######## chaser_scan_display ########
Figure 1. Met3 routing (chaser_scan_display).
Scale: 4 px per um.
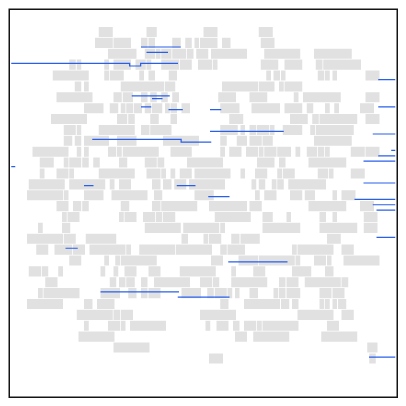
Figure 2. Local utilization (chaser_scan_display).
Scale: 4 px per um. The die is cut into 10 by 10 equal tiles; dark blue is low, red is high, 0 to 100% covered.
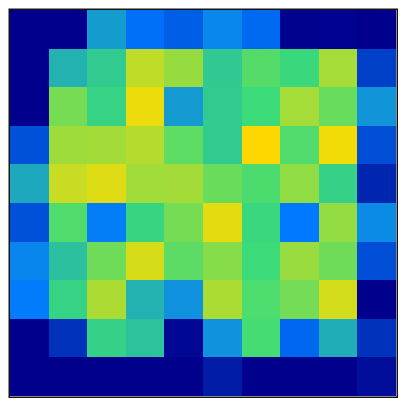
`src/rtl/chaser_pkg.sv`:
```
// Shared definitions for the segment chaser display.
//   mode_e          : run-mode encodings sampled on each step tick
//   dir_e           : ping-pong travel direction
//   seg_onehot_low  : active-low one-hot segment pattern for chase position p
package chaser_pkg;

   localparam int unsigned SEG_MAX = 32;

   typedef enum logic [1:0] {
      MODE_FWD  = 2'b00,
      MODE_REV  = 2'b01,
      MODE_PING = 2'b10,
      MODE_HOLD = 2'b11
   } mode_e;

   typedef enum logic {
      DIR_UP = 1'b0,
      DIR_DN = 1'b1
   } dir_e;

   // Position 0 maps to the MSB of the segment bus (segment a); all other bits stay high.
   function automatic logic [SEG_MAX-1:0] seg_onehot_low(input int p, input int segw);
      logic [SEG_MAX-1:0] r;
      r = '1;
      for (int i = 0; i < int'(SEG_MAX); i++) begin
         if (i == segw - 1 - p) r[i] = 1'b0;
      end
      return r;
   endfunction

endpackage

```
`src/rtl/tick_gen.sv`:
```
// Free-running prescaler: counts 0..DIV-1 and wraps.
//   clk  : system clock
//   re   : asynchronous active-low reset
//   tick : high for the single cycle in which the count equals DIV-1
module tick_gen #(
   parameter int unsigned DIV = 2
) (
   input  logic clk,
   input  logic re,
   output logic tick
);

   localparam int unsigned CW   = (DIV > 1) ? $clog2(DIV) : 1;
   localparam logic [CW-1:0] LAST = CW'(DIV - 1);

   logic [CW-1:0] cnt_q;
   logic [CW-1:0] cnt_d;

   always_comb begin
      cnt_d = (cnt_q == LAST) ? '0 : cnt_q + CW'(1);
   end

   always_ff @(posedge clk or negedge re) begin
      if (!re) cnt_q <= '0;
      else     cnt_q <= cnt_d;
   end

   assign tick = (cnt_q == LAST);

endmodule

```
`src/rtl/chaser_scan_display.sv`:
```
// Multiplexed common-anode chaser: one lit segment per digit walks through STEPS
// positions, each digit offset by PHASE steps, with forward/reverse/ping-pong/hold.
//   clk  : system clock
//   re   : asynchronous active-low reset (blanks display, pos=0)
//   en   : 1 lets the chase advance on step ticks; scanning always runs
//   mode : 00 fwd, 01 rev, 10 ping-pong, 11 hold (sampled on step ticks)
//   an   : digit enables, active-low
//   out  : segment drive, active-low
//   pos  : current base chase position
module chaser_scan_display
   import chaser_pkg::*;
#(
   parameter int unsigned DIGITS   = 4,
   parameter int unsigned SEGW     = 8,
   parameter int unsigned STEPS    = 7,
   parameter int unsigned PHASE    = 2,
   parameter int unsigned STEP_DIV = 8388608,
   parameter int unsigned SCAN_DIV = 32768
) (
   input  logic                       clk,
   input  logic                       re,
   input  logic                       en,
   input  logic [1:0]                 mode,
   output logic [DIGITS-1:0]          an,
   output logic [SEGW-1:0]            out,
   output logic [$clog2(STEPS)-1:0]   pos
);

   localparam int unsigned PW = $clog2(STEPS);
   localparam int unsigned DW = (DIGITS > 1) ? $clog2(DIGITS) : 1;
   // One extra bit so STEPS itself is representable as the modulus.
   localparam int unsigned SW = $clog2(STEPS * DIGITS) + 1;
   localparam logic [PW-1:0] LAST     = PW'(STEPS - 1);
   localparam logic [DW-1:0] LAST_DIG = DW'(DIGITS - 1);

   logic step_tick;
   logic scan_tick;

   tick_gen #(.DIV(STEP_DIV)) u_step (.clk(clk), .re(re), .tick(step_tick));
   tick_gen #(.DIV(SCAN_DIV)) u_scan (.clk(clk), .re(re), .tick(scan_tick));

   logic [PW-1:0]     pos_q, pos_d;
   dir_e              dir_q, dir_d;
   mode_e             last_mode_q, last_mode_d;
   logic [DW-1:0]     dig_q, dig_d;
   logic [DIGITS-1:0] an_q, an_d;
   logic [SEGW-1:0]   out_q, out_d;

   dir_e              ping_dir_c;
   mode_e             mode_c;
   logic [SW-1:0]     sum_c;
   logic [PW-1:0]     p_c;

   // Next position/direction and scan registers.
   always_comb begin
      pos_d       = pos_q;
      dir_d       = dir_q;
      last_mode_d = last_mode_q;
      dig_d       = dig_q;
      an_d        = an_q;
      out_d       = out_q;
      mode_c      = mode_e'(mode);
      ping_dir_c  = dir_q;
      sum_c       = '0;
      p_c         = '0;

      if (step_tick && en) begin
         last_mode_d = mode_c;
         case (mode_c)
            MODE_FWD: pos_d = (pos_q == LAST) ? '0 : pos_q + PW'(1);
            MODE_REV: pos_d = (pos_q == '0) ? LAST : pos_q - PW'(1);
            MODE_PING: begin
               // Fresh entry into ping-pong: head up unless already at the top end.
               if (last_mode_q != MODE_PING) ping_dir_c = (pos_q == LAST) ? DIR_DN : DIR_UP;
               if (ping_dir_c == DIR_UP) begin
                  if (pos_q == LAST) begin
                     pos_d = LAST - PW'(1);
                     dir_d = DIR_DN;
                  end else begin
                     pos_d = pos_q + PW'(1);
                     dir_d = DIR_UP;
                  end
               end else begin
                  if (pos_q == '0) begin
                     pos_d = PW'(1);
                     dir_d = DIR_UP;
                  end else begin
                     pos_d = pos_q - PW'(1);
                     dir_d = DIR_DN;
                  end
               end
            end
            default: ;
         endcase
      end

      // Digit select and segments register together from the pre-update pos.
      if (scan_tick) begin
         dig_d = (dig_q == LAST_DIG) ? '0 : dig_q + DW'(1);
         an_d  = ~(DIGITS'(1) << dig_d);
         sum_c = SW'(pos_q) + SW'(dig_d) * SW'(PHASE);
         p_c   = PW'(sum_c % SW'(STEPS));
         out_d = SEGW'(seg_onehot_low(int'(p_c), int'(SEGW)));
      end
   end

   always_ff @(posedge clk or negedge re) begin
      if (!re) begin
         pos_q       <= '0;
         dir_q       <= DIR_UP;
         last_mode_q <= MODE_FWD;
         dig_q       <= '0;
         an_q        <= '1;
         out_q       <= '1;
      end else begin
         pos_q       <= pos_d;
         dir_q       <= dir_d;
         last_mode_q <= last_mode_d;
         dig_q       <= dig_d;
         an_q        <= an_d;
         out_q       <= out_d;
      end
   end

   assign an  = an_q;
   assign out = out_q;
   assign pos = pos_q;

endmodule

```
`config.mk`:
```
export PLATFORM = sky130hd
export DESIGN_NAME = chaser_scan_display
export DESIGN_NICKNAME = d
export VERILOG_FILES = /design/src/rtl/chaser_pkg.sv /design/src/rtl/tick_gen.sv /design/src/rtl/chaser_scan_display.sv
export SDC_FILE = /design/constraint.sdc
export NUM_CORES = 1
export LEC_CHECK = 0
export CORE_MARGIN = 4
export CORE_UTILIZATION = 40
export DETAILED_ROUTE_END_ITERATION = 10
export PLACE_DENSITY = 0.55
export SYNTH_ARGS = -nofsm -noshare
export SYNTH_HDL_FRONTEND = slang
export SYNTH_SLANG_ARGS = --single-unit
```
`constraint.sdc`:
```
create_clock -name clk -period 6.62 [get_ports clk]
set_clock_uncertainty 0.2 [all_clocks]
set_input_delay 1.324 -clock clk [delete_from_list [all_inputs] [get_ports clk]]
set_output_delay 1.324 -clock clk [all_outputs]
set_load 0.01 [all_outputs]
```
==> commit_impl_results.txt <==
Update PnR metrics after Yosys + OpenROAD run

- Of all the cell area in the finished design, non-clock buffers hold 0.0535.
- The final layout report lists a non-clock inverter count of 13.
- The commonest register cell is sky130_fd_sc_hd__dfrtp_1.
- Detailed routing placed a total of approximately 250 um of wire on met3.
- Vias in the first global route: ~2200
- Post-synthesis cell count: 310
* Synthesis-stage register bit count: just under 60
* Internal power: ~550 uW
- Number of hold-slack violations in the final timing report: 0
- Outcome: finished, final reports clean
- Final #Nets: roughly 350
* Number of remaining DRC errors: 0
- Summing over the stages, the warning tally comes to 33.
* Worst hold slack: 0.279 ns
- Data on the critical path arrives at its endpoint at 3.99 ns.
* Pin count of the biggest net entering global routing: around 60
* Number of buffers inserted by hold repair at cts: 0
- The timing report notes that buffer and inverter cells on the critical path total 1.
* Seq_cells: just under 60
- In the log, the iteration count for the first detailed-route pass is 4.
* Overall Global Routing Usage: 0.132
* Period utilisation layout: 0.592
* Number of buffers added for setup after CTS: 0
About Figure 1:
nets with wire on the layer: 21
longest straight run: 29.4 um
share of all routed wire: 4.4%
main direction: horizontal
met3 layer usage reported by global route: 0.0454
Routed WL: 5700 um

About Figure 2:
mean over tiles: 37%
tiles over 75% full: 1.0%
fullest tile: 76%
nearly empty tiles: 18%
share of the core filled with cells: 0.469
CORE AREA: 0.00769 sq mm

worst paths after layout:
kind	from	endpoint	slack, ns	cells after the start
worst min register to register	u_step.cnt_q[20]	u_step.cnt_q[20]	0.28	1
max in group asynchronous	re	u_step.cnt_q[12]	4.81	2
worst min-delay path	u_step.cnt_q[20]	u_step.cnt_q[20]	0.28	1
worst max register to register	dig_q[0]	out[4]	2.70	15
min in group asynchronous	re	u_scan.cnt_q[13]	0.93	2
worst max-delay path	dig_q[0]	out[4]	2.70	15

######## pool_engine ########
Figure 3. Track usage over the die (pool_engine).
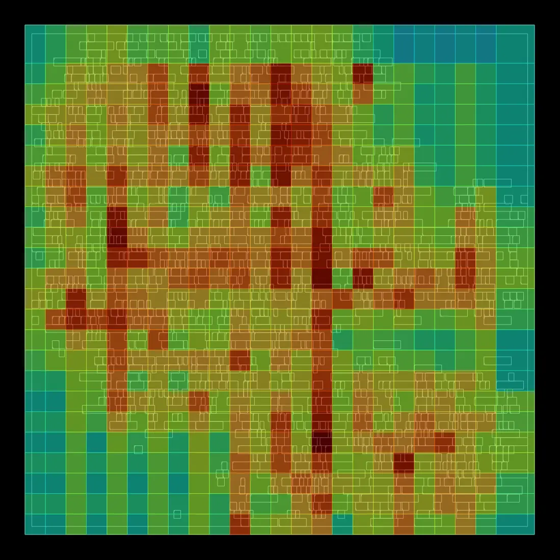
==> src/rtl/pool_pkg.sv <==
// ---------------------------------------------------------------------------
// pool_pkg
// Shared definitions for the pooling engine: FSM state encoding, pooling
// mode encoding, the legal window sizes and the accumulator width.
// Helper functions map a raw window request onto a legal window and give
// the right-shift that turns a window sum into an average.
// ---------------------------------------------------------------------------
package pool_pkg;

    typedef enum logic [1:0] {
        ST_IDLE  = 2'd0,
        ST_ACCUM = 2'd1,
        ST_EMIT  = 2'd2,
        ST_DONE  = 2'd3
    } pool_state_e;

    typedef enum logic {
        MODE_AVG = 1'b0,
        MODE_MAX = 1'b1
    } pool_mode_e;

    localparam logic [2:0] WIN_K1 = 3'd1;
    localparam logic [2:0] WIN_K2 = 3'd2;
    localparam logic [2:0] WIN_K4 = 3'd4;

    // A KxK window of DW-bit values needs 2*log2(4) = 4 extra bits at most.
    localparam int ACC_GUARD_BITS = 4;

    function automatic int accWidth(input int dw);
        return dw + ACC_GUARD_BITS;
    endfunction

    // Anything that is not 2 or 4 collapses to a 1x1 window.
    function automatic logic [2:0] legalWindow(input logic [2:0] k);
        if (k == WIN_K2 || k == WIN_K4) begin
            return k;
        end
        return WIN_K1;
    endfunction

    // Dividing by K*K is a shift by 2*log2(K).
    function automatic logic [2:0] windowShift(input logic [2:0] k);
        case (k)
            WIN_K4:  return 3'd4;
            WIN_K2:  return 3'd2;
            default: return 3'd0;
        endcase
    endfunction

endpackage

==> src/rtl/pool_lane_reduce.sv <==
// ---------------------------------------------------------------------------
// pool_lane_reduce
// One output lane of the pooling engine. Each accepted row contributes the
// K adjacent input elements belonging to this lane; they are summed (and,
// with POOL_MAX_MODE_EN, max-reduced) into running accumulators that are
// cleared between windows.
//
// Ports:
//   clk, resetn   clock and asynchronous active-low reset
//   k_i           legal window size (1, 2 or 4)
//   active_i      lane lies inside the N/K pooled lanes
//   accept_i      a row is being accepted this cycle
//   clear_i       drop accumulated state
//   mode_i        1 = max pooling (only with POOL_MAX_MODE_EN)
//   win1_i/2_i/4_i  this lane's input elements for K = 1, 2, 4
//   result_o      pooled value for this lane
//
// Configuration macro: POOL_MAX_MODE_EN adds max pooling.
// ---------------------------------------------------------------------------
module pool_lane_reduce
    import pool_pkg::*;
#(
    parameter int DW = 8
) (
    input  logic              clk,
    input  logic              resetn,
    input  logic [2:0]        k_i,
    input  logic              active_i,
    input  logic              accept_i,
    input  logic              clear_i,
`ifdef POOL_MAX_MODE_EN
    input  logic              mode_i,
`endif
    input  logic [DW-1:0]     win1_i,
    input  logic [2*DW-1:0]   win2_i,
    input  logic [4*DW-1:0]   win4_i,
    output logic [DW-1:0]     result_o
);

    localparam int ACC_W = accWidth(DW);

    logic [DW-1:0]    elem [4];
    logic [ACC_W-1:0] rowSum;
    logic [ACC_W-1:0] acc_q;
    logic [ACC_W-1:0] acc_d;
    logic [DW-1:0]    avgValue;

    // Elements outside the current window are forced to zero so they add
    // nothing to the sum and never win the max.
    always_comb begin
        for (int i = 0; i < 4; i++) begin
            elem[i] = '0;
        end
        case (k_i)
            WIN_K4: begin
                for (int i = 0; i < 4; i++) begin
                    elem[i] = win4_i[i*DW +: DW];
                end
            end
            WIN_K2: begin
                elem[0] = win2_i[0 +: DW];
                elem[1] = win2_i[DW +: DW];
            end
            default: elem[0] = win1_i;
        endcase
    end

    always_comb begin
        rowSum = ACC_W'(elem[0]) + ACC_W'(elem[1]) + ACC_W'(elem[2]) + ACC_W'(elem[3]);
        acc_d  = acc_q;
        if (clear_i) begin
            acc_d = '0;
        end else if (accept_i) begin
            acc_d = acc_q + rowSum;
        end
    end

    always_ff @(posedge clk or negedge resetn) begin
        if (!resetn) begin
            acc_q <= '0;
        end else begin
            acc_q <= acc_d;
        end
    end

    // Missing rows of a partial window simply never added anything, so the
    // shift still divides by the full K*K.
    assign avgValue = DW'(acc_q >> windowShift(k_i));

`ifdef POOL_MAX_MODE_EN
    logic [DW-1:0] rowMax;
    logic [DW-1:0] max_q;
    logic [DW-1:0] max_d;

    always_comb begin
        rowMax = elem[0];
        for (int i = 1; i < 4; i++) begin
            if (elem[i] > rowMax) begin
                rowMax = elem[i];
            end
        end
        max_d = max_q;
        if (clear_i) begin
            max_d = '0;
        end else if (accept_i && rowMax > max_q) begin
            max_d = rowMax;
        end
    end

    always_ff @(posedge clk or negedge resetn) begin
        if (!resetn) begin
            max_q <= '0;
        end else begin
            max_q <= max_d;
        end
    end

    assign result_o = !active_i ? '0 : (mode_i ? max_q : avgValue);
`else
    assign result_o = active_i ? avgValue : '0;
`endif

endmodule

==> src/rtl/pool_engine.sv <==
// ---------------------------------------------------------------------------
// pool_engine
// Streaming KxK pooling over rows of N lanes. Rows arrive on a valid/ready
// input; every K rows (or the last row of the job) produce one pooled row on
// a valid/ready output. With enable_pool low the block is a plain wire.
//
// Ports:
//   clk, resetn            clock and asynchronous active-low reset
//   enable_pool            engine enable (low = combinational bypass)
//   pool_window_size       window K (1, 2 or 4; anything else means 1)
//   pool_mode              0 = average, 1 = max (max needs POOL_MAX_MODE_EN)
//   num_rows               input rows per job
//   in_valid/in_ready/in_data     input row stream
//   out_valid/out_ready/out_data  pooled row stream
//   done_pool              job complete
//   busy                   job in progress
//
// Configuration macro: POOL_MAX_MODE_EN enables max pooling; without it
// pool_mode is ignored and only averaging is built.
// ---------------------------------------------------------------------------
module pool_engine
    import pool_pkg::*;
#(
    parameter int N  = 8,
    parameter int DW = 8
) (
    input  logic            clk,
    input  logic            resetn,
    input  logic            enable_pool,
    input  logic [2:0]      pool_window_size,
    input  logic            pool_mode,
    input  logic [15:0]     num_rows,
    input  logic            in_valid,
    output logic            in_ready,
    input  logic [N*DW-1:0] in_data,
    output logic            out_valid,
    input  logic            out_ready,
    output logic [N*DW-1:0] out_data,
    output logic            done_pool,
    output logic            busy
);

    pool_state_e state_q;
    logic [2:0]  k_q;
    logic [15:0] numRows_q;
    logic [15:0] rowCount_q;
    logic [2:0]  groupCount_q;
    logic        outValid_q;
    logic        done_q;
    logic        busy_q;

    logic            accept;
    logic            transfer;
    logic            abort;
    logic            clearAcc;
    logic [15:0]     rowCountInc;
    logic            groupFull;
    logic            lastRow;
    logic [N*DW-1:0] poolData;

`ifdef POOL_MAX_MODE_EN
    pool_mode_e mode_q;
`else
    // Averaging only: the mode input is deliberately left unused.
    logic unusedMode;
    assign unusedMode = pool_mode;
`endif

    assign accept      = enable_pool && (state_q == ST_ACCUM) && in_valid;
    assign transfer    = enable_pool && (state_q == ST_EMIT) && out_ready;
    assign abort       = !enable_pool && ((state_q == ST_ACCUM) || (state_q == ST_EMIT));
    assign clearAcc    = transfer || abort || (state_q == ST_IDLE) || (state_q == ST_DONE);
    assign rowCountInc = rowCount_q + 16'd1;
    assign groupFull   = (groupCount_q + 3'd1) == k_q;
    assign lastRow     = rowCountInc == numRows_q;

    // Control FSM; out_valid, done and busy are registered alongside the state.
    always_ff @(posedge clk or negedge resetn) begin
        if (!resetn) begin
            state_q      <= ST_IDLE;
            k_q          <= WIN_K1;
            numRows_q    <= '0;
            rowCount_q   <= '0;
            groupCount_q <= '0;
            outValid_q   <= 1'b0;
            done_q       <= 1'b0;
            busy_q       <= 1'b0;
`ifdef POOL_MAX_MODE_EN
            mode_q       <= MODE_AVG;
`endif
        end else begin
            case (state_q)
                ST_IDLE: begin
                    if (enable_pool) begin
                        k_q          <= legalWindow(pool_window_size);
                        numRows_q    <= num_rows;
                        rowCount_q   <= '0;
                        groupCount_q <= '0;
`ifdef POOL_MAX_MODE_EN
                        mode_q       <= pool_mode_e'(pool_mode);
`endif
                        if (num_rows == 16'd0) begin
                            state_q <= ST_DONE;
                            done_q  <= 1'b1;
                        end else begin
                            state_q <= ST_ACCUM;
                            busy_q  <= 1'b1;
                        end
                    end
                end
                ST_ACCUM: begin
                    if (!enable_pool) begin
                        state_q <= ST_IDLE;
                        busy_q  <= 1'b0;
                    end else if (in_valid) begin
                        rowCount_q <= rowCountInc;
                        if (groupFull || lastRow) begin
                            groupCount_q <= '0;
                            state_q      <= ST_EMIT;
                            outValid_q   <= 1'b1;
                        end else begin
                            groupCount_q <= groupCount_q + 3'd1;
                        end
                    end
                end
                ST_EMIT: begin
                    if (!enable_pool) begin
                        state_q    <= ST_IDLE;
                        outValid_q <= 1'b0;
                        busy_q     <= 1'b0;
                    end else if (out_ready) begin
                        outValid_q <= 1'b0;
                        if (rowCount_q == numRows_q) begin
                            state_q <= ST_DONE;
                            done_q  <= 1'b1;
                            busy_q  <= 1'b0;
                        end else begin
                            state_q <= ST_ACCUM;
                        end
                    end
                end
                ST_DONE: begin
                    if (!enable_pool) begin
                        state_q <= ST_IDLE;
                        done_q  <= 1'b0;
                    end
                end
                default: state_q <= ST_IDLE;
            endcase
        end
    end

    // Each output lane gets the K-wide slice of the row it reduces; slices
    // that would run past lane N-1 are tied off and the lane reports 0.
    for (genvar j = 0; j < N; j++) begin : g_lane
        localparam bit LANE2_OK = (2*j + 1) < N;
        localparam bit LANE4_OK = (4*j + 3) < N;

        logic [2*DW-1:0] win2;
        logic [4*DW-1:0] win4;
        logic            active;
        logic [DW-1:0]   laneResult;

        if (LANE2_OK) begin : g_win2
            assign win2 = in_data[2*j*DW +: 2*DW];
        end else begin : g_nowin2
            assign win2 = '0;
        end

        if (LANE4_OK) begin : g_win4
            assign win4 = in_data[4*j*DW +: 4*DW];
        end else begin : g_nowin4
            assign win4 = '0;
        end

        assign active = (k_q == WIN_K4) ? LANE4_OK :
                        (k_q == WIN_K2) ? LANE2_OK : 1'b1;

        pool_lane_reduce #(
            .DW(DW)
        ) u_lane (
            .clk      (clk),
            .resetn   (resetn),
            .k_i      (k_q),
            .active_i (active),
            .accept_i (accept),
            .clear_i  (clearAcc),
`ifdef POOL_MAX_MODE_EN
            .mode_i   (mode_q == MODE_MAX),
`endif
            .win1_i   (in_data[j*DW +: DW]),
            .win2_i   (win2),
            .win4_i   (win4),
            .result_o (laneResult)
        );

        assign poolData[j*DW +: DW] = laneResult;
    end

    // Bypass is purely combinational; reset still forces the outputs quiet.
    assign in_ready  = enable_pool ? (state_q == ST_ACCUM) : out_ready;
    assign out_valid = resetn && (enable_pool ? outValid_q : in_valid);
    assign out_data  = !resetn     ? '0 :
                       enable_pool ? (outValid_q ? poolData : '0) : in_data;
    assign done_pool = resetn && (enable_pool ? done_q : 1'b1);
    assign busy      = enable_pool && busy_q;

endmodule

==> config.mk <==
export PLATFORM = sky130hd
export DESIGN_NAME = pool_engine
export DESIGN_NICKNAME = d
export VERILOG_FILES = /design/src/rtl/pool_pkg.sv /design/src/rtl/pool_lane_reduce.sv /design/src/rtl/pool_engine.sv
export SDC_FILE = /design/constraint.sdc
export NUM_CORES = 1
export LEC_CHECK = 0
export ABC_CLOCK_PERIOD_IN_PS = 9770
export CORE_MARGIN = 2
export CORE_UTILIZATION = 45
export CTS_CLUSTER_SIZE = 10
export DETAILED_ROUTE_END_ITERATION = 6
export DONT_BUFFER_PORTS = 1
export PLACE_DENSITY = 0.64
export SKIP_CTS_REPAIR_TIMING = 1
export SLEW_MARGIN = 20
export SYNTH_ARGS = -nofsm -noshare
export SYNTH_HDL_FRONTEND = slang
export SYNTH_SLANG_ARGS = --single-unit
==> constraint.sdc <==
create_clock -name clk -period 9.77 [get_ports clk]
set_clock_uncertainty 0.1 [all_clocks]
set_input_delay 1.954 -clock clk [delete_from_list [all_inputs] [get_ports clk]]
set_output_delay 1.954 -clock clk [all_outputs]
set_load 0.05 [all_outputs]
==> commit_impl_results.txt <==
Update PnR metrics after Yosys + OpenROAD run

* AO/OA Area Share: 0.207
- Worst IR drop on VDD: roughly 170 uV
- The largest registers in the layout are g_lane.u_lane.acc_q x76, numRows_q x16, rowCount_q x16.
- Mapped cell area: about 0.013 sq mm
- Summing over every cut layer, the via total after detailed routing is 10900.
- The critical path ends at out_data[63].
- The final layout contains between 1500 and 2000 nets.
- Maximum Capacitance Violations: 0
- Headroom to the max-slew limit came out at 0.257.
* Row Count: about 61
* Async SR Flop Fraction: 1.00
- In the final layout, the multi-input gates occupy 0.00887 sq mm.
* Synthesized-area fraction occupied by xor and xnor cells: 0.0728
* CTS H-tree lvls: 4
- Cells in synth_stat.txt: between 1500 and 2000
- Type of the tightest min-delay check: flip-flop to flip-flop
- The flow ran to the end, and the final reports show no timing, DRC or antenna violations.
* Buffer type at the clock tree root: sky130_fd_sc_hd__clkbuf_16
* Met1 Routed Length: roughly 16000 um
- In this run the power density over the cells is between 200 and 300 mW/mm^2.
- Average cell area after synthesis: between 8 and 9 sq um
* Count of final setup violators: 0
- Clock Path Buffers: 2
- According to the floorplan report, the die height is ~170 um.
- Of the cells placed in the final design, the portion with a size suffix greater than 1 is 0.0547.
- Internal power: 1.84 mW
- Min-Delay Path Depth: 2
## Picture notes: Figure 3
share of the core filled with cells: 0.486
met1 layer usage reported by global route: 0.336

==> final cells by class <==
class / instances / share of cell area
Sequential cell: 119 / 0.221
Clock buffer: 18 / 0.0326
Clock inverter: 14 / 0.0122
Tap cell: 378 / 0.0352
Multi-Input combinational cell: 1216 / 0.659
Timing Repair Buffer: 9 / 0.00502
Inverter: 122 / 0.0340
==> metrics by stage <==
step	power [mW]	area (sq um)	setup WS, ns
finish	3.52	13500	3.21
global route	3.84	13500	3.02
CTS	3.53	13500	3.19
detailed placement	2.84	12800	3.14
global placement	2.79	12800	3.20
floorplan	2.44	12600	3.73

######## divider_16_bit_flat ########
Figure 4. Track usage over the die (divider_16_bit_flat).
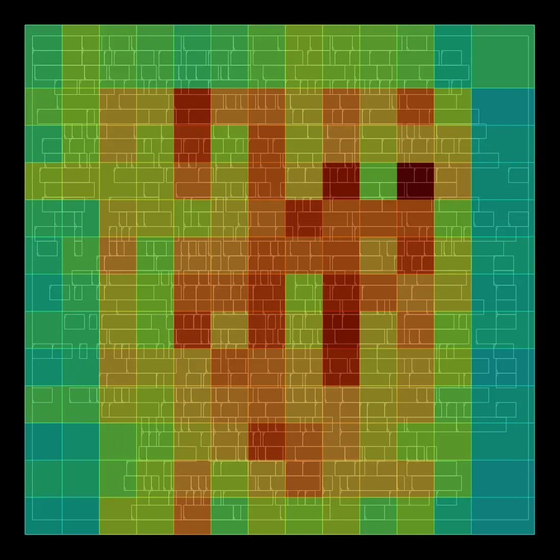
Figure 5. Clock distribution (divider_16_bit_flat).
Scale: 4 px per um.
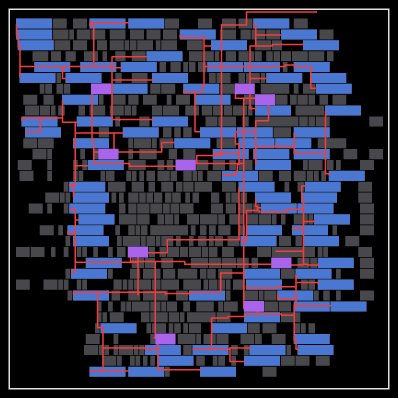
### src/rtl/divider_pkg.sv
// Shared definitions for the 16-bit restoring divider slice.
// Holds the FSM state encoding, datapath width, step count and counter width.
// Imported by the interface, the subtractor and the divider top.
package divider_pkg;

   localparam int DIV_W     = 16;
   localparam int DIV_STEPS = 16;
   localparam int CNT_W     = 5;

   typedef enum logic [1:0] {
      ST_IDLE = 2'd0,
      ST_RUN  = 2'd1,
      ST_DONE = 2'd2
   } div_state_e;

endpackage

### src/rtl/divider_16_bit_if.sv
// Request/result bundle between a divider client (master) and the divider (slave).
// Latency: none, wires only.
// Backpressure: none; start is a request pulse, done a one-cycle result strobe.
// Ports: start/X/Y driven by master; busy/done/Q/R/div_by_zero driven by slave.
interface divider_16_bit_if;
   import divider_pkg::*;

   logic             start;
   logic [DIV_W-1:0] X;
   logic [DIV_W-1:0] Y;
   logic             busy;
   logic             done;
   logic [DIV_W-1:0] Q;
   logic [DIV_W-1:0] R;
   logic             div_by_zero;

   modport master (
      output start, X, Y,
      input  busy, done, Q, R, div_by_zero
   );

   modport slave (
      input  start, X, Y,
      output busy, done, Q, R, div_by_zero
   );

endinterface

### src/rtl/subtractor_16_bit.sv
// 16-bit unsigned subtractor: Z[15:0] = A - B (mod 2^16), Z[16] = borrow out.
// Latency: purely combinational.
// Backpressure: none.
// Ports: A, B operands in; Z {borrow, difference} out.
module subtractor_16_bit
   import divider_pkg::*;
(
   input  logic [DIV_W-1:0] A,
   input  logic [DIV_W-1:0] B,
   output logic [DIV_W:0]   Z
);

   // Borrow-in is not used by any client, so it is fixed at zero here.
   logic b_in;
   assign b_in = 1'b0;

   // Zero-extending both operands makes bit 16 of the result the borrow.
   assign Z = {1'b0, A} - {1'b0, B} - {{DIV_W{1'b0}}, b_in};

endmodule

### src/rtl/divider_16_bit.sv
// Sequential 16-bit unsigned restoring divider, one trial subtraction per clock.
// Latency: done exactly 17 cycles after start is sampled, operand independent.
// Backpressure: none; start during RUN is ignored, start in DONE chains back-to-back.
// Ports: clk, rst (async active-high); bus = slave side of divider_16_bit_if.
module divider_16_bit
   import divider_pkg::*;
(
   input  logic              clk,
   input  logic              rst,
   divider_16_bit_if.slave   bus
);

   div_state_e       state_q, state_d;
   logic [CNT_W-1:0] cnt_q,   cnt_d;
   logic [DIV_W-1:0] p_q,     p_d;
   logic [DIV_W-1:0] qs_q,    qs_d;
   logic [DIV_W-1:0] div_q,   div_d;
   logic [DIV_W-1:0] q_q,     q_d;
   logic [DIV_W-1:0] r_q,     r_d;
   logic             dbz_q,   dbz_d;
   logic             busy_q,  busy_d;
   logic             done_q,  done_d;

   logic             msb;
   logic [DIV_W-1:0] p_shift;
   logic [DIV_W:0]   sub_z;
   logic             step_ok;
   logic [DIV_W-1:0] p_step;
   logic [DIV_W-1:0] qs_step;

   // Shift {P,Qs} left by one; the bit leaving P[15] is kept as msb.
   assign msb     = p_q[DIV_W-1];
   assign p_shift = {p_q[DIV_W-2:0], qs_q[DIV_W-1]};

   subtractor_16_bit u_sub (
      .A (p_shift),
      .B (div_q),
      .Z (sub_z)
   );

   // With msb set the true partial remainder is >= 2^16 > divisor, so the
   // step succeeds and the mod-2^16 difference is already the right value.
   assign step_ok = msb | ~sub_z[DIV_W];
   assign p_step  = step_ok ? sub_z[DIV_W-1:0] : p_shift;
   assign qs_step = {qs_q[DIV_W-2:0], step_ok};

   always_comb begin
      state_d = state_q;
      cnt_d   = cnt_q;
      p_d     = p_q;
      qs_d    = qs_q;
      div_d   = div_q;
      q_d     = q_q;
      r_d     = r_q;
      dbz_d   = dbz_q;

      case (state_q)
         ST_IDLE, ST_DONE: begin
            if (bus.start) begin
               div_d   = bus.Y;
               qs_d    = bus.X;
               p_d     = '0;
               cnt_d   = '0;
               state_d = ST_RUN;
            end else if (state_q == ST_DONE) begin
               state_d = ST_IDLE;
            end
         end
         ST_RUN: begin
            p_d   = p_step;
            qs_d  = qs_step;
            cnt_d = cnt_q + CNT_W'(1);
            if (cnt_q == CNT_W'(DIV_STEPS - 1)) begin
               state_d = ST_DONE;
               q_d     = qs_step;
               r_d     = p_step;
               // Divide by zero needs no special path: every step succeeds,
               // giving Q = all ones and R = X; only the flag is extra.
               dbz_d   = (div_q == '0);
            end
         end
         default: state_d = ST_IDLE;
      endcase

      // Status outputs are registered, decoded from the next state.
      busy_d = (state_d == ST_RUN);
      done_d = (state_d == ST_DONE);
   end

   always_ff @(posedge clk or posedge rst) begin
      if (rst) begin
         state_q <= ST_IDLE;
         cnt_q   <= '0;
         p_q     <= '0;
         qs_q    <= '0;
         div_q   <= '0;
         q_q     <= '0;
         r_q     <= '0;
         dbz_q   <= 1'b0;
         busy_q  <= 1'b0;
         done_q  <= 1'b0;
      end else begin
         state_q <= state_d;
         cnt_q   <= cnt_d;
         p_q     <= p_d;
         qs_q    <= qs_d;
         div_q   <= div_d;
         q_q     <= q_d;
         r_q     <= r_d;
         dbz_q   <= dbz_d;
         busy_q  <= busy_d;
         done_q  <= done_d;
      end
   end

   assign bus.busy        = busy_q;
   assign bus.done        = done_q;
   assign bus.Q           = q_q;
   assign bus.R           = r_q;
   assign bus.div_by_zero = dbz_q;

endmodule
### src/flat_wrapper.sv
// flat-port wrapper written by rule: the top's interface ports become plain ports
module divider_16_bit_flat import divider_pkg::*;
  (clk, rst, bus_start, bus_X, bus_Y, bus_busy, bus_done, bus_Q, bus_R, bus_div_by_zero);
  divider_16_bit_if bus_i ();
  input  logic clk;
  input  logic rst;
  input wire logic [$bits(bus_i.start)-1:0] bus_start;
  input wire logic [$bits(bus_i.X)-1:0] bus_X;
  input wire logic [$bits(bus_i.Y)-1:0] bus_Y;
  output wire logic [$bits(bus_i.busy)-1:0] bus_busy;
  output wire logic [$bits(bus_i.done)-1:0] bus_done;
  output wire logic [$bits(bus_i.Q)-1:0] bus_Q;
  output wire logic [$bits(bus_i.R)-1:0] bus_R;
  output wire logic [$bits(bus_i.div_by_zero)-1:0] bus_div_by_zero;
  assign bus_i.start = bus_start;
  assign bus_i.X = bus_X;
  assign bus_i.Y = bus_Y;
  assign bus_busy = bus_i.busy;
  assign bus_done = bus_i.done;
  assign bus_Q = bus_i.Q;
  assign bus_R = bus_i.R;
  assign bus_div_by_zero = bus_i.div_by_zero;
  divider_16_bit u_core (.clk(clk), .rst(rst), .bus(bus_i));
endmodule
### config.mk
export PLATFORM = sky130hd
export DESIGN_NAME = divider_16_bit_flat
export DESIGN_NICKNAME = d
export VERILOG_FILES = /design/src/rtl/divider_pkg.sv /design/src/rtl/divider_16_bit_if.sv /design/src/rtl/subtractor_16_bit.sv /design/src/rtl/divider_16_bit.sv /design/src/flat_wrapper.sv
export SDC_FILE = /design/constraint.sdc
export NUM_CORES = 1
export LEC_CHECK = 0
export CAP_MARGIN = 20
export CORE_UTILIZATION = 54
export CTS_CLUSTER_SIZE = 30
export DETAILED_ROUTE_END_ITERATION = 8
export PLACE_DENSITY = 0.85
export SYNTH_ARGS = -nofsm -noshare
export SYNTH_HDL_FRONTEND = slang
export SYNTH_HIERARCHICAL = 1
export SYNTH_SLANG_ARGS = --single-unit
export TNS_END_PERCENT = 5
### constraint.sdc
create_clock -name clk -period 3.7 [get_ports clk]
set_input_delay 0.555 -clock clk [delete_from_list [all_inputs] [get_ports clk]]
set_output_delay 0.555 -clock clk [all_outputs]
set_load 0.02 [all_outputs]
==> commit_impl_results.txt <==
Update PnR metrics after Yosys + OpenROAD run

* Outcome: finished, final reports clean
* CTS tree: done
- Counting the warning lines in the Yosys log gives 6.
- The timing report notes that buffer and inverter cells on the critical path total 1.
* WL met3: 592 um
- Note that the worst hold path type here is flip-flop to flip-flop.
- The synthesized netlist occupies a cell area of 0.00462 sq mm.
* Number of remaining DRC errors: 0
- The average instance in the mapped netlist occupies around 10 sq um.
- Yosys mapped a number of flops with a built-in enable equal to 0.
- The root buffer cell chosen for the clock tree is sky130_fd_sc_hd__clkbuf_8.
* Slowest-stage cell, CP: sky130_fd_sc_hd__dfrtp_1
- GRT met2 Usage: 0.364
- The floorplan step set the die height to about 95 um.
* Data arrival time of the critical path: 3.27 ns
- Setup crit start: u_core/p_q[3]
- Setup ws final: around 0.63 ns
* Post-synthesis mux area share: 0.0799
* CORE AREA: 0.00826 sq mm
* Area leader share: 0.487
- Buffer count excluding the clock tree in the final layout: ~74
* Biggest area consumer among synthesized cells: sky130_fd_sc_hd__dfrtp_1
- Clock-pin slew on the worst setup and hold paths: roughly 0.090 ns
* Post-layout instance area: approximately 0.0056 sq mm
- Routing resource usage on met3 recorded by global route was 0.0459.
* Overall Global Routing Usage: 0.244
* Area-dominant cell class after layout: sequential cells
About Figure 4:
Most Crowded Layer GR: met2
wire length per cell after detailed routing: 16.3 um
share of the core filled with cells: 0.676
met1 layer usage reported by global route: 0.357

About Figure 5:
[blue] flip-flops | count: 90
[red] clock wires | length: 1050 um
[purple] clock drivers | count: 9
flops lie: widely spread
routed clock nets: 10
Worst Skew: 0.00951 ns

==> layout by cell type, fill, tap and decap left out, drive strengths merged, types with 6 or more instances in the layout <==
| cell | count |
|---|---|
| nand2 | 88 |
| o2bb2ai | 16 |
| nor2 | 10 |
| o21ai | 27 |
| nor4 | 6 |
| nand3 | 17 |
| mux2 | 15 |
| xnor2 | 9 |
| mux2i | 20 |
| inv | 26 |
| nand2b | 7 |
| clkdlybuf4s50 | 69 |
| clkbuf | 11 |
| a22oi | 15 |
| a21oi | 15 |
| dfrtp | 90 |
| nor2b | 8 |
| ha | 18 |

######## adt7320_scan_ctrl_flat ########
Figure 6. M4 wires (adt7320_scan_ctrl_flat).
Scale: 2 px per um. Supply wires on this layer in gray.
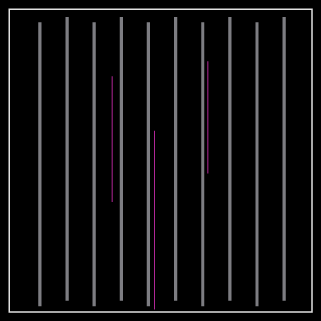
Figure 7. Local utilization (adt7320_scan_ctrl_flat).
Scale: 2 px per um. The die is cut into 15 by 15 equal tiles; dark blue is low, red is high, 0 to 100% covered.
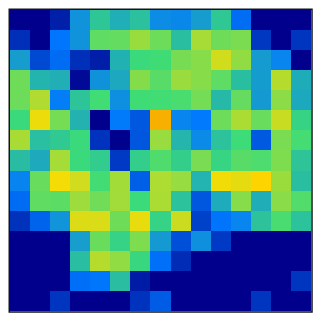
Figure 8. Clock distribution (adt7320_scan_ctrl_flat).
Scale: 2 px per um.
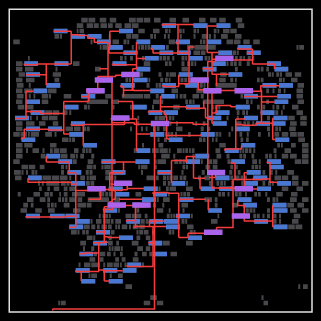
===== src/rtl/adt7320_scan_ctrl_if.sv =====
// Host register port and SPI engine port of the ADT7320 scan controller.
// The master modport is the scheduler's view; slave is the host/engine side.
interface adt7320_scan_ctrl_if;
    logic        host_req;
    logic        host_wr;
    logic [1:0]  host_chip;
    logic [2:0]  host_addr;
    logic        host_len16;
    logic [15:0] host_wdata;
    logic        host_ack;
    logic        host_done;
    logic [15:0] host_rdata;

    logic        eng_start;
    logic [1:0]  eng_chip;
    logic [7:0]  eng_cmd;
    logic        eng_len16;
    logic [15:0] eng_wdata;
    logic        eng_busy;
    logic        eng_done;
    logic [15:0] eng_rdata;

    modport master (
        input  host_req, host_wr, host_chip, host_addr, host_len16, host_wdata,
        output host_ack, host_done, host_rdata,
        output eng_start, eng_chip, eng_cmd, eng_len16, eng_wdata,
        input  eng_busy, eng_done, eng_rdata
    );

    modport slave (
        output host_req, host_wr, host_chip, host_addr, host_len16, host_wdata,
        input  host_ack, host_done, host_rdata,
        input  eng_start, eng_chip, eng_cmd, eng_len16, eng_wdata,
        output eng_busy, eng_done, eng_rdata
    );
endinterface


===== src/rtl/adt7320_scan_ctrl.sv =====
// Shares one ADT7320 SPI engine between a periodic temperature poller and a
// host register port; configures every sensor after reset.
module adt7320_scan_ctrl #(
    parameter int         NCHIP       = 4,
    parameter int         POLL_CYCLES = 100000,
    parameter logic [7:0] CONFIG_VAL  = 8'h80
) (
    input  logic                 clk,
    input  logic                 reset,
    adt7320_scan_ctrl_if.master  bus,
    output logic [16*NCHIP-1:0]  temp_flat,
    output logic [NCHIP-1:0]     temp_valid,
    output logic                 init_done
);
    localparam int            TW          = (POLL_CYCLES > 1) ? $clog2(POLL_CYCLES) : 1;
    localparam logic [TW-1:0] TIMER_MAX   = TW'(POLL_CYCLES - 1);
    localparam logic [1:0]    LAST_CHIP   = 2'(NCHIP - 1);
    localparam logic [7:0]    CMD_CFG_WR  = 8'h08;
    localparam logic [7:0]    CMD_TEMP_RD = 8'h50;

    typedef enum logic [2:0] {INIT_ISSUE, INIT_WAIT, IDLE, ISSUE, WAIT} state_t;

    state_t        state, state_nx;
    logic          issue_rdy;
    logic [1:0]    init_chip;
    logic [1:0]    poll_ptr;
    logic          poll_pending;
    logic          last_poll;
    logic          cur_host;
    logic          bad_chip;
    logic [TW-1:0] timer;
    logic          grant_host, grant_poll;
    logic          start, ack, poll_wr, host_bad;

    logic [1:0]    eng_chip_r;
    logic [7:0]    eng_cmd_r;
    logic          eng_len16_r;
    logic [15:0]   eng_wdata_r;
    logic          host_done_r;
    logic [15:0]   host_rdata_r;

    assign host_bad = int'(bus.host_chip) >= NCHIP;
    assign poll_wr  = (state == WAIT) && bus.eng_done && !cur_host;

    // On contention the side that did not win last time gets the engine.
    always_comb begin
        grant_host = 1'b0;
        grant_poll = 1'b0;
        if (bus.host_req && poll_pending) begin
            grant_host = last_poll;
            grant_poll = !last_poll;
        end else begin
            grant_host = bus.host_req;
            grant_poll = poll_pending;
        end
    end

    always_ff @(posedge clk) begin
        if (reset) state <= INIT_ISSUE;
        else       state <= state_nx;
    end

    always_comb begin
        state_nx = state;
        start    = 1'b0;
        ack      = 1'b0;
        unique case (state)
            INIT_ISSUE: begin
                if (issue_rdy && !bus.eng_busy) begin
                    start    = 1'b1;
                    state_nx = INIT_WAIT;
                end
            end
            INIT_WAIT: begin
                if (bus.eng_done) state_nx = (init_chip == LAST_CHIP) ? IDLE : INIT_ISSUE;
            end
            IDLE: begin
                if (grant_host || grant_poll) state_nx = ISSUE;
            end
            ISSUE: begin
                if (bad_chip) begin
                    ack      = 1'b1;
                    state_nx = IDLE;
                end else if (!bus.eng_busy) begin
                    start    = 1'b1;
                    ack      = cur_host;
                    state_nx = WAIT;
                end
            end
            WAIT: begin
                if (bus.eng_done) state_nx = IDLE;
            end
            default: state_nx = INIT_ISSUE;
        endcase
    end

    always_ff @(posedge clk) begin
        if (reset) begin
            issue_rdy    <= 1'b0;
            init_chip    <= '0;
            poll_ptr     <= '0;
            poll_pending <= 1'b0;
            last_poll    <= 1'b1;
            cur_host     <= 1'b0;
            bad_chip     <= 1'b0;
            timer        <= '0;
            init_done    <= 1'b0;
            eng_chip_r   <= '0;
            eng_cmd_r    <= '0;
            eng_len16_r  <= 1'b0;
            eng_wdata_r  <= '0;
            host_done_r  <= 1'b0;
            host_rdata_r <= '0;
        end else begin
            host_done_r <= 1'b0;
            // A wrap during a pass finds poll_pending already set and is lost.
            if (init_done) begin
                timer <= (timer == TIMER_MAX) ? '0 : timer + 1'b1;
                if (timer == TIMER_MAX) poll_pending <= 1'b1;
            end
            case (state)
                INIT_ISSUE: begin
                    if (!issue_rdy) begin
                        eng_chip_r  <= init_chip;
                        eng_cmd_r   <= CMD_CFG_WR;
                        eng_len16_r <= 1'b0;
                        eng_wdata_r <= {8'h00, CONFIG_VAL};
                        issue_rdy   <= 1'b1;
                    end else if (start) begin
                        issue_rdy <= 1'b0;
                    end
                end
                INIT_WAIT: begin
                    if (bus.eng_done) begin
                        if (init_chip == LAST_CHIP) begin
                            init_done    <= 1'b1;
                            poll_pending <= 1'b1;
                        end else begin
                            init_chip <= init_chip + 2'd1;
                        end
                    end
                end
                IDLE: begin
                    if (grant_host) begin
                        eng_chip_r  <= bus.host_chip;
                        eng_cmd_r   <= {1'b0, ~bus.host_wr, bus.host_addr, 3'b000};
                        eng_len16_r <= bus.host_len16;
                        eng_wdata_r <= bus.host_wdata;
                        cur_host    <= 1'b1;
                        last_poll   <= 1'b0;
                        bad_chip    <= host_bad;
                        issue_rdy   <= 1'b1;
                    end else if (grant_poll) begin
                        eng_chip_r  <= poll_ptr;
                        eng_cmd_r   <= CMD_TEMP_RD;
                        eng_len16_r <= 1'b1;
                        eng_wdata_r <= '0;
                        cur_host    <= 1'b0;
                        last_poll   <= 1'b1;
                        bad_chip    <= 1'b0;
                        issue_rdy   <= 1'b1;
                    end
                end
                ISSUE: begin
                    if (bad_chip) begin
                        host_done_r  <= 1'b1;
                        host_rdata_r <= 16'hFFFF;
                        issue_rdy    <= 1'b0;
                    end else if (start) begin
                        issue_rdy <= 1'b0;
                    end
                end
                WAIT: begin
                    if (bus.eng_done) begin
                        if (cur_host) begin
                            host_done_r  <= 1'b1;
                            host_rdata_r <= bus.eng_rdata;
                        end else if (poll_ptr == LAST_CHIP) begin
                            poll_ptr     <= '0;
                            poll_pending <= 1'b0;
                        end else begin
                            poll_ptr <= poll_ptr + 2'd1;
                        end
                    end
                end
                default: ;
            endcase
        end
    end

    for (genvar k = 0; k < NCHIP; k++) begin : g_slot
        logic [15:0] temp;
        logic        valid;
        always_ff @(posedge clk) begin
            if (reset) begin
                temp  <= '0;
                valid <= 1'b0;
            end else if (poll_wr && poll_ptr == 2'(k)) begin
                temp  <= bus.eng_rdata;
                valid <= 1'b1;
            end
        end
        assign temp_flat[16*k +: 16] = temp;
        assign temp_valid[k]         = valid;
    end

    assign bus.eng_start  = start;
    assign bus.host_ack   = ack;
    assign bus.eng_chip   = eng_chip_r;
    assign bus.eng_cmd    = eng_cmd_r;
    assign bus.eng_len16  = eng_len16_r;
    assign bus.eng_wdata  = eng_wdata_r;
    assign bus.host_done  = host_done_r;
    assign bus.host_rdata = host_rdata_r;
endmodule


===== src/flat_wrapper.sv =====
// flat-port wrapper written by rule: the top's interface ports become plain ports
module adt7320_scan_ctrl_flat 
#(
    parameter int         NCHIP       = 4,
    parameter int         POLL_CYCLES = 100000,
    parameter logic [7:0] CONFIG_VAL  = 8'h80
)
  (clk, reset, temp_flat, temp_valid, init_done, bus_host_req, bus_host_wr, bus_host_chip, bus_host_addr, bus_host_len16, bus_host_wdata, bus_host_ack, bus_host_done, bus_host_rdata, bus_eng_start, bus_eng_chip, bus_eng_cmd, bus_eng_len16, bus_eng_wdata, bus_eng_busy, bus_eng_done, bus_eng_rdata);
  adt7320_scan_ctrl_if bus_i ();
  input  logic clk;
  input  logic reset;
  output logic [16*NCHIP-1:0] temp_flat;
  output logic [NCHIP-1:0] temp_valid;
  output logic init_done;
  input wire logic [$bits(bus_i.host_req)-1:0] bus_host_req;
  input wire logic [$bits(bus_i.host_wr)-1:0] bus_host_wr;
  input wire logic [$bits(bus_i.host_chip)-1:0] bus_host_chip;
  input wire logic [$bits(bus_i.host_addr)-1:0] bus_host_addr;
  input wire logic [$bits(bus_i.host_len16)-1:0] bus_host_len16;
  input wire logic [$bits(bus_i.host_wdata)-1:0] bus_host_wdata;
  output wire logic [$bits(bus_i.host_ack)-1:0] bus_host_ack;
  output wire logic [$bits(bus_i.host_done)-1:0] bus_host_done;
  output wire logic [$bits(bus_i.host_rdata)-1:0] bus_host_rdata;
  output wire logic [$bits(bus_i.eng_start)-1:0] bus_eng_start;
  output wire logic [$bits(bus_i.eng_chip)-1:0] bus_eng_chip;
  output wire logic [$bits(bus_i.eng_cmd)-1:0] bus_eng_cmd;
  output wire logic [$bits(bus_i.eng_len16)-1:0] bus_eng_len16;
  output wire logic [$bits(bus_i.eng_wdata)-1:0] bus_eng_wdata;
  input wire logic [$bits(bus_i.eng_busy)-1:0] bus_eng_busy;
  input wire logic [$bits(bus_i.eng_done)-1:0] bus_eng_done;
  input wire logic [$bits(bus_i.eng_rdata)-1:0] bus_eng_rdata;
  assign bus_i.host_req = bus_host_req;
  assign bus_i.host_wr = bus_host_wr;
  assign bus_i.host_chip = bus_host_chip;
  assign bus_i.host_addr = bus_host_addr;
  assign bus_i.host_len16 = bus_host_len16;
  assign bus_i.host_wdata = bus_host_wdata;
  assign bus_host_ack = bus_i.host_ack;
  assign bus_host_done = bus_i.host_done;
  assign bus_host_rdata = bus_i.host_rdata;
  assign bus_eng_start = bus_i.eng_start;
  assign bus_eng_chip = bus_i.eng_chip;
  assign bus_eng_cmd = bus_i.eng_cmd;
  assign bus_eng_len16 = bus_i.eng_len16;
  assign bus_eng_wdata = bus_i.eng_wdata;
  assign bus_i.eng_busy = bus_eng_busy;
  assign bus_i.eng_done = bus_eng_done;
  assign bus_i.eng_rdata = bus_eng_rdata;
  adt7320_scan_ctrl #(.NCHIP(NCHIP), .POLL_CYCLES(POLL_CYCLES), .CONFIG_VAL(CONFIG_VAL)) u_core (.clk(clk), .reset(reset), .bus(bus_i), .temp_flat(temp_flat), .temp_valid(temp_valid), .init_done(init_done));
endmodule

===== config.mk =====
export PLATFORM = sky130hd
export DESIGN_NAME = adt7320_scan_ctrl_flat
export DESIGN_NICKNAME = d
export VERILOG_FILES = /design/src/rtl/adt7320_scan_ctrl_if.sv /design/src/rtl/adt7320_scan_ctrl.sv /design/src/flat_wrapper.sv
export SDC_FILE = /design/constraint.sdc
export NUM_CORES = 1
export LEC_CHECK = 0
export ABC_AREA = 0
export CORE_UTILIZATION = 25
export DETAILED_ROUTE_END_ITERATION = 10
export GPL_TIMING_DRIVEN = 0
export PLACE_DENSITY = 0.59
export SETUP_SLACK_MARGIN = 0.3
export SYNTH_ARGS = -nofsm -noshare
export SYNTH_HDL_FRONTEND = slang
export SYNTH_SLANG_ARGS = --single-unit

===== constraint.sdc =====
create_clock -name clk -period 2.5 [get_ports clk]
set_clock_uncertainty 0.15 [all_clocks]
set_input_delay 0.375 -clock clk [delete_from_list [all_inputs] [get_ports clk]]
set_output_delay 0.375 -clock clk [all_outputs]
set_load 0.03 [all_outputs]

==> commit_impl_results.txt <==
Update PnR metrics after Yosys + OpenROAD run

* Top logic cells by instance count in the layout: sky130_fd_sc_hd__clkdlybuf4s50_1 (151), sky130_fd_sc_hd__dfxtp_1 (136), sky130_fd_sc_hd__nand2_1 (115)
* Power of the combinational group: 265 uW
- The largest register by flop count is u_core.g_slot.temp.
- Once layout is complete, the cells apart from fillers number around 1100.
- Setup Total Neg Slack: 0 ns
- Required arrival time at the worst endpoint: a little under 2 ns
- Sw frac: 0.223
* YS chip area: about 0.0055 sq mm
- Slowest-stage cell, CP: sky130_fd_sc_hd__dfxtp_1
- Vias in the first global route: 4624
- Outcome: finished, final reports clean
- Overflow left after global routing: 0
* Standard cell area after detailed placement: 0.00741 sq mm
- Flip-flop count of the largest register, all copies and words added: between 60 and 70
- Post-layout instance area: between 0.008 and 0.009 sq mm
* Static Leak: ~2.7 nW
* First-pass GRT wire length: approximately 26000 um
- Worst hold endpoint: u_core.last_poll
- Per the GRT log, the top usage layer is met2.
- Measured in cells, the most critical reg-to-reg path has a length of 7.
* Number of warnings in the stage logs: 29
* Critical path endpoint category: primary output
- According to the timing report, the critical path is captured at bus_eng_start.
- Average cell area after synthesis: 8.56 sq um
- The completed layout was analyzed and its total power is about 5.4 mW.
- PortBufs: 153
* Number of buffer and inverter stages on the critical path: 2
- Worst setup path class: flip-flop to primary output
## Picture notes: Figure 6
longest straight run: 89.1 um
nets with wire on the layer: 2
Routed WL: 16900 um
vias after detailed routing: 5051

## Picture notes: Figure 7
densest ninth of the die: east
emptiest ninth of the die: south-east
nearly empty tiles: 21%
tiles over 75% full: 0.90%
CORE AREA: 0.0214 sq mm
share of the core filled with cells: 0.380
floorplan core density: 0.258

## Picture notes: Figure 8
[purple] clock drivers | count: 17
[red] clock wires | length: 1980 um
[blue] flip-flops | count: 137
routed clock nets: 18
clock network power: 2.95 mW
Clock Latency Late Sink: 0.42 ns

[cell type report]
type,instances,area [sq um],area share
multi-input combinational,444,2440,0.300
clock buffer,17,425,0.0525
tap,275,344,0.0424
sequential,137,2740,0.338
buffer,58,332,0.0409
clock inverter,15,262,0.0323
timing repair buffer,154,1530,0.189
inverter,9,33.8,0.00417
[kinds of logic (layout without fill, tap and decap cells)]
group,after synthesis,count (layout),share of synthesized area
simple gates,276,276,0.239
compound gates,139,139,0.153
flops,137,137,0.497
buf+inv,67,253,0.0655
xor+xnor,14,14,0.0222
fa+ha+maj,6,6,0.0136
mux,5,5,0.00907
other cells,1,4,0.000679

######## phy_sram_boot_arb_flat ########
Figure 9. Local utilization (phy_sram_boot_arb_flat).
Scale: 4 px per um. The die is cut into 9 by 9 equal tiles; dark blue is low, red is high, 0 to 100% covered.
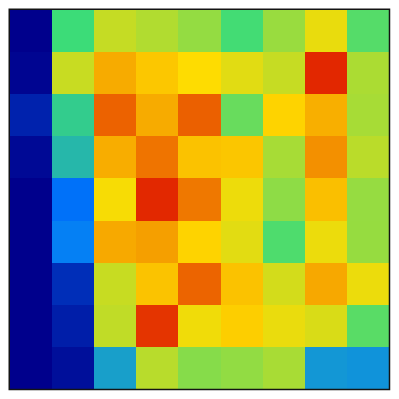
Figure 10. Met3 routing (phy_sram_boot_arb_flat).
Scale: 4 px per um.
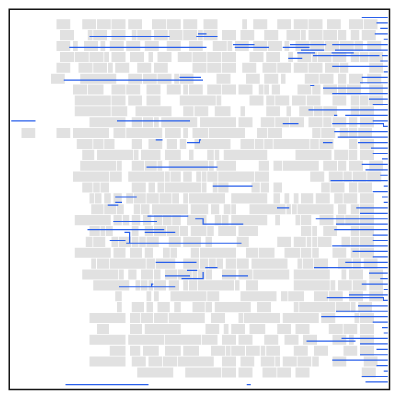
## src/rtl/phy_sram_boot_arb_if.sv

```systemverilog
// Signal bundle around the PHY SRAM boot/arbitration block: boot control,
// ROM read port, SRAM port and the two requester ports (A = firmware, B = debug).
interface phy_sram_boot_arb_if #(
    parameter int WD = 16,
    parameter int PW = 15
);
    logic          boot_start, boot_busy, boot_done;
    logic [PW-1:0] rom_addr;
    logic [WD-1:0] rom_rd_data;
    logic [PW-1:0] sram_addr;
    logic [WD-1:0] sram_wr_data, sram_rd_data;
    logic          sram_wr_en, sram_rd_en;
    logic          a_req, a_we, a_gnt, a_rvalid;
    logic [PW-1:0] a_addr;
    logic [WD-1:0] a_wdata, a_rdata;
    logic          b_req, b_we, b_gnt, b_rvalid;
    logic [PW-1:0] b_addr;
    logic [WD-1:0] b_wdata, b_rdata;

    modport slave (
        input  boot_start, rom_rd_data, sram_rd_data,
        input  a_req, a_we, a_addr, a_wdata,
        input  b_req, b_we, b_addr, b_wdata,
        output boot_busy, boot_done, rom_addr,
        output sram_addr, sram_wr_data, sram_wr_en, sram_rd_en,
        output a_gnt, a_rvalid, a_rdata,
        output b_gnt, b_rvalid, b_rdata
    );

    modport master (
        output boot_start, rom_rd_data, sram_rd_data,
        output a_req, a_we, a_addr, a_wdata,
        output b_req, b_we, b_addr, b_wdata,
        input  boot_busy, boot_done, rom_addr,
        input  sram_addr, sram_wr_data, sram_wr_en, sram_rd_en,
        input  a_gnt, a_rvalid, a_rdata,
        input  b_gnt, b_rvalid, b_rdata
    );
endinterface

```

## src/rtl/phy_sram_boot_arb.sv

```systemverilog
// PHY firmware SRAM sequencer: copies the boot image ROM->SRAM on request, then
// round-robin arbitrates the single SRAM port between firmware (A) and debug (B).
module phy_sram_boot_arb #(
    parameter int WD         = 16,
    parameter int PW         = 15,
    parameter int BOOT_WORDS = 1024
) (
    input  logic               phy_sram_clk,
    input  logic               phy_sram_rst,
    phy_sram_boot_arb_if.slave bus
);
    typedef enum logic [1:0] {IDLE, COPY, RUN} state_t;

    // One bit wider than the address so a full 2^PW image still terminates.
    localparam logic [PW:0] LAST = (PW+1)'(BOOT_WORDS);

    state_t        state;
    logic [PW:0]   cnt, cnt_inc;
    logic [PW-1:0] rom_addr, wr_addr;
    logic          wr_vld, busy, done, ptr, rd_pend, rd_own;
    logic          a_gnt, b_gnt, a_rvalid, b_rvalid;
    logic [PW-1:0] sram_addr;
    logic [WD-1:0] sram_wr_data;
    logic          sram_wr_en, sram_rd_en;

    assign cnt_inc = cnt + 1'b1;

    // ptr = 0 favours A, 1 favours B; only consulted when both request.
    assign a_gnt = (state == RUN) & bus.a_req & (~bus.b_req | ~ptr);
    assign b_gnt = (state == RUN) & bus.b_req & (~bus.a_req |  ptr);

    always_ff @(posedge phy_sram_clk or posedge phy_sram_rst) begin
        if (phy_sram_rst) begin
            state    <= IDLE;
            cnt      <= '0;
            rom_addr <= '0;
            wr_addr  <= '0;
            wr_vld   <= 1'b0;
            busy     <= 1'b0;
            done     <= 1'b0;
            ptr      <= 1'b0;
            rd_pend  <= 1'b0;
            rd_own   <= 1'b0;
        end else begin
            // Read return is independent of the FSM so a read granted alongside
            // a reload boot_start still completes.
            rd_pend <= (a_gnt & ~bus.a_we) | (b_gnt & ~bus.b_we);
            rd_own  <= b_gnt;
            if (a_gnt)      ptr <= 1'b1;
            else if (b_gnt) ptr <= 1'b0;

            case (state)
                IDLE, RUN: begin
                    if (bus.boot_start) begin
                        state    <= COPY;
                        busy     <= 1'b1;
                        done     <= 1'b0;
                        cnt      <= '0;
                        rom_addr <= '0;
                        wr_vld   <= 1'b0;
                    end
                end
                COPY: begin
                    if (cnt == LAST) begin
                        state  <= RUN;
                        busy   <= 1'b0;
                        done   <= 1'b1;
                        wr_vld <= 1'b0;
                    end else begin
                        // ROM data for rom_addr arrives next cycle; write it there.
                        wr_vld  <= 1'b1;
                        wr_addr <= rom_addr;
                        cnt     <= cnt_inc;
                        if (cnt_inc != LAST) rom_addr <= cnt_inc[PW-1:0];
                    end
                end
                default: state <= IDLE;
            endcase
        end
    end

    always_comb begin
        sram_addr    = '0;
        sram_wr_data = '0;
        sram_wr_en   = 1'b0;
        sram_rd_en   = 1'b0;
        if (state == COPY && wr_vld) begin
            sram_addr    = wr_addr;
            sram_wr_data = bus.rom_rd_data;
            sram_wr_en   = 1'b1;
        end else if (a_gnt) begin
            sram_addr    = bus.a_addr;
            sram_wr_data = bus.a_wdata;
            sram_wr_en   = bus.a_we;
            sram_rd_en   = ~bus.a_we;
        end else if (b_gnt) begin
            sram_addr    = bus.b_addr;
            sram_wr_data = bus.b_wdata;
            sram_wr_en   = bus.b_we;
            sram_rd_en   = ~bus.b_we;
        end
    end

    assign a_rvalid = rd_pend & ~rd_own;
    assign b_rvalid = rd_pend &  rd_own;

    assign bus.boot_busy    = busy;
    assign bus.boot_done    = done;
    assign bus.rom_addr     = rom_addr;
    assign bus.sram_addr    = sram_addr;
    assign bus.sram_wr_data = sram_wr_data;
    assign bus.sram_wr_en   = sram_wr_en;
    assign bus.sram_rd_en   = sram_rd_en;
    assign bus.a_gnt        = a_gnt;
    assign bus.b_gnt        = b_gnt;
    assign bus.a_rvalid     = a_rvalid;
    assign bus.b_rvalid     = b_rvalid;
    assign bus.a_rdata      = a_rvalid ? bus.sram_rd_data : '0;
    assign bus.b_rdata      = b_rvalid ? bus.sram_rd_data : '0;
endmodule

```

## src/flat_wrapper.sv

```systemverilog
// flat-port wrapper written by rule: the top's interface ports become plain ports
module phy_sram_boot_arb_flat 
#(
    parameter int WD         = 16,
    parameter int PW         = 15,
    parameter int BOOT_WORDS = 1024
)
  (phy_sram_clk, phy_sram_rst, bus_boot_start, bus_rom_rd_data, bus_sram_rd_data, bus_a_req, bus_a_we, bus_a_addr, bus_a_wdata, bus_b_req, bus_b_we, bus_b_addr, bus_b_wdata, bus_boot_busy, bus_boot_done, bus_rom_addr, bus_sram_addr, bus_sram_wr_data, bus_sram_wr_en, bus_sram_rd_en, bus_a_gnt, bus_a_rvalid, bus_a_rdata, bus_b_gnt, bus_b_rvalid, bus_b_rdata);
  phy_sram_boot_arb_if #(.WD(WD), .PW(PW)) bus_i ();
  input  logic phy_sram_clk;
  input  logic phy_sram_rst;
  input wire logic [$bits(bus_i.boot_start)-1:0] bus_boot_start;
  input wire logic [$bits(bus_i.rom_rd_data)-1:0] bus_rom_rd_data;
  input wire logic [$bits(bus_i.sram_rd_data)-1:0] bus_sram_rd_data;
  input wire logic [$bits(bus_i.a_req)-1:0] bus_a_req;
  input wire logic [$bits(bus_i.a_we)-1:0] bus_a_we;
  input wire logic [$bits(bus_i.a_addr)-1:0] bus_a_addr;
  input wire logic [$bits(bus_i.a_wdata)-1:0] bus_a_wdata;
  input wire logic [$bits(bus_i.b_req)-1:0] bus_b_req;
  input wire logic [$bits(bus_i.b_we)-1:0] bus_b_we;
  input wire logic [$bits(bus_i.b_addr)-1:0] bus_b_addr;
  input wire logic [$bits(bus_i.b_wdata)-1:0] bus_b_wdata;
  output wire logic [$bits(bus_i.boot_busy)-1:0] bus_boot_busy;
  output wire logic [$bits(bus_i.boot_done)-1:0] bus_boot_done;
  output wire logic [$bits(bus_i.rom_addr)-1:0] bus_rom_addr;
  output wire logic [$bits(bus_i.sram_addr)-1:0] bus_sram_addr;
  output wire logic [$bits(bus_i.sram_wr_data)-1:0] bus_sram_wr_data;
  output wire logic [$bits(bus_i.sram_wr_en)-1:0] bus_sram_wr_en;
  output wire logic [$bits(bus_i.sram_rd_en)-1:0] bus_sram_rd_en;
  output wire logic [$bits(bus_i.a_gnt)-1:0] bus_a_gnt;
  output wire logic [$bits(bus_i.a_rvalid)-1:0] bus_a_rvalid;
  output wire logic [$bits(bus_i.a_rdata)-1:0] bus_a_rdata;
  output wire logic [$bits(bus_i.b_gnt)-1:0] bus_b_gnt;
  output wire logic [$bits(bus_i.b_rvalid)-1:0] bus_b_rvalid;
  output wire logic [$bits(bus_i.b_rdata)-1:0] bus_b_rdata;
  assign bus_i.boot_start = bus_boot_start;
  assign bus_i.rom_rd_data = bus_rom_rd_data;
  assign bus_i.sram_rd_data = bus_sram_rd_data;
  assign bus_i.a_req = bus_a_req;
  assign bus_i.a_we = bus_a_we;
  assign bus_i.a_addr = bus_a_addr;
  assign bus_i.a_wdata = bus_a_wdata;
  assign bus_i.b_req = bus_b_req;
  assign bus_i.b_we = bus_b_we;
  assign bus_i.b_addr = bus_b_addr;
  assign bus_i.b_wdata = bus_b_wdata;
  assign bus_boot_busy = bus_i.boot_busy;
  assign bus_boot_done = bus_i.boot_done;
  assign bus_rom_addr = bus_i.rom_addr;
  assign bus_sram_addr = bus_i.sram_addr;
  assign bus_sram_wr_data = bus_i.sram_wr_data;
  assign bus_sram_wr_en = bus_i.sram_wr_en;
  assign bus_sram_rd_en = bus_i.sram_rd_en;
  assign bus_a_gnt = bus_i.a_gnt;
  assign bus_a_rvalid = bus_i.a_rvalid;
  assign bus_a_rdata = bus_i.a_rdata;
  assign bus_b_gnt = bus_i.b_gnt;
  assign bus_b_rvalid = bus_i.b_rvalid;
  assign bus_b_rdata = bus_i.b_rdata;
  phy_sram_boot_arb #(.WD(WD), .PW(PW), .BOOT_WORDS(BOOT_WORDS)) u_core (.phy_sram_clk(phy_sram_clk), .phy_sram_rst(phy_sram_rst), .bus(bus_i));
endmodule
```

## config.mk

```make
export PLATFORM = sky130hd
export DESIGN_NAME = phy_sram_boot_arb_flat
export DESIGN_NICKNAME = d
export VERILOG_FILES = /design/src/rtl/phy_sram_boot_arb_if.sv /design/src/rtl/phy_sram_boot_arb.sv /design/src/flat_wrapper.sv
export SDC_FILE = /design/constraint.sdc
export NUM_CORES = 1
export LEC_CHECK = 0
export CORE_UTILIZATION = 39
export CTS_CLUSTER_SIZE = 30
export DETAILED_ROUTE_END_ITERATION = 10
export PLACE_DENSITY = 0.87
export SLEW_MARGIN = 20
export SYNTH_ARGS = -nofsm -noshare
export SYNTH_HDL_FRONTEND = slang
export SYNTH_SLANG_ARGS = --single-unit
```

## constraint.sdc

```tcl
create_clock -name phy_sram_clk -period 3.8 [get_ports phy_sram_clk]
set_clock_uncertainty 0.05 [all_clocks]
set_input_delay 0.57 -clock phy_sram_clk [delete_from_list [all_inputs] [get_ports phy_sram_clk]]
set_output_delay 0.57 -clock phy_sram_clk [all_outputs]
set_load 0.02 [all_outputs]
```

==> commit_impl_results.txt <==
Update PnR metrics after Yosys + OpenROAD run

- The flow ran to the end, and the final reports show no timing, DRC or antenna violations.
- The launch point of the worst min-delay path is recorded as u_core.bus.boot_done.
- Initial antenna violation count: 0
- For this run, the post-layout net count is around 630.
* Critical path endpoint category: primary output
- Once detailed placement completed, the half-perimeter wirelength came to roughly 8600 um.
* Logic gate fraction of the total cell area: 0.316
- Met1 layer usage reported by global route: 0.300
- Tightest Pin Transition: 0.928 ns
- During synthesis, Yosys emitted a total of 0 warnings.
* Overflow left after global routing: 0
- Based on the critical path, the design can be clocked at up to a little over 300 MHz.
- The layout report gives the register share of total cell area as 0.252.
* Seq pwr share: 0.319
- For this run, the register share of the synthesized area comes to 0.403.
- The most common cell in the synthesized netlist is sky130_fd_sc_hd__dfrtp_1.
* Non-clock buffering overhead: 0.359
- Clock Latency Late Sink: about 0.30 ns
* Row Count: 33
- The stat command in Yosys gives a chip area of between 0.003 and 0.004 sq mm.
- Source of the worst register-to-register timing path: u_core.cnt[0]
* Data arrival time of the critical path: about 2.6 ns
- The net switching power in the latest report is roughly 1.1 mW.
* Seq_cells: 54
About Figure 9:
fullest tile: 96%
emptiest ninth of the die: south-west
tiles over 75% full: 31%
mean over tiles: 59%
nearly empty tiles: 9.9%
share of the core filled with cells: 0.651
CORE AREA: 0.00826 sq mm
floorplan core density: 0.406

About Figure 10:
wire length on this layer: 898 um
main direction: horizontal
nets with wire on the layer: 101
longest straight run: 34.5 um
share of all routed wire: 8.0%
Routed WL: 11200 um
vias after detailed routing: 3574
met3 layer usage reported by global route: 0.0451

## cells by family (layout without fill, tap and decap cells)
kind of cell / count (synthesis) / count (layout) / share of synthesized area
adder cells (fa/ha/maj): 3 / 3 / 0.0112
AND/OR/NAND/NOR: 110 / 110 / 0.183
multiplexers: 16 / 16 / 0.0538
buffers and inverters: 72 / 243 / 0.0919
XOR/XNOR: 17 / 17 / 0.0444
flip-flops: 54 / 54 / 0.403
AND-OR/OR-AND: 87 / 87 / 0.212

######## switch_debounce_ctrl ########
`config.mk`:
```
export PLATFORM = sky130hd
export DESIGN_NAME = switch_debounce_ctrl
export DESIGN_NICKNAME = d
export VERILOG_FILES = /design/src/rtl/switch_debounce_ctrl.sv
export SDC_FILE = /design/constraint.sdc
export NUM_CORES = 1
export LEC_CHECK = 0
export CELL_PAD_IN_SITES_DETAIL_PLACEMENT = 2
export CELL_PAD_IN_SITES_GLOBAL_PLACEMENT = 2
export CORE_MARGIN = 2
export CORE_UTILIZATION = 35
export DETAILED_ROUTE_END_ITERATION = 16
export PLACE_DENSITY = 0.84
export RECOVER_POWER = 50
export SLEW_MARGIN = 20
export SYNTH_ARGS = -nofsm -noshare
export SYNTH_HDL_FRONTEND = slang
export SYNTH_SLANG_ARGS = --single-unit
```
`constraint.sdc`:
```
create_clock -name sysclk -period 2.28 [get_ports sysclk]
set_clock_uncertainty 0.1 [all_clocks]
set_input_delay 0.228 -clock sysclk [delete_from_list [all_inputs] [get_ports sysclk]]
set_output_delay 0.228 -clock sysclk [all_outputs]
set_load 0.01 [all_outputs]
```
`src/rtl/switch_debounce_ctrl.sv`:
```
// Two-flop synchronizer plus debounce FSM for a bouncing slide switch; emits a clean level,
// one-cycle rise/fall strobes and the PWM enable. Define SWITCH_TOGGLE_MODE_EN for toggle enable.
//
// state     | meaning
// ----------+-------------------------------------------------------
// STABLE_LO | accepted level is 0, waiting for sync_q to go high
// CHECK_HI  | sync_q high, counting stable cycles before accepting 1
// STABLE_HI | accepted level is 1, waiting for sync_q to go low
// CHECK_LO  | sync_q low, counting stable cycles before accepting 0
module switch_debounce_ctrl #(
  parameter int DEBOUNCE_CYCLES = 1000000,
  parameter int CNT_W           = 20
) (
  input  logic sysclk,
  input  logic sysrst,
  input  logic sw_raw,
  output logic sw_level,
  output logic sw_rise,
  output logic sw_fall,
  output logic sw_enable
);

  localparam logic [1:0] STABLE_LO = 2'd0;
  localparam logic [1:0] CHECK_HI  = 2'd1;
  localparam logic [1:0] STABLE_HI = 2'd2;
  localparam logic [1:0] CHECK_LO  = 2'd3;

  localparam logic [CNT_W-1:0] CNT_LAST = CNT_W'(DEBOUNCE_CYCLES - 1);

  logic             s1_q, s1_d;
  logic             sync_q, sync_d;
  logic [1:0]       state_q, state_d;
  logic [CNT_W-1:0] cnt_q, cnt_d;
  logic             level_q, level_d;
  logic             rise_q, rise_d;
  logic             fall_q, fall_d;

  always_comb begin
    s1_d    = sw_raw;
    sync_d  = s1_q;
    state_d = state_q;
    cnt_d   = cnt_q;
    level_d = level_q;
    rise_d  = 1'b0;
    fall_d  = 1'b0;
    case (state_q)
      STABLE_LO: begin
        if (sync_q) begin
          state_d = CHECK_HI;
          cnt_d   = '0;
        end
      end
      CHECK_HI: begin
        if (!sync_q) begin
          state_d = STABLE_LO;
          cnt_d   = '0;
        end else if (cnt_q == CNT_LAST) begin
          state_d = STABLE_HI;
          level_d = 1'b1;
          rise_d  = 1'b1;
        end else begin
          cnt_d = cnt_q + CNT_W'(1);
        end
      end
      STABLE_HI: begin
        if (!sync_q) begin
          state_d = CHECK_LO;
          cnt_d   = '0;
        end
      end
      CHECK_LO: begin
        if (sync_q) begin
          state_d = STABLE_HI;
          cnt_d   = '0;
        end else if (cnt_q == CNT_LAST) begin
          state_d = STABLE_LO;
          level_d = 1'b0;
          fall_d  = 1'b1;
        end else begin
          cnt_d = cnt_q + CNT_W'(1);
        end
      end
      default: begin
        state_d = STABLE_LO;
        cnt_d   = '0;
      end
    endcase
  end

  always_ff @(posedge sysclk) begin
    if (sysrst) begin
      s1_q    <= 1'b0;
      sync_q  <= 1'b0;
      state_q <= STABLE_LO;
      cnt_q   <= '0;
      level_q <= 1'b0;
      rise_q  <= 1'b0;
      fall_q  <= 1'b0;
    end else begin
      s1_q    <= s1_d;
      sync_q  <= sync_d;
      state_q <= state_d;
      cnt_q   <= cnt_d;
      level_q <= level_d;
      rise_q  <= rise_d;
      fall_q  <= fall_d;
    end
  end

  assign sw_level = level_q;
  assign sw_rise  = rise_q;
  assign sw_fall  = fall_q;

`ifdef SWITCH_TOGGLE_MODE_EN
  // Flips on the edge that samples the rise strobe, so a push button latches the PWM on/off.
  logic enable_q, enable_d;

  always_comb begin
    enable_d = enable_q ^ rise_q;
  end

  always_ff @(posedge sysclk) begin
    if (sysrst) enable_q <= 1'b0;
    else        enable_q <= enable_d;
  end

  assign sw_enable = enable_q;
`else
  assign sw_enable = level_q;
`endif

endmodule

```
Figure 11. Wires at chosen ports, followed through buffers (switch_debounce_ctrl).
Scale: 4 px per um.
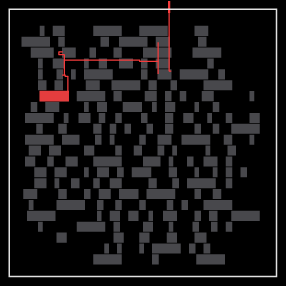
| color | port | bits | direction | end cells | buffers | wire |
|---|---|---|---|---|---|---|
| red | sw_level | 1 | output | 1 | 1 | 61.0 um |
PortBufs: 6
I/O Pins: 7

Figure 12. Met3 routing (switch_debounce_ctrl).
Scale: 8 px per um.
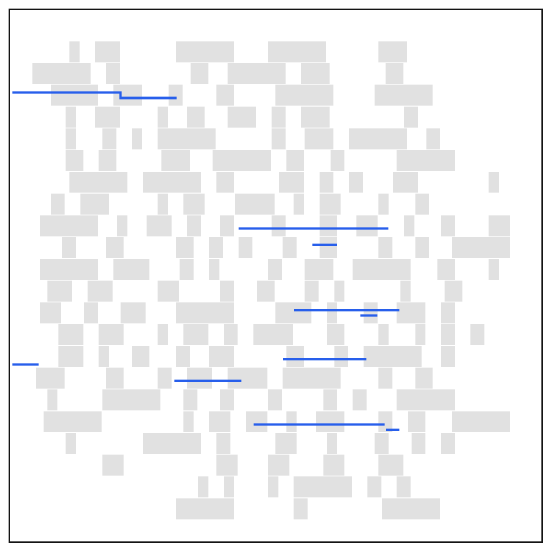
share of all routed wire: 2.1%
longest straight run: 18.4 um
nets with wire on the layer: 9
main direction: horizontal
vias after detailed routing: 1368
met3 layer usage reported by global route: 0.0153
Routed WL: 4520 um

where the power goes:
part	total, mW	internal [mW]	switching (mW)
logic	0.0424	0.0154	0.0270
registers	0.481	0.475	0.00550
clock network	0.281	0.123	0.158
total	0.804	0.613	0.191
final cells by class:
type                            count  area [sq um]
Fill cell                         433          2200
Clock inverter                      1          5.00
Inverter                            5          18.8
Clock buffer                        3          41.3
Multi-Input combinational cell    125           766
Timing Repair Buffer               11          87.6
Tap cell                           48          60.1
Sequential cell                    27           541
==> commit_impl_results.txt <==
Update PnR metrics after Yosys + OpenROAD run

- Outcome: finished, final reports clean
- By count the netlist is led by sky130_fd_sc_hd__dfxtp_1 (27), sky130_fd_sc_hd__o21ai_0 (19), sky130_fd_sc_hd__nand3_1 (15), sky130_fd_sc_hd__nand2_1 (11).
- Wire length per cell after detailed routing: around 20 um
* Clock Latency Late Sink: between 0.2 and 0.3 ns
- Period utilisation layout: 0.900
- The layout stage reports a final design area of around 0.0015 sq mm.
- CORE AREA: about 0.0037 sq mm
* Overall Global Routing Usage: 0.231
- STA puts the critical path data required time at around 2.4 ns.
- Count of flip-flops with a built-in enable after synthesis: 0
* Family with the most delay on the worst path: simple AND/OR/NAND/NOR gates
- Pin count of the biggest net entering global routing: 17
- Peak clock frequency supported by timing: between 400 and 500 MHz
* Area leader share: 0.396
* Setup crit start: cnt_q[14]
* Data arrival time of the critical path: approximately 2.1 ns
- Portion of the post-synthesis area used by sequential elements: 0.396

######## rr_arb_mux ########
Figure 13. Local utilization (rr_arb_mux).
Scale: 3 px per um. The die is cut into 11 by 11 equal tiles; dark blue is low, red is high, 0 to 100% covered.
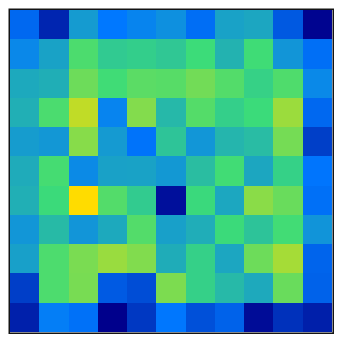
Figure 14. Wires at chosen ports, followed through buffers (rr_arb_mux).
Scale: 2 px per um.
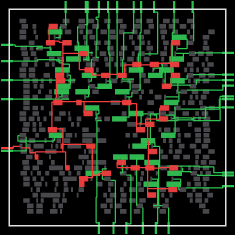
Figure 15. Clock distribution (rr_arb_mux).
Scale: 3 px per um.
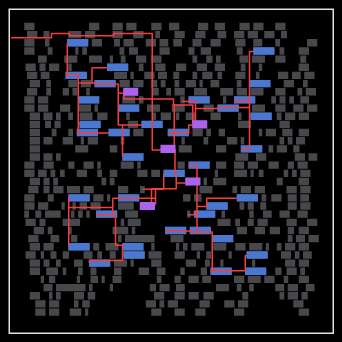
--- src/rtl/mux_pkg.sv ---
// Shared select/arbitration types.
// arb_mode_t: SEL, PRIO, RR, reserved.
package mux_pkg;

  typedef enum logic [1:0] {
    MODE_SEL  = 2'b00,
    MODE_PRIO = 2'b01,
    MODE_RR   = 2'b10,
    MODE_RSVD = 2'b11
  } arb_mode_t;

endpackage

--- src/rtl/rr_arbiter.sv ---
// Combinational N-way grant: explicit, fixed-priority or round-robin.
// In: req, ptr, mode, s. Out: gnt_valid, gnt_idx.
module rr_arbiter
  import mux_pkg::*;
#(
  parameter  int N    = 4,
  localparam int SELW = $clog2(N)
) (
  input  logic [N-1:0]    req,
  input  logic [SELW-1:0] ptr,
  input  arb_mode_t       mode,
  input  logic [SELW-1:0] s,
  output logic            gnt_valid,
  output logic [SELW-1:0] gnt_idx
);

  int rr_j;

  always_comb begin
    gnt_valid = 1'b0;
    gnt_idx   = '0;
    rr_j      = 0;
    unique case (mode)
      MODE_SEL: begin
        // s beyond N-1 matches no channel
        for (int i = 0; i < N; i++) begin
          if (SELW'(i) == s && req[i]) begin
            gnt_valid = 1'b1;
            gnt_idx   = SELW'(i);
          end
        end
      end
      MODE_PRIO: begin
        for (int i = 0; i < N; i++) begin
          if (!gnt_valid && req[i]) begin
            gnt_valid = 1'b1;
            gnt_idx   = SELW'(i);
          end
        end
      end
      MODE_RR: begin
        // scan ptr, ptr+1, ... wrapping at N
        for (int k = 0; k < N; k++) begin
          rr_j = int'(ptr) + k;
          if (rr_j >= N) rr_j = rr_j - N;
          if (!gnt_valid && req[rr_j]) begin
            gnt_valid = 1'b1;
            gnt_idx   = SELW'(rr_j);
          end
        end
      end
      MODE_RSVD: begin
        gnt_valid = 1'b0;
      end
    endcase
  end

endmodule

--- src/rtl/rr_arb_mux.sv ---
// Registered N:1 flow-controlled mux stage with selectable arbitration.
// Ports: clk, rst, mode, s, in_valid/in_data/in_ready, out_*.
module rr_arb_mux
  import mux_pkg::*;
#(
  parameter  int SIZE = 32,
  parameter  int N    = 4,
  localparam int SELW = $clog2(N)
) (
  input  logic            clk,
  input  logic            rst,
  input  arb_mode_t       mode,
  input  logic [SELW-1:0] s,
  input  logic [N-1:0]    in_valid,
  input  logic [SIZE-1:0] in_data [N],
  output logic [N-1:0]    in_ready,
  output logic            out_valid,
  output logic [SIZE-1:0] out_data,
  output logic [SELW-1:0] out_ch,
  input  logic            out_ready
);

  logic            load;
  logic            xfer;
  logic            gnt_valid;
  logic [SELW-1:0] gnt_idx;
  logic [SELW-1:0] ptr;
  logic [SELW-1:0] ptr_nxt;
  logic [SIZE-1:0] sel_data;

  assign load = !out_valid || out_ready;

  rr_arbiter #(.N(N)) u_arb (
    .req       (in_valid),
    .ptr       (ptr),
    .mode      (mode),
    .s         (s),
    .gnt_valid (gnt_valid),
    .gnt_idx   (gnt_idx)
  );

  always_comb begin
    in_ready = '0;
    sel_data = '0;
    for (int i = 0; i < N; i++) begin
      if (SELW'(i) == gnt_idx) begin
        sel_data = in_data[i];
        in_ready[i] = !rst && load && gnt_valid;
      end
    end
  end

  // a grant only exists for a valid request
  assign xfer = |in_ready;

  assign ptr_nxt = (gnt_idx == SELW'(N - 1))
                 ? '0 : gnt_idx + SELW'(1);

  always_ff @(posedge clk) begin
    if (rst) begin
      out_valid <= 1'b0;
      out_data  <= '0;
      out_ch    <= '0;
      ptr       <= '0;
    end else begin
      if (load) begin
        out_valid <= xfer;
        if (xfer) begin
          out_data <= sel_data;
          out_ch   <= gnt_idx;
        end
      end
      if (xfer && mode == MODE_RR) begin
        ptr <= ptr_nxt;
      end
    end
  end

endmodule

--- config.mk ---
export PLATFORM = sky130hd
export DESIGN_NAME = rr_arb_mux
export DESIGN_NICKNAME = d
export VERILOG_FILES = /design/src/rtl/mux_pkg.sv /design/src/rtl/rr_arbiter.sv /design/src/rtl/rr_arb_mux.sv
export SDC_FILE = /design/constraint.sdc
export NUM_CORES = 1
export LEC_CHECK = 0
export CAP_MARGIN = 20
export CELL_PAD_IN_SITES_DETAIL_PLACEMENT = 1
export CELL_PAD_IN_SITES_GLOBAL_PLACEMENT = 1
export CORE_MARGIN = 4
export CORE_UTILIZATION = 27
export CTS_BUF_LIST = sky130_fd_sc_hd__clkbuf_8
export DETAILED_ROUTE_END_ITERATION = 7
export PLACE_DENSITY_LB_ADDON = 0.1
export SYNTH_ARGS = -nofsm -noshare
export SYNTH_HDL_FRONTEND = slang
export SYNTH_SLANG_ARGS = --single-unit
--- constraint.sdc ---
create_clock -name clk -period 7.2 [get_ports clk]
set_clock_uncertainty 0.15 [all_clocks]
set_input_delay 0.72 -clock clk [delete_from_list [all_inputs] [get_ports clk]]
set_output_delay 0.72 -clock clk [all_outputs]
set_load 0.02 [all_outputs]
==> commit_impl_results.txt <==
Update PnR metrics after Yosys + OpenROAD run

* Top logic cell family in the synthesized netlist: AND-OR/OR-AND gates
* Net count after synthesis: 468
- In the layout the tool counted multi-input logic cells amounting to 246.
- Prior to clock tree synthesis, the placed netlist has a worst setup slack of ~1.9 ns.
* Vias after detailed routing: ~3100
- Power per cell area: 161 mW/mm^2
- The power report attributes to the combinational group a share of 0.487.
- Die W: between 100 and 150 um
- CTS tree: done
* Number of hold-slack violations in the final timing report: 0
* Maximum fanout along the worst path: 21
- Per the hold report, the tightest min-delay path originates at out_data[29].
- OpenROAD emitted warnings numbering 29.
- out_data holds more flip-flops than any other register.
- Before antenna repair, the detailed router went through 6 iterations.
* Count of cells along the worst register-to-register path: 12
- The number of global-route vias before repair was 3242.
- The run finished with clean final reports.
- The fraction of final cell area spent on clock buffers and inverters in this run is 0.0180.
About Figure 13:
nearly empty tiles: 1.7%
fullest tile: 75%
mean over tiles: 38%
CORE AREA: 0.00968 sq mm
floorplan core density: 0.276
share of the core filled with cells: 0.473

About Figure 14:
| color | port | bits | direction | end cells | buffers | wire |
|---|---|---|---|---|---|---|
| red | rst | 1 | input | 38 | 1 | 429 um |
| green | out_data | 32 | output | 32 | 32 | 1230 um |
PortBufs: 177
I/O Pins: 178

About Figure 15:
[blue] flip-flops | count: 37
[purple] clock drivers | count: 5
[red] clock wires | length: 567 um
routed clock nets: 6
clock network power: 138 uW
part of the total power dissipated in the clock network: 0.187
Clock Latency Late Sink: 0.28 ns

## power groups by stage
stage | sequential (mW) | combinational, mW | clock (mW)
after floorplan | 0.272 | 0.173 | 0
after global placement | 0.245 | 0.353 | 0
after detailed placement | 0.246 | 0.361 | 0
after CTS | 0.241 | 0.363 | 0.147
after global routing | 0.244 | 0.393 | 0.156
final | 0.241 | 0.359 | 0.138
## routing by layer
metal | share of wire | global-route usage
met4 | 0.0050 | 0.0298
met3 | 0.10 | 0.0630
met5 | 0 | 0
met2 | 0.50 | 0.321
met1 | 0.39 | 0.201

######## qam_symbol_source ########
Figure 16. Met3 routing (qam_symbol_source).
Scale: 4 px per um.
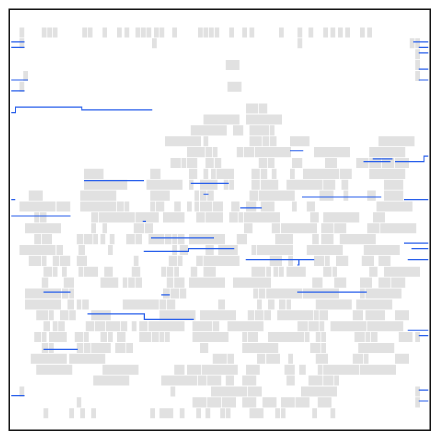
Figure 17. Track usage over the die (qam_symbol_source).
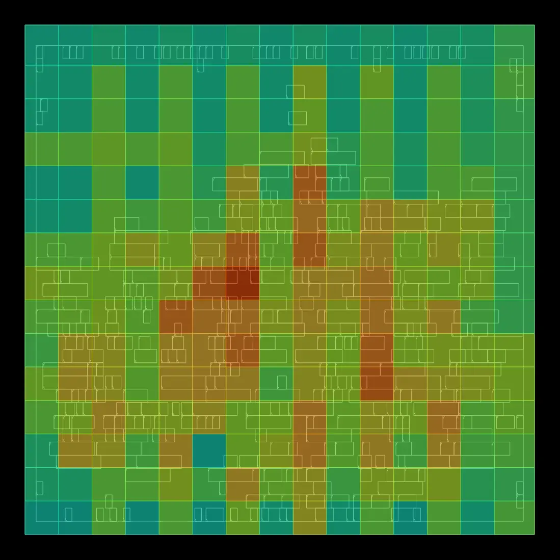
`src/rtl/qam_symbol_source.sv`:
```
// qam_symbol_source: pseudo-random 16-QAM test source for the MER chain.
// Produces Gray-mapped 4-ASK levels on I and Q from a 22-bit LFSR, zero-stuffed
// sample streams at 4x symbol rate, and a frame-aligned clear_accum pulse.
// Optional feature: define SYM_SRC_NOISE_EN to add scaled LFSR noise to samples.
module qam_symbol_source #(
    parameter logic [21:0] SEED       = 22'h000001,
    parameter int          FRAME_LOG2 = 18,
    parameter int          WARMUP     = 16
) (
    input  logic               clk,
    input  logic               reset,
    input  logic               sym_clk_en,
    input  logic               smp_clk_en,
    input  logic               enable,
    input  logic [1:0]         noise_sel,
    output logic signed [17:0] sym_i,
    output logic signed [17:0] sym_q,
    output logic [1:0]         sym_bits_i,
    output logic [1:0]         sym_bits_q,
    output logic signed [17:0] sample_i,
    output logic signed [17:0] sample_q,
    output logic               sym_valid,
    output logic               clear_accum,
    output logic [1:0]         state
);

    localparam logic [21:0] SEED_EFF = (SEED == 22'd0) ? 22'd1 : SEED;
    localparam int          WARM_N   = (WARMUP < 1) ? 1 : WARMUP;
    localparam int          WCNT_W   = $clog2(WARM_N + 1);

    typedef enum logic [1:0] {
        ST_IDLE   = 2'd0,
        ST_WARMUP = 2'd1,
        ST_RUN    = 2'd2
    } state_t;

    state_t                 cur_state, nxt_state;
    logic [21:0]            lfsr, lfsr_n, lfsr_step;
    logic [FRAME_LOG2-1:0]  frame_cnt, frame_n;
    logic [WCNT_W-1:0]      wcnt, wcnt_n;
    logic signed [17:0]     lvl_i, lvl_q, smp_new_i, smp_new_q;
    logic signed [17:0]     sym_i_n, sym_q_n, sample_i_n, sample_q_n;
    logic [1:0]             bits_i_n, bits_q_n;
    logic                   sym_valid_n, clear_n, emit;

    function automatic logic signed [17:0] gray_level(input logic [1:0] b);
        case (b)
            2'b00:   gray_level = 18'sh28000;
            2'b01:   gray_level = 18'sh38000;
            2'b11:   gray_level = 18'sh08000;
            default: gray_level = 18'sh18000;
        endcase
    endfunction

    // Next LFSR value (zero state reloads the seed) and the levels it selects
    always_comb begin
        lfsr_step = (lfsr == 22'd0) ? SEED_EFF : {lfsr[20:0], lfsr[21] ^ lfsr[20]};
        lvl_i     = gray_level(lfsr_step[1:0]);
        lvl_q     = gray_level(lfsr_step[3:2]);
    end

`ifdef SYM_SRC_NOISE_EN
    logic [15:0]        nlfsr;
    logic signed [17:0] noise;
    logic signed [18:0] sum_i, sum_q;

    function automatic logic signed [17:0] sat18(input logic signed [18:0] s);
        if (s > 19'sd131071)
            sat18 = 18'sd131071;
        else if (s < -19'sd131071)
            sat18 = -18'sd131071;
        else
            sat18 = s[17:0];
    endfunction

    // Noise generator advances on every sample enable
    always_ff @(posedge clk or posedge reset) begin
        if (reset)
            nlfsr <= 16'hACE1;
        else if (smp_clk_en)
            nlfsr <= {nlfsr[14:0], nlfsr[15] ^ nlfsr[13] ^ nlfsr[12] ^ nlfsr[10]};
    end

    // Scale the noise by noise_sel and add it to the fresh symbol with saturation
    always_comb begin
        noise = $signed({{2{nlfsr[15]}}, nlfsr}) >>> (3'd5 - {1'b0, noise_sel});
        if (noise_sel == 2'd0)
            noise = '0;
        sum_i     = {lvl_i[17], lvl_i} + {noise[17], noise};
        sum_q     = {lvl_q[17], lvl_q} + {noise[17], noise};
        smp_new_i = sat18(sum_i);
        smp_new_q = sat18(sum_q);
    end
`else
    logic unused_noise_sel;
    assign unused_noise_sel = ^noise_sel;

    // Without the noise option the samples carry the clean symbol levels
    always_comb begin
        smp_new_i = lvl_i;
        smp_new_q = lvl_q;
    end
`endif

    // Next-state, LFSR stepping, frame counting and next output values
    always_comb begin
        nxt_state   = cur_state;
        lfsr_n      = lfsr;
        frame_n     = frame_cnt;
        wcnt_n      = wcnt;
        sym_i_n     = sym_i;
        sym_q_n     = sym_q;
        bits_i_n    = sym_bits_i;
        bits_q_n    = sym_bits_q;
        sample_i_n  = sample_i;
        sample_q_n  = sample_q;
        sym_valid_n = 1'b0;
        clear_n     = 1'b0;
        emit        = 1'b0;
        if (!enable) begin
            nxt_state  = ST_IDLE;
            lfsr_n     = SEED_EFF;
            frame_n    = '0;
            wcnt_n     = '0;
            sym_i_n    = '0;
            sym_q_n    = '0;
            bits_i_n   = '0;
            bits_q_n   = '0;
            sample_i_n = '0;
            sample_q_n = '0;
        end else begin
            case (cur_state)
                ST_IDLE: begin
                    lfsr_n  = SEED_EFF;
                    frame_n = '0;
                    wcnt_n  = '0;
                    if (sym_clk_en) begin
                        emit = 1'b1;
                        if (WARM_N == 1) begin
                            nxt_state = ST_RUN;
                            clear_n   = 1'b1;
                        end else begin
                            nxt_state = ST_WARMUP;
                            wcnt_n    = WCNT_W'(1);
                        end
                    end
                end
                ST_WARMUP: begin
                    if (sym_clk_en) begin
                        emit = 1'b1;
                        if (wcnt == WCNT_W'(WARM_N - 1)) begin
                            nxt_state = ST_RUN;
                            clear_n   = 1'b1;
                            wcnt_n    = '0;
                            frame_n   = '0;
                        end else begin
                            wcnt_n = wcnt + WCNT_W'(1);
                        end
                    end
                end
                ST_RUN: begin
                    if (sym_clk_en) begin
                        emit        = 1'b1;
                        sym_valid_n = 1'b1;
                        if (frame_cnt == '1) begin
                            clear_n = 1'b1;
                            frame_n = '0;
                        end else begin
                            frame_n = frame_cnt + FRAME_LOG2'(1);
                        end
                    end
                end
                default: nxt_state = ST_IDLE;
            endcase
            if (emit) begin
                lfsr_n   = lfsr_step;
                sym_i_n  = lvl_i;
                sym_q_n  = lvl_q;
                bits_i_n = lfsr_step[1:0];
                bits_q_n = lfsr_step[3:2];
            end
            if (smp_clk_en) begin
                sample_i_n = emit ? smp_new_i : 18'sd0;
                sample_q_n = emit ? smp_new_q : 18'sd0;
            end
        end
    end

    // State register and registered outputs
    always_ff @(posedge clk or posedge reset) begin
        if (reset) begin
            cur_state   <= ST_IDLE;
            lfsr        <= SEED_EFF;
            frame_cnt   <= '0;
            wcnt        <= '0;
            sym_i       <= '0;
            sym_q       <= '0;
            sym_bits_i  <= '0;
            sym_bits_q  <= '0;
            sample_i    <= '0;
            sample_q    <= '0;
            sym_valid   <= 1'b0;
            clear_accum <= 1'b0;
        end else begin
            cur_state   <= nxt_state;
            lfsr        <= lfsr_n;
            frame_cnt   <= frame_n;
            wcnt        <= wcnt_n;
            sym_i       <= sym_i_n;
            sym_q       <= sym_q_n;
            sym_bits_i  <= bits_i_n;
            sym_bits_q  <= bits_q_n;
            sample_i    <= sample_i_n;
            sample_q    <= sample_q_n;
            sym_valid   <= sym_valid_n;
            clear_accum <= clear_n;
        end
    end

    assign state = cur_state;

endmodule

```
`config.mk`:
```
export PLATFORM = sky130hd
export DESIGN_NAME = qam_symbol_source
export DESIGN_NICKNAME = d
export VERILOG_FILES = /design/src/rtl/qam_symbol_source.sv
export SDC_FILE = /design/constraint.sdc
export NUM_CORES = 1
export LEC_CHECK = 0
export CORE_MARGIN = 2
export CORE_UTILIZATION = 35
export DETAILED_ROUTE_END_ITERATION = 8
export GPL_ROUTABILITY_DRIVEN = 1
export SLEW_MARGIN = 20
export SYNTH_ARGS = -nofsm -noshare
export SYNTH_HDL_FRONTEND = slang
export SYNTH_SLANG_ARGS = --single-unit
```
`constraint.sdc`:
```
create_clock -name clk -period 4.3 [get_ports clk]
set_clock_uncertainty 0.2 [all_clocks]
set_input_delay 0.645 -clock clk [delete_from_list [all_inputs] [get_ports clk]]
set_output_delay 0.645 -clock clk [all_outputs]
set_load 0.03 [all_outputs]
```
==> commit_impl_results.txt <==
Update PnR metrics after Yosys + OpenROAD run

* Peak clock frequency supported by timing: around 390 MHz
- The power report lists the sequential group at about 610 uW.
* I/O Pins: ~87
* Biggest area consumer among synthesized cells: sky130_fd_sc_hd__dfrtp_1
* Post-layout instance area: slightly below 0.004 sq mm
- Post-synthesis cell count: between 300 and 400
- The global routing report lists met1 layer usage as 0.173.
- According to the floorplan report, the die width is about 100 um.
- The flow ran to the end, and the final reports show no timing, DRC or antenna violations.
- Average cell area after synthesis: about 9.4 sq um
* Sw frac: 0.287
* Setup Total Neg Slack: 0 ns
- Per Yosys stat, the portion of area used by sequential elements is 0.443.
* Top logic cell family in the synthesized netlist: simple AND/OR/NAND/NOR gates
- CTS built an H-tree with a depth of 3.
- In the layout the commonest cells are sky130_fd_sc_hd__dfrtp_1 (62), sky130_fd_sc_hd__conb_1 (60), sky130_fd_sc_hd__nand2_1 (34).
* Family with the most delay on the worst path: simple AND/OR/NAND/NOR gates
- Largest Register: lfsr
- Logic depth of the worst setup path including buffers: 6
* Tightest Pin Transition: around 0.89 ns
* Cells along the critical path: clkdlybuf4s50_1, and3_1, o221ai_2, a41o_2, or3_2, o21ai_0
* Number of buffers added for setup after CTS: 0
- STA on the placed design reports a worst setup slack of ~1.4 ns.
* Worst slew slack as a fraction of its limit: 0.408
* Static Leak: 1.71 nW
* Part of the total power dissipated in the clock network: 0.391
- Kind of start point of the critical path: primary input
* YS chip area: between 0.003 and 0.004 sq mm
About Figure 16:
longest straight run: 19.6 um
share of all routed wire: 4.3%
nets with wire on the layer: 31
main direction: horizontal
Routed WL: 6960 um
met3 layer usage reported by global route: 0.0468
vias after detailed routing: 2572

About Figure 17:
Most Crowded Layer GR: met2
share of the core filled with cells: 0.396
Overall Global Routing Usage: 0.133

[worst paths after layout]
| kind | to | startpoint | slack (ns) |
|---|---|---|---|
| worst max-delay path | frame_cnt[9] | sym_clk_en | 1.74 |
| worst min-delay path | frame_cnt[16] | frame_cnt[16] | 0.29 |
| worst max register to register | frame_cnt[9] | state[0] | 1.89 |
| worst min register to register | frame_cnt[16] | frame_cnt[16] | 0.29 |
| max in group asynchronous | lfsr[7] | reset | 2.48 |
| min in group asynchronous | lfsr[21] | reset | 0.61 |

######## multicycle_control_fsm ########
==> src/rtl/multicycle_control_fsm.sv <==
// ---------------------------------------------------------------------------
// multicycle_control_fsm
//   Multi-cycle instruction sequencer: FETCH / DECODE / EXECUTE / MEM /
//   WRITEBACK per instruction. Waits on the imem/dmem ready handshakes with a
//   bounded wait counter, traps undefined opcodes/functs and handshake
//   timeouts, and counts retired instructions.
//
// Ports
//   clk, rst_n          clock (rising edge), asynchronous active-low reset
//   run                 fetch/execute enable, sampled at instruction boundaries
//   opcode, funct_r     instruction fields from the IR
//   alu_zero            ALU result is zero (branch resolution)
//   imem_ready          instruction memory completes this cycle
//   dmem_ready          data memory completes this cycle
//   imem_req, ir_load   fetch request, IR load pulse
//   pc_write, pc_src    PC update pulse, 00 PC+4 / 01 branch / 10 jump
//   dmem_read/write     data memory requests
//   reg_write           register file write pulse
//   mem_to_reg          writeback selects memory data
//   alu_src, alu_op     ALU operand B = immediate, ALU operation
//   illegal_op          sticky trap flag: undefined opcode/funct
//   mem_timeout         sticky trap flag: handshake wait exceeded MEM_TMO
//   busy                state is neither IDLE nor TRAP
//   retired             retired-instruction count (wraps)
//
// State table
//   state      | meaning
//   S_IDLE     | parked, waits for run
//   S_FETCH    | instruction fetch, waits for imem_ready
//   S_DECODE   | one-cycle decode; J retires here, illegal traps here
//   S_EXECUTE  | one-cycle ALU; branches retire here
//   S_MEM      | data access, waits for dmem_ready; SW retires here
//   S_WRITEBACK| register write, retires
//   S_TRAP     | dead until reset, all outputs quiet
// ---------------------------------------------------------------------------
module multicycle_control_fsm #(
    parameter int OPCODE_W = 6,
    parameter int FUNCT_W  = 11,
    parameter int ALUOP_W  = 4,
    parameter int MEM_TMO  = 15,
    parameter int CNT_W    = 16
) (
    input  logic                clk,
    input  logic                rst_n,
    input  logic                run,
    input  logic [OPCODE_W-1:0] opcode,
    input  logic [FUNCT_W-1:0]  funct_r,
    input  logic                alu_zero,
    input  logic                imem_ready,
    input  logic                dmem_ready,
    output logic                imem_req,
    output logic                ir_load,
    output logic                pc_write,
    output logic [1:0]          pc_src,
    output logic                dmem_read,
    output logic                dmem_write,
    output logic                reg_write,
    output logic                mem_to_reg,
    output logic                alu_src,
    output logic [ALUOP_W-1:0]  alu_op,
    output logic                illegal_op,
    output logic                mem_timeout,
    output logic                busy,
    output logic [CNT_W-1:0]    retired
);

    localparam logic [2:0] S_IDLE      = 3'd0;
    localparam logic [2:0] S_FETCH     = 3'd1;
    localparam logic [2:0] S_DECODE    = 3'd2;
    localparam logic [2:0] S_EXECUTE   = 3'd3;
    localparam logic [2:0] S_MEM       = 3'd4;
    localparam logic [2:0] S_WRITEBACK = 3'd5;
    localparam logic [2:0] S_TRAP      = 3'd6;

    localparam logic [OPCODE_W-1:0] OP_R    = OPCODE_W'(8'h00);
    localparam logic [OPCODE_W-1:0] OP_ADDI = OPCODE_W'(8'h01);
    localparam logic [OPCODE_W-1:0] OP_SUBI = OPCODE_W'(8'h02);
    localparam logic [OPCODE_W-1:0] OP_LW   = OPCODE_W'(8'h08);
    localparam logic [OPCODE_W-1:0] OP_SW   = OPCODE_W'(8'h09);
    localparam logic [OPCODE_W-1:0] OP_J    = OPCODE_W'(8'h10);
    localparam logic [OPCODE_W-1:0] OP_BEQ  = OPCODE_W'(8'h12);
    localparam logic [OPCODE_W-1:0] OP_BNE  = OPCODE_W'(8'h13);
    localparam logic [OPCODE_W-1:0] OP_LI   = OPCODE_W'(8'h18);

    localparam logic [FUNCT_W-1:0] FN_ADD = FUNCT_W'(1);
    localparam logic [FUNCT_W-1:0] FN_SUB = FUNCT_W'(2);
    localparam logic [FUNCT_W-1:0] FN_SLT = FUNCT_W'(8);

    localparam logic [ALUOP_W-1:0] ALU_ADD = ALUOP_W'(0);
    localparam logic [ALUOP_W-1:0] ALU_SUB = ALUOP_W'(1);
    localparam logic [ALUOP_W-1:0] ALU_SLT = ALUOP_W'(2);
    localparam logic [ALUOP_W-1:0] ALU_LI  = ALUOP_W'(3);

    // Wide enough to hold MEM_TMO itself.
    localparam int WAIT_W = $clog2(MEM_TMO + 1);
    localparam logic [WAIT_W-1:0] WAIT_LAST = WAIT_W'(MEM_TMO - 1);

    logic [2:0]        state, next_state;
    logic [WAIT_W-1:0] wait_cnt;
    logic              retire, set_illegal, set_timeout;

    logic is_r, is_addi, is_subi, is_lw, is_sw, is_j, is_beq, is_bne, is_li;
    logic funct_ok, op_legal, is_branch, is_mem, wait_expired, boundary_fetch;
    logic [2:0] boundary_state;

    assign is_r    = (opcode == OP_R);
    assign is_addi = (opcode == OP_ADDI);
    assign is_subi = (opcode == OP_SUBI);
    assign is_lw   = (opcode == OP_LW);
    assign is_sw   = (opcode == OP_SW);
    assign is_j    = (opcode == OP_J);
    assign is_beq  = (opcode == OP_BEQ);
    assign is_bne  = (opcode == OP_BNE);
    assign is_li   = (opcode == OP_LI);

    assign funct_ok  = (funct_r == FN_ADD) || (funct_r == FN_SUB) || (funct_r == FN_SLT);
    assign op_legal  = (is_r && funct_ok) || is_addi || is_subi || is_lw || is_sw ||
                       is_j || is_beq || is_bne || is_li;
    assign is_branch = is_beq || is_bne;
    assign is_mem    = is_lw || is_sw;

    // Ready in the cycle the counter sits at MEM_TMO-1 still completes; only
    // a low ready at that point times out.
    assign wait_expired   = (wait_cnt == WAIT_LAST);
    assign boundary_fetch = run;
    assign boundary_state = boundary_fetch ? S_FETCH : S_IDLE;

    always_comb begin
        next_state  = state;
        retire      = 1'b0;
        set_illegal = 1'b0;
        set_timeout = 1'b0;
        case (state)
            S_IDLE: begin
                if (run) next_state = S_FETCH;
            end
            S_FETCH: begin
                if (imem_ready) begin
                    next_state = S_DECODE;
                end else if (wait_expired) begin
                    next_state  = S_TRAP;
                    set_timeout = 1'b1;
                end
            end
            S_DECODE: begin
                if (is_j) begin
                    retire     = 1'b1;
                    next_state = boundary_state;
                end else if (!op_legal) begin
                    next_state  = S_TRAP;
                    set_illegal = 1'b1;
                end else begin
                    next_state = S_EXECUTE;
                end
            end
            S_EXECUTE: begin
                if (is_branch) begin
                    retire     = 1'b1;
                    next_state = boundary_state;
                end else if (is_mem) begin
                    next_state = S_MEM;
                end else begin
                    next_state = S_WRITEBACK;
                end
            end
            S_MEM: begin
                if (dmem_ready) begin
                    if (is_lw) begin
                        next_state = S_WRITEBACK;
                    end else begin
                        retire     = 1'b1;
                        next_state = boundary_state;
                    end
                end else if (wait_expired) begin
                    next_state  = S_TRAP;
                    set_timeout = 1'b1;
                end
            end
            S_WRITEBACK: begin
                retire     = 1'b1;
                next_state = boundary_state;
            end
            S_TRAP: begin
                next_state = S_TRAP;
            end
            default: begin
                next_state = S_IDLE;
            end
        endcase
    end

    always_comb begin
        imem_req   = 1'b0;
        ir_load    = 1'b0;
        pc_write   = 1'b0;
        pc_src     = 2'b00;
        dmem_read  = 1'b0;
        dmem_write = 1'b0;
        reg_write  = 1'b0;
        mem_to_reg = 1'b0;
        alu_src    = 1'b0;
        alu_op     = ALU_ADD;
        case (state)
            S_FETCH: begin
                imem_req = 1'b1;
                ir_load  = imem_ready;
                pc_write = imem_ready;
            end
            S_DECODE: begin
                if (is_j) begin
                    pc_write = 1'b1;
                    pc_src   = 2'b10;
                end
            end
            S_EXECUTE: begin
                alu_src = is_addi || is_subi || is_li || is_lw || is_sw;
                if (is_r) begin
                    if (funct_r == FN_SUB)      alu_op = ALU_SUB;
                    else if (funct_r == FN_SLT) alu_op = ALU_SLT;
                    else                        alu_op = ALU_ADD;
                end else if (is_subi || is_branch) begin
                    alu_op = ALU_SUB;
                end else if (is_li) begin
                    alu_op = ALU_LI;
                end
                if (is_branch) begin
                    pc_src   = 2'b01;
                    pc_write = (is_beq && alu_zero) || (is_bne && !alu_zero);
                end
            end
            S_MEM: begin
                dmem_read  = is_lw;
                dmem_write = is_sw;
            end
            S_WRITEBACK: begin
                reg_write  = 1'b1;
                mem_to_reg = is_lw;
            end
            default: begin
            end
        endcase
    end

    assign busy = (state != S_IDLE) && (state != S_TRAP);

    always_ff @(posedge clk or negedge rst_n) begin
        if (!rst_n) begin
            state       <= S_IDLE;
            wait_cnt    <= '0;
            retired     <= '0;
            illegal_op  <= 1'b0;
            mem_timeout <= 1'b0;
        end else begin
            state <= next_state;
            if ((next_state != state) && ((next_state == S_FETCH) || (next_state == S_MEM))) begin
                wait_cnt <= '0;
            end else if ((state == S_FETCH && !imem_ready) || (state == S_MEM && !dmem_ready)) begin
                wait_cnt <= wait_cnt + WAIT_W'(1);
            end
            if (retire)      retired     <= retired + CNT_W'(1);
            if (set_illegal) illegal_op  <= 1'b1;
            if (set_timeout) mem_timeout <= 1'b1;
        end
    end

endmodule

==> config.mk <==
export PLATFORM = sky130hd
export DESIGN_NAME = multicycle_control_fsm
export DESIGN_NICKNAME = d
export VERILOG_FILES = /design/src/rtl/multicycle_control_fsm.sv
export SDC_FILE = /design/constraint.sdc
export NUM_CORES = 1
export LEC_CHECK = 0
export ABC_CLOCK_PERIOD_IN_PS = 4600
export CAP_MARGIN = 20
export CELL_PAD_IN_SITES_DETAIL_PLACEMENT = 1
export CELL_PAD_IN_SITES_GLOBAL_PLACEMENT = 2
export CORE_MARGIN = 2
export CORE_UTILIZATION = 28
export CTS_CLUSTER_SIZE = 10
export DETAILED_ROUTE_END_ITERATION = 10
export GPL_TIMING_DRIVEN = 0
export PLACE_DENSITY_LB_ADDON = 0.1
export SYNTH_ARGS = -nofsm -noshare
export SYNTH_HDL_FRONTEND = slang
export SYNTH_SLANG_ARGS = --single-unit
==> constraint.sdc <==
create_clock -name clk -period 4.6 [get_ports clk]
set_input_delay 0.69 -clock clk [delete_from_list [all_inputs] [get_ports clk]]
set_output_delay 0.69 -clock clk [all_outputs]
set_load 0.02 [all_outputs]
==> commit_impl_results.txt <==
Update PnR metrics after Yosys + OpenROAD run

* Outcome: finished, final reports clean
- Post-synthesis cell count: roughly 180
- Number of DRC violations after detailed-routing iteration 0: a little over 50
* Dominant cells by area after synthesis: sky130_fd_sc_hd__dfrtp_1 (38%), sky130_fd_sc_hd__xnor2_1 (7.9%), sky130_fd_sc_hd__nand2_1 (4.1%), sky130_fd_sc_hd__nor2_1 (3.6%), sky130_fd_sc_hd__and3_1 (2.6%)
- Met1 Routed Length: between 2000 and 2500 um
- The critical path maximum fanout is 8.
- Pin count of the biggest net entering global routing: 19
- Worst setup path class: primary input to primary output
- The largest part of the power goes to combinational logic.
- For this run, the total global-route usage over all layers was measured as 0.155.
- Signal inverters: 7
- Synthesized-area fraction occupied by xor and xnor cells: 0.106
- 0 antenna diodes ended up in the layout.
- The top cell type in the final layout, fill and taps aside, is sky130_fd_sc_hd__clkdlybuf4s50_1.
- Combinational Power Share: 0.503
- For this run the detailed placement stage logged an HPWL of 3780 um.
- In this run, distinct cell masters in the synthesized netlist total approximately 53.
- Clock Latency Late Sink: around 0.26 ns
- Seq pwr share: 0.357
* Type of the tightest min-delay check: flip-flop to flip-flop
* Placed cell count: ~300
- Static Leak: about 0.99 nW
* Setup Total Neg Slack: 0 ns
* Mapped cell area: roughly 0.0017 sq mm
-- kinds of logic (layout without fill, tap and decap cells) --
family	count (synthesis)	in the layout
AND/OR/NAND/NOR	88	88
AND-OR/OR-AND	26	26
flip-flops	25	25
XOR/XNOR	20	20
buffers and inverters	14	70
adder cells (fa/ha/maj)	3	3
multiplexers	2	2
other	1	2
-- state kept, by name, summed over array words and instances (netlist names) --
| signal | count |
|---|---|
| retired | 16 |
| wait_cnt | 4 |
| illegal_op | 1 |
| mem_timeout | 1 |
| state | 3 |
Figure 18. Met3 routing (multicycle_control_fsm).
Scale: 6 px per um.
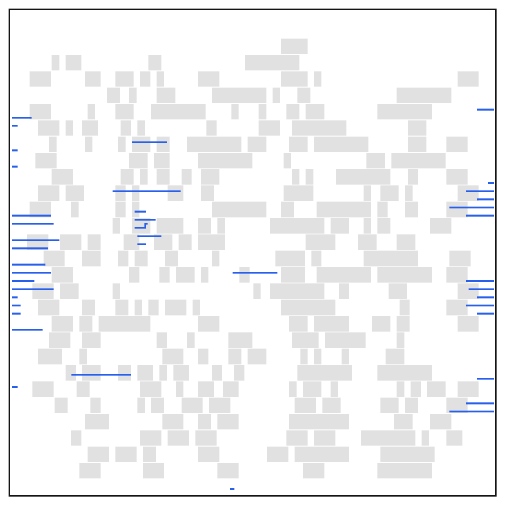
nets with wire on the layer: 39
longest straight run: 11.0 um
share of all routed wire: 3.4%
main direction: horizontal
met3 layer usage reported by global route: 0.0100
vias after detailed routing: 1570
Routed WL: 4700 um

Figure 19. Local utilization (multicycle_control_fsm).
Scale: 4 px per um. The die is cut into 8 by 8 equal tiles; dark blue is low, red is high, 0 to 100% covered.
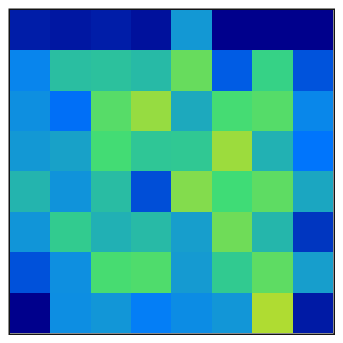
fullest tile: 65%
emptiest ninth of the die: north-east
nearly empty tiles: 6.2%
share of the core filled with cells: 0.416
floorplan core density: 0.295
CORE AREA: 0.00561 sq mm


######## fetch_sequencer ########
Figure 20. M4 wires (fetch_sequencer).
Scale: 3 px per um. Supply wires on this layer in gray.
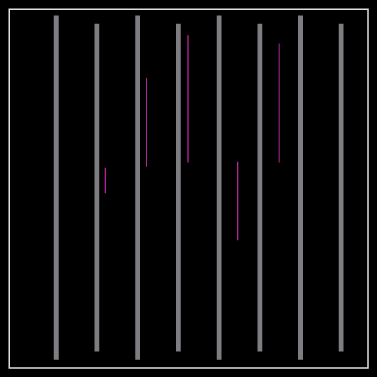
==> config.mk <==
export PLATFORM = sky130hd
export DESIGN_NAME = fetch_sequencer
export DESIGN_NICKNAME = d
export VERILOG_FILES = /design/src/rtl/fetch_sequencer.sv
export SDC_FILE = /design/constraint.sdc
export NUM_CORES = 1
export LEC_CHECK = 0
export ABC_AREA = 1
export ABC_CLOCK_PERIOD_IN_PS = 3400
export CORE_MARGIN = 1.5
export CORE_UTILIZATION = 38
export CTS_CLUSTER_SIZE = 40
export DETAILED_ROUTE_END_ITERATION = 8
export DONT_BUFFER_PORTS = 1
export PLACE_DENSITY = 0.64
export SETUP_SLACK_MARGIN = 0.05
export SYNTH_ARGS = -nofsm -noshare
export SYNTH_HDL_FRONTEND = slang
export SYNTH_SLANG_ARGS = --single-unit
==> constraint.sdc <==
create_clock -name clk -period 3.4 [get_ports clk]
set_clock_uncertainty 0.1 [all_clocks]
set_input_delay 0.68 -clock clk [delete_from_list [all_inputs] [get_ports clk]]
set_output_delay 0.68 -clock clk [all_outputs]
set_load 0.05 [all_outputs]
==> src/rtl/fetch_sequencer.sv <==
// Fetch sequencer: drives a synchronous-read instruction ROM and hands words to
// decode through a 2-entry FIFO, with branch redirects and terminator halt.
module fetch_sequencer #(
    parameter int WIDTH    = 32,
    parameter int ADDR_W   = 8,
    parameter int NUM_INST = 13
) (
    input  logic              clk,
    input  logic              rst,
    input  logic              start,
    input  logic [ADDR_W-1:0] start_pc,
    input  logic              redirect_valid,
    input  logic [ADDR_W-1:0] redirect_pc,
    output logic              imem_en,
    output logic [ADDR_W-1:0] imem_addr,
    input  logic [WIDTH-1:0]  imem_rdata,
    output logic              inst_valid,
    output logic [WIDTH-1:0]  inst,
    output logic [ADDR_W-1:0] inst_pc,
    input  logic              inst_ready,
    output logic              busy,
    output logic              done
);

    typedef enum logic [1:0] {IDLE, FETCH, HALT} state_t;

    localparam logic [ADDR_W:0] LIMIT = (ADDR_W + 1)'(NUM_INST);

    state_t            state;
    logic [ADDR_W-1:0] pc;
    logic [ADDR_W-1:0] req_pc;
    logic [1:0]        count;
    logic              inflight;
    logic              halt_seen;
    logic              drop;
    logic [WIDTH-1:0]  data0, data1;
    logic [ADDR_W-1:0] pc0, pc1;

    logic pop;
    logic push;
    logic pc_in_range;
    logic fifo_room;
    logic issue;
    logic drained;

    assign pop         = inst_valid & inst_ready;
    assign pc_in_range = {1'b0, pc} < LIMIT;
    // Slots already claimed (held + in flight) minus the one leaving this cycle.
    assign fifo_room   = ({1'b0, count} + {2'b00, inflight}) < (3'd2 + {2'b00, pop});
    assign issue       = (state == FETCH) & !redirect_valid & !halt_seen & pc_in_range & fifo_room;
    assign push        = inflight & !drop & !halt_seen;
    assign drained     = !inflight & ((count == 2'd0) | ((count == 2'd1) & pop));

    assign imem_en    = issue;
    assign imem_addr  = pc;
    assign inst_valid = (count != 2'd0);
    assign inst       = data0;
    assign inst_pc    = pc0;
    assign busy       = (state == FETCH);
    assign done       = (state == HALT);

    always_ff @(posedge clk or posedge rst) begin
        if (rst) begin
            state     <= IDLE;
            pc        <= '0;
            req_pc    <= '0;
            count     <= '0;
            inflight  <= 1'b0;
            halt_seen <= 1'b0;
            drop      <= 1'b0;
            data0     <= '0;
            data1     <= '0;
            pc0       <= '0;
            pc1       <= '0;
        end else begin
            case (state)
                IDLE, HALT: begin
                    inflight <= 1'b0;
                    drop     <= 1'b0;
                    if (start) begin
                        state     <= FETCH;
                        pc        <= start_pc;
                        count     <= '0;
                        halt_seen <= 1'b0;
                    end
                end
                FETCH: begin
                    inflight <= issue;
                    drop     <= 1'b0;
                    if (redirect_valid) begin
                        pc        <= redirect_pc;
                        count     <= '0;
                        halt_seen <= 1'b0;
                        drop      <= 1'b1;
                    end else begin
                        if (issue) begin
                            pc     <= pc + ADDR_W'(1);
                            req_pc <= pc;
                        end
                        case ({push, pop})
                            2'b10: begin
                                if (count == 2'd0) begin
                                    data0 <= imem_rdata;
                                    pc0   <= req_pc;
                                end else begin
                                    data1 <= imem_rdata;
                                    pc1   <= req_pc;
                                end
                                count <= count + 2'd1;
                            end
                            2'b01: begin
                                data0 <= data1;
                                pc0   <= pc1;
                                count <= count - 2'd1;
                            end
                            2'b11: begin
                                // Simultaneous push/pop: the new word lands behind any remaining entry.
                                if (count == 2'd2) begin
                                    data0 <= data1;
                                    pc0   <= pc1;
                                    data1 <= imem_rdata;
                                    pc1   <= req_pc;
                                end else begin
                                    data0 <= imem_rdata;
                                    pc0   <= req_pc;
                                end
                            end
                            default: ;
                        endcase
                        if (push && imem_rdata == '0)
                            halt_seen <= 1'b1;
                        if ((halt_seen | !pc_in_range) & drained)
                            state <= HALT;
                    end
                end
                default: state <= IDLE;
            endcase
        end
    end

endmodule

==> commit_impl_results.txt <==
Update PnR metrics after Yosys + OpenROAD run

- Outcome: finished, final reports clean
* Family with the most delay on the worst path: simple AND/OR/NAND/NOR gates
* Worst path max stage delay: about 0.38 ns
- Met1 layer usage reported by global route: 0.234
- Post-CTS repair changed the size of 0 cells.
- Worst Setup EP: imem_en
- GRT met2 Usage: 0.292
* Number of DRC violations after detailed-routing iteration 0: about 260
- The data required time reported for the critical path is 2.62 ns.
* Maximum fanout along the worst path: 5
- Share of the core filled with cells: 0.424
* Most common cell type on the critical path: sky130_fd_sc_hd__nand2_1
- Clock-pin slew was measured on the worst setup and hold paths at 0.07 ns.
* Setup ws final: ~0.3 ns
* Power per cell area: approximately 960 mW/mm^2
About Figure 20:
longest straight run: 42.2 um
nets with wire on the layer: 2
share of all routed wire: 1.2%
wire length on this layer: 145 um
main direction: vertical
Routed WL: 12000 um
vias after detailed routing: 4084

[through the flow]
| step | power, mW | hold slack, ns |
|---|---|---|
| final | 5.38 | 0.0851 |
| after global placement | 4.32 | 0.371 |
| after detailed placement | 4.40 | 0.379 |
| after global routing | 5.75 | 0.102 |
| after floorplan | 4.06 | 0.359 |
| after CTS | 5.42 | 0.0857 |
[per-layer routing]
metal  vias up  wire, um
met4         0       144
met2       112      5630
met1      1883      5390
li1       2076         -
met5         -         0
met3        13       856

######## pipeline_sequencer ########
Figure 21. Local utilization (pipeline_sequencer).
Scale: 8 px per um. The die is cut into 10 by 10 equal tiles; dark blue is low, red is high, 0 to 100% covered.
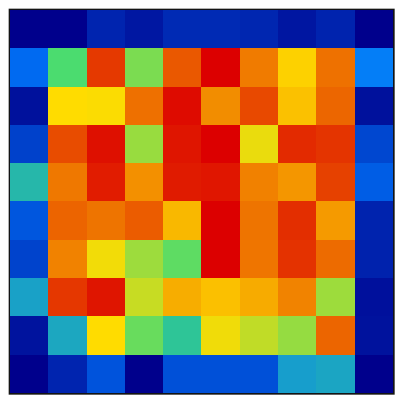
==> config.mk <==
export PLATFORM = sky130hd
export DESIGN_NAME = pipeline_sequencer
export DESIGN_NICKNAME = d
export VERILOG_FILES = /design/src/rtl/pipeline_sequencer.sv
export SDC_FILE = /design/constraint.sdc
export NUM_CORES = 1
export LEC_CHECK = 0
export CAP_MARGIN = 20
export CORE_MARGIN = 2
export CORE_UTILIZATION = 43
export DETAILED_ROUTE_END_ITERATION = 10
export PLACE_DENSITY = 0.78
export SYNTH_ARGS = -nofsm -noshare
export SYNTH_HDL_FRONTEND = slang
export SYNTH_SLANG_ARGS = --single-unit
==> constraint.sdc <==
create_clock -name clk -period 3.2 [get_ports clk]
set_input_delay 0.96 -clock clk [delete_from_list [all_inputs] [get_ports clk]]
set_output_delay 0.96 -clock clk [all_outputs]
set_load 0.01 [all_outputs]
==> src/rtl/pipeline_sequencer.sv <==
// pipeline_sequencer: start/run/drain/halt sequencing plus hazard, redirect
// and return-stack control for the 5-stage core.
// Optional: define ZERO_REG_EN to treat r0 as hardwired zero, so a load to
// r0 never causes a load-use stall.
module pipeline_sequencer #(
  parameter int STACK_DEPTH  = 8,
  parameter int DRAIN_CYCLES = 3
) (
  input  logic       clk,
  input  logic       rst,
  input  logic       start,
  input  logic       id_halt,
  input  logic       id_jmp,
  input  logic       id_call,
  input  logic       id_ret,
  input  logic [2:0] id_rs,
  input  logic [2:0] id_rt,
  input  logic       id_uses_rs,
  input  logic       id_uses_rt,
  input  logic       ex_mem_rd,
  input  logic [2:0] ex_rd,
  input  logic       ex_branch_taken,
  output logic [1:0] pc_sel,
  output logic       pc_wr,
  output logic       if_id_wr,
  output logic       if_id_flush,
  output logic       id_ex_flush,
  output logic       push,
  output logic       pop,
  output logic       running,
  output logic       halted,
  output logic       fault
);

  localparam int DEPTH_W = $clog2(STACK_DEPTH + 1);
  localparam int DRN_W   = (DRAIN_CYCLES > 1) ? $clog2(DRAIN_CYCLES) : 1;
  localparam logic [DEPTH_W-1:0] DEPTH_MAX  = DEPTH_W'(STACK_DEPTH);
  localparam logic [DRN_W-1:0]   DRAIN_INIT = DRN_W'(DRAIN_CYCLES - 1);

  localparam logic [1:0] SEL_INC = 2'b00;
  localparam logic [1:0] SEL_JMP = 2'b01;
  localparam logic [1:0] SEL_STK = 2'b10;
  localparam logic [1:0] SEL_BR  = 2'b11;

  typedef enum logic [1:0] {S_IDLE, S_RUN, S_DRAIN, S_HALTED} state_t;

  state_t               state_q, state_d;
  logic [DEPTH_W-1:0]   depth_q, depth_d;
  logic [DRN_W-1:0]     drain_q, drain_d;
  logic                 fault_q, fault_d;
  logic                 rd_live;
  logic                 load_use;
  logic                 do_halt;

`ifdef ZERO_REG_EN
  assign rd_live = (ex_rd != 3'd0);
`else
  assign rd_live = 1'b1;
`endif

  // Load in EX whose destination is read by the instruction in ID.
  assign load_use = ex_mem_rd & rd_live &
                    ((id_uses_rs & (id_rs == ex_rd)) | (id_uses_rt & (id_rt == ex_rd)));

  assign running = (state_q == S_RUN);
  assign halted  = (state_q == S_HALTED);
  assign fault   = fault_q;

  // Next-state and same-cycle pipeline controls; non-RUN states freeze the front end.
  always_comb begin
    state_d     = state_q;
    depth_d     = depth_q;
    drain_d     = drain_q;
    fault_d     = fault_q;
    pc_sel      = SEL_INC;
    pc_wr       = 1'b0;
    if_id_wr    = 1'b0;
    if_id_flush = 1'b1;
    id_ex_flush = 1'b1;
    push        = 1'b0;
    pop         = 1'b0;
    do_halt     = 1'b0;
    unique case (state_q)
      S_IDLE: if (start) state_d = S_RUN;
      S_RUN: begin
        pc_wr       = 1'b1;
        if_id_wr    = 1'b1;
        if_id_flush = 1'b0;
        id_ex_flush = 1'b0;
        if (ex_branch_taken) begin
          // Redirect kills whatever sits in ID, including control flow.
          pc_sel      = SEL_BR;
          if_id_flush = 1'b1;
          id_ex_flush = 1'b1;
        end else if (id_halt) begin
          do_halt = 1'b1;
        end else if (load_use) begin
          // Hold PC and IF_ID, bubble into EX; ID jmp/call/ret retry next cycle.
          pc_wr       = 1'b0;
          if_id_wr    = 1'b0;
          id_ex_flush = 1'b1;
        end else if (id_call) begin
          if (depth_q == DEPTH_MAX) begin
            fault_d = 1'b1;
            do_halt = 1'b1;
          end else begin
            pc_sel      = SEL_JMP;
            push        = 1'b1;
            if_id_flush = 1'b1;
            depth_d     = depth_q + 1'b1;
          end
        end else if (id_ret) begin
          if (depth_q == '0) begin
            fault_d = 1'b1;
            do_halt = 1'b1;
          end else begin
            pc_sel      = SEL_STK;
            pop         = 1'b1;
            if_id_flush = 1'b1;
            depth_d     = depth_q - 1'b1;
          end
        end else if (id_jmp) begin
          pc_sel      = SEL_JMP;
          if_id_flush = 1'b1;
        end
        if (do_halt) begin
          pc_wr       = 1'b0;
          if_id_flush = 1'b1;
          drain_d     = DRAIN_INIT;
          state_d     = S_DRAIN;
        end
      end
      S_DRAIN: begin
        if (drain_q == '0) state_d = S_HALTED;
        else               drain_d = drain_q - 1'b1;
      end
      S_HALTED: ;
      default: state_d = S_IDLE;
    endcase
  end

  // Sequencer state, call depth, drain countdown and sticky fault.
  always_ff @(posedge clk or negedge rst) begin
    if (!rst) begin
      state_q <= S_IDLE;
      depth_q <= '0;
      drain_q <= '0;
      fault_q <= 1'b0;
    end else begin
      state_q <= state_d;
      depth_q <= depth_d;
      drain_q <= drain_d;
      fault_q <= fault_d;
    end
  end

endmodule

==> commit_impl_results.txt <==
Update PnR metrics after Yosys + OpenROAD run

* Initial antenna violation count: 0
- Clock Latency Late Sink: about 0.27 ns
- Most Crowded Layer GR: met2
- Standard cell area after detailed placement: 0.00130 sq mm
- Syn. warnings: 0
- At the end of the flow, the number of nets in the layout was 171.
- Looking at the clock tree report, the H-tree level count equals 1.
- CTS tree: done
- Outcome: finished, final reports clean
- Post-CTS resize count: around 84
- Number of DRC violations after detailed-routing iteration 0: 16
* Met1 Routed Length: between 1000 and 1500 um
- PortBufs: 30
- Average cell area after synthesis: about 9.6 sq um
- Data arrival time of the critical path: around 2.2 ns
- The clock period could shrink to around 3.2 ns.
- From the final report, the count of setup violators was given as 0.
- Clock buffer instance count of the final layout: 4
- Per report_power, the Clock row totals about 95 uW.
- Number of clock sinks seen by CTS: 9
- Measured against the total synthesized area, the mux share comes to 0.0695.
- Dividing the detail-routed via count by the number of cells gives just over 5.
- Slowest-stage cell, CP: sky130_fd_sc_hd__and4_4
- Looking at the worst setup and hold paths, the clock pins of their registers show a slew of about 0.07 ns.
* Net Switching: a little under 400 uW
- Tightest Pin Transition: between 0.4 and 0.5 ns
- Of all cell types, the one taking the most synthesized area is sky130_fd_sc_hd__dfrtp_1.
- The sequential power reported by the tool is between 200 and 250 uW.
* Top logic cells by instance count in the layout: sky130_fd_sc_hd__buf_4 (19), sky130_fd_sc_hd__buf_2 (14), sky130_fd_sc_hd__inv_1 (9), sky130_fd_sc_hd__dfrtp_1 (9)
## Picture notes: Figure 21
mean over tiles: 57%
tiles over 75% full: 46%
densest ninth of the die: center
fullest tile: 100%
nearly empty tiles: 6.0%
CORE AREA: 0.00176 sq mm
share of the core filled with cells: 0.757
floorplan core density: 0.470

[sequential cells by signal, indices dropped and copies added (netlist names)]
| name | flops |
|---|---|
| drain_q | 2 |
| state_q | 2 |
| fault | 1 |
| depth_q | 4 |
[worst paths after layout]
kind                              end       start  slack, ns
max in group asynchronous  depth_q[2]         rst       1.91
hold / removal                  fault       fault       0.48
min in group asynchronous  depth_q[0]         rst       0.99
hold reg to reg                 fault       fault       0.48
setup / recovery            pc_sel[0]    ex_rd[2]       0.02
setup reg to reg           state_q[1]  depth_q[0]       0.81

######## nand_op_sequencer ########
Figure 22. Local utilization (nand_op_sequencer).
Scale: 4 px per um. The die is cut into 13 by 6 equal tiles; dark blue is low, red is high, 0 to 100% covered.
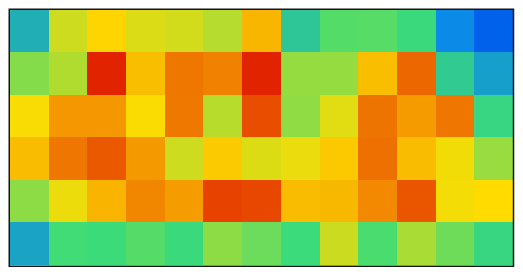
Figure 23. Wires at chosen ports, followed through buffers (nand_op_sequencer).
Scale: 3 px per um.
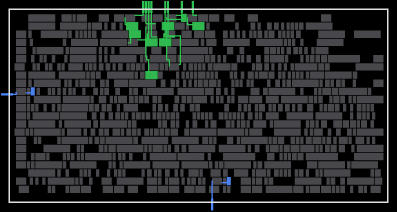
==> config.mk <==
export PLATFORM = sky130hd
export DESIGN_NAME = nand_op_sequencer
export DESIGN_NICKNAME = d
export VERILOG_FILES = /design/src/rtl/nand_op_sequencer.sv
export SDC_FILE = /design/constraint.sdc
export NUM_CORES = 1
export LEC_CHECK = 0
export ABC_AREA = 1
export CAP_MARGIN = 25
export CORE_ASPECT_RATIO = 0.5
export CORE_UTILIZATION = 59
export CTS_BUF_LIST = sky130_fd_sc_hd__clkbuf_8
export DETAILED_ROUTE_END_ITERATION = 8
export GPL_TIMING_DRIVEN = 0
export HOLD_SLACK_MARGIN = 0.02
export PLACE_DENSITY = 0.88
export SETUP_SLACK_MARGIN = 0.1
export SYNTH_ARGS = -nofsm -noshare
export SYNTH_HDL_FRONTEND = slang
export SYNTH_SLANG_ARGS = --single-unit
==> constraint.sdc <==
create_clock -name P_clk -period 8.4 [get_ports P_clk]
set_clock_uncertainty 0.1 [all_clocks]
set_input_delay 1.68 -clock P_clk [delete_from_list [all_inputs] [get_ports P_clk]]
set_output_delay 1.68 -clock P_clk [all_outputs]
set_load 0.01 [all_outputs]
==> src/rtl/nand_op_sequencer.sv <==
// ============================================================================
//  Module   : nand_op_sequencer
//  Purpose  : Turns one host NAND operation into an ordered CMD/ADDR/DATA beat
//             stream for the flash fsm, then waits on ready/busy.
//  Options  : SEQ_RB_TIMEOUT_EN enables the busy-wait timeout and H_Err.
//  Revision : 1.0  initial release
// ============================================================================
`timescale 1ns/1ps
`default_nettype none

module nand_op_sequencer #(
  parameter int ADDR_CYCLES = 5,
  parameter int TIMEOUT_W   = 16
) (
  input  logic                     P_clk,
  input  logic                     P_rst,
  input  logic                     H_Req,
  input  logic [1:0]               H_Op,
  input  logic [8*ADDR_CYCLES-1:0] H_Addr,
  input  logic [7:0]               H_Len,
  output logic                     H_Ack,
  output logic                     H_Done,
  output logic                     H_Err,
  output logic                     H_Busy,
  output logic                     C_Valid,
  output logic [1:0]               C_Kind,
  output logic [7:0]               C_Byte,
  input  logic                     C_Ack,
  input  logic [7:0]               W_Data,
  output logic                     W_Pop,
  input  logic                     F_nRB
);

  localparam logic [1:0] c_OP_READ   = 2'b00;
  localparam logic [1:0] c_OP_PROG   = 2'b01;
  localparam logic [1:0] c_OP_ERASE  = 2'b10;
  localparam logic [1:0] c_OP_STATUS = 2'b11;

  localparam logic [1:0] c_K_CMD  = 2'b00;
  localparam logic [1:0] c_K_ADDR = 2'b01;
  localparam logic [1:0] c_K_WR   = 2'b10;
  localparam logic [1:0] c_K_RD   = 2'b11;

  typedef enum logic [2:0] {
    S_IDLE    = 3'd0,
    S_CMD1    = 3'd1,
    S_ADDR    = 3'd2,
    S_DATA    = 3'd3,
    S_CMD2    = 3'd4,
    S_WAIT_RB = 3'd5,
    S_DONE    = 3'd6
  } state_t;

  if (ADDR_CYCLES < 3 || TIMEOUT_W < 1) begin : g_param_check
    $error("nand_op_sequencer: ADDR_CYCLES must be >= 3 and TIMEOUT_W >= 1");
  end

  state_t                   state_q;
  logic [1:0]               op_q;
  logic [8*ADDR_CYCLES-1:0] addr_q;
  logic [8:0]               len_q;
  logic [8:0]               cnt_q;
  logic [1:0]               guard_q;
  logic                     rb_meta_q;
  logic                     rb_sync_q;
  logic                     valid_q;
  logic [1:0]               kind_q;
  logic [7:0]               byte_q;
  logic                     ack_q;
  logic                     done_q;
  logic                     busy_q;

  logic                     w_xfer;
  logic                     w_tmo_hit;
  logic [8:0]               w_first_cnt;
  logic [8:0]               w_first_idx;
  logic [8:0]               w_next_idx;
  logic [7:0]               w_addr_first;
  logic [7:0]               w_addr_next;

  function automatic logic [7:0] f_cmd1(input logic [1:0] op);
    case (op)
      c_OP_READ:  f_cmd1 = 8'h00;
      c_OP_PROG:  f_cmd1 = 8'h80;
      c_OP_ERASE: f_cmd1 = 8'h60;
      default:    f_cmd1 = 8'h70;
    endcase
  endfunction

  function automatic logic [7:0] f_cmd2(input logic [1:0] op);
    case (op)
      c_OP_READ: f_cmd2 = 8'h30;
      c_OP_PROG: f_cmd2 = 8'h10;
      default:   f_cmd2 = 8'hD0;
    endcase
  endfunction

  assign w_xfer = valid_q & C_Ack;

  // Address byte index is derived from the down-counter: idx = ADDR_CYCLES - cnt.
  // Erase loads 3 so it naturally starts at the top three bytes.
  assign w_first_cnt = (op_q == c_OP_ERASE) ? 9'd3 : 9'(ADDR_CYCLES);
  assign w_first_idx = 9'(ADDR_CYCLES) - w_first_cnt;
  assign w_next_idx  = 9'(ADDR_CYCLES) - cnt_q + 9'd1;

  always_comb begin
    w_addr_first = 8'h00;
    w_addr_next  = 8'h00;
    for (int i = 0; i < ADDR_CYCLES; i++) begin
      if (9'(i) == w_first_idx) w_addr_first = addr_q[8*i +: 8];
      if (9'(i) == w_next_idx)  w_addr_next  = addr_q[8*i +: 8];
    end
  end

`ifdef SEQ_RB_TIMEOUT_EN
  logic [TIMEOUT_W-1:0] tmo_q;
  logic                 err_q;
  assign w_tmo_hit = &tmo_q;
  assign H_Err     = err_q;
`else
  assign w_tmo_hit = 1'b0;
  assign H_Err     = 1'b0;
`endif

  always_ff @(posedge P_clk or posedge P_rst) begin
    if (P_rst) begin
      state_q   <= S_IDLE;
      op_q      <= 2'b00;
      addr_q    <= '0;
      len_q     <= 9'd0;
      cnt_q     <= 9'd0;
      guard_q   <= 2'd0;
      rb_meta_q <= 1'b1;
      rb_sync_q <= 1'b1;
      valid_q   <= 1'b0;
      kind_q    <= c_K_CMD;
      byte_q    <= 8'h00;
      ack_q     <= 1'b0;
      done_q    <= 1'b0;
      busy_q    <= 1'b0;
`ifdef SEQ_RB_TIMEOUT_EN
      tmo_q     <= '0;
      err_q     <= 1'b0;
`endif
    end else begin
      rb_meta_q <= F_nRB;
      rb_sync_q <= rb_meta_q;
      ack_q     <= 1'b0;
      done_q    <= 1'b0;
`ifdef SEQ_RB_TIMEOUT_EN
      err_q     <= 1'b0;
`endif
      case (state_q)
        S_IDLE: begin
          if (H_Req) begin
            op_q    <= H_Op;
            addr_q  <= H_Addr;
            len_q   <= (H_Len == 8'd0) ? 9'd256 : {1'b0, H_Len};
            ack_q   <= 1'b1;
            busy_q  <= 1'b1;
            state_q <= S_CMD1;
          end
        end
        S_CMD1: begin
          if (!valid_q) begin
            valid_q <= 1'b1;
            kind_q  <= c_K_CMD;
            byte_q  <= f_cmd1(op_q);
          end else if (w_xfer) begin
            if (op_q == c_OP_STATUS) begin
              state_q <= S_DATA;
              cnt_q   <= 9'd1;
              kind_q  <= c_K_RD;
              byte_q  <= 8'h00;
            end else begin
              state_q <= S_ADDR;
              cnt_q   <= w_first_cnt;
              kind_q  <= c_K_ADDR;
              byte_q  <= w_addr_first;
            end
          end
        end
        S_ADDR: begin
          if (w_xfer) begin
            if (cnt_q == 9'd1) begin
              if (op_q == c_OP_PROG) begin
                state_q <= S_DATA;
                cnt_q   <= len_q;
                kind_q  <= c_K_WR;
                byte_q  <= 8'h00;
              end else begin
                state_q <= S_CMD2;
                kind_q  <= c_K_CMD;
                byte_q  <= f_cmd2(op_q);
              end
            end else begin
              cnt_q  <= cnt_q - 9'd1;
              byte_q <= w_addr_next;
            end
          end
        end
        S_DATA: begin
          // Counter runs 256..1, so a 256-byte page never wraps through zero.
          if (w_xfer) begin
            if (cnt_q == 9'd1) begin
              if (op_q == c_OP_PROG) begin
                state_q <= S_CMD2;
                kind_q  <= c_K_CMD;
                byte_q  <= f_cmd2(op_q);
              end else begin
                state_q <= S_DONE;
                valid_q <= 1'b0;
                kind_q  <= c_K_CMD;
                byte_q  <= 8'h00;
                done_q  <= 1'b1;
              end
            end else begin
              cnt_q <= cnt_q - 9'd1;
            end
          end
        end
        S_CMD2: begin
          if (w_xfer) begin
            state_q <= S_WAIT_RB;
            valid_q <= 1'b0;
            kind_q  <= c_K_CMD;
            byte_q  <= 8'h00;
            guard_q <= 2'd0;
`ifdef SEQ_RB_TIMEOUT_EN
            tmo_q   <= {{(TIMEOUT_W-1){1'b0}}, 1'b1};
`endif
          end
        end
        S_WAIT_RB: begin
`ifdef SEQ_RB_TIMEOUT_EN
          tmo_q <= tmo_q + 1'b1;
`endif
          if (w_tmo_hit) begin
            state_q <= S_DONE;
            done_q  <= 1'b1;
`ifdef SEQ_RB_TIMEOUT_EN
            err_q   <= 1'b1;
`endif
          end else if (guard_q != 2'd3) begin
            guard_q <= guard_q + 2'd1;
          end else if (rb_sync_q) begin
            if (op_q == c_OP_READ) begin
              state_q <= S_DATA;
              cnt_q   <= len_q;
              valid_q <= 1'b1;
              kind_q  <= c_K_RD;
              byte_q  <= 8'h00;
            end else begin
              state_q <= S_DONE;
              done_q  <= 1'b1;
            end
          end
        end
        S_DONE: begin
          busy_q  <= 1'b0;
          state_q <= S_IDLE;
        end
        default: state_q <= S_IDLE;
      endcase
    end
  end

  assign H_Ack   = ack_q;
  assign H_Done  = done_q;
  assign H_Busy  = busy_q;
  assign C_Valid = valid_q;
  assign C_Kind  = kind_q;
  assign C_Byte  = (kind_q == c_K_WR) ? W_Data : byte_q;
  assign W_Pop   = valid_q & C_Ack & (kind_q == c_K_WR);

endmodule

`default_nettype wire

==> commit_impl_results.txt <==
Update PnR metrics after Yosys + OpenROAD run

- Outcome: finished, final reports clean
- Net count after synthesis: 687
- By instance count, the cell type seen most on the critical path is sky130_fd_sc_hd__clkdlybuf4s50_1.
- Per the layout report, the design carries 558 filler cells.
* Power Total: around 2.2 mW
* Biggest area consumer among synthesized cells: sky130_fd_sc_hd__dfrtp_1
* Number of remaining DRC errors: 0
* Static Leak: approximately 2.7 nW
* Initial antenna violation count: 0
* Overall Global Routing Usage: 0.325
* WL met3: about 860 um
- First-pass GRT wire length: roughly 20000 um
* Count of final setup violators: 0
- Setup crit start: C_Ack
- For this block, the initial DRC count from the detailed router was between 400 and 500.
- After synthesis, the largest family of logic cells by area is simple AND/OR/NAND/NOR gates.
- In the placement report, post-DP HPWL is listed as about 9000 um.
Notes on Figure 22 above:
emptiest ninth of the die: north-east
mean over tiles: 69%
tiles over 75% full: 44%
CORE AREA: 0.00738 sq mm
share of the core filled with cells: 0.768
floorplan core density: 0.612

Notes on Figure 23 above:
| color | port | bits | direction | end cells | buffers | wire |
|---|---|---|---|---|---|---|
| green | C_Byte | 8 | output | 8 | 8 | 131 um |
| blue | H_Op | 2 | input | 2 | 2 | 13.8 um |
I/O Pins: 79
PortBufs: 77

==> power by group <==
| part | total [mW] | switching [mW] | leakage [nW] | internal [mW] |
|---|---|---|---|---|
| Sequential | 0.697 | 0.129 | 1.00 | 0.569 |
| Combinational | 1.20 | 0.779 | 1.62 | 0.424 |
| Clock | 0.337 | 0.142 | 0.121 | 0.195 |
==> layout make-up <==
type                       count  area [sq um]  area share
tap                           96           120      0.0212
inverter                      73           277      0.0488
sequential                    81          2030       0.358
timing repair buffer          78           798       0.141
clock buffer                   9           124      0.0219
multi-input combinational    448          2140       0.378
clock inverter                 6           108      0.0190
buffer                        16          67.6      0.0119

######## irq_arbiter ########
Figure 24. Wires at chosen ports, followed through buffers (irq_arbiter).
Scale: 6 px per um.
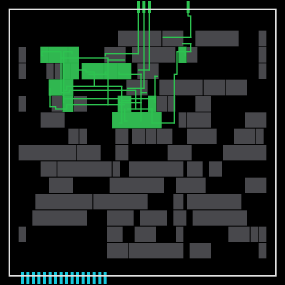
Figure 25. Local utilization (irq_arbiter).
Scale: 8 px per um. The die is cut into 9 by 9 equal tiles; dark blue is low, red is high, 0 to 100% covered.
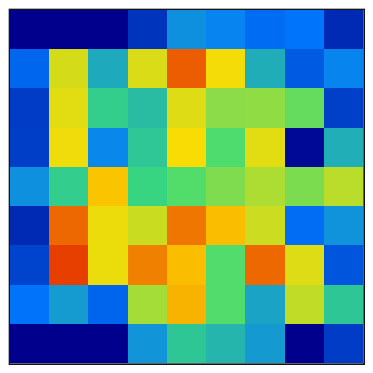
[config.mk]
export PLATFORM = sky130hd
export DESIGN_NAME = irq_arbiter
export DESIGN_NICKNAME = d
export VERILOG_FILES = /design/src/rtl/irq_arbiter.sv
export SDC_FILE = /design/constraint.sdc
export NUM_CORES = 1
export LEC_CHECK = 0
export ABC_CLOCK_PERIOD_IN_PS = 2100
export CAP_MARGIN = 30
export CORE_UTILIZATION = 36
export DETAILED_ROUTE_END_ITERATION = 10
export PLACE_DENSITY_LB_ADDON = 0.05
export REMOVE_ABC_BUFFERS = 1
export SLEW_MARGIN = 40
export SYNTH_ARGS = -nofsm -noshare
export SYNTH_HDL_FRONTEND = slang
export SYNTH_SLANG_ARGS = --single-unit
[constraint.sdc]
create_clock -name clk -period 2.1 [get_ports clk]
set_input_delay 0.315 -clock clk [delete_from_list [all_inputs] [get_ports clk]]
set_output_delay 0.315 -clock clk [all_outputs]
set_load 0.05 [all_outputs]
[src/rtl/irq_arbiter.sv]
`default_nettype none
// +--------------------------------------------------------------------------+
// | irq_arbiter: round-robin arbiter over polled ready flags, exposing one    |
// | vector/status register pair and an irq flag. Option macro: IRQ_MASK_EN.  |
// | Rev 1.0                                                                   |
// +--------------------------------------------------------------------------+
module irq_arbiter #(
  parameter int N_SRC = 4
) (
  input  logic             clk,
  input  logic             rst_n,
  input  logic [N_SRC-1:0] req,
  input  logic             sel,
  input  logic             a0,
  input  logic             rd,
  input  logic             wr,
  input  logic [15:0]      din,
  output logic [15:0]      dout,
  output logic [N_SRC-1:0] ack,
  output logic             irq
);

  localparam int IDX_W = $clog2(N_SRC);

  localparam logic [1:0] IDLE    = 2'd0;
  localparam logic [1:0] PENDING = 2'd1;
  localparam logic [1:0] CLAIM   = 2'd2;
  localparam logic [1:0] GAP     = 2'd3;

  logic [1:0]       state;
  logic [IDX_W-1:0] ptr;
  logic [IDX_W-1:0] vec;
  logic [IDX_W-1:0] pick;
  logic [IDX_W-1:0] cand;
  logic             any;
  logic [N_SRC-1:0] mask;
  logic [N_SRC-1:0] elig;
  logic [5:0]       stat_mask;

`ifdef IRQ_MASK_EN
  always_ff @(posedge clk or negedge rst_n) begin
    if (!rst_n) begin
      mask <= '1;
    end else if (sel && wr && a0) begin
      mask <= din[N_SRC-1:0];
    end
  end

  assign stat_mask = 6'(mask);

  logic unused_din_hi;
  assign unused_din_hi = ^din[15:N_SRC];
`else
  assign mask      = '1;
  assign stat_mask = 6'b0;

  logic unused_wr_din;
  assign unused_wr_din = ^{wr, din};
`endif

  assign elig = req & mask;
  assign irq  = (state == PENDING);

  // Walk downward so the nearest eligible source after ptr is the one kept.
  always_comb begin
    any  = 1'b0;
    pick = ptr;
    cand = '0;
    for (int k = N_SRC; k >= 1; k--) begin
      cand = IDX_W'((int'(ptr) + k) % N_SRC);
      if (elig[cand]) begin
        any  = 1'b1;
        pick = cand;
      end
    end
  end

  always_ff @(posedge clk or negedge rst_n) begin
    if (!rst_n) begin
      state <= IDLE;
      ptr   <= IDX_W'(N_SRC - 1);
      vec   <= '0;
      ack   <= '0;
    end else begin
      ack <= '0;
      case (state)
        IDLE: begin
          if (any) begin
            vec   <= pick;
            state <= PENDING;
          end
        end
        PENDING: begin
          if (sel && rd && !a0) begin
            ack   <= N_SRC'(1) << vec;
            state <= CLAIM;
          end else if (!elig[vec]) begin
            state <= IDLE;
          end
        end
        CLAIM: begin
          ptr   <= vec;
          state <= GAP;
        end
        GAP: begin
          state <= IDLE;
        end
        default: begin
          state <= IDLE;
        end
      endcase
    end
  end

  // Reads are side-effect free; only the PENDING vector read claims, above.
  always_comb begin
    dout = 16'h0000;
    if (a0) begin
      dout = {state, stat_mask, 8'(req)};
    end else if (state == PENDING) begin
      dout = {1'b1, 15'(vec)};
    end
  end

endmodule
`default_nettype wire

==> commit_impl_results.txt <==
Update PnR metrics after Yosys + OpenROAD run

- Cells along the critical path: nor2b_4, clkdlybuf4s50_1
* Clock-pin slew on the worst setup and hold paths: about 0.06 ns
- TritonRoute output was used to compute an average wire per cell of 11.1 um.
- In this run the worst hold path is classified as primary input to async pin.
* Failing checks: design-rule violations
- The run finished, with violations left.
- The finished layout holds approximately 100 standard cells, fillers aside.
- After detailed routing, the wire length on met1 is approximately 530 um.
- The post-CTS hold buffer count recorded in the log is 0.
- AO/OA Area Share: 0.0898
- Internal power: 623 uW
- Top logic cell family in the synthesized netlist: simple AND/OR/NAND/NOR gates
- Kind of start point of the critical path: flip-flop
- Area growth syn-to-layout: 38.1%
* Number of remaining DRC errors: 1
- The group that draws the most power in this run is combinational logic.
* Worst path max stage delay: between 0.8 and 0.9 ns
* Die Outline Area: roughly 0.002 sq mm
- Family with the most delay on the worst path: buffers and inverters
* Met1 layer usage reported by global route: 0.162
- Net Switching: 466 uW
- Mapped cell area: 641 sq um
* Vias in the first global route: 407
- Of the cells placed in the final design, the portion with a size suffix greater than 1 is 0.253.
## Picture notes: Figure 24
| color | port | bits | direction | end cells | buffers |
|---|---|---|---|---|---|
| green | req | 4 | input | 15 | 4 |
| cyan | din | 16 | input | 0 | 0 |
I/O Pins: 47
PortBufs: 19

## Picture notes: Figure 25
tiles over 75% full: 12%
fullest tile: 93%
mean over tiles: 44%
nearly empty tiles: 9.9%
CORE AREA: 0.00158 sq mm
floorplan core density: 0.406

[cell type report]
class                   count  area, sq um  area share
multi-input cells          51          327       0.369
flip-flops and latches     10          253       0.286
repair buffers             19          238       0.269
clock buffers               4         36.3      0.0410
well taps                  16         20.0      0.0226
inverters                   3         11.3      0.0127
[Yosys cell counts (all sizes together) (2+ instances only)]
master,number
a21oi,2
and2,3
buf,11
dfrtp,8
dfstp,2
inv,3
mux2,4
nand2,8
nand2b,2
nor2,2
nor2b,2
nor3,2
nor3b,2
o21ai,5

######## sudoku_constraint_tracker ########
$ cat config.mk
export PLATFORM = sky130hd
export DESIGN_NAME = sudoku_constraint_tracker
export DESIGN_NICKNAME = d
export VERILOG_FILES = /design/src/rtl/sudoku_constraint_tracker.sv
export SDC_FILE = /design/constraint.sdc
export NUM_CORES = 1
export LEC_CHECK = 0
export CORE_ASPECT_RATIO = 1.75
export CORE_MARGIN = 5
export CORE_UTILIZATION = 25
export CTS_BUF_LIST = sky130_fd_sc_hd__clkbuf_4 sky130_fd_sc_hd__clkbuf_8
export DETAILED_ROUTE_END_ITERATION = 8
export GPL_ROUTABILITY_DRIVEN = 0
export PLACE_DENSITY = 0.36
export SYNTH_ARGS = -nofsm -noshare
export SYNTH_HDL_FRONTEND = slang
export SYNTH_SLANG_ARGS = --single-unit
$ cat constraint.sdc
create_clock -name Clk -period 5.4 [get_ports Clk]
set_input_delay 0.81 -clock Clk [delete_from_list [all_inputs] [get_ports Clk]]
set_output_delay 0.81 -clock Clk [all_outputs]
set_load 0.03 [all_outputs]
$ cat src/rtl/sudoku_constraint_tracker.sv
// sudoku_constraint_tracker: row/col/box digit bitmaps for a 9x9 board.
// Serves CHECK/PLACE/REMOVE/CLEAR with fixed latency to the solver FSM.
module sudoku_constraint_tracker #(
  parameter int N     = 9,
  parameter int CNT_W = 7
) (
  input  logic             Clk,
  input  logic             Reset,
  input  logic             Cmd_valid,
  output logic             Cmd_ready,
  input  logic [1:0]       Cmd_op,
  input  logic [3:0]       Row,
  input  logic [3:0]       Col,
  input  logic [3:0]       Value,
  output logic             Rsp_valid,
  output logic             Ok,
  output logic             Err,
  output logic [N-1:0]     Used_mask,
  output logic [CNT_W-1:0] Placed_count
);

  localparam int MAX_CNT = N * N;

  localparam logic [1:0] OP_CHECK  = 2'b00;
  localparam logic [1:0] OP_PLACE  = 2'b01;
  localparam logic [1:0] OP_REMOVE = 2'b10;
  localparam logic [1:0] OP_CLEAR  = 2'b11;

  typedef enum logic [1:0] {
    S_IDLE,
    S_DECODE,
    S_EXEC,
    S_CLR
  } state_t;

  state_t state, state_n;

  logic [1:0] op_q;
  logic [3:0] row_q, col_q, val_q;
  logic [3:0] box_q, idx_q;
  logic       err_q;

  logic [N-1:0] row_mask [N];
  logic [N-1:0] col_mask [N];
  logic [N-1:0] box_mask [N];

  logic [1:0]   rdiv, cdiv;
  logic [3:0]   box_d;
  logic         err_d;
  logic [3:0]   row_i, col_i;
  logic [N-1:0] bit_v, rm, cm, bm, any_m;
  logic         absent, present;

  always_ff @(posedge Clk or negedge Reset) begin
    if (!Reset) state <= S_IDLE;
    else        state <= state_n;
  end

  always_comb begin
    state_n   = state;
    Cmd_ready = 1'b0;
    unique case (state)
      S_IDLE: begin
        Cmd_ready = 1'b1;
        if (Cmd_valid)
          state_n = (Cmd_op == OP_CLEAR) ? S_CLR : S_DECODE;
      end
      S_DECODE: state_n = S_EXEC;
      S_EXEC:   state_n = S_IDLE;
      S_CLR:    if (idx_q == 4'd9) state_n = S_IDLE;
      default:  state_n = S_IDLE;
    endcase
  end

  // divide by 3 via compares; box = r*3 + c as r + 2r + c
  assign rdiv  = (row_q < 4'd3) ? 2'd0 :
                 (row_q < 4'd6) ? 2'd1 : 2'd2;
  assign cdiv  = (col_q < 4'd3) ? 2'd0 :
                 (col_q < 4'd6) ? 2'd1 : 2'd2;
  assign box_d = {2'b00, rdiv} + {1'b0, rdiv, 1'b0}
               + {2'b00, cdiv};
  assign err_d = (row_q > 4'd8) | (col_q > 4'd8)
               | (val_q == 4'd0) | (val_q > 4'd9);

  assign row_i = (row_q > 4'd8) ? 4'd0 : row_q;
  assign col_i = (col_q > 4'd8) ? 4'd0 : col_q;
  assign bit_v = {{(N-1){1'b0}}, 1'b1} << (val_q - 4'd1);

  assign rm      = row_mask[row_i];
  assign cm      = col_mask[col_i];
  assign bm      = box_mask[box_q];
  assign any_m   = rm | cm | bm;
  assign absent  = ((any_m & bit_v) == '0);
  assign present = (|(rm & bit_v)) && (|(cm & bit_v))
                && (|(bm & bit_v));

  always_ff @(posedge Clk or negedge Reset) begin
    if (!Reset) begin
      for (int i = 0; i < N; i++) begin
        row_mask[i] <= '0;
        col_mask[i] <= '0;
        box_mask[i] <= '0;
      end
      op_q         <= '0;
      row_q        <= '0;
      col_q        <= '0;
      val_q        <= '0;
      box_q        <= '0;
      idx_q        <= '0;
      err_q        <= 1'b0;
      Rsp_valid    <= 1'b0;
      Ok           <= 1'b0;
      Err          <= 1'b0;
      Used_mask    <= '0;
      Placed_count <= '0;
    end else begin
      Rsp_valid <= 1'b0;
      unique case (state)
        S_IDLE: begin
          if (Cmd_valid) begin
            op_q  <= Cmd_op;
            row_q <= Row;
            col_q <= Col;
            val_q <= Value;
            idx_q <= '0;
          end
        end
        S_DECODE: begin
          box_q <= box_d;
          err_q <= err_d;
        end
        S_EXEC: begin
          Rsp_valid <= 1'b1;
          if (err_q) begin
            Ok  <= 1'b0;
            Err <= 1'b1;
          end else begin
            Err       <= 1'b0;
            Ok        <= 1'b0;
            Used_mask <= any_m;
            unique case (1'b1)
              (op_q == OP_CHECK): Ok <= absent;
              (op_q == OP_PLACE): begin
                if (absent) begin
                  row_mask[row_i] <= rm | bit_v;
                  col_mask[col_i] <= cm | bit_v;
                  box_mask[box_q] <= bm | bit_v;
                  Used_mask       <= any_m | bit_v;
                  Ok              <= 1'b1;
                  if (Placed_count < CNT_W'(MAX_CNT))
                    Placed_count <= Placed_count + CNT_W'(1);
                end
              end
              (op_q == OP_REMOVE): begin
                // partial presence is left untouched
                if (present) begin
                  row_mask[row_i] <= rm & ~bit_v;
                  col_mask[col_i] <= cm & ~bit_v;
                  box_mask[box_q] <= bm & ~bit_v;
                  Used_mask       <= any_m & ~bit_v;
                  Ok              <= 1'b1;
                  if (Placed_count != '0)
                    Placed_count <= Placed_count - CNT_W'(1);
                end
              end
              default: ;
            endcase
          end
        end
        S_CLR: begin
          if (idx_q == 4'd9) begin
            Rsp_valid    <= 1'b1;
            Ok           <= 1'b1;
            Err          <= 1'b0;
            Used_mask    <= '0;
            Placed_count <= '0;
          end else begin
            row_mask[idx_q] <= '0;
            col_mask[idx_q] <= '0;
            box_mask[idx_q] <= '0;
            idx_q           <= idx_q + 4'd1;
          end
        end
        default: ;
      endcase
    end
  end

endmodule

==> commit_impl_results.txt <==
Update PnR metrics after Yosys + OpenROAD run

- Outcome: finished, final reports clean
- Clock Path Buffers: 3
- Tightest Pin Transition: approximately 1.1 ns
* CTS H-tree lvls: 2
* Number of clock sinks seen by CTS: ~290
- The placed instances occupy a cell area of 0.0165 sq mm.
- Total CTS buffers: around 50
* Overflow left after global routing: 0
- Mapped cell area: ~0.015 sq mm
- Once layout is complete, the utilization of the core stands at 0.298.
- Finished Layout Cells: roughly 2300
- Worst reg-to-reg setup slack: 0.54 ns
- Unique cell types: between 90 and 100
* Type of the tightest min-delay check: primary input to async pin
- Placed cell count: 2186
* Final critical-path required period: between 4 and 5 ns
- In this run, synthesis inferred 0 flip-flops with an integrated enable.
- Of the available clock period, the critical path in the final layout requires 0.900.
- The critical path maximum fanout is 29.
* Critical path endpoint category: flip-flop
- Based on the critical path, the design can be clocked at up to 206 MHz.
* YS chip area: between 0.01 and 0.015 sq mm
* Maximum Capacitance Violations: 0
* Pin count of the biggest net entering global routing: around 120
[power breakdown]
group	total, mW	internal, mW	switching [mW]	leakage [nW]
registers	3.50	2.84	0.656	3.87
clock network	2.37	1.41	0.962	0.634
logic	5.63	2.09	3.54	2.84
total	11.5	6.34	5.15	7.34
[routing by layer]
metal / GRT usage / wire [um] / vias to the layer above
li1: - / - / 5518
met1: 0.200 / 22400 / 6305
met2: 0.345 / 33100 / 332
met3: 0.0210 / 1950 / 142
met4: 0.0855 / 3230 / 0
met5: 0 / 0 / -
Figure 26. M4 wires (sudoku_constraint_tracker).
Scale: 1.5 px per um. Supply wires on this layer in gray.
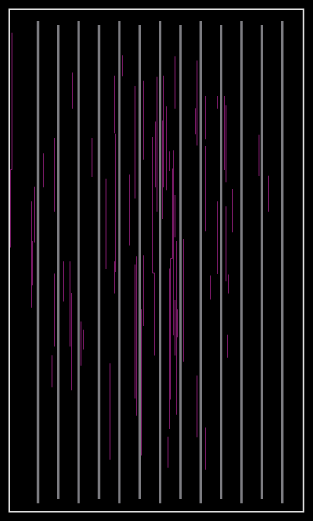
main direction: vertical
longest straight run: 123 um
share of all routed wire: 5.3%
vias after detailed routing: 12300
Routed WL: 60700 um


######## pipeline_latch_bank ########
<file path="config.mk">
export PLATFORM = sky130hd
export DESIGN_NAME = pipeline_latch_bank
export DESIGN_NICKNAME = d
export VERILOG_FILES = /design/src/rtl/cpu_types_pkg.sv /design/src/rtl/pipe_latch.sv /design/src/rtl/pipeline_latch_bank.sv
export SDC_FILE = /design/constraint.sdc
export NUM_CORES = 1
export LEC_CHECK = 0
export CAP_MARGIN = 20
export CORE_AREA = 2 2 395 397
export DETAILED_ROUTE_END_ITERATION = 16
export DIE_AREA = 0 0 397 399
export SLEW_MARGIN = 40
export SYNTH_ARGS = -nofsm -noshare
export SYNTH_HDL_FRONTEND = slang
export SYNTH_SLANG_ARGS = --single-unit
</file>
<file path="constraint.sdc">
create_clock -name CLK -period 2.05 [get_ports CLK]
set_input_delay 0.3075 -clock CLK [delete_from_list [all_inputs] [get_ports CLK]]
set_output_delay 0.3075 -clock CLK [all_outputs]
set_load 0.05 [all_outputs]
</file>
<file path="src/rtl/cpu_types_pkg.sv">
// Shared datapath types for the 5-stage MIPS core.
// Stage payload layouts and default latch widths.
package cpu_types_pkg;

  localparam int FD_W_DEF  = 64;
  localparam int DE_W_DEF  = 160;
  localparam int EM_W_DEF  = 128;
  localparam int MW_W_DEF  = 96;
  localparam int CNT_W_DEF = 32;

  typedef struct packed {
    logic [31:0] instr;
    logic [31:0] npc;
  } fd_latch_t;

  typedef struct packed {
    logic [31:0] instr;
    logic [31:0] npc;
    logic [31:0] rdat1;
    logic [31:0] rdat2;
    logic [31:0] imm;
  } de_latch_t;

  typedef struct packed {
    logic [31:0] instr;
    logic [31:0] npc;
    logic [31:0] alu_out;
    logic [31:0] wdat;
  } em_latch_t;

  typedef struct packed {
    logic [31:0] instr;
    logic [31:0] alu_out;
    logic [31:0] dmem;
  } mw_latch_t;

endpackage

</file>
<file path="src/rtl/pipe_latch.sv">
// One inter-stage register with valid bit.
// Flush beats enable; otherwise hold.
module pipe_latch #(
  parameter int W = 64
) (
  input  logic         clk,
  input  logic         rst_n,
  input  logic         en,
  input  logic         flush,
  input  logic [W-1:0] d,
  input  logic         vin,
  output logic [W-1:0] q,
  output logic         v
);

  always_ff @(posedge clk or negedge rst_n) begin
    if (!rst_n) begin
      q <= '0;
      v <= 1'b0;
    end else if (flush) begin
      q <= '0;
      v <= 1'b0;
    end else if (en) begin
      q <= d;
      v <= vin;
    end
  end

endmodule

</file>
<file path="src/rtl/pipeline_latch_bank.sv">
// IF/ID, ID/EX, EX/MEM, MEM/WB registers with valid
// chaining and saturating stall/flush/retire counters.
module pipeline_latch_bank
  import cpu_types_pkg::*;
#(
  parameter int FD_W  = FD_W_DEF,
  parameter int DE_W  = DE_W_DEF,
  parameter int EM_W  = EM_W_DEF,
  parameter int MW_W  = MW_W_DEF,
  parameter int CNT_W = CNT_W_DEF
) (
  input  logic             CLK,
  input  logic             nRST,
  input  logic             FDen,
  input  logic             DEen,
  input  logic             EMen,
  input  logic             MWen,
  input  logic             FDflush,
  input  logic             DEflush,
  input  logic             EMflush,
  input  logic             MWflush,
  input  logic [FD_W-1:0]  fd_d,
  input  logic             fd_vin,
  input  logic [DE_W-1:0]  de_d,
  input  logic [EM_W-1:0]  em_d,
  input  logic [MW_W-1:0]  mw_d,
  output logic [FD_W-1:0]  fd_q,
  output logic [DE_W-1:0]  de_q,
  output logic [EM_W-1:0]  em_q,
  output logic [MW_W-1:0]  mw_q,
  output logic             fd_v,
  output logic             de_v,
  output logic             em_v,
  output logic             mw_v,
  input  logic             cnt_clr,
  output logic [CNT_W-1:0] stall_cnt,
  output logic [CNT_W-1:0] flush_cnt,
  output logic [CNT_W-1:0] retire_cnt
);

  localparam logic [CNT_W-1:0] CNT_ONE = CNT_W'(1);

  pipe_latch #(.W(FD_W)) u_fd (
    .clk(CLK), .rst_n(nRST),
    .en(FDen), .flush(FDflush),
    .d(fd_d), .vin(fd_vin),
    .q(fd_q), .v(fd_v)
  );

  pipe_latch #(.W(DE_W)) u_de (
    .clk(CLK), .rst_n(nRST),
    .en(DEen), .flush(DEflush),
    .d(de_d), .vin(fd_v),
    .q(de_q), .v(de_v)
  );

  pipe_latch #(.W(EM_W)) u_em (
    .clk(CLK), .rst_n(nRST),
    .en(EMen), .flush(EMflush),
    .d(em_d), .vin(de_v),
    .q(em_q), .v(em_v)
  );

  pipe_latch #(.W(MW_W)) u_mw (
    .clk(CLK), .rst_n(nRST),
    .en(MWen), .flush(MWflush),
    .d(mw_d), .vin(em_v),
    .q(mw_q), .v(mw_v)
  );

  logic stall_ev;
  logic flush_ev;
  logic retire_ev;

  assign stall_ev  = !FDen && !FDflush && fd_v;
  // Only a flush that kills a live instruction counts.
  assign flush_ev  = (FDflush && fd_v) ||
                     (DEflush && de_v) ||
                     (EMflush && em_v) ||
                     (MWflush && mw_v);
  assign retire_ev = mw_v && MWen && !MWflush;

  always_ff @(posedge CLK or negedge nRST) begin
    if (!nRST) begin
      stall_cnt  <= '0;
      flush_cnt  <= '0;
      retire_cnt <= '0;
    end else if (cnt_clr) begin
      stall_cnt  <= '0;
      flush_cnt  <= '0;
      retire_cnt <= '0;
    end else begin
      if (stall_ev && stall_cnt != '1)
        stall_cnt <= stall_cnt + CNT_ONE;
      if (flush_ev && flush_cnt != '1)
        flush_cnt <= flush_cnt + CNT_ONE;
      if (retire_ev && retire_cnt != '1)
        retire_cnt <= retire_cnt + CNT_ONE;
    end
  end

endmodule

</file>
Figure 27. Track usage over the die (pipeline_latch_bank).
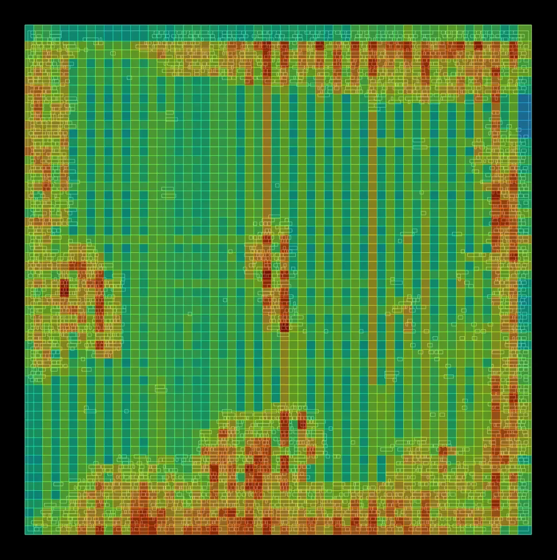
Overall Global Routing Usage: 0.125
share of the core filled with cells: 0.258
met1 layer usage reported by global route: 0.143
GRT met2 Usage: 0.216

Figure 28. Wires at chosen ports, followed through buffers (pipeline_latch_bank).
Scale: 1 px per um.
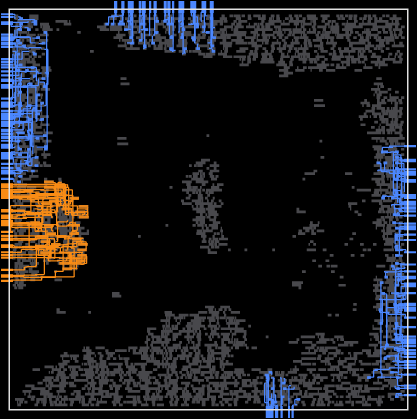
| color | port | bits | direction | end cells | buffers | wire |
|---|---|---|---|---|---|---|
| orange | flush_cnt | 32 | output | 32 | 64 | 3200 um |
| blue | de_d | 160 | input | 160 | 160 | 5020 um |
PortBufs: 1007
I/O Pins: 1008

==> commit_impl_results.txt <==
Update PnR metrics after Yosys + OpenROAD run

* Worst slew slack as a fraction of its limit: 0.376
- Failing checks: negative setup slack
- Across all setup checks in the final design, the least slack found is -0.0567 ns.
- The number of gates resized after CTS was 467.
- Async SR Flop Fraction: 1.00
- Mapped cell area: roughly 0.023 sq mm
- In the global route stage, met3 resource usage came out at 0.0419.
- Dominant power group: the clock network
- CORE AREA: ~0.15 sq mm
* Kind of start point of the critical path: flip-flop
* Biggest area consumer among synthesized cells: sky130_fd_sc_hd__dfrtp_1
- Per the OpenROAD power report, leakage power amounts to 19.2 nW.
- Detail-routed via count per cell: 3.81
* Routed WL: between 100000 and 150000 um
- Fraction of final layout cells sized beyond drive strength 1: 0.202
* Vias in the first global route: 20800
* Outcome: complete, but fails checks
- Per the finish-stage timing summary, setup violations number 5.
- The share of the core area taken by cells at floorplan is 0.151.
- Unique cell types: around 55
* Most used logic cell in the final layout: sky130_fd_sc_hd__nor2_1
* Source of the worst register-to-register timing path: retire_cnt[5]
- The area taken by sequential standard cells is reported as 0.0138 sq mm.
- The first detailed-routing pass ran for 5 iterations.
- Net Switching: 9.01 mW
* Logic depth of the worst setup path including buffers: 5
- Number of hold-slack violations in the final timing report: 0
- Die W: just under 400 um
- Initial antenna violation count: 19
- Top logic cell family in the synthesized netlist: multiplexers
==> area by class of cell <==
| cell class | count | share of cell area |
|---|---|---|
| multi-input combinational | 1351 | 0.236 |
| tap | 2044 | 0.0646 |
| clock inverter | 28 | 0.0100 |
| inverter | 9 | 0.000853 |
| timing repair buffer | 1240 | 0.290 |
| antenna | 5 | 0.000316 |
| clock buffer | 99 | 0.0500 |
| sequential | 548 | 0.349 |

######## iter_shift_unit_flat ########
Figure 29. Clock distribution (iter_shift_unit_flat).
Scale: 3 px per um.
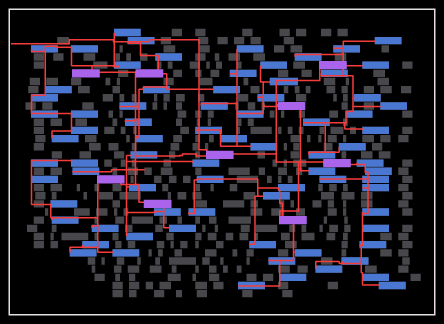
Figure 30. Wires at chosen ports, followed through buffers (iter_shift_unit_flat).
Scale: 2 px per um.
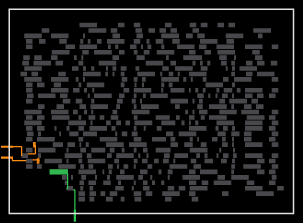
Figure 31. Local utilization (iter_shift_unit_flat).
Scale: 3 px per um. The die is cut into 14 by 10 equal tiles; dark blue is low, red is high, 0 to 100% covered.
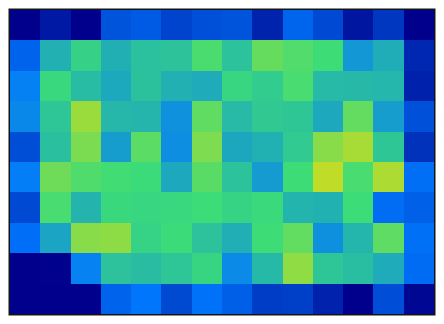
==> src/rtl/shift_unit_pkg.sv <==
// rtl/shift_unit_pkg.sv - op and state encodings shared by the iterative shifter
package shift_unit_pkg;

    typedef enum logic [1:0] {
        OP_SLL = 2'b00,
        OP_SRL = 2'b01,
        OP_SRA = 2'b10,
        OP_ROL = 2'b11
    } shift_op_e;

    typedef enum logic [1:0] {
        IDLE  = 2'b00,
        SHIFT = 2'b01,
        DONE  = 2'b10
    } state_e;

    // Cycles from accepting start to the done pulse for a given amount.
    function automatic int shift_latency(input int shamt, input int step);
        return (shamt + step - 1) / step + 2;
    endfunction

endpackage

==> src/rtl/iter_shift_unit_if.sv <==
// rtl/iter_shift_unit_if.sv - start/busy/done request bus of the iterative shifter
interface iter_shift_unit_if
    import shift_unit_pkg::*;
#(
    parameter int WIDTH = 32
);
    localparam int SHW = $clog2(WIDTH);

    logic             start;
    shift_op_e        op;
    logic [SHW-1:0]   shamt;
    logic [WIDTH-1:0] operand;
    logic             busy;
    logic             done;
    logic [WIDTH-1:0] result;
    logic             result_zero;

    modport master (
        output start, op, shamt, operand,
        input  busy, done, result, result_zero
    );

    modport slave (
        input  start, op, shamt, operand,
        output busy, done, result, result_zero
    );

endinterface

==> src/rtl/shift_step.sv <==
// rtl/shift_step.sv - combinational shift by 0..STEP positions; rotate only with SHIFT_UNIT_ROTATE_EN
module shift_step
    import shift_unit_pkg::*;
#(
    parameter int WIDTH = 32,
    parameter int STEP  = 1
) (
    input  logic [WIDTH-1:0]           data,
    input  logic [$clog2(STEP+1)-1:0]  amt,
    input  shift_op_e                  op,
    input  logic                       sign,
    output logic [WIDTH-1:0]           shifted
);

    logic [WIDTH-1:0] fill_mask;

    always_comb begin
        // Bits vacated by a right shift, set to the sign for SRA.
        fill_mask = ~({WIDTH{1'b1}} >> amt);
        shifted   = data;
        case (op)
            OP_SLL: shifted = data << amt;
            OP_SRL: shifted = data >> amt;
            OP_SRA: shifted = (data >> amt) | (sign ? fill_mask : '0);
`ifdef SHIFT_UNIT_ROTATE_EN
            OP_ROL: shifted = (data << amt) | (data >> (WIDTH - int'(amt)));
`else
            OP_ROL: shifted = data << amt;
`endif
            default: shifted = data;
        endcase
    end

endmodule

==> src/rtl/iter_shift_unit.sv <==
// rtl/iter_shift_unit.sv - multi-cycle SLL/SRL/SRA shifter, ROL when SHIFT_UNIT_ROTATE_EN is defined
module iter_shift_unit
    import shift_unit_pkg::*;
#(
    parameter int WIDTH = 32,
    parameter int STEP  = 1
) (
    input  logic             clk,
    input  logic             rst_n,
    iter_shift_unit_if.slave bus
);

    localparam int SHW = $clog2(WIDTH);
    localparam int AW  = $clog2(STEP + 1);
    localparam logic [SHW:0] STEP_V = (SHW + 1)'(STEP);

    state_e           state;
    logic [SHW-1:0]   count;
    logic [WIDTH-1:0] work;
    logic [WIDTH-1:0] stepped;
    shift_op_e        op_q;
    logic             sign_q;
    logic [AW-1:0]    step_amt;
    logic             busy_q;
    logic             done_q;
    logic [WIDTH-1:0] result_q;
    logic             result_zero_q;

    // Distance moved this cycle is min(STEP, count), so count never underflows.
    always_comb begin
        step_amt = AW'(count);
        if ({1'b0, count} >= STEP_V)
            step_amt = AW'(STEP_V);
    end

    shift_step #(
        .WIDTH (WIDTH),
        .STEP  (STEP)
    ) u_step (
        .data    (work),
        .amt     (step_amt),
        .op      (op_q),
        .sign    (sign_q),
        .shifted (stepped)
    );

    always_ff @(posedge clk or negedge rst_n) begin
        if (!rst_n) begin
            state         <= IDLE;
            count         <= '0;
            work          <= '0;
            op_q          <= OP_SLL;
            sign_q        <= 1'b0;
            busy_q        <= 1'b0;
            done_q        <= 1'b0;
            result_q      <= '0;
            result_zero_q <= 1'b1;
        end else begin
            case (state)
                IDLE: begin
                    done_q <= 1'b0;
                    if (bus.start) begin
                        work   <= bus.operand;
                        op_q   <= bus.op;
                        sign_q <= bus.operand[WIDTH-1];
                        count  <= bus.shamt;
                        busy_q <= 1'b1;
                        state  <= SHIFT;
                    end
                end
                SHIFT: begin
                    if (count != '0) begin
                        work  <= stepped;
                        count <= count - SHW'(step_amt);
                    end else begin
                        result_q      <= work;
                        result_zero_q <= (work == '0);
                        done_q        <= 1'b1;
                        state         <= DONE;
                    end
                end
                DONE: begin
                    // Any start seen here is dropped; a new request needs IDLE.
                    done_q <= 1'b0;
                    busy_q <= 1'b0;
                    state  <= IDLE;
                end
                default: begin
                    done_q <= 1'b0;
                    busy_q <= 1'b0;
                    state  <= IDLE;
                end
            endcase
        end
    end

    assign bus.busy        = busy_q;
    assign bus.done        = done_q;
    assign bus.result      = result_q;
    assign bus.result_zero = result_zero_q;

endmodule
==> src/flat_wrapper.sv <==
// flat-port wrapper written by rule: the top's interface ports become plain ports
module iter_shift_unit_flat import shift_unit_pkg::*;
#(
    parameter int WIDTH = 32,
    parameter int STEP  = 1
)
  (clk, rst_n, bus_start, bus_op, bus_shamt, bus_operand, bus_busy, bus_done, bus_result, bus_result_zero);
  iter_shift_unit_if #(.WIDTH(WIDTH)) bus_i ();
  input  logic clk;
  input  logic rst_n;
  input wire logic [$bits(bus_i.start)-1:0] bus_start;
  input wire logic [$bits(bus_i.op)-1:0] bus_op;
  input wire logic [$bits(bus_i.shamt)-1:0] bus_shamt;
  input wire logic [$bits(bus_i.operand)-1:0] bus_operand;
  output wire logic [$bits(bus_i.busy)-1:0] bus_busy;
  output wire logic [$bits(bus_i.done)-1:0] bus_done;
  output wire logic [$bits(bus_i.result)-1:0] bus_result;
  output wire logic [$bits(bus_i.result_zero)-1:0] bus_result_zero;
  assign bus_i.start = bus_start;
  assign bus_i.op = bus_op;
  assign bus_i.shamt = bus_shamt;
  assign bus_i.operand = bus_operand;
  assign bus_busy = bus_i.busy;
  assign bus_done = bus_i.done;
  assign bus_result = bus_i.result;
  assign bus_result_zero = bus_i.result_zero;
  iter_shift_unit #(.WIDTH(WIDTH), .STEP(STEP)) u_core (.clk(clk), .rst_n(rst_n), .bus(bus_i));
endmodule
==> config.mk <==
export PLATFORM = sky130hd
export DESIGN_NAME = iter_shift_unit_flat
export DESIGN_NICKNAME = d
export VERILOG_FILES = /design/src/rtl/shift_unit_pkg.sv /design/src/rtl/iter_shift_unit_if.sv /design/src/rtl/shift_step.sv /design/src/rtl/iter_shift_unit.sv /design/src/flat_wrapper.sv
export SDC_FILE = /design/constraint.sdc
export NUM_CORES = 1
export LEC_CHECK = 0
export ABC_AREA = 0
export CAP_MARGIN = 0
export CELL_PAD_IN_SITES_DETAIL_PLACEMENT = 2
export CELL_PAD_IN_SITES_GLOBAL_PLACEMENT = 2
export CORE_ASPECT_RATIO = 0.7
export CORE_MARGIN = 4
export CORE_UTILIZATION = 29
export CTS_CLUSTER_SIZE = 25
export DETAILED_ROUTE_END_ITERATION = 12
export PLACE_DENSITY_LB_ADDON = 0.1
export SYNTH_ARGS = -nofsm -noshare
export SYNTH_HDL_FRONTEND = slang
export SYNTH_SLANG_ARGS = --single-unit
==> constraint.sdc <==
create_clock -name clk -period 1.9 [get_ports clk]
set_input_delay 0.38 -clock clk [delete_from_list [all_inputs] [get_ports clk]]
set_output_delay 0.38 -clock clk [all_outputs]
set_load 0.02 [all_outputs]
==> commit_impl_results.txt <==
Update PnR metrics after Yosys + OpenROAD run

- On the final layout, the worst hold slack is just over 0.5 ns.
- The critical path ends at u_core.work[3].
* Setup ws final: -0.00601 ns
* Setup Total Neg Slack: -0.0224 ns
* Vias in the first global route: roughly 3500
- In this run the deepest clock path goes through 2 buffers.
- Static Leak: 2.15 nW
- Post-synthesis cell count: about 330
- The OpenROAD report gives the critical path a required time of roughly 2.2 ns.
- Yosys reports that the most numerous cell types are sky130_fd_sc_hd__dfrtp_1 (76), sky130_fd_sc_hd__nand2_1 (37), sky130_fd_sc_hd__mux2_2 (34), sky130_fd_sc_hd__o21ai_0 (27), sky130_fd_sc_hd__o22ai_1 (21).
* Total CTS buffers: 9
* Failing checks: negative setup slack
- Count of fill cells added during filler insertion: about 1200
* Multi-input combinational cell area: between 0.0015 and 0.002 sq mm
- Count of final setup violators: 7
- The flow ran to the end, but the final reports show violations.
- Portion of the post-synthesis area used by sequential elements: 0.534
- Vias after detailed routing: 3105
* Fraction of final layout cells sized beyond drive strength 1: 0.256
- For this run, the post-layout net count is 479.
- Counting the warning lines in the Yosys log gives 0.
* Number of remaining DRC errors: 0
Notes on Figure 29 above:
[blue] flip-flops | count: 77
[purple] clock drivers | count: 9
[red] clock wires | length: 1210 um
routed clock nets: 10
flops lie: widely spread
Worst Skew: 0.00848 ns
Clock Latency Late Sink: 0.34 ns

Notes on Figure 30 above:
| color | port | bits | direction | end cells | buffers | wire |
|---|---|---|---|---|---|---|
| orange | bus_op | 2 | input | 2 | 2 | 30.7 um |
| green | bus_done | 1 | output | 1 | 1 | 20.4 um |
I/O Pins: 77
PortBufs: 76

Notes on Figure 31 above:
mean over tiles: 35%
fullest tile: 67%
nearly empty tiles: 7.1%
floorplan core density: 0.303
share of the core filled with cells: 0.438
CORE AREA: 0.0119 sq mm

[where the power goes]
group	total [mW]	switching, mW	internal [mW]	leakage (nW)
sequential	3.26	0.798	2.46	0.960
clock	1.60	0.691	0.909	0.127
combinational	6.27	3.08	3.19	1.06
[logic make-up after synthesis]
group	count (synthesis)	synth area share
compound gates	112	0.211
flops	77	0.534
simple gates	76	0.0977
mux	34	0.106
buf+inv	30	0.0409
fa+ha+maj	3	0.0104
[cell type report]
class	count	area share
inverters	4	0.00287
clock inverters	4	0.00478
multi-input cells	225	0.316
flip-flops and latches	77	0.369
repair buffers	117	0.224
clock buffers	11	0.0464
well taps	157	0.0376

######## sm_frame_accumulator ########
**config.mk**
```make
export PLATFORM = sky130hd
export DESIGN_NAME = sm_frame_accumulator
export DESIGN_NICKNAME = d
export VERILOG_FILES = /design/src/rtl/sm_frame_accumulator.sv
export SDC_FILE = /design/constraint.sdc
export NUM_CORES = 1
export LEC_CHECK = 0
export CORE_ASPECT_RATIO = 2
export CORE_MARGIN = 10
export CORE_UTILIZATION = 40
export DETAILED_ROUTE_END_ITERATION = 6
export GPL_ROUTABILITY_DRIVEN = 1
export GPL_TIMING_DRIVEN = 0
export SLEW_MARGIN = 0
export SYNTH_ARGS = -nofsm -noshare
export SYNTH_HDL_FRONTEND = slang
export SYNTH_SLANG_ARGS = --single-unit
```
**constraint.sdc**
```tcl
create_clock -name clk -period 6.8 [get_ports clk]
set_clock_uncertainty 0.05 [all_clocks]
set_input_delay 0.68 -clock clk [delete_from_list [all_inputs] [get_ports clk]]
set_output_delay 0.68 -clock clk [all_outputs]
set_load 0.05 [all_outputs]
```
**src/rtl/sm_frame_accumulator.sv**
```systemverilog
// Sign-magnitude frame accumulator: sums a frame of sign-magnitude samples in two's complement
// and returns the total in sign-magnitude form. Define SMACC_SAT_EN for a saturating accumulator.
module sm_frame_accumulator #(
  parameter int IN_MAG_W  = 5,
  parameter int ACC_MAG_W = 8,
  parameter int FRAME_LEN = 16
) (
  input  logic                               clk,
  input  logic                               rst_n,
  input  logic                               in_valid,
  output logic                               in_ready,
  input  logic [IN_MAG_W-1:0]                in_mag,
  input  logic                               in_sign,
  input  logic                               flush,
  output logic                               out_valid,
  input  logic                               out_ready,
  output logic [ACC_MAG_W-1:0]               out_mag,
  output logic                               out_sign,
  output logic                               out_sat,
  output logic [$clog2(FRAME_LEN+1)-1:0]     out_count
);

  localparam int CNT_W = $clog2(FRAME_LEN + 1);
  localparam logic [CNT_W-1:0] FRAME_LEN_C = CNT_W'(FRAME_LEN);
  localparam logic [CNT_W-1:0] CNT_ONE_C   = CNT_W'(1);
  localparam logic [CNT_W-1:0] CNT_ZERO_C  = CNT_W'(0);

  typedef enum logic [1:0] {
    IDLE  = 2'd0,
    ACCUM = 2'd1,
    HOLD  = 2'd2
  } state_t;

  state_t                      state_r, state_nxt_s;
  logic signed [ACC_MAG_W:0]   acc_r, acc_nxt_s, acc_add_s, samp_s;
  logic [ACC_MAG_W:0]          mag_ext_s;
  logic [CNT_W-1:0]            cnt_r, cnt_nxt_s;
  logic                        sat_r, sat_nxt_s, sat_hit_s;
  logic                        in_ready_r, in_ready_nxt_s;
  logic                        out_valid_r, out_valid_nxt_s;
  logic [ACC_MAG_W-1:0]        out_mag_r, out_mag_nxt_s;
  logic                        out_sign_r, out_sign_nxt_s;
  logic                        out_sat_r, out_sat_nxt_s;
  logic [CNT_W-1:0]            out_count_r, out_count_nxt_s;
  logic                        accept_s;

  assign accept_s = in_valid && in_ready_r;

  // Sample to two's complement; negative zero naturally collapses to +0.
  always_comb begin
    mag_ext_s = {{(ACC_MAG_W + 1 - IN_MAG_W){1'b0}}, in_mag};
    samp_s    = in_sign ? -$signed(mag_ext_s) : $signed(mag_ext_s);
  end

`ifdef SMACC_SAT_EN
  localparam int ACC_LIM = (1 << ACC_MAG_W) - 1;
  localparam logic signed [ACC_MAG_W+1:0] SUM_MAX_C = (ACC_MAG_W + 2)'(ACC_LIM);
  localparam logic signed [ACC_MAG_W+1:0] SUM_MIN_C = (ACC_MAG_W + 2)'(-ACC_LIM);
  localparam logic signed [ACC_MAG_W:0]   ACC_MAX_C = (ACC_MAG_W + 1)'(ACC_LIM);
  localparam logic signed [ACC_MAG_W:0]   ACC_MIN_C = (ACC_MAG_W + 1)'(-ACC_LIM);
  logic signed [ACC_MAG_W+1:0] sum_wide_s;

  // Saturating add: one guard bit detects overflow before clamping.
  always_comb begin
    sum_wide_s = (ACC_MAG_W + 2)'(acc_r) + (ACC_MAG_W + 2)'(samp_s);
    if (sum_wide_s > SUM_MAX_C) begin
      acc_add_s = ACC_MAX_C;
      sat_hit_s = 1'b1;
    end else if (sum_wide_s < SUM_MIN_C) begin
      acc_add_s = ACC_MIN_C;
      sat_hit_s = 1'b1;
    end else begin
      acc_add_s = sum_wide_s[ACC_MAG_W:0];
      sat_hit_s = 1'b0;
    end
  end
`else
  // Wrapping add modulo 2^(ACC_MAG_W+1).
  always_comb begin
    acc_add_s = acc_r + samp_s;
    sat_hit_s = 1'b0;
  end
`endif

  // Next-state and output-register logic.
  always_comb begin
    state_nxt_s     = state_r;
    acc_nxt_s       = acc_r;
    cnt_nxt_s       = cnt_r;
    sat_nxt_s       = sat_r;
    in_ready_nxt_s  = in_ready_r;
    out_valid_nxt_s = out_valid_r;
    out_mag_nxt_s   = out_mag_r;
    out_sign_nxt_s  = out_sign_r;
    out_sat_nxt_s   = out_sat_r;
    out_count_nxt_s = out_count_r;
    case (state_r)
      IDLE, ACCUM: begin
        if (accept_s) begin
          acc_nxt_s = acc_add_s;
          cnt_nxt_s = cnt_r + CNT_ONE_C;
          sat_nxt_s = sat_r | sat_hit_s;
        end else begin
          acc_nxt_s = acc_r;
        end
        // cnt_nxt_s != 0 covers both "frame already open" and "accept this cycle".
        if ((accept_s && (cnt_nxt_s == FRAME_LEN_C)) || (flush && (cnt_nxt_s != CNT_ZERO_C))) begin
          state_nxt_s     = HOLD;
          in_ready_nxt_s  = 1'b0;
          out_valid_nxt_s = 1'b1;
          out_sign_nxt_s  = acc_nxt_s[ACC_MAG_W];
          out_mag_nxt_s   = acc_nxt_s[ACC_MAG_W] ? ACC_MAG_W'(-acc_nxt_s) : acc_nxt_s[ACC_MAG_W-1:0];
          out_sat_nxt_s   = sat_nxt_s;
          out_count_nxt_s = cnt_nxt_s;
        end else if (cnt_nxt_s != CNT_ZERO_C) begin
          state_nxt_s = ACCUM;
        end else begin
          state_nxt_s = IDLE;
        end
      end
      HOLD: begin
        if (out_ready) begin
          state_nxt_s     = IDLE;
          acc_nxt_s       = '0;
          cnt_nxt_s       = '0;
          sat_nxt_s       = 1'b0;
          in_ready_nxt_s  = 1'b1;
          out_valid_nxt_s = 1'b0;
        end else begin
          state_nxt_s = HOLD;
        end
      end
      default: begin
        state_nxt_s     = IDLE;
        acc_nxt_s       = '0;
        cnt_nxt_s       = '0;
        sat_nxt_s       = 1'b0;
        in_ready_nxt_s  = 1'b1;
        out_valid_nxt_s = 1'b0;
      end
    endcase
  end

  // State and output registers.
  always_ff @(posedge clk or negedge rst_n) begin
    if (!rst_n) begin
      state_r     <= IDLE;
      acc_r       <= '0;
      cnt_r       <= '0;
      sat_r       <= 1'b0;
      in_ready_r  <= 1'b1;
      out_valid_r <= 1'b0;
      out_mag_r   <= '0;
      out_sign_r  <= 1'b0;
      out_sat_r   <= 1'b0;
      out_count_r <= '0;
    end else begin
      state_r     <= state_nxt_s;
      acc_r       <= acc_nxt_s;
      cnt_r       <= cnt_nxt_s;
      sat_r       <= sat_nxt_s;
      in_ready_r  <= in_ready_nxt_s;
      out_valid_r <= out_valid_nxt_s;
      out_mag_r   <= out_mag_nxt_s;
      out_sign_r  <= out_sign_nxt_s;
      out_sat_r   <= out_sat_nxt_s;
      out_count_r <= out_count_nxt_s;
    end
  end

  assign in_ready  = in_ready_r;
  assign out_valid = out_valid_r;
  assign out_mag   = out_mag_r;
  assign out_sign  = out_sign_r;
  assign out_sat   = out_sat_r;
  assign out_count = out_count_r;

endmodule

```
Figure 32. Clock distribution (sm_frame_accumulator).
Scale: 4 px per um.
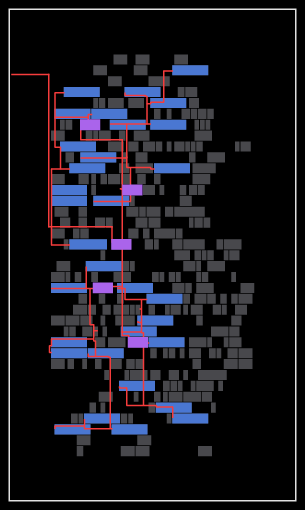
[red] clock wires | length: 457 um
[purple] clock drivers | count: 5
[blue] flip-flops | count: 32
routed clock nets: 6
Clock Latency Late Sink: 0.28 ns
part of the total power dissipated in the clock network: 0.109
clock network power: 139 uW

==> commit_impl_results.txt <==
Update PnR metrics after Yosys + OpenROAD run

- Synth Flop Type: sky130_fd_sc_hd__dfrtp_1
- Count of fill cells added during filler insertion: about 510
- Pin count of the biggest net entering global routing: 33
- End of the worst register-to-register path: out_mag[7]
- AO/OA Area Share: 0.214
- The global routing report lists met2 layer usage as 0.252.
* Outcome: finished, final reports clean
- Once synthesis finished, the tally of register bits stood at 32.
- Power attributed to combinational cells is roughly 800 uW.
- The detail route stage leaves a number of antenna-violating nets equal to 0.
- Multi-input combinational cell area: about 0.0012 sq mm
* Top logic cell family in the synthesized netlist: AND-OR/OR-AND gates
- Setup repair after global routing left no endpoint under its margin.
- between 150 and 200 cells are multi-input combinational gates.
* Maximum fanout along the worst path: 6
- Top logic cells by instance count in the layout: sky130_fd_sc_hd__dfrtp_1 (31), sky130_fd_sc_hd__clkdlybuf4s50_1 (25), sky130_fd_sc_hd__nand2_1 (24)
- Counting the inverters off the clock network in the layout gives 10.
* Net Switching: between 600 and 700 uW
* Floorplan die height: 123 um
* Average cell area after synthesis: just over 9 sq um
- Area growth syn-to-layout: 19.4%
- Worst hold slack: around 0.39 ns
- After floorplanning, the die was sized to cover 0.00873 sq mm.
* Most used logic cell in the final layout: sky130_fd_sc_hd__dfrtp_1
metrics by stage:
step | setup slack (ns) | total power [mW] | cell area (sq um)
2_1_floorplan | 3.36 | 0.915 | 2100
3_3_place_gp | 2.50 | 1.15 | 2430
3_5_place_dp | 2.34 | 1.15 | 2430
4_1_cts | 2.62 | 1.30 | 2510
5_1_grt | 2.18 | 1.38 | 2510
6_report | 2.63 | 1.28 | 2510

######## har_frame_loader_flat ########
Figure 33. Clock distribution (har_frame_loader_flat).
Scale: 1 px per um.
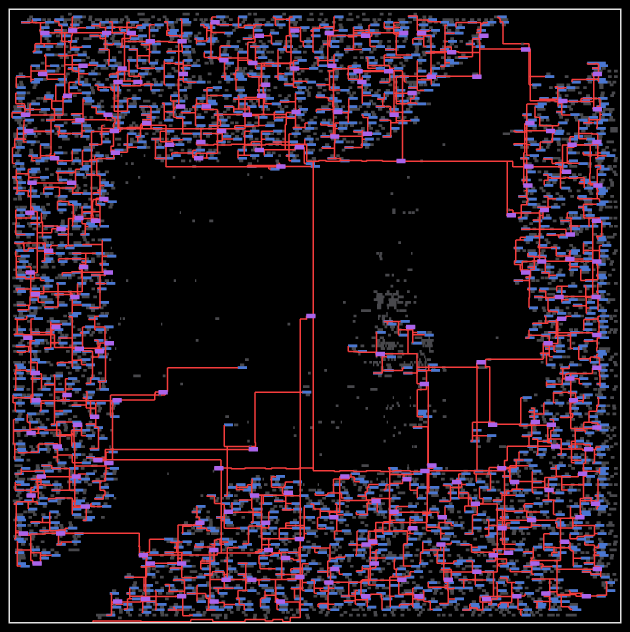
**config.mk**
```make
export PLATFORM = sky130hd
export DESIGN_NAME = har_frame_loader_flat
export DESIGN_NICKNAME = d
export VERILOG_FILES = /design/src/rtl/har_frame_loader_pkg.sv /design/src/rtl/har_frame_loader_if.sv /design/src/rtl/har_frame_loader.sv /design/src/flat_wrapper.sv
export SDC_FILE = /design/constraint.sdc
export NUM_CORES = 2
export LEC_CHECK = 0
export CAP_MARGIN = 20
export CORE_AREA = 2 2 608 610
export DETAILED_ROUTE_END_ITERATION = 8
export DIE_AREA = 0 0 610 612
export HOLD_SLACK_MARGIN = 0.12
export PLACE_DENSITY = 0.36
export SETUP_SLACK_MARGIN = 0.4
export SLEW_MARGIN = 20
export SYNTH_ARGS = -nofsm -noshare
export SYNTH_HDL_FRONTEND = slang
export SYNTH_SLANG_ARGS = --single-unit
```
**constraint.sdc**
```tcl
create_clock -name clk -period 6.23 [get_ports clk]
set_input_delay 0.9345 -clock clk [delete_from_list [all_inputs] [get_ports clk]]
set_output_delay 0.9345 -clock clk [all_outputs]
set_load 0.05 [all_outputs]
```
**src/rtl/har_frame_loader_pkg.sv**
```systemverilog
// Shared types and defaults for the HAR classifier front end.
// Used by har_frame_loader_if and har_frame_loader.
package har_pkg;

  localparam int CLASS_W         = 4;
  localparam int IMG_SIZE_DEF    = 95;
  localparam int NUM_CLASSES_DEF = 6;

  typedef enum logic [2:0] {
    LOAD,
    DROP,
    FIRE,
    WAIT,
    OUT
  } state_t;

endpackage

```
**src/rtl/har_frame_loader_if.sv**
```systemverilog
// Sample stream, classifier and result bundle for har_frame_loader.
// slave = loader side, master = producer/classifier/consumer side.
interface har_frame_loader_if
  import har_pkg::*;
#(
  parameter int IMG_SIZE = IMG_SIZE_DEF,
  parameter int M        = 15
) ();

  logic                         s_valid;
  logic                         s_ready;
  logic [M:0]                   s_data;
  logic                         s_last;
  logic [IMG_SIZE-1:0][M:0]     image;
  logic                         v_valid;
  logic [CLASS_W-1:0]           class_in;
  logic                         m_valid;
  logic                         m_ready;
  logic [CLASS_W-1:0]           m_class;
  logic                         busy;
  logic                         frame_err;

  modport slave (
    input  s_valid, s_data, s_last, class_in, m_ready,
    output s_ready, image, v_valid, m_valid, m_class, busy, frame_err
  );

  modport master (
    output s_valid, s_data, s_last, class_in, m_ready,
    input  s_ready, image, v_valid, m_valid, m_class, busy, frame_err
  );

endinterface

```
**src/rtl/har_frame_loader.sv**
```systemverilog
// har_frame_loader: collects one frame of signed samples into the parallel
// image vector, strobes the crossbar classifier, samples its predicted class
// after a fixed latency and hands it out on a valid/ready port.
// Optional feature: define HAR_TIMEOUT_EN to abandon a partial frame that
// stalls for TIMEOUT cycles.
module har_frame_loader
  import har_pkg::*;
#(
  parameter int IMG_SIZE    = IMG_SIZE_DEF,
  parameter int NUM_CLASSES = NUM_CLASSES_DEF,
  parameter int M           = 15,
  parameter int VALID_CYC   = 2,
  parameter int RESULT_LAT  = 1,
  parameter int TIMEOUT     = 1024
) (
  input logic               clk,
  input logic               rst,
  har_frame_loader_if.slave bus
);

  localparam int IDX_W = $clog2(IMG_SIZE);
  localparam int CNT_W = $clog2(VALID_CYC + RESULT_LAT + 1);
  localparam logic [IDX_W-1:0] LAST_IDX  = IDX_W'(IMG_SIZE - 1);
  localparam logic [CNT_W-1:0] FIRE_LAST = CNT_W'(VALID_CYC);
  localparam logic [CNT_W-1:0] WAIT_LAST = CNT_W'(RESULT_LAT - 1);

  // Reject configurations the handshake timing cannot honour.
  if (VALID_CYC < 2 || RESULT_LAT < 1 || TIMEOUT < 1 ||
      NUM_CLASSES > (1 << CLASS_W)) begin : g_bad_cfg
    $error("har_frame_loader: unsupported parameter set");
  end

  state_t           state;
  logic [IDX_W-1:0] idx;
  logic [CNT_W-1:0] cnt;
  logic             beat;

`ifdef HAR_TIMEOUT_EN
  localparam int TMO_W = (TIMEOUT > 1) ? $clog2(TIMEOUT) : 1;
  localparam logic [TMO_W-1:0] TMO_LAST = TMO_W'(TIMEOUT - 1);
  logic [TMO_W-1:0] tmo_cnt;
`endif

  assign beat     = bus.s_valid & bus.s_ready;
  assign bus.busy = !(state == LOAD && idx == '0);

  // Frame control: state, beat index, fire/wait counter and registered outputs.
  always_ff @(posedge clk or negedge rst) begin
    if (!rst) begin
      state         <= LOAD;
      idx           <= '0;
      cnt           <= '0;
      bus.s_ready   <= 1'b0;
      bus.v_valid   <= 1'b0;
      bus.m_valid   <= 1'b0;
      bus.m_class   <= '0;
      bus.frame_err <= 1'b0;
`ifdef HAR_TIMEOUT_EN
      tmo_cnt       <= '0;
`endif
    end else begin
      bus.frame_err <= 1'b0;
      case (state)
        LOAD: begin
          bus.s_ready <= 1'b1;
          if (beat) begin
`ifdef HAR_TIMEOUT_EN
            tmo_cnt <= '0;
`endif
            if (idx == LAST_IDX) begin
              idx <= '0;
              if (bus.s_last) begin
                // Complete frame: stop accepting and strobe the classifier.
                state       <= FIRE;
                cnt         <= '0;
                bus.s_ready <= 1'b0;
              end else begin
                // Frame overran: discard until the producer's s_last.
                bus.frame_err <= 1'b1;
                state         <= DROP;
              end
            end else if (bus.s_last) begin
              // Short frame: restart collection from word 0.
              bus.frame_err <= 1'b1;
              idx           <= '0;
            end else begin
              idx <= idx + IDX_W'(1);
            end
          end
`ifdef HAR_TIMEOUT_EN
          else if (idx == '0) begin
            tmo_cnt <= '0;
          end else if (tmo_cnt == TMO_LAST) begin
            bus.frame_err <= 1'b1;
            idx           <= '0;
            tmo_cnt       <= '0;
          end else begin
            tmo_cnt <= tmo_cnt + TMO_W'(1);
          end
`endif
        end
        DROP: begin
          bus.s_ready <= 1'b1;
          if (beat && bus.s_last) state <= LOAD;
        end
        FIRE: begin
          // First FIRE cycle raises v_valid; it then stays up VALID_CYC cycles.
          if (cnt == FIRE_LAST) begin
            bus.v_valid <= 1'b0;
            cnt         <= '0;
            state       <= WAIT;
          end else begin
            bus.v_valid <= 1'b1;
            cnt         <= cnt + CNT_W'(1);
          end
        end
        WAIT: begin
          if (cnt == WAIT_LAST) begin
            bus.m_class <= bus.class_in;
            bus.m_valid <= 1'b1;
            state       <= OUT;
          end else begin
            cnt <= cnt + CNT_W'(1);
          end
        end
        OUT: begin
          if (bus.m_ready) begin
            bus.m_valid <= 1'b0;
            bus.s_ready <= 1'b1;
            state       <= LOAD;
          end
        end
        default: state <= LOAD;
      endcase
    end
  end

  // Image store: only accepted LOAD beats write; contents persist otherwise.
  always_ff @(posedge clk or negedge rst) begin
    if (!rst) begin
      bus.image <= '0;
    end else if (beat && state == LOAD) begin
      bus.image[idx] <= bus.s_data;
    end
  end

endmodule

```
**src/flat_wrapper.sv**
```systemverilog
// flat-port wrapper written by rule: the top's interface ports become plain ports
module har_frame_loader_flat import har_pkg::*;
#(
  parameter int IMG_SIZE    = IMG_SIZE_DEF,
  parameter int NUM_CLASSES = NUM_CLASSES_DEF,
  parameter int M           = 15,
  parameter int VALID_CYC   = 2,
  parameter int RESULT_LAT  = 1,
  parameter int TIMEOUT     = 1024
)
  (clk, rst, bus_s_valid, bus_s_data, bus_s_last, bus_class_in, bus_m_ready, bus_s_ready, bus_image, bus_v_valid, bus_m_valid, bus_m_class, bus_busy, bus_frame_err);
  har_frame_loader_if #(.IMG_SIZE(IMG_SIZE), .M(M)) bus_i ();
  input logic clk;
  input logic rst;
  input wire logic [$bits(bus_i.s_valid)-1:0] bus_s_valid;
  input wire logic [$bits(bus_i.s_data)-1:0] bus_s_data;
  input wire logic [$bits(bus_i.s_last)-1:0] bus_s_last;
  input wire logic [$bits(bus_i.class_in)-1:0] bus_class_in;
  input wire logic [$bits(bus_i.m_ready)-1:0] bus_m_ready;
  output wire logic [$bits(bus_i.s_ready)-1:0] bus_s_ready;
  output wire logic [$bits(bus_i.image)-1:0] bus_image;
  output wire logic [$bits(bus_i.v_valid)-1:0] bus_v_valid;
  output wire logic [$bits(bus_i.m_valid)-1:0] bus_m_valid;
  output wire logic [$bits(bus_i.m_class)-1:0] bus_m_class;
  output wire logic [$bits(bus_i.busy)-1:0] bus_busy;
  output wire logic [$bits(bus_i.frame_err)-1:0] bus_frame_err;
  assign bus_i.s_valid = bus_s_valid;
  assign bus_i.s_data = bus_s_data;
  assign bus_i.s_last = bus_s_last;
  assign bus_i.class_in = bus_class_in;
  assign bus_i.m_ready = bus_m_ready;
  assign bus_s_ready = bus_i.s_ready;
  assign bus_image = bus_i.image;
  assign bus_v_valid = bus_i.v_valid;
  assign bus_m_valid = bus_i.m_valid;
  assign bus_m_class = bus_i.m_class;
  assign bus_busy = bus_i.busy;
  assign bus_frame_err = bus_i.frame_err;
  har_frame_loader #(.IMG_SIZE(IMG_SIZE), .NUM_CLASSES(NUM_CLASSES), .M(M), .VALID_CYC(VALID_CYC), .RESULT_LAT(RESULT_LAT), .TIMEOUT(TIMEOUT)) u_core (.clk(clk), .rst(rst), .bus(bus_i));
endmodule
```
==> commit_impl_results.txt <==
Update PnR metrics after Yosys + OpenROAD run

- The critical path endpoint has a required time of 5.30 ns.
- Final number of max-transition violations: 0
* Cells in synth_stat.txt: around 3600
- Number of remaining DRC errors: 0
* Final #Nets: slightly above 5000
* Commonest cells in the netlist: sky130_fd_sc_hd__dfrtp_1 (1540), sky130_fd_sc_hd__mux2_2 (1486), sky130_fd_sc_hd__clkbuf_1 (213), sky130_fd_sc_hd__nand2_1 (66), sky130_fd_sc_hd__buf_2 (56)
* Setup Total Neg Slack: 0 ns
- Count of final setup violators: 0
- Wire length per cell after detailed routing: between 20 and 30 um
- Once the clock tree was built, the resizer swapped 0 gates to a different size.
* Area leader share: 0.661
- In this run, the synthesized area fraction spent on adder and majority cells is recorded as 0.00150.
- Sorting the synthesized cells by area gives the leading types as sky130_fd_sc_hd__dfrtp_1 (66%), sky130_fd_sc_hd__mux2_2 (29%), sky130_fd_sc_hd__clkbuf_1 (1.4%), sky130_fd_sc_hd__mux2_1 (0.81%), sky130_fd_sc_hd__buf_2 (0.48%).
- The synthesis report lists the Yosys warning total as 0.
* Mapped cell area: slightly below 0.06 sq mm
- TritonCTS built the clock tree.
* Synthesized-area fraction occupied by xor and xnor cells: 0.000902
* Biggest area consumer among synthesized cells: sky130_fd_sc_hd__dfrtp_1
* Sw frac: 0.297
- HPWL Detailed: 204000 um
- The run finished with clean final reports.
- Worst hold endpoint: u_core.bus.image[1381]
* Power of the combinational group: roughly 3.7 mW
* Net count after synthesis: 3597
- CTS built an H-tree with a depth of 4.
- Min-Delay Path Depth: 1
- Static Leak: 39.9 nW
- Number of DRC violations after detailed-routing iteration 0: 1536
Notes on Figure 33 above:
[blue] flip-flops | count: 1540
[red] clock wires | length: 26.7 mm
[purple] clock drivers | count: 194
routed clock nets: 195
Clock Latency Late Sink: 0.88 ns
clock network power: 11.3 mW
part of the total power dissipated in the clock network: 0.441

[area by class of cell]
type / instances / area (sq um)
clock inverter: 55 / 539
sequential: 1540 / 38500
tap: 4837 / 6050
clock buffer: 294 / 5700
timing repair buffer: 1657 / 16600
fill: 38600 / 281000
multi-input combinational: 1733 / 18600
inverter: 6 / 22.5
antenna: 18 / 45.0
[registers in the layout (all words and copies together), names as in the netlist]
signal / flops
u_core.bus.m_valid: 1
u_core.bus.m_class: 4
u_core.idx: 7
u_core.bus.v_valid: 1
u_core.bus.s_ready: 1
u_core.bus.image: 1520
u_core.state: 3
u_core.bus.frame_err: 1
u_core.cnt: 2

######## game_progress_fsm ########
Figure 34. Met3 routing (game_progress_fsm).
Scale: 10 px per um.
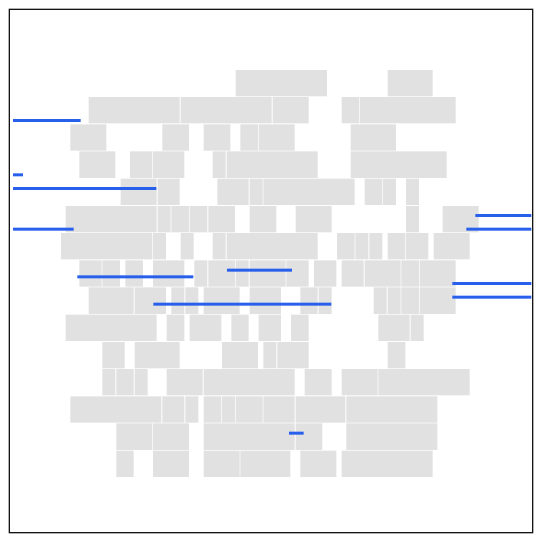
Figure 35. Clock distribution (game_progress_fsm).
Scale: 8 px per um.
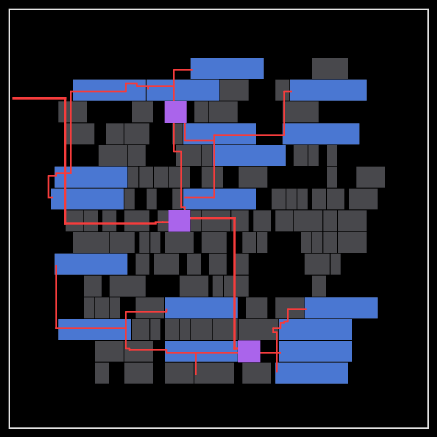
### config.mk
export PLATFORM = sky130hd
export DESIGN_NAME = game_progress_fsm
export DESIGN_NICKNAME = d
export VERILOG_FILES = /design/src/rtl/game_progress_fsm.sv
export SDC_FILE = /design/constraint.sdc
export NUM_CORES = 1
export LEC_CHECK = 0
export CORE_MARGIN = 5
export CORE_UTILIZATION = 54
export DETAILED_ROUTE_END_ITERATION = 10
export PLACE_DENSITY = 0.88
export SLEW_MARGIN = 40
export SYNTH_ARGS = -nofsm -noshare
export SYNTH_HDL_FRONTEND = slang
export SYNTH_SLANG_ARGS = --single-unit
### constraint.sdc
create_clock -name clk -period 4.6 [get_ports clk]
set_input_delay 0.92 -clock clk [delete_from_list [all_inputs] [get_ports clk]]
set_output_delay 0.92 -clock clk [all_outputs]
set_load 0.01 [all_outputs]
### src/rtl/game_progress_fsm.sv
// Game-progression controller: sequences levels, worlds and lives through timed banner
// phases, with edge-detected pass/fail/start inputs and a restart path from terminal states.
module game_progress_fsm #(
  parameter int unsigned NUM_WORLDS       = 2,
  parameter int unsigned LEVELS_PER_WORLD = 5,
  parameter int unsigned LIVES_INIT       = 3,
  parameter int unsigned BANNER_CYCLES    = 4,
  localparam int unsigned LW = (LEVELS_PER_WORLD <= 2) ? 1 : $clog2(LEVELS_PER_WORLD),
  localparam int unsigned WW = (NUM_WORLDS <= 2) ? 1 : $clog2(NUM_WORLDS)
) (
  input  logic          clk,
  input  logic          reset,
  input  logic          start,
  input  logic          level_passed,
  input  logic          level_failed,
  output logic [LW-1:0] level,
  output logic [WW-1:0] world,
  output logic [3:0]    lives,
  output logic [2:0]    state,
  output logic          playing,
  output logic          banner
);

  localparam int unsigned CW = (BANNER_CYCLES <= 2) ? 1 : $clog2(BANNER_CYCLES);

  localparam logic [LW-1:0] LvlMax    = LW'(LEVELS_PER_WORLD - 1);
  localparam logic [WW-1:0] WldMax    = WW'(NUM_WORLDS - 1);
  localparam logic [CW-1:0] CntMax    = CW'(BANNER_CYCLES - 1);
  localparam logic [3:0]    LivesInit = 4'(LIVES_INIT);

  typedef enum logic [2:0] {
    StIdle     = 3'd0,
    StPlay     = 3'd1,
    StWinLevel = 3'd2,
    StWinWorld = 3'd3,
    StWinGame  = 3'd4,
    StLoseLife = 3'd5,
    StGameOver = 3'd6
  } state_e;

  state_e        r_state, w_state_d;
  logic [LW-1:0] r_level, w_level_d;
  logic [WW-1:0] r_world, w_world_d;
  logic [3:0]    r_lives, w_lives_d;
  logic [CW-1:0] r_cnt, w_cnt_d;
  logic          r_playing, w_playing_d;
  logic          r_banner, w_banner_d;
  logic          r_start_q, r_pass_q, r_fail_q;

  logic w_start_edge, w_pass_edge, w_fail_edge;

  assign w_start_edge = start & ~r_start_q;
  assign w_pass_edge  = level_passed & ~r_pass_q;
  assign w_fail_edge  = level_failed & ~r_fail_q;

  // State register, including registered copies of the decoded flags.
  always_ff @(posedge clk or negedge reset) begin
    if (!reset) begin
      r_state   <= StIdle;
      r_level   <= '0;
      r_world   <= '0;
      r_lives   <= LivesInit;
      r_cnt     <= '0;
      r_playing <= 1'b0;
      r_banner  <= 1'b0;
      r_start_q <= 1'b0;
      r_pass_q  <= 1'b0;
      r_fail_q  <= 1'b0;
    end else begin
      r_state   <= w_state_d;
      r_level   <= w_level_d;
      r_world   <= w_world_d;
      r_lives   <= w_lives_d;
      r_cnt     <= w_cnt_d;
      r_playing <= w_playing_d;
      r_banner  <= w_banner_d;
      r_start_q <= start;
      r_pass_q  <= level_passed;
      r_fail_q  <= level_failed;
    end
  end

  always_comb begin
    w_state_d = r_state;
    w_level_d = r_level;
    w_world_d = r_world;
    w_lives_d = r_lives;
    w_cnt_d   = '0;
    case (r_state)
      StIdle: begin
        w_level_d = '0;
        w_world_d = '0;
        w_lives_d = LivesInit;
        if (start) begin
          w_state_d = StPlay;
        end
      end
      StPlay: begin
        // A pass edge takes priority; a coincident fail edge is dropped.
        if (w_pass_edge) begin
          if (r_level < LvlMax) begin
            w_state_d = StWinLevel;
          end else if (r_world < WldMax) begin
            w_state_d = StWinWorld;
          end else begin
            w_state_d = StWinGame;
          end
        end else if (w_fail_edge) begin
          if (r_lives > 4'd1) begin
            w_lives_d = r_lives - 4'd1;
            w_state_d = StLoseLife;
          end else begin
            w_lives_d = '0;
            w_state_d = StGameOver;
          end
        end
      end
      StWinLevel, StWinWorld, StLoseLife: begin
        if (r_cnt == CntMax) begin
          w_state_d = StPlay;
          if (r_state == StWinLevel) begin
            w_level_d = r_level + LW'(1);
          end else if (r_state == StWinWorld) begin
            w_level_d = '0;
            w_world_d = r_world + WW'(1);
          end
        end else begin
          w_cnt_d = r_cnt + CW'(1);
        end
      end
      StWinGame, StGameOver: begin
        // Progress is reset on the way out so IDLE already shows a fresh game.
        if (w_start_edge) begin
          w_state_d = StIdle;
          w_level_d = '0;
          w_world_d = '0;
          w_lives_d = LivesInit;
        end
      end
      default: begin
        w_state_d = StIdle;
      end
    endcase
  end

  always_comb begin
    w_playing_d = (w_state_d == StPlay);
    w_banner_d  = (w_state_d == StWinLevel) || (w_state_d == StWinWorld) ||
                  (w_state_d == StLoseLife);
  end

  assign level   = r_level;
  assign world   = r_world;
  assign lives   = r_lives;
  assign state   = r_state;
  assign playing = r_playing;
  assign banner  = r_banner;

endmodule

==> commit_impl_results.txt <==
Update PnR metrics after Yosys + OpenROAD run

* Final number of max-transition violations: 0
- Once placement completed, the tool counted placed cells totaling approximately 140.
* YS chip area: 961 sq um
- Logic depth of the worst setup path including buffers: 1
* Vias after detailed routing: between 700 and 800
- Mapped cell area: approximately 960 sq um
- The script extracted a total leakage power of 0.524 nW.
- Count of cells along the worst register-to-register path: 6
- In this design, the largest share of critical-path delay is due to buffers and inverters.
- Antenna-violating nets left: 0
- Outcome: finished, final reports clean
- Across the placement rows, the number of tap cells is 25.
- Summing all flip-flop and latch instances after layout gives 453 sq um.
- Counting every net in the synthesized netlist gives around 110.
- The layout report lists the multi-input gate area as around 460 sq um.
- Unique cell types: 34
## Picture notes: Figure 34
longest straight run: 17.5 um
main direction: horizontal
share of all routed wire: 4.8%
nets with wire on the layer: 10
wire length on this layer: 89.7 um
Routed WL: 1870 um
met3 layer usage reported by global route: 0.0484

## Picture notes: Figure 35
[purple] clock drivers | count: 3
[red] clock wires | length: 208 um
[blue] flip-flops | count: 18
routed clock nets: 4
part of the total power dissipated in the clock network: 0.162
Clock Latency Late Sink: 0.29 ns

## logic make-up (layout without fill, tap and decap cells)
family,Yosys count,count (layout),synth area share
and+or+nand+nor,41,41,0.230
AOI/OAI and AO/OA,23,23,0.154
DFF,18,18,0.471
buffers and inverters,8,25,0.0521
adders and majority gates,4,4,0.0521
muxes,3,3,0.0313
xor gates and xnor gates,1,1,0.00912
## layer usage
layer,global-route usage,share of wire,vias up
met5,0,0,-
met4,0.0766,0.017,0
met3,0.0484,0.048,4
met2,0.295,0.53,14
met1,0.187,0.40,368
li1,-,-,378

######## galaksija_tape_player ########
Figure 36. Local utilization (galaksija_tape_player).
Scale: 4 px per um. The die is cut into 10 by 10 equal tiles; dark blue is low, red is high, 0 to 100% covered.
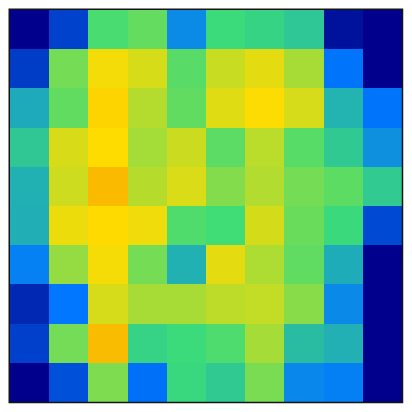
Figure 37. Clock distribution (galaksija_tape_player).
Scale: 4 px per um.
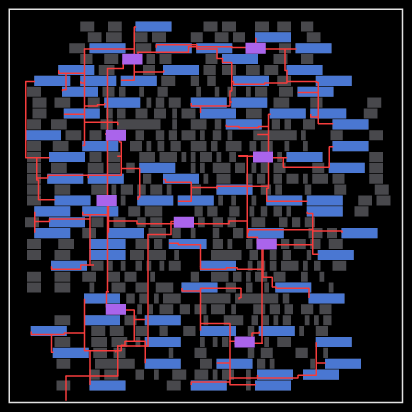
<file path="config.mk">
export PLATFORM = sky130hd
export DESIGN_NAME = galaksija_tape_player
export DESIGN_NICKNAME = d
export VERILOG_FILES = /design/src/rtl/galaksija_pkg.sv /design/src/rtl/galaksija_tape_bitgen.sv /design/src/rtl/galaksija_tape_player.sv
export SDC_FILE = /design/constraint.sdc
export NUM_CORES = 1
export LEC_CHECK = 0
export ABC_CLOCK_PERIOD_IN_PS = 3000
export CAP_MARGIN = 40
export CELL_PAD_IN_SITES_DETAIL_PLACEMENT = 1
export CELL_PAD_IN_SITES_GLOBAL_PLACEMENT = 1
export CORE_MARGIN = 2
export CORE_UTILIZATION = 42
export CTS_CLUSTER_SIZE = 24
export DETAILED_ROUTE_END_ITERATION = 8
export MAX_ROUTING_LAYER = met4
export PLACE_DENSITY = 0.83
export SLEW_MARGIN = 15
export SYNTH_ARGS = -nofsm -noshare
export SYNTH_HDL_FRONTEND = slang
export SYNTH_SLANG_ARGS = --single-unit
</file>
<file path="constraint.sdc">
create_clock -name cpuclk -period 3 [get_ports cpuclk]
set_input_delay 0.6 -clock cpuclk [delete_from_list [all_inputs] [get_ports cpuclk]]
set_output_delay 0.6 -clock cpuclk [all_outputs]
set_load 0.01 [all_outputs]
</file>
<file path="src/rtl/galaksija_pkg.sv">
// Shared Galaksija definitions: tape buffer address width, cassette bit
// framing constants, tape player state encoding and the slot level rule.
package galaksija_pkg;

  localparam int TAPE_ADDR_W        = 14;
  localparam int TAPE_SLOTS_PER_BIT = 8;
  localparam int TAPE_BITS_PER_BYTE = 8;

  typedef enum logic [2:0] {
    TAPE_IDLE   = 3'd0,
    TAPE_LEADER = 3'd1,
    TAPE_FETCH  = 3'd2,
    TAPE_WAIT   = 3'd3,
    TAPE_LOAD   = 3'd4,
    TAPE_PLAY   = 3'd5,
    TAPE_DONE   = 3'd6
  } tape_state_t;

  // Cassette level for a slot: clock pulse low in slot 0, data pulse low in
  // the middle slot only for a 1 bit, high otherwise.
  function automatic logic tape_level(input logic [2:0] slot, input logic data_bit);
    return !((slot == 3'd0) || ((slot == 3'(TAPE_SLOTS_PER_BIT / 2)) && data_bit));
  endfunction

endpackage

</file>
<file path="src/rtl/galaksija_tape_bitgen.sv">
// Bit/slot generator: shifts one byte out LSB first as 8 slots per bit,
// paced by pace_en, and registers the resulting cassette level.
module galaksija_tape_bitgen
  import galaksija_pkg::*;
#(
  parameter int SLOT_TICKS     = 1152,
  parameter int BYTE_GAP_TICKS = 13002
) (
  input  logic       cpuclk,
  input  logic       resetn,
  input  logic       load,
  input  logic [7:0] load_byte,
  input  logic       play,
  input  logic       pace_en,
  output logic       tape_bit,
  output logic       byte_end
);

  localparam int TICK_MAX = (BYTE_GAP_TICKS > SLOT_TICKS) ? BYTE_GAP_TICKS : SLOT_TICKS;
  localparam int TICK_W   = (TICK_MAX > 1) ? $clog2(TICK_MAX) : 1;
  localparam logic [TICK_W-1:0] SLOT_LAST = TICK_W'(SLOT_TICKS - 1);
  localparam logic [TICK_W-1:0] GAP_LAST  = TICK_W'(BYTE_GAP_TICKS - 1);

  logic [7:0]        sr_q, sr_d;
  logic [2:0]        bit_idx_q, bit_idx_d;
  logic [2:0]        slot_q, slot_d;
  logic [TICK_W-1:0] tick_q, tick_d;
  logic              tape_bit_q, tape_bit_d;
  logic              slot_end, bit_end, tick_wrap;
  logic [TICK_W-1:0] tick_last;

  // Next-state for the slot counters; the level is computed from the next
  // slot so tape_bit moves on the same edge as the slot it belongs to.
  always_comb begin
    // NOTE: every variable gets a default first so no latch is inferred.
    sr_d       = sr_q;
    bit_idx_d  = bit_idx_q;
    slot_d     = slot_q;
    tick_d     = tick_q;
    tape_bit_d = tape_bit_q;
    slot_end   = (slot_q == 3'(TAPE_SLOTS_PER_BIT - 1));
    bit_end    = (bit_idx_q == 3'(TAPE_BITS_PER_BYTE - 1));
    tick_last  = (slot_end && bit_end) ? GAP_LAST : SLOT_LAST;
    tick_wrap  = play && pace_en && (tick_q == tick_last);
    byte_end   = tick_wrap && slot_end && bit_end;

    if (load) begin
      sr_d       = load_byte;
      bit_idx_d  = '0;
      slot_d     = '0;
      tick_d     = '0;
      tape_bit_d = tape_level(3'd0, load_byte[0]);
    end else if (play) begin
      if (tick_wrap) begin
        tick_d = '0;
        slot_d = slot_q + 3'd1;
        if (slot_end) bit_idx_d = bit_idx_q + 3'd1;
        // The line rests high between bytes while the next one is fetched.
        tape_bit_d = byte_end ? 1'b1 : tape_level(slot_d, sr_q[bit_idx_d]);
      end else if (pace_en) begin
        tick_d = tick_q + 1'b1;
      end
    end else begin
      tape_bit_d = 1'b1;
    end
  end

  // Slot state registers; the line idles high.
  always_ff @(posedge cpuclk or negedge resetn) begin
    // NOTE: non-blocking assignments so every flop samples pre-edge values.
    if (!resetn) begin
      // NOTE: sr is a plain register, not a memory array, so it is reset too.
      sr_q       <= '0;
      bit_idx_q  <= '0;
      slot_q     <= '0;
      tick_q     <= '0;
      tape_bit_q <= 1'b1;
    end else begin
      sr_q       <= sr_d;
      bit_idx_q  <= bit_idx_d;
      slot_q     <= slot_d;
      tick_q     <= tick_d;
      tape_bit_q <= tape_bit_d;
    end
  end

  assign tape_bit = tape_bit_q;

endmodule

</file>
<file path="src/rtl/galaksija_tape_player.sv">
// Galaksija cassette playback engine: fetches bytes from the tape buffer
// and plays them through galaksija_tape_bitgen.
// Build option: define GALAKSIJA_TAPE_LEADER_EN to precede the data with
// LEADER_BYTES bytes of 0x00.
module galaksija_tape_player
  import galaksija_pkg::*;
#(
  parameter int SLOT_TICKS     = 1152,
  parameter int BYTE_GAP_TICKS = 13002,
  parameter int LEADER_BYTES   = 32
) (
  input  logic                   cpuclk,
  input  logic                   resetn,
  input  logic                   start,
  input  logic [TAPE_ADDR_W-1:0] addr_max,
  input  logic                   pace_en,
  output logic [TAPE_ADDR_W-1:0] buf_addr,
  input  logic [7:0]             buf_q,
  output logic                   tape_bit,
  output logic                   busy,
  output logic [TAPE_ADDR_W-1:0] progress,
  output logic                   done
);

  tape_state_t            state_q, state_d;
  logic [TAPE_ADDR_W-1:0] buf_addr_q, buf_addr_d;
  logic [TAPE_ADDR_W-1:0] addr_max_q, addr_max_d;
  logic [TAPE_ADDR_W-1:0] progress_q, progress_d;
  logic                   busy_q, busy_d;
  logic                   done_q, done_d;
  logic                   bg_load, bg_play, byte_end;
  logic [7:0]             bg_byte;

`ifdef GALAKSIJA_TAPE_LEADER_EN
  localparam int LEAD_W = (LEADER_BYTES > 1) ? $clog2(LEADER_BYTES) : 1;
  localparam logic [LEAD_W-1:0] LEAD_LAST = LEAD_W'(LEADER_BYTES - 1);
  logic [LEAD_W-1:0] lead_cnt_q, lead_cnt_d;
`endif

  // Playback FSM: fetch handshake, byte sequencing and restart on start.
  always_comb begin
    state_d    = state_q;
    buf_addr_d = buf_addr_q;
    addr_max_d = addr_max_q;
    progress_d = progress_q;
    busy_d     = busy_q;
    done_d     = 1'b0;
    bg_load    = 1'b0;
    bg_play    = 1'b0;
    bg_byte    = 8'h00;
`ifdef GALAKSIJA_TAPE_LEADER_EN
    lead_cnt_d = lead_cnt_q;
`endif

    case (state_q)
      TAPE_IDLE: ;
`ifdef GALAKSIJA_TAPE_LEADER_EN
      TAPE_LEADER: begin
        bg_play = 1'b1;
        if (byte_end) begin
          if (lead_cnt_q == LEAD_LAST) begin
            state_d = TAPE_FETCH;
          end else begin
            // Reloading 0x00 on the byte edge keeps leader bytes back to back.
            lead_cnt_d = lead_cnt_q + 1'b1;
            bg_load    = 1'b1;
          end
        end
      end
`endif
      TAPE_FETCH: state_d = TAPE_WAIT;
      TAPE_WAIT:  state_d = TAPE_LOAD;
      TAPE_LOAD: begin
        bg_load    = 1'b1;
        bg_byte    = buf_q;
        progress_d = buf_addr_q;
        state_d    = TAPE_PLAY;
      end
      TAPE_PLAY: begin
        bg_play = 1'b1;
        if (byte_end) begin
          if (buf_addr_q == addr_max_q) begin
            state_d = TAPE_DONE;
            done_d  = 1'b1;
            busy_d  = 1'b0;
          end else begin
            buf_addr_d = buf_addr_q + 1'b1;
            state_d    = TAPE_FETCH;
          end
        end
      end
      TAPE_DONE: state_d = TAPE_IDLE;
      default:   state_d = TAPE_IDLE;
    endcase

    // A start pulse wins from any state and drops the byte in flight.
    if (start) begin
      addr_max_d = addr_max;
      buf_addr_d = '0;
      progress_d = '0;
      busy_d     = 1'b1;
      done_d     = 1'b0;
      bg_byte    = 8'h00;
`ifdef GALAKSIJA_TAPE_LEADER_EN
      state_d    = TAPE_LEADER;
      lead_cnt_d = '0;
      bg_load    = 1'b1;
      bg_play    = 1'b0;
`else
      state_d    = TAPE_FETCH;
      bg_load    = 1'b0;
      bg_play    = 1'b0;
`endif
    end
  end

  // FSM and handshake registers.
  always_ff @(posedge cpuclk or negedge resetn) begin
    if (!resetn) begin
      state_q    <= TAPE_IDLE;
      buf_addr_q <= '0;
      addr_max_q <= '0;
      progress_q <= '0;
      busy_q     <= 1'b0;
      done_q     <= 1'b0;
`ifdef GALAKSIJA_TAPE_LEADER_EN
      lead_cnt_q <= '0;
`endif
    end else begin
      state_q    <= state_d;
      buf_addr_q <= buf_addr_d;
      addr_max_q <= addr_max_d;
      progress_q <= progress_d;
      busy_q     <= busy_d;
      done_q     <= done_d;
`ifdef GALAKSIJA_TAPE_LEADER_EN
      lead_cnt_q <= lead_cnt_d;
`endif
    end
  end

  galaksija_tape_bitgen #(
    .SLOT_TICKS    (SLOT_TICKS),
    .BYTE_GAP_TICKS(BYTE_GAP_TICKS)
  ) u_bitgen (
    .cpuclk   (cpuclk),
    .resetn   (resetn),
    .load     (bg_load),
    .load_byte(bg_byte),
    .play     (bg_play),
    .pace_en  (pace_en),
    .tape_bit (tape_bit),
    .byte_end (byte_end)
  );

  assign buf_addr = buf_addr_q;
  assign busy     = busy_q;
  assign progress = progress_q;
  assign done     = done_q;

endmodule

</file>
==> commit_impl_results.txt <==
Update PnR metrics after Yosys + OpenROAD run

* Sequential Power: 1.18 mW
- Slowest-stage cell, CP: sky130_fd_sc_hd__or4_1
* Antenna-violating nets left: 0
- OpenSTA lists the critical path startpoint as u_bitgen.bit_idx_q[0].
- The transition time recorded at the tightest slew-check pin is roughly 0.52 ns.
- The layout contains a multi-input combinational cell count of about 240.
* Final critical-path required period: around 2.8 ns
* Final number of max-transition violations: 0
- Dividing the synthesized area by the synthesized cell count gives roughly 11 sq um.
- The flow reports power dissipated in combinational cells as approximately 230 uW.
* Storage element area: ~0.0019 sq mm
- In the synthesized netlist, the number of instances is between 300 and 400.
- Critical path endpoint category: flip-flop
* Internal power: between 1.5 and 2 mW
- 0 antenna diodes ended up in the layout.
- Synthesis-stage register bit count: 76
- The die covers roughly 0.0096 sq mm.
- CORE AREA: approximately 0.0086 sq mm
* Area leader share: 0.506
* Detail-routed via count per cell: roughly 5.6
- Post-route period utilization is reported as 0.934.
- The flow ran to the end, and the final reports show no timing, DRC or antenna violations.
- The fraction of final cell area spent on clock buffers and inverters in this run is 0.0528.
About Figure 36:
fullest tile: 79%
mean over tiles: 48%
nearly empty tiles: 8.0%
tiles over 75% full: 4.0%
emptiest ninth of the die: south-east
share of the core filled with cells: 0.546
floorplan core density: 0.429

About Figure 37:
[purple] clock drivers | count: 9
[red] clock wires | length: 1040 um
[blue] flip-flops | count: 76
routed clock nets: 10
Worst Skew: 0.0129 ns
clock network power: 981 uW
part of the total power dissipated in the clock network: 0.411
Clock Latency Late Sink: 0.37 ns

## layer usage
| metal | GRT usage | share of wire |
|---|---|---|
| met5 | - | 0 |
| met3 | 0.0293 | 0.024 |
| met4 | 0.0791 | 0.021 |
| met1 | 0.288 | 0.47 |
| met2 | 0.337 | 0.49 |
## state kept, by name, summed over array words and instances, names as in the netlist
name / cells
addr_max_q: 14
buf_addr: 14
busy: 1
done: 1
progress: 14
state_q: 3
u_bitgen.bit_idx_q: 3
u_bitgen.slot_q: 3
u_bitgen.sr_q: 8
u_bitgen.tape_bit: 1
u_bitgen.tick_q: 14

######## rf_wb_arbiter ########
Figure 38. Met3 routing (rf_wb_arbiter).
Scale: 6 px per um.
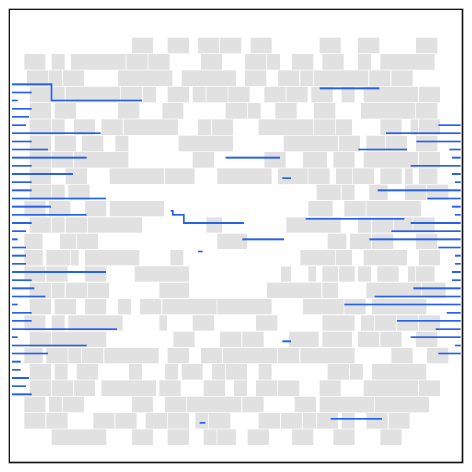
<file path="config.mk">
export PLATFORM = sky130hd
export DESIGN_NAME = rf_wb_arbiter
export DESIGN_NICKNAME = d
export VERILOG_FILES = /design/src/rtl/rf_pkg.sv /design/src/rtl/rr_arbiter.sv /design/src/rtl/rf_wb_arbiter.sv
export SDC_FILE = /design/constraint.sdc
export NUM_CORES = 1
export LEC_CHECK = 0
export CAP_MARGIN = 20
export CORE_MARGIN = 2
export CORE_UTILIZATION = 36
export DETAILED_ROUTE_END_ITERATION = 6
export GPL_TIMING_DRIVEN = 0
export PLACE_DENSITY = 0.88
export REMOVE_ABC_BUFFERS = 1
export SYNTH_ARGS = -nofsm -noshare
export SYNTH_HDL_FRONTEND = slang
export SYNTH_SLANG_ARGS = --single-unit
</file>
<file path="constraint.sdc">
create_clock -name clk -period 1.95 [get_ports clk]
set_clock_uncertainty 0.2 [all_clocks]
set_input_delay 0.2925 -clock clk [delete_from_list [all_inputs] [get_ports clk]]
set_output_delay 0.2925 -clock clk [all_outputs]
set_load 0.01 [all_outputs]
</file>
<file path="src/rtl/rf_pkg.sv">
// Shared register-file constants for the writeback path.
package rf_pkg;

  localparam int RF_AW    = 5;
  localparam int RF_DW    = 32;
  localparam int RF_DEPTH = 32;
  localparam int ZERO_REG = 0;

endpackage : rf_pkg

</file>
<file path="src/rtl/rr_arbiter.sv">
// Combinational rotating-priority arbiter: the first requester at or above ptr (wrapping) wins.
module rr_arbiter #(
  parameter int N = 2
) (
  input  logic [N-1:0]         req,
  input  logic [$clog2(N)-1:0] ptr,
  output logic [N-1:0]         gnt,
  output logic [$clog2(N)-1:0] gnt_idx,
  output logic                 any
);

  localparam int IW = $clog2(N);

  logic [IW-1:0] w_idx;

  // NOTE: every output is defaulted first so no path through the loop can infer a latch.
  always_comb begin
    gnt     = '0;
    gnt_idx = '0;
    any     = 1'b0;
    w_idx   = ptr;
    for (int k = 0; k < N; k++) begin
      if (!any && req[w_idx]) begin
        any        = 1'b1;
        gnt[w_idx] = 1'b1;
        gnt_idx    = w_idx;
      end
      w_idx = (w_idx == IW'(N - 1)) ? '0 : w_idx + 1'b1;
    end
  end

endmodule : rr_arbiter

</file>
<file path="src/rtl/rf_wb_arbiter.sv">
// Round-robin writeback arbiter for the single register-file write port.
// Define RF_WB_SCOREBOARD_EN to add the pending-write scoreboard (rsv_valid/rsv_addr/busy).
module rf_wb_arbiter
  import rf_pkg::*;
#(
  parameter int NREQ    = 2,
  parameter int AW      = RF_AW,
  parameter int DW      = RF_DW,
  parameter bit DROP_R0 = 1'b1
) (
  input  logic              clk,
  input  logic              rst,
  input  logic              hold,
  input  logic [NREQ-1:0]    req_valid,
  input  logic [NREQ*AW-1:0] req_addr,
  input  logic [NREQ*DW-1:0] req_data,
  output logic [NREQ-1:0]    req_ready,
  output logic               rf_we,
  output logic [AW-1:0]      rf_waddr,
  output logic [DW-1:0]      rf_wdata
`ifdef RF_WB_SCOREBOARD_EN
  ,
  input  logic               rsv_valid,
  input  logic [AW-1:0]      rsv_addr,
  output logic [2**AW-1:0]   busy
`endif
);

  localparam int PW = $clog2(NREQ);

  logic [PW-1:0]   r_ptr;
  logic [NREQ-1:0] w_gnt;
  logic [PW-1:0]   w_gnt_idx;
  logic            w_any;
  logic            w_xfer;
  logic            w_we_next;
  logic [AW-1:0]   w_sel_addr;
  logic [DW-1:0]   w_sel_data;
  logic            r_we;
  logic [AW-1:0]   r_waddr;
  logic [DW-1:0]   r_wdata;

  rr_arbiter #(.N(NREQ)) u_arb (
    .req     (req_valid),
    .ptr     (r_ptr),
    .gnt     (w_gnt),
    .gnt_idx (w_gnt_idx),
    .any     (w_any)
  );

  // Ready is combinational, so reset must gate it directly rather than through a flop.
  assign w_xfer    = w_any & ~hold & ~rst;
  assign req_ready = w_xfer ? w_gnt : '0;

  always_comb begin
    w_sel_addr = '0;
    w_sel_data = '0;
    for (int i = 0; i < NREQ; i++) begin
      if (w_gnt[i]) begin
        w_sel_addr = req_addr[i*AW +: AW];
        w_sel_data = req_data[i*DW +: DW];
      end
    end
  end

  // A transfer to r0 still completes, but is never presented as a write.
  assign w_we_next = w_xfer & ~(DROP_R0 && (w_sel_addr == AW'(ZERO_REG)));

  // NOTE: sequential state uses non-blocking assignments so every flop samples pre-edge values.
  always_ff @(posedge clk or posedge rst) begin
    if (rst) begin
      r_ptr <= '0;
    end else if (w_xfer) begin
      r_ptr <= (w_gnt_idx == PW'(NREQ - 1)) ? '0 : w_gnt_idx + 1'b1;
    end
  end

  always_ff @(posedge clk or posedge rst) begin
    if (rst) begin
      r_we    <= 1'b0;
      r_waddr <= '0;
      r_wdata <= '0;
    end else begin
      r_we <= w_we_next;
      if (w_xfer) begin
        r_waddr <= w_sel_addr;
        r_wdata <= w_sel_data;
      end
    end
  end

  assign rf_we    = r_we;
  assign rf_waddr = r_waddr;
  assign rf_wdata = r_wdata;

`ifdef RF_WB_SCOREBOARD_EN
  logic [2**AW-1:0] r_busy;
  logic [2**AW-1:0] w_busy_next;

  // Clear before set so a same-edge reserve of the retiring register wins.
  always_comb begin
    w_busy_next = r_busy;
    if (w_we_next) begin
      w_busy_next[w_sel_addr] = 1'b0;
    end
    if (rsv_valid && (rsv_addr != AW'(ZERO_REG))) begin
      w_busy_next[rsv_addr] = 1'b1;
    end
    w_busy_next[ZERO_REG] = 1'b0;
  end

  // NOTE: the scoreboard is a plain flop vector, so it is reset like any other control state.
  always_ff @(posedge clk or posedge rst) begin
    if (rst) begin
      r_busy <= '0;
    end else begin
      r_busy <= w_busy_next;
    end
  end

  assign busy = r_busy;
`endif

endmodule : rf_wb_arbiter
</file>
==> commit_impl_results.txt <==
Update PnR metrics after Yosys + OpenROAD run

- Final number of max-transition violations: 0
- The internal power of the cells totals 1.75 mW.
- Initial antenna violation count: 0
- Power of the combinational group: 864 uW
* Outcome: finished, final reports clean
- Post-synthesis mux area share: 0.0287
- In the synthesized netlist the dominant register cell turns out to be sky130_fd_sc_hd__dfrtp_1.
- With fillers left out, the area of the finished cells amounts to ~0.0032 sq mm.
- First-pass GRT wire length: between 9000 and 10000 um
- The power report attributes to the combinational group a share of 0.359.
* CTS H-tree lvls: 2
- Dominant cells by area after synthesis: sky130_fd_sc_hd__dfrtp_1 (53%), sky130_fd_sc_hd__a221o_1 (18%), sky130_fd_sc_hd__and3_1 (11%), sky130_fd_sc_hd__buf_6 (4.3%), sky130_fd_sc_hd__a32oi_1 (1.9%)
- The synthesis run shows the most used standard cells to be sky130_fd_sc_hd__dfrtp_1 (39), sky130_fd_sc_hd__a221o_1 (32), sky130_fd_sc_hd__and3_1 (32), sky130_fd_sc_hd__buf_6 (7), sky130_fd_sc_hd__clkbuf_1 (6).
- In this run the count of I/O pins placed on the die edge is about 120.
* Family with the most delay on the worst path: buffers and inverters
- Entering global routing, the biggest net connects 40 pins.
- Fraction of final layout cells sized beyond drive strength 1: 0.102
Notes on Figure 38 above:
wire length on this layer: 456 um
longest straight run: 19.1 um
nets with wire on the layer: 75
main direction: horizontal
met3 layer usage reported by global route: 0.0549
vias after detailed routing: 1776
Routed WL: 6050 um

==> area by class of cell <==
class,count,area (sq um),area share
timing repair buffer,127,1260,0.400
sequential,39,976,0.309
clock buffer,6,72.6,0.0230
tap,67,83.8,0.0265
inverter,5,18.8,0.00594
multi-input combinational,87,746,0.236
==> flip-flops by register name (all words and copies together), names as in the netlist, named ones only <==
name      cells
rf_wdata     32
rf_waddr      5
rf_we         1
==> timing repair <==
action,4_1_cts,5_1_grt
cloned,2,0
setup buffers,6,1
pin swaps,3,0
hold buffers,0,0
endpoints found under the setup margin,41,1
gates resized,9,0
hold endpoints to repair,0,0

######## ram_fifo_ctrl ########
<file path="config.mk">
export PLATFORM = sky130hd
export DESIGN_NAME = ram_fifo_ctrl
export DESIGN_NICKNAME = d
export VERILOG_FILES = /design/src/rtl/ram_fifo_pkg.sv /design/src/rtl/ram_fifo_ptr.sv /design/src/rtl/ram_fifo_ctrl.sv
export SDC_FILE = /design/constraint.sdc
export NUM_CORES = 1
export LEC_CHECK = 0
export CORE_UTILIZATION = 34
export CTS_BUF_LIST = sky130_fd_sc_hd__clkbuf_16
export DETAILED_ROUTE_END_ITERATION = 8
export GPL_TIMING_DRIVEN = 0
export PLACE_DENSITY = 0.78
export SLEW_MARGIN = 20
export SYNTH_ARGS = -nofsm -noshare
export SYNTH_HDL_FRONTEND = slang
export SYNTH_SLANG_ARGS = --single-unit
export TNS_END_PERCENT = 50
</file>
<file path="constraint.sdc">
create_clock -name clk -period 1.9 [get_ports clk]
set_input_delay 0.19 -clock clk [delete_from_list [all_inputs] [get_ports clk]]
set_output_delay 0.19 -clock clk [all_outputs]
set_load 0.01 [all_outputs]
</file>
<file path="src/rtl/ram_fifo_pkg.sv">
// Shared types and defaults for the RAM-backed FIFO controller.
// The RAM port performs exactly one of these operations per cycle.
package ram_fifo_pkg;

    typedef enum logic [1:0] {
        OP_IDLE  = 2'd0,
        OP_WRITE = 2'd1,
        OP_READ  = 2'd2
    } ram_op_t;

    localparam int WIDTH_DEF = 8;
    localparam int DEPTH_DEF = 2;

endpackage

</file>
<file path="src/rtl/ram_fifo_ptr.sv">
// Write/read pointer pair and RAM occupancy counter for the FIFO controller.
// Pointers wrap naturally because DEPTH is a power of two.
module ram_fifo_ptr #(
    parameter int DEPTH = 2,
    parameter int AW    = 1
) (
    input  logic          clk,
    input  logic          clr,
    input  logic          inc_wr,
    input  logic          inc_rd,
    output logic [AW-1:0] wr_ptr,
    output logic [AW-1:0] rd_ptr,
    output logic [AW:0]   count
);

    logic [AW-1:0] wr_ptr_q, wr_ptr_d;
    logic [AW-1:0] rd_ptr_q, rd_ptr_d;
    logic [AW:0]   count_q,  count_d;

    always_comb begin
        wr_ptr_d = wr_ptr_q;
        rd_ptr_d = rd_ptr_q;
        count_d  = count_q;
        if (inc_wr) begin
            wr_ptr_d = wr_ptr_q + 1'b1;
        end
        if (inc_rd) begin
            rd_ptr_d = rd_ptr_q + 1'b1;
        end
        // The controller never issues both in one cycle; treat that as a no-op on count.
        unique case ({inc_wr, inc_rd})
            2'b10:   count_d = count_q + 1'b1;
            2'b01:   count_d = count_q - 1'b1;
            default: count_d = count_q;
        endcase
    end

    always_ff @(posedge clk or negedge clr) begin
        if (!clr) begin
            wr_ptr_q <= '0;
            rd_ptr_q <= '0;
            count_q  <= '0;
        end else begin
            wr_ptr_q <= wr_ptr_d;
            rd_ptr_q <= rd_ptr_d;
            count_q  <= count_d;
        end
    end

    assign wr_ptr = wr_ptr_q;
    assign rd_ptr = rd_ptr_q;
    assign count  = count_q;

endmodule

</file>
<file path="src/rtl/ram_fifo_ctrl.sv">
// Valid/ready FIFO built on a single-port RAM plus a one-word output register.
// Each cycle the RAM port is given to a read (refill output register) or a write.
module ram_fifo_ctrl
    import ram_fifo_pkg::*;
#(
    parameter int WIDTH = WIDTH_DEF,
    parameter int DEPTH = DEPTH_DEF,
    parameter int AW    = $clog2(DEPTH)
) (
    input  logic             clk,
    input  logic             clr,
    input  logic             in_valid,
    output logic             in_ready,
    input  logic [WIDTH-1:0] in_data,
    output logic             out_valid,
    input  logic             out_ready,
    output logic [WIDTH-1:0] out_data,
    output logic             ram_rw,
    output logic [AW-1:0]    ram_addr,
    output logic [WIDTH-1:0] ram_din,
    input  logic [WIDTH-1:0] ram_dout,
    output logic [AW:0]      count,
    output logic             full,
    output logic             empty
);

    localparam logic [AW:0] FULL_CNT = DEPTH[AW:0];

    ram_op_t          op;
    logic [AW-1:0]    wr_ptr;
    logic [AW-1:0]    rd_ptr;
    logic             oreg_free;
    logic             take;
    logic             out_valid_q, out_valid_d;
    logic [WIDTH-1:0] out_data_q,  out_data_d;

    assign take      = out_valid_q & out_ready;
    assign oreg_free = ~out_valid_q | out_ready;
    assign full      = (count == FULL_CNT);
    assign empty     = (count == '0) & ~out_valid_q;

    // Refilling the output register wins over accepting input; nothing moves during reset.
    always_comb begin
        op = OP_IDLE;
        if (clr) begin
            if (oreg_free && (count != '0)) begin
                op = OP_READ;
            end else if (in_valid && !full) begin
                op = OP_WRITE;
            end
        end
    end

    assign ram_rw   = (op == OP_WRITE);
    assign in_ready = (op == OP_WRITE);
    assign ram_addr = (op == OP_WRITE) ? wr_ptr : rd_ptr;
    assign ram_din  = in_data;

    ram_fifo_ptr #(
        .DEPTH (DEPTH),
        .AW    (AW)
    ) u_ptr (
        .clk    (clk),
        .clr    (clr),
        .inc_wr (op == OP_WRITE),
        .inc_rd (op == OP_READ),
        .wr_ptr (wr_ptr),
        .rd_ptr (rd_ptr),
        .count  (count)
    );

    always_comb begin
        out_valid_d = out_valid_q;
        out_data_d  = out_data_q;
        if (op == OP_READ) begin
            out_valid_d = 1'b1;
            out_data_d  = ram_dout;
        end else if (take) begin
            out_valid_d = 1'b0;
        end
    end

    always_ff @(posedge clk or negedge clr) begin
        if (!clr) begin
            out_valid_q <= 1'b0;
            out_data_q  <= '0;
        end else begin
            out_valid_q <= out_valid_d;
            out_data_q  <= out_data_d;
        end
    end

    assign out_valid = out_valid_q;
    assign out_data  = out_data_q;

endmodule

</file>
Figure 39. Track usage over the die (ram_fifo_ctrl).
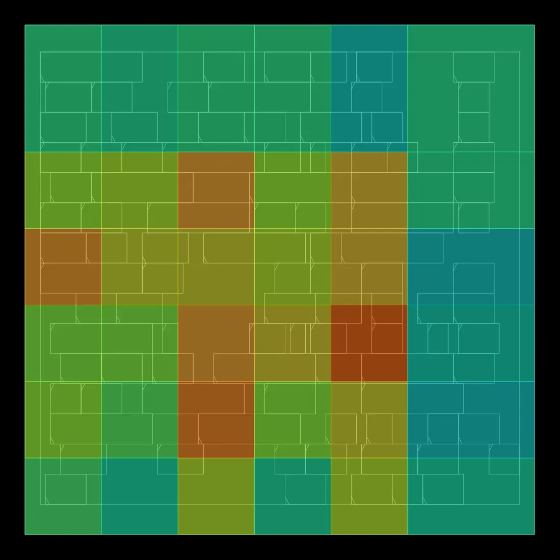
wire length per cell after detailed routing: 12.0 um
met1 layer usage reported by global route: 0.175

==> commit_impl_results.txt <==
Update PnR metrics after Yosys + OpenROAD run

- Measured in cells, the most critical reg-to-reg path has a length of 7.
* Failing checks: negative setup slack
- Peak clock frequency supported by timing: 520 MHz
- Summed over all layers, the global routing overflow is 0.
- Top layer reached by signal wires: met4
- The final timing report lists clock skew as ~0.0021 ns.
* Count of final setup violators: 1
- Routability Congestion: approximately 0.61
- The flow ran to the end, but the final reports show violations.
* Final #Nets: around 120
- met3 track demand over resource after global routing is 0.0476.
* Worst path max stage delay: 0.36 ns
* Min-Delay Path Depth: 1
- A synthesized cell averages 12.9 sq um.
* Synth Flop Type: sky130_fd_sc_hd__dfrtp_1
- Row Count: 15
* Floorplan die height: roughly 46 um
- Multi-input combinational cell area: approximately 290 sq um
- Number of hold-slack violations in the final timing report: 0
- TritonCTS built the clock tree.
* Leading cell type by number of instances after synthesis: sky130_fd_sc_hd__dfrtp_1
* Setup ws final: -0.0231 ns
[logic make-up (layout without fill, tap and decap cells)]
logic type      after synthesis  in the layout  share of synthesized area
flops                        13             13                      0.495
buf+inv                      12             58                      0.133
mux                          10             10                      0.170
simple gates                  7              7                     0.0628
xor+xnor                      5              5                     0.0667
fa+ha+maj                     3              3                     0.0571
compound gates                1              1                     0.0152
[flip-flops by register name, indices dropped and copies added, names as in the netlist]
name and cells:
u_ptr.wr_ptr 1, u_ptr.rd_ptr 1, u_ptr.count 2, out_data 8, out_valid 1

######## imm_encoder_flat ########
Figure 40. Wires at chosen ports, followed through buffers (imm_encoder_flat).
Scale: 3 px per um.
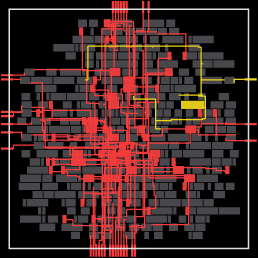
--- src/rtl/imm_pkg.sv ---
// imm_pkg: shared definitions for the immediate encoder.
//   EOP_*   : extender op codes carried on out_eop
//   state_t : encoder FSM states
package imm_pkg;

  localparam logic [1:0] EOP_SIGN = 2'd0;  // sign-extend imm
  localparam logic [1:0] EOP_ZERO = 2'd1;  // zero-extend imm
  localparam logic [1:0] EOP_LUI  = 2'd2;  // imm << 16
  localparam logic [1:0] EOP_SHL2 = 2'd3;  // sign-extend imm, then << 2

  typedef enum logic [1:0] {
    IDLE,
    EMIT_ONE,
    EMIT_HI,
    EMIT_LO
  } state_t;

endpackage

--- src/rtl/imm_encoder_if.sv ---
// imm_encoder_if: valid/ready bundle between producer, encoder and consumer.
//   in_valid/in_ready/in_value         : constant to encode
//   out_valid/out_ready                : beat handshake
//   out_imm/out_eop                    : extender immediate and op
//   out_last/out_or/out_pair           : beat framing flags
// Modports: master = producer/consumer side, slave = encoder side.
interface imm_encoder_if;
  logic        in_valid;
  logic        in_ready;
  logic [31:0] in_value;
  logic        out_valid;
  logic        out_ready;
  logic [15:0] out_imm;
  logic [1:0]  out_eop;
  logic        out_last;
  logic        out_or;
  logic        out_pair;

  modport master (
    output in_valid, in_value, out_ready,
    input  in_ready, out_valid, out_imm, out_eop, out_last, out_or, out_pair
  );

  modport slave (
    input  in_valid, in_value, out_ready,
    output in_ready, out_valid, out_imm, out_eop, out_last, out_or, out_pair
  );
endinterface

--- src/rtl/imm_encoder_classify.sv ---
// imm_classify: combinational single-beat fit tests with priority select.
//   value : 32-bit constant
//   fit   : 1 when one extender mode reproduces value
//   imm   : immediate for the selected mode (0 when no fit)
//   eop   : extender op for the selected mode
// Parameter PREFER_ZERO: when 1, zero-extend is chosen over sign-extend.
// Macro IMM_SHL2_EN: enables the sign<<2 fit (EOP_SHL2).
module imm_classify
  import imm_pkg::*;
#(
  parameter int PREFER_ZERO = 0
) (
  input  logic [31:0] value,
  output logic        fit,
  output logic [15:0] imm,
  output logic [1:0]  eop
);

  logic sign_fit;
  logic zero_fit;
  logic lui_fit;
  logic shl2_fit;

  always_comb begin
    sign_fit = (&value[31:15]) || (~|value[31:15]);
    zero_fit = ~|value[31:16];
    lui_fit  = ~|value[15:0];
`ifdef IMM_SHL2_EN
    shl2_fit = (~|value[1:0]) && ((&value[31:17]) || (~|value[31:17]));
`else
    shl2_fit = 1'b0;
`endif
  end

  always_comb begin
    fit = 1'b1;
    imm = '0;
    eop = EOP_SIGN;
    // A value fitting both zero and sign has the same imm; only eop differs.
    if ((PREFER_ZERO != 0) && zero_fit) begin
      imm = value[15:0];
      eop = EOP_ZERO;
    end else if (sign_fit) begin
      imm = value[15:0];
      eop = EOP_SIGN;
    end else if (zero_fit) begin
      imm = value[15:0];
      eop = EOP_ZERO;
    end else if (lui_fit) begin
      imm = value[31:16];
      eop = EOP_LUI;
    end else if (shl2_fit) begin
`ifdef IMM_SHL2_EN
      imm = value[17:2];
      eop = EOP_SHL2;
`endif
    end else begin
      fit = 1'b0;
    end
  end

endmodule

--- src/rtl/imm_encoder.sv ---
// imm_encoder: turns a 32-bit constant into one or two extender beats.
//   clk   : system clock, rising edge
//   rst_n : synchronous active-low reset
//   bus   : imm_encoder_if.slave (in_* accept side, out_* beat side)
// One beat when a single extender mode fits; otherwise a LUI high half
// followed by a zero-extended low half flagged out_or.
// Parameter PREFER_ZERO: zero-extend wins over sign-extend when both fit.
// Macro IMM_SHL2_EN: allows single-beat EOP_SHL2 encodings.
module imm_encoder
  import imm_pkg::*;
#(
  parameter int PREFER_ZERO = 0
) (
  input  logic         clk,
  input  logic         rst_n,
  imm_encoder_if.slave bus
);

  state_t      state_q;
  state_t      state_d;
  logic [31:0] value_q;
  logic [15:0] one_imm_q;
  logic [1:0]  one_eop_q;

  logic        cls_fit;
  logic [15:0] cls_imm;
  logic [1:0]  cls_eop;

  imm_classify #(.PREFER_ZERO(PREFER_ZERO)) u_classify (
    .value (bus.in_value),
    .fit   (cls_fit),
    .imm   (cls_imm),
    .eop   (cls_eop)
  );

  always_ff @(posedge clk) begin
    if (!rst_n) begin
      state_q   <= IDLE;
      value_q   <= '0;
      one_imm_q <= '0;
      one_eop_q <= EOP_SIGN;
    end else begin
      state_q <= state_d;
      if (state_q == IDLE && bus.in_valid) begin
        value_q   <= bus.in_value;
        one_imm_q <= cls_imm;
        one_eop_q <= cls_eop;
      end
    end
  end

  // Outputs decode from registered state/data only, so they hold steady
  // while a beat is stalled.
  always_comb begin
    state_d       = state_q;
    bus.in_ready  = (state_q == IDLE);
    bus.out_valid = 1'b0;
    bus.out_imm   = '0;
    bus.out_eop   = EOP_SIGN;
    bus.out_last  = 1'b0;
    bus.out_or    = 1'b0;
    bus.out_pair  = 1'b0;
    case (state_q)
      IDLE: begin
        if (bus.in_valid) state_d = cls_fit ? EMIT_ONE : EMIT_HI;
      end
      EMIT_ONE: begin
        bus.out_valid = 1'b1;
        bus.out_imm   = one_imm_q;
        bus.out_eop   = one_eop_q;
        bus.out_last  = 1'b1;
        if (bus.out_ready) state_d = IDLE;
      end
      EMIT_HI: begin
        bus.out_valid = 1'b1;
        bus.out_imm   = value_q[31:16];
        bus.out_eop   = EOP_LUI;
        bus.out_pair  = 1'b1;
        if (bus.out_ready) state_d = EMIT_LO;
      end
      EMIT_LO: begin
        bus.out_valid = 1'b1;
        bus.out_imm   = value_q[15:0];
        bus.out_eop   = EOP_ZERO;
        bus.out_last  = 1'b1;
        bus.out_or    = 1'b1;
        bus.out_pair  = 1'b1;
        if (bus.out_ready) state_d = IDLE;
      end
      default: state_d = IDLE;
    endcase
  end

endmodule

--- src/flat_wrapper.sv ---
// flat-port wrapper written by rule: the top's interface ports become plain ports
module imm_encoder_flat import imm_pkg::*;
#(
  parameter int PREFER_ZERO = 0
)
  (clk, rst_n, bus_in_valid, bus_in_value, bus_out_ready, bus_in_ready, bus_out_valid, bus_out_imm, bus_out_eop, bus_out_last, bus_out_or, bus_out_pair);
  imm_encoder_if bus_i ();
  input  logic clk;
  input  logic rst_n;
  input wire logic [$bits(bus_i.in_valid)-1:0] bus_in_valid;
  input wire logic [$bits(bus_i.in_value)-1:0] bus_in_value;
  input wire logic [$bits(bus_i.out_ready)-1:0] bus_out_ready;
  output wire logic [$bits(bus_i.in_ready)-1:0] bus_in_ready;
  output wire logic [$bits(bus_i.out_valid)-1:0] bus_out_valid;
  output wire logic [$bits(bus_i.out_imm)-1:0] bus_out_imm;
  output wire logic [$bits(bus_i.out_eop)-1:0] bus_out_eop;
  output wire logic [$bits(bus_i.out_last)-1:0] bus_out_last;
  output wire logic [$bits(bus_i.out_or)-1:0] bus_out_or;
  output wire logic [$bits(bus_i.out_pair)-1:0] bus_out_pair;
  assign bus_i.in_valid = bus_in_valid;
  assign bus_i.in_value = bus_in_value;
  assign bus_i.out_ready = bus_out_ready;
  assign bus_in_ready = bus_i.in_ready;
  assign bus_out_valid = bus_i.out_valid;
  assign bus_out_imm = bus_i.out_imm;
  assign bus_out_eop = bus_i.out_eop;
  assign bus_out_last = bus_i.out_last;
  assign bus_out_or = bus_i.out_or;
  assign bus_out_pair = bus_i.out_pair;
  imm_encoder #(.PREFER_ZERO(PREFER_ZERO)) u_core (.clk(clk), .rst_n(rst_n), .bus(bus_i));
endmodule
--- config.mk ---
export PLATFORM = sky130hd
export DESIGN_NAME = imm_encoder_flat
export DESIGN_NICKNAME = d
export VERILOG_FILES = /design/src/rtl/imm_pkg.sv /design/src/rtl/imm_encoder_if.sv /design/src/rtl/imm_encoder_classify.sv /design/src/rtl/imm_encoder.sv /design/src/flat_wrapper.sv
export SDC_FILE = /design/constraint.sdc
export NUM_CORES = 1
export LEC_CHECK = 0
export CAP_MARGIN = 10
export CORE_MARGIN = 2
export CORE_UTILIZATION = 52
export CTS_CLUSTER_SIZE = 40
export DETAILED_ROUTE_END_ITERATION = 6
export PLACE_DENSITY = 0.81
export SLEW_MARGIN = 20
export SYNTH_ARGS = -nofsm -noshare
export SYNTH_HDL_FRONTEND = slang
export SYNTH_HIERARCHICAL = 1
export SYNTH_SLANG_ARGS = --single-unit
--- constraint.sdc ---
create_clock -name clk -period 2.3 [get_ports clk]
set_input_delay 0.46 -clock clk [delete_from_list [all_inputs] [get_ports clk]]
set_output_delay 0.46 -clock clk [all_outputs]
set_load 0.02 [all_outputs]
==> commit_impl_results.txt <==
Update PnR metrics after Yosys + OpenROAD run

* Outcome: finished, final reports clean
* Largest Register: u_core/value_q
- Slowest-stage cell, CP: sky130_fd_sc_hd__dfxtp_2
* Vias after detailed routing: 2523
* Antenna-violating nets left: 0
- Net count after synthesis: 352
- After floorplanning, the core was sized to cover between 0.005 and 0.006 sq mm.
- Number of buffers inserted by hold repair at cts: 0
- Per the layout area report, the combinational fraction of cell area is 0.436.
- CTS added clock buffers totalling 5.
- Wire length per cell after detailed routing: 16.1 um
- The area recorded from the Yosys report for this design is between 0.002 and 0.003 sq mm.
- Per the post-place timing report, worst setup slack is -0.128 ns.
- For this floorplan the total number of well-tap instances is roughly 72.
* Worst hold slack: ~0.46 ns
- Maximum Capacitance Violations: 0
- HPWL Detailed: 5320 um
- The number of antenna violations at the first check in global routing is 0.
- Post-layout instance area: approximately 0.0037 sq mm
- Internal power: roughly 1.5 mW
* Post-CTS resize count: 16
* Routed WL: ~7400 um
- Number of multi-input logic gates: 231
* Clock buffer instance count of the final layout: 6
- The biggest area contributor in the post-synthesis netlist is sky130_fd_sc_hd__dfxtp_1.
- Per the Yosys statistics, synthesis produced approximately 320 cells.
* Placed cell count: between 400 and 500
- Area growth syn-to-layout: 27.1%
- Measured along the y axis, the die boundary spans 79.2 um.
About Figure 40:
| color | port | bits | direction | end cells | buffers | wire |
|---|---|---|---|---|---|---|
| red | bus_in_value | 32 | input | 63 | 47 | 2040 um |
| yellow | bus_out_last | 1 | output | 1 | 2 | 136 um |
PortBufs: 58
I/O Pins: 59

[path summary, 6_finish.rpt]
check                    start  cells after the start                  to  slack [ns]
max          u_core/state_q[0]                      4     bus_out_imm[10]         0.1
min          u_core/value_q[0]                      2   u_core/value_q[0]        0.46
max reg2reg  u_core/state_q[1]                      4  u_core/value_q[11]        0.90
min reg2reg  u_core/value_q[0]                      2   u_core/value_q[0]        0.46
[cell families (layout without fill, tap and decap cells)]
kind of cell,after synthesis,in the layout
and+or+nand+nor,125,125
muxes,66,66
DFF,52,52
AOI/OAI and AO/OA,40,40
buffers and inverters,33,102

######## cond_flags_it_flat ########
Figure 41. Met3 routing (cond_flags_it_flat).
Scale: 10 px per um.
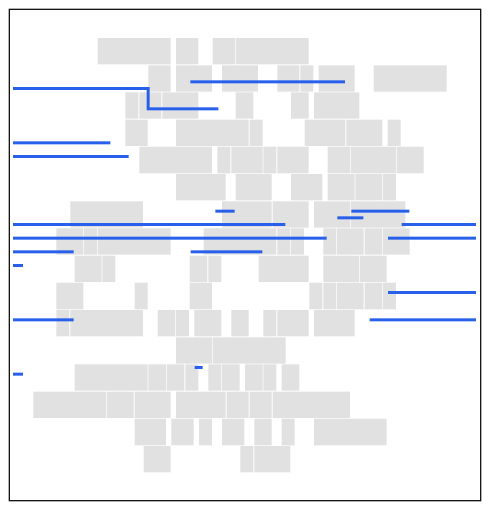
Figure 42. Track usage over the die (cond_flags_it_flat).
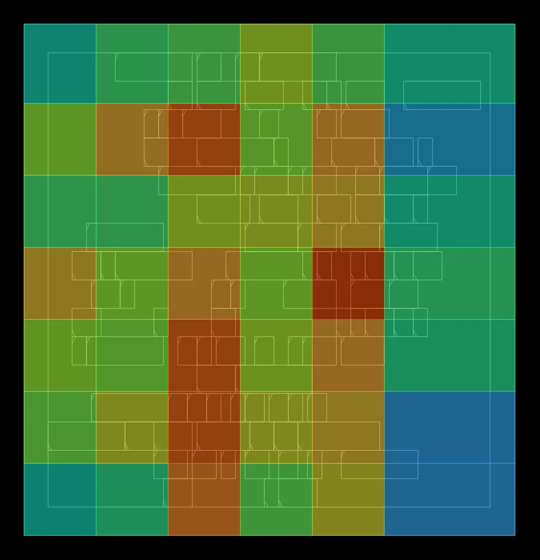
### src/rtl/cond_flags_if.sv
// NZCV flag / IT-block interface between the ALU/retire logic (master)
// and the condition-flag consumer (slave).
interface cond_flags_if;
  logic       n_in;
  logic       z_in;
  logic       c_in;
  logic       v_in;
  logic       flag_we;
  logic       instr_adv;
  logic       it_load;
  logic [3:0] it_cond;
  logic [3:0] it_mask;
  logic [3:0] cond_ext;
  logic       n;
  logic       z;
  logic       c;
  logic       v;
  logic       in_it;
  logic       it_last;
  logic       cond_pass;
  logic       it_err;

  modport master (
    output n_in, z_in, c_in, v_in, flag_we, instr_adv, it_load,
           it_cond, it_mask, cond_ext,
    input  n, z, c, v, in_it, it_last, cond_pass, it_err
  );

  modport slave (
    input  n_in, z_in, c_in, v_in, flag_we, instr_adv, it_load,
           it_cond, it_mask, cond_ext,
    output n, z, c, v, in_it, it_last, cond_pass, it_err
  );
endinterface

### src/rtl/cond_flags_it.sv
// Architectural NZCV flag register, Thumb ITSTATE tracking and ARM
// condition-code evaluation for issue/retire.
module cond_flags_it #(
  parameter logic [3:0] FLAGS_RESET = 4'b0000
) (
  input logic         clk,
  input logic         rst,
  cond_flags_if.slave bus
);

  logic [3:0] flags;
  logic [7:0] itstate;
  logic       it_err_q;

  logic       in_it;
  logic       it_last;
  logic [3:0] ec;
  logic       pass;
  logic       load_ok;
  logic       load_rej;

  // ARM condition table evaluated against {n,z,c,v}
  function automatic logic cond_eval(input logic [3:0] cond, input logic [3:0] f);
    logic fn, fz, fc, fv;
    logic r;
    {fn, fz, fc, fv} = f;
    case (cond)
      4'b0000: r = fz;
      4'b0001: r = !fz;
      4'b0010: r = fc;
      4'b0011: r = !fc;
      4'b0100: r = fn;
      4'b0101: r = !fn;
      4'b0110: r = fv;
      4'b0111: r = !fv;
      4'b1000: r = fc & !fz;
      4'b1001: r = !fc | fz;
      4'b1010: r = (fn == fv);
      4'b1011: r = (fn != fv);
      4'b1100: r = !fz & (fn == fv);
      4'b1101: r = fz | (fn != fv);
      default: r = 1'b1;
    endcase
    return r;
  endfunction

  // Decode ITSTATE, pick the effective condition and classify IT loads
  always_comb begin
    in_it    = (itstate[3:0] != 4'b0000);
    it_last  = in_it & (itstate[2:0] == 3'b000);
    if (in_it) begin
      ec = itstate[7:4];
    end else begin
      ec = bus.cond_ext;
    end
    pass     = cond_eval(ec, flags);
    load_ok  = bus.it_load & !in_it & (bus.it_mask != 4'b0000);
    load_rej = bus.it_load & !load_ok;
  end

  // Flag register, ITSTATE and the rejected-load pulse
  always_ff @(posedge clk) begin
    if (rst) begin
      flags    <= FLAGS_RESET;
      itstate  <= 8'h00;
      it_err_q <= 1'b0;
    end else begin
      it_err_q <= load_rej;
      if (bus.flag_we && pass) begin
        flags <= {bus.n_in, bus.z_in, bus.c_in, bus.v_in};
      end else begin
        flags <= flags;
      end
      // An accepted load swallows a same-cycle advance; a failing instruction still uses its slot
      if (load_ok) begin
        itstate <= {bus.it_cond, bus.it_mask};
      end else if (bus.instr_adv && in_it) begin
        if (itstate[2:0] == 3'b000) begin
          itstate <= 8'h00;
        end else begin
          itstate[4:0] <= {itstate[3:0], 1'b0};
        end
      end else begin
        itstate <= itstate;
      end
    end
  end

  assign bus.n         = flags[3];
  assign bus.z         = flags[2];
  assign bus.c         = flags[1];
  assign bus.v         = flags[0];
  assign bus.in_it     = in_it;
  assign bus.it_last   = it_last;
  assign bus.cond_pass = pass;
  assign bus.it_err    = it_err_q;

endmodule

### src/flat_wrapper.sv
// flat-port wrapper written by rule: the top's interface ports become plain ports
module cond_flags_it_flat 
#(
  parameter logic [3:0] FLAGS_RESET = 4'b0000
)
  (clk, rst, bus_n_in, bus_z_in, bus_c_in, bus_v_in, bus_flag_we, bus_instr_adv, bus_it_load, bus_it_cond, bus_it_mask, bus_cond_ext, bus_n, bus_z, bus_c, bus_v, bus_in_it, bus_it_last, bus_cond_pass, bus_it_err);
  cond_flags_if bus_i ();
  input logic clk;
  input logic rst;
  input wire logic [$bits(bus_i.n_in)-1:0] bus_n_in;
  input wire logic [$bits(bus_i.z_in)-1:0] bus_z_in;
  input wire logic [$bits(bus_i.c_in)-1:0] bus_c_in;
  input wire logic [$bits(bus_i.v_in)-1:0] bus_v_in;
  input wire logic [$bits(bus_i.flag_we)-1:0] bus_flag_we;
  input wire logic [$bits(bus_i.instr_adv)-1:0] bus_instr_adv;
  input wire logic [$bits(bus_i.it_load)-1:0] bus_it_load;
  input wire logic [$bits(bus_i.it_cond)-1:0] bus_it_cond;
  input wire logic [$bits(bus_i.it_mask)-1:0] bus_it_mask;
  input wire logic [$bits(bus_i.cond_ext)-1:0] bus_cond_ext;
  output wire logic [$bits(bus_i.n)-1:0] bus_n;
  output wire logic [$bits(bus_i.z)-1:0] bus_z;
  output wire logic [$bits(bus_i.c)-1:0] bus_c;
  output wire logic [$bits(bus_i.v)-1:0] bus_v;
  output wire logic [$bits(bus_i.in_it)-1:0] bus_in_it;
  output wire logic [$bits(bus_i.it_last)-1:0] bus_it_last;
  output wire logic [$bits(bus_i.cond_pass)-1:0] bus_cond_pass;
  output wire logic [$bits(bus_i.it_err)-1:0] bus_it_err;
  assign bus_i.n_in = bus_n_in;
  assign bus_i.z_in = bus_z_in;
  assign bus_i.c_in = bus_c_in;
  assign bus_i.v_in = bus_v_in;
  assign bus_i.flag_we = bus_flag_we;
  assign bus_i.instr_adv = bus_instr_adv;
  assign bus_i.it_load = bus_it_load;
  assign bus_i.it_cond = bus_it_cond;
  assign bus_i.it_mask = bus_it_mask;
  assign bus_i.cond_ext = bus_cond_ext;
  assign bus_n = bus_i.n;
  assign bus_z = bus_i.z;
  assign bus_c = bus_i.c;
  assign bus_v = bus_i.v;
  assign bus_in_it = bus_i.in_it;
  assign bus_it_last = bus_i.it_last;
  assign bus_cond_pass = bus_i.cond_pass;
  assign bus_it_err = bus_i.it_err;
  cond_flags_it #(.FLAGS_RESET(FLAGS_RESET)) u_core (.clk(clk), .rst(rst), .bus(bus_i));
endmodule
### config.mk
export PLATFORM = sky130hd
export DESIGN_NAME = cond_flags_it_flat
export DESIGN_NICKNAME = d
export VERILOG_FILES = /design/src/rtl/cond_flags_if.sv /design/src/rtl/cond_flags_it.sv /design/src/flat_wrapper.sv
export SDC_FILE = /design/constraint.sdc
export NUM_CORES = 1
export LEC_CHECK = 0
export CAP_MARGIN = 20
export CORE_AREA = 2 2 45 47
export CTS_BUF_LIST = sky130_fd_sc_hd__clkbuf_8
export DETAILED_ROUTE_END_ITERATION = 16
export DIE_AREA = 0 0 47 49
export DONT_BUFFER_PORTS = 1
export SETUP_SLACK_MARGIN = 0.1
export SLEW_MARGIN = 20
export SYNTH_ARGS = -nofsm -noshare
export SYNTH_HDL_FRONTEND = slang
export SYNTH_SLANG_ARGS = --single-unit
### constraint.sdc
create_clock -name clk -period 4.21 [get_ports clk]
set_input_delay 0.421 -clock clk [delete_from_list [all_inputs] [get_ports clk]]
set_output_delay 0.421 -clock clk [all_outputs]
set_load 0.005 [all_outputs]
==> commit_impl_results.txt <==
Update PnR metrics after Yosys + OpenROAD run

- The run finished with clean final reports.
- Number of warnings in the stage logs: 26
- Final critical-path required period: 2.68 ns
- PortBufs: 0
* I/O Pins: 29
- The Yosys step of the flow raised 0 warnings.
- STA classifies the critical path endpoint as a primary output.
- The power report attributes to the clock group a share of 0.207.
- Number of hold-slack violations in the final timing report: 0
- In this run, synthesis inferred 0 flip-flops with an integrated enable.
- Max-cap violations in this run came to 0.
* Post-layout instance area: about 930 sq um
- Maximum fanout along the worst path: 7
- Required arrival time at the worst endpoint: 3.79 ns
* Setup repair after global routing missed its margin: no
- Share of synthesized cell area in and, or, nand and nor gates: 0.264
* Slowest-stage cell, CP: sky130_fd_sc_hd__nor4_4
* Worst hold slack: between 0.2 and 0.25 ns
* HPWL Detailed: roughly 1500 um
- Synthesis produced between 100 and 150 cells.
- The final antenna diode tally reported by the flow is 0.
## Picture notes: Figure 41
nets with wire on the layer: 17
share of all routed wire: 9.3%
main direction: horizontal
longest straight run: 31.1 um
Routed WL: 1920 um
met3 layer usage reported by global route: 0.0778
vias after detailed routing: 761

## Picture notes: Figure 42
wire length per cell after detailed routing: 14.7 um
share of the core filled with cells: 0.506
Overall Global Routing Usage: 0.199
Most Crowded Layer GR: met1

## layout make-up
type                    count  area share
inverters                   6      0.0242
clock buffers               3      0.0443
multi-input cells          80       0.604
flip-flops and latches     13       0.279
repair buffers              1     0.00805
well taps                  27      0.0362
clock inverters             1     0.00403
## worst paths after layout
path                      from           endpoint  slack [ns]  depth (start not counted)
min reg2reg  u_core.itstate[4]  u_core.itstate[4]        0.51                          2
max          u_core.itstate[0]      bus_cond_pass        1.53                          6
min                        rst  u_core.itstate[7]        0.24                          1
max reg2reg  u_core.itstate[0]    u_core.flags[3]        1.73                          7


==> screenshots <==
Wires at chosen ports, followed through buffers.
image #1
Scale: 6 px per um.
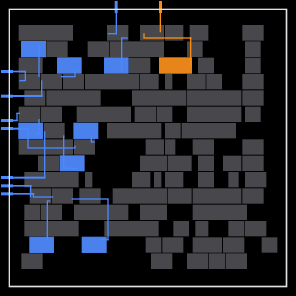
image #2
Scale: 1.5 px per um.
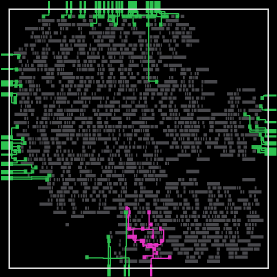
image #3
Scale: 4 px per um.
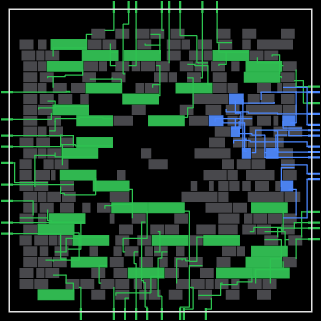
image #4
Scale: 3 px per um.
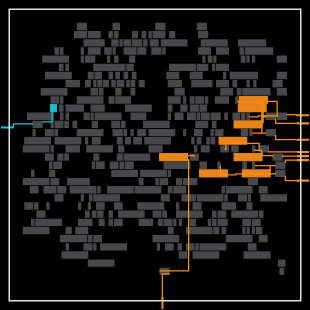
image #5
Scale: 2 px per um.
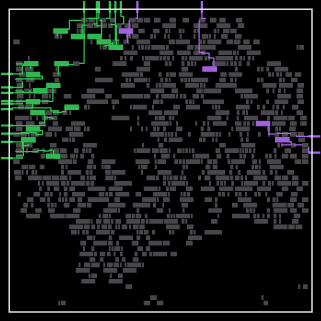
image #6
Scale: 3 px per um.
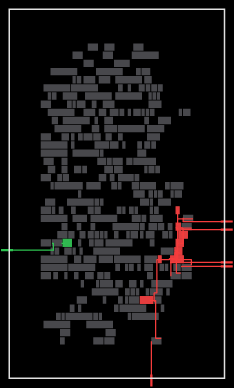
- pool_engine = image #2
- chaser_scan_display = image #4
- sm_frame_accumulator = image #6
- ram_fifo_ctrl = image #1
- rf_wb_arbiter = image #3
- adt7320_scan_ctrl_flat = image #5

Key to image #5:
| color | port | bits | direction | end cells | buffers | wire |
|---|---|---|---|---|---|---|
| purple | temp_valid | 4 | output | 4 | 8 | 98.8 um |
| green | bus_eng_wdata | 16 | output | 16 | 16 | 441 um |


==> gallery <==
Local utilization.
(a)
Scale: 3 px per um. The die is cut into 12 by 12 equal tiles; dark blue is low, red is high, 0 to 100% covered.
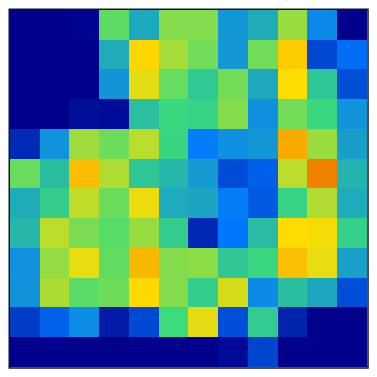
(b)
Scale: 4 px per um. The die is cut into 10 by 10 equal tiles; dark blue is low, red is high, 0 to 100% covered.
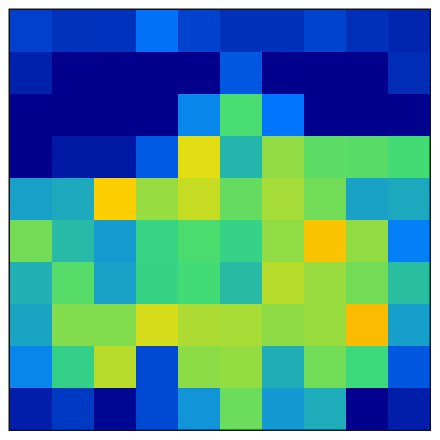
(c)
Scale: 4 px per um. The die is cut into 9 by 9 equal tiles; dark blue is low, red is high, 0 to 100% covered.
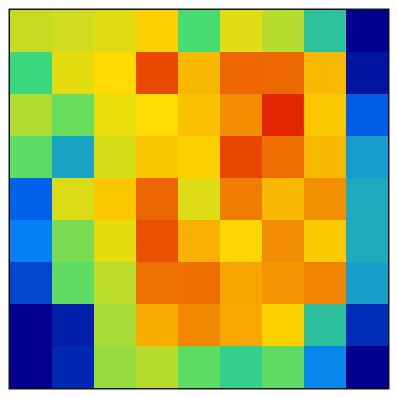
(d)
Scale: 0.5 px per um. The die is cut into 30 by 31 equal tiles; dark blue is low, red is high, 0 to 100% covered.
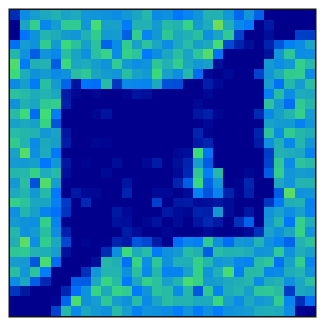
(e)
Scale: 6 px per um. The die is cut into 7 by 7 equal tiles; dark blue is low, red is high, 0 to 100% covered.
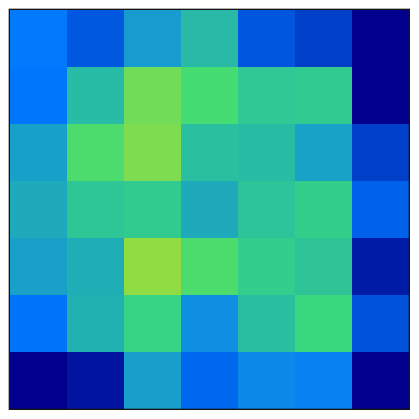
(f)
Scale: 2 px per um. The die is cut into 17 by 17 equal tiles; dark blue is low, red is high, 0 to 100% covered.
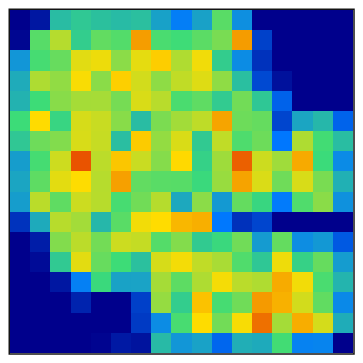
- highest utilization: (c)
- largest die: (d)
(b) -> qam_symbol_source
(c) -> divider_16_bit_flat
(f) -> pool_engine
(d) -> har_frame_loader_flat
(a) -> fetch_sequencer
(e) -> switch_debounce_ctrl

Power figures rest on the tool's default switching activity, not on a simulated workload.
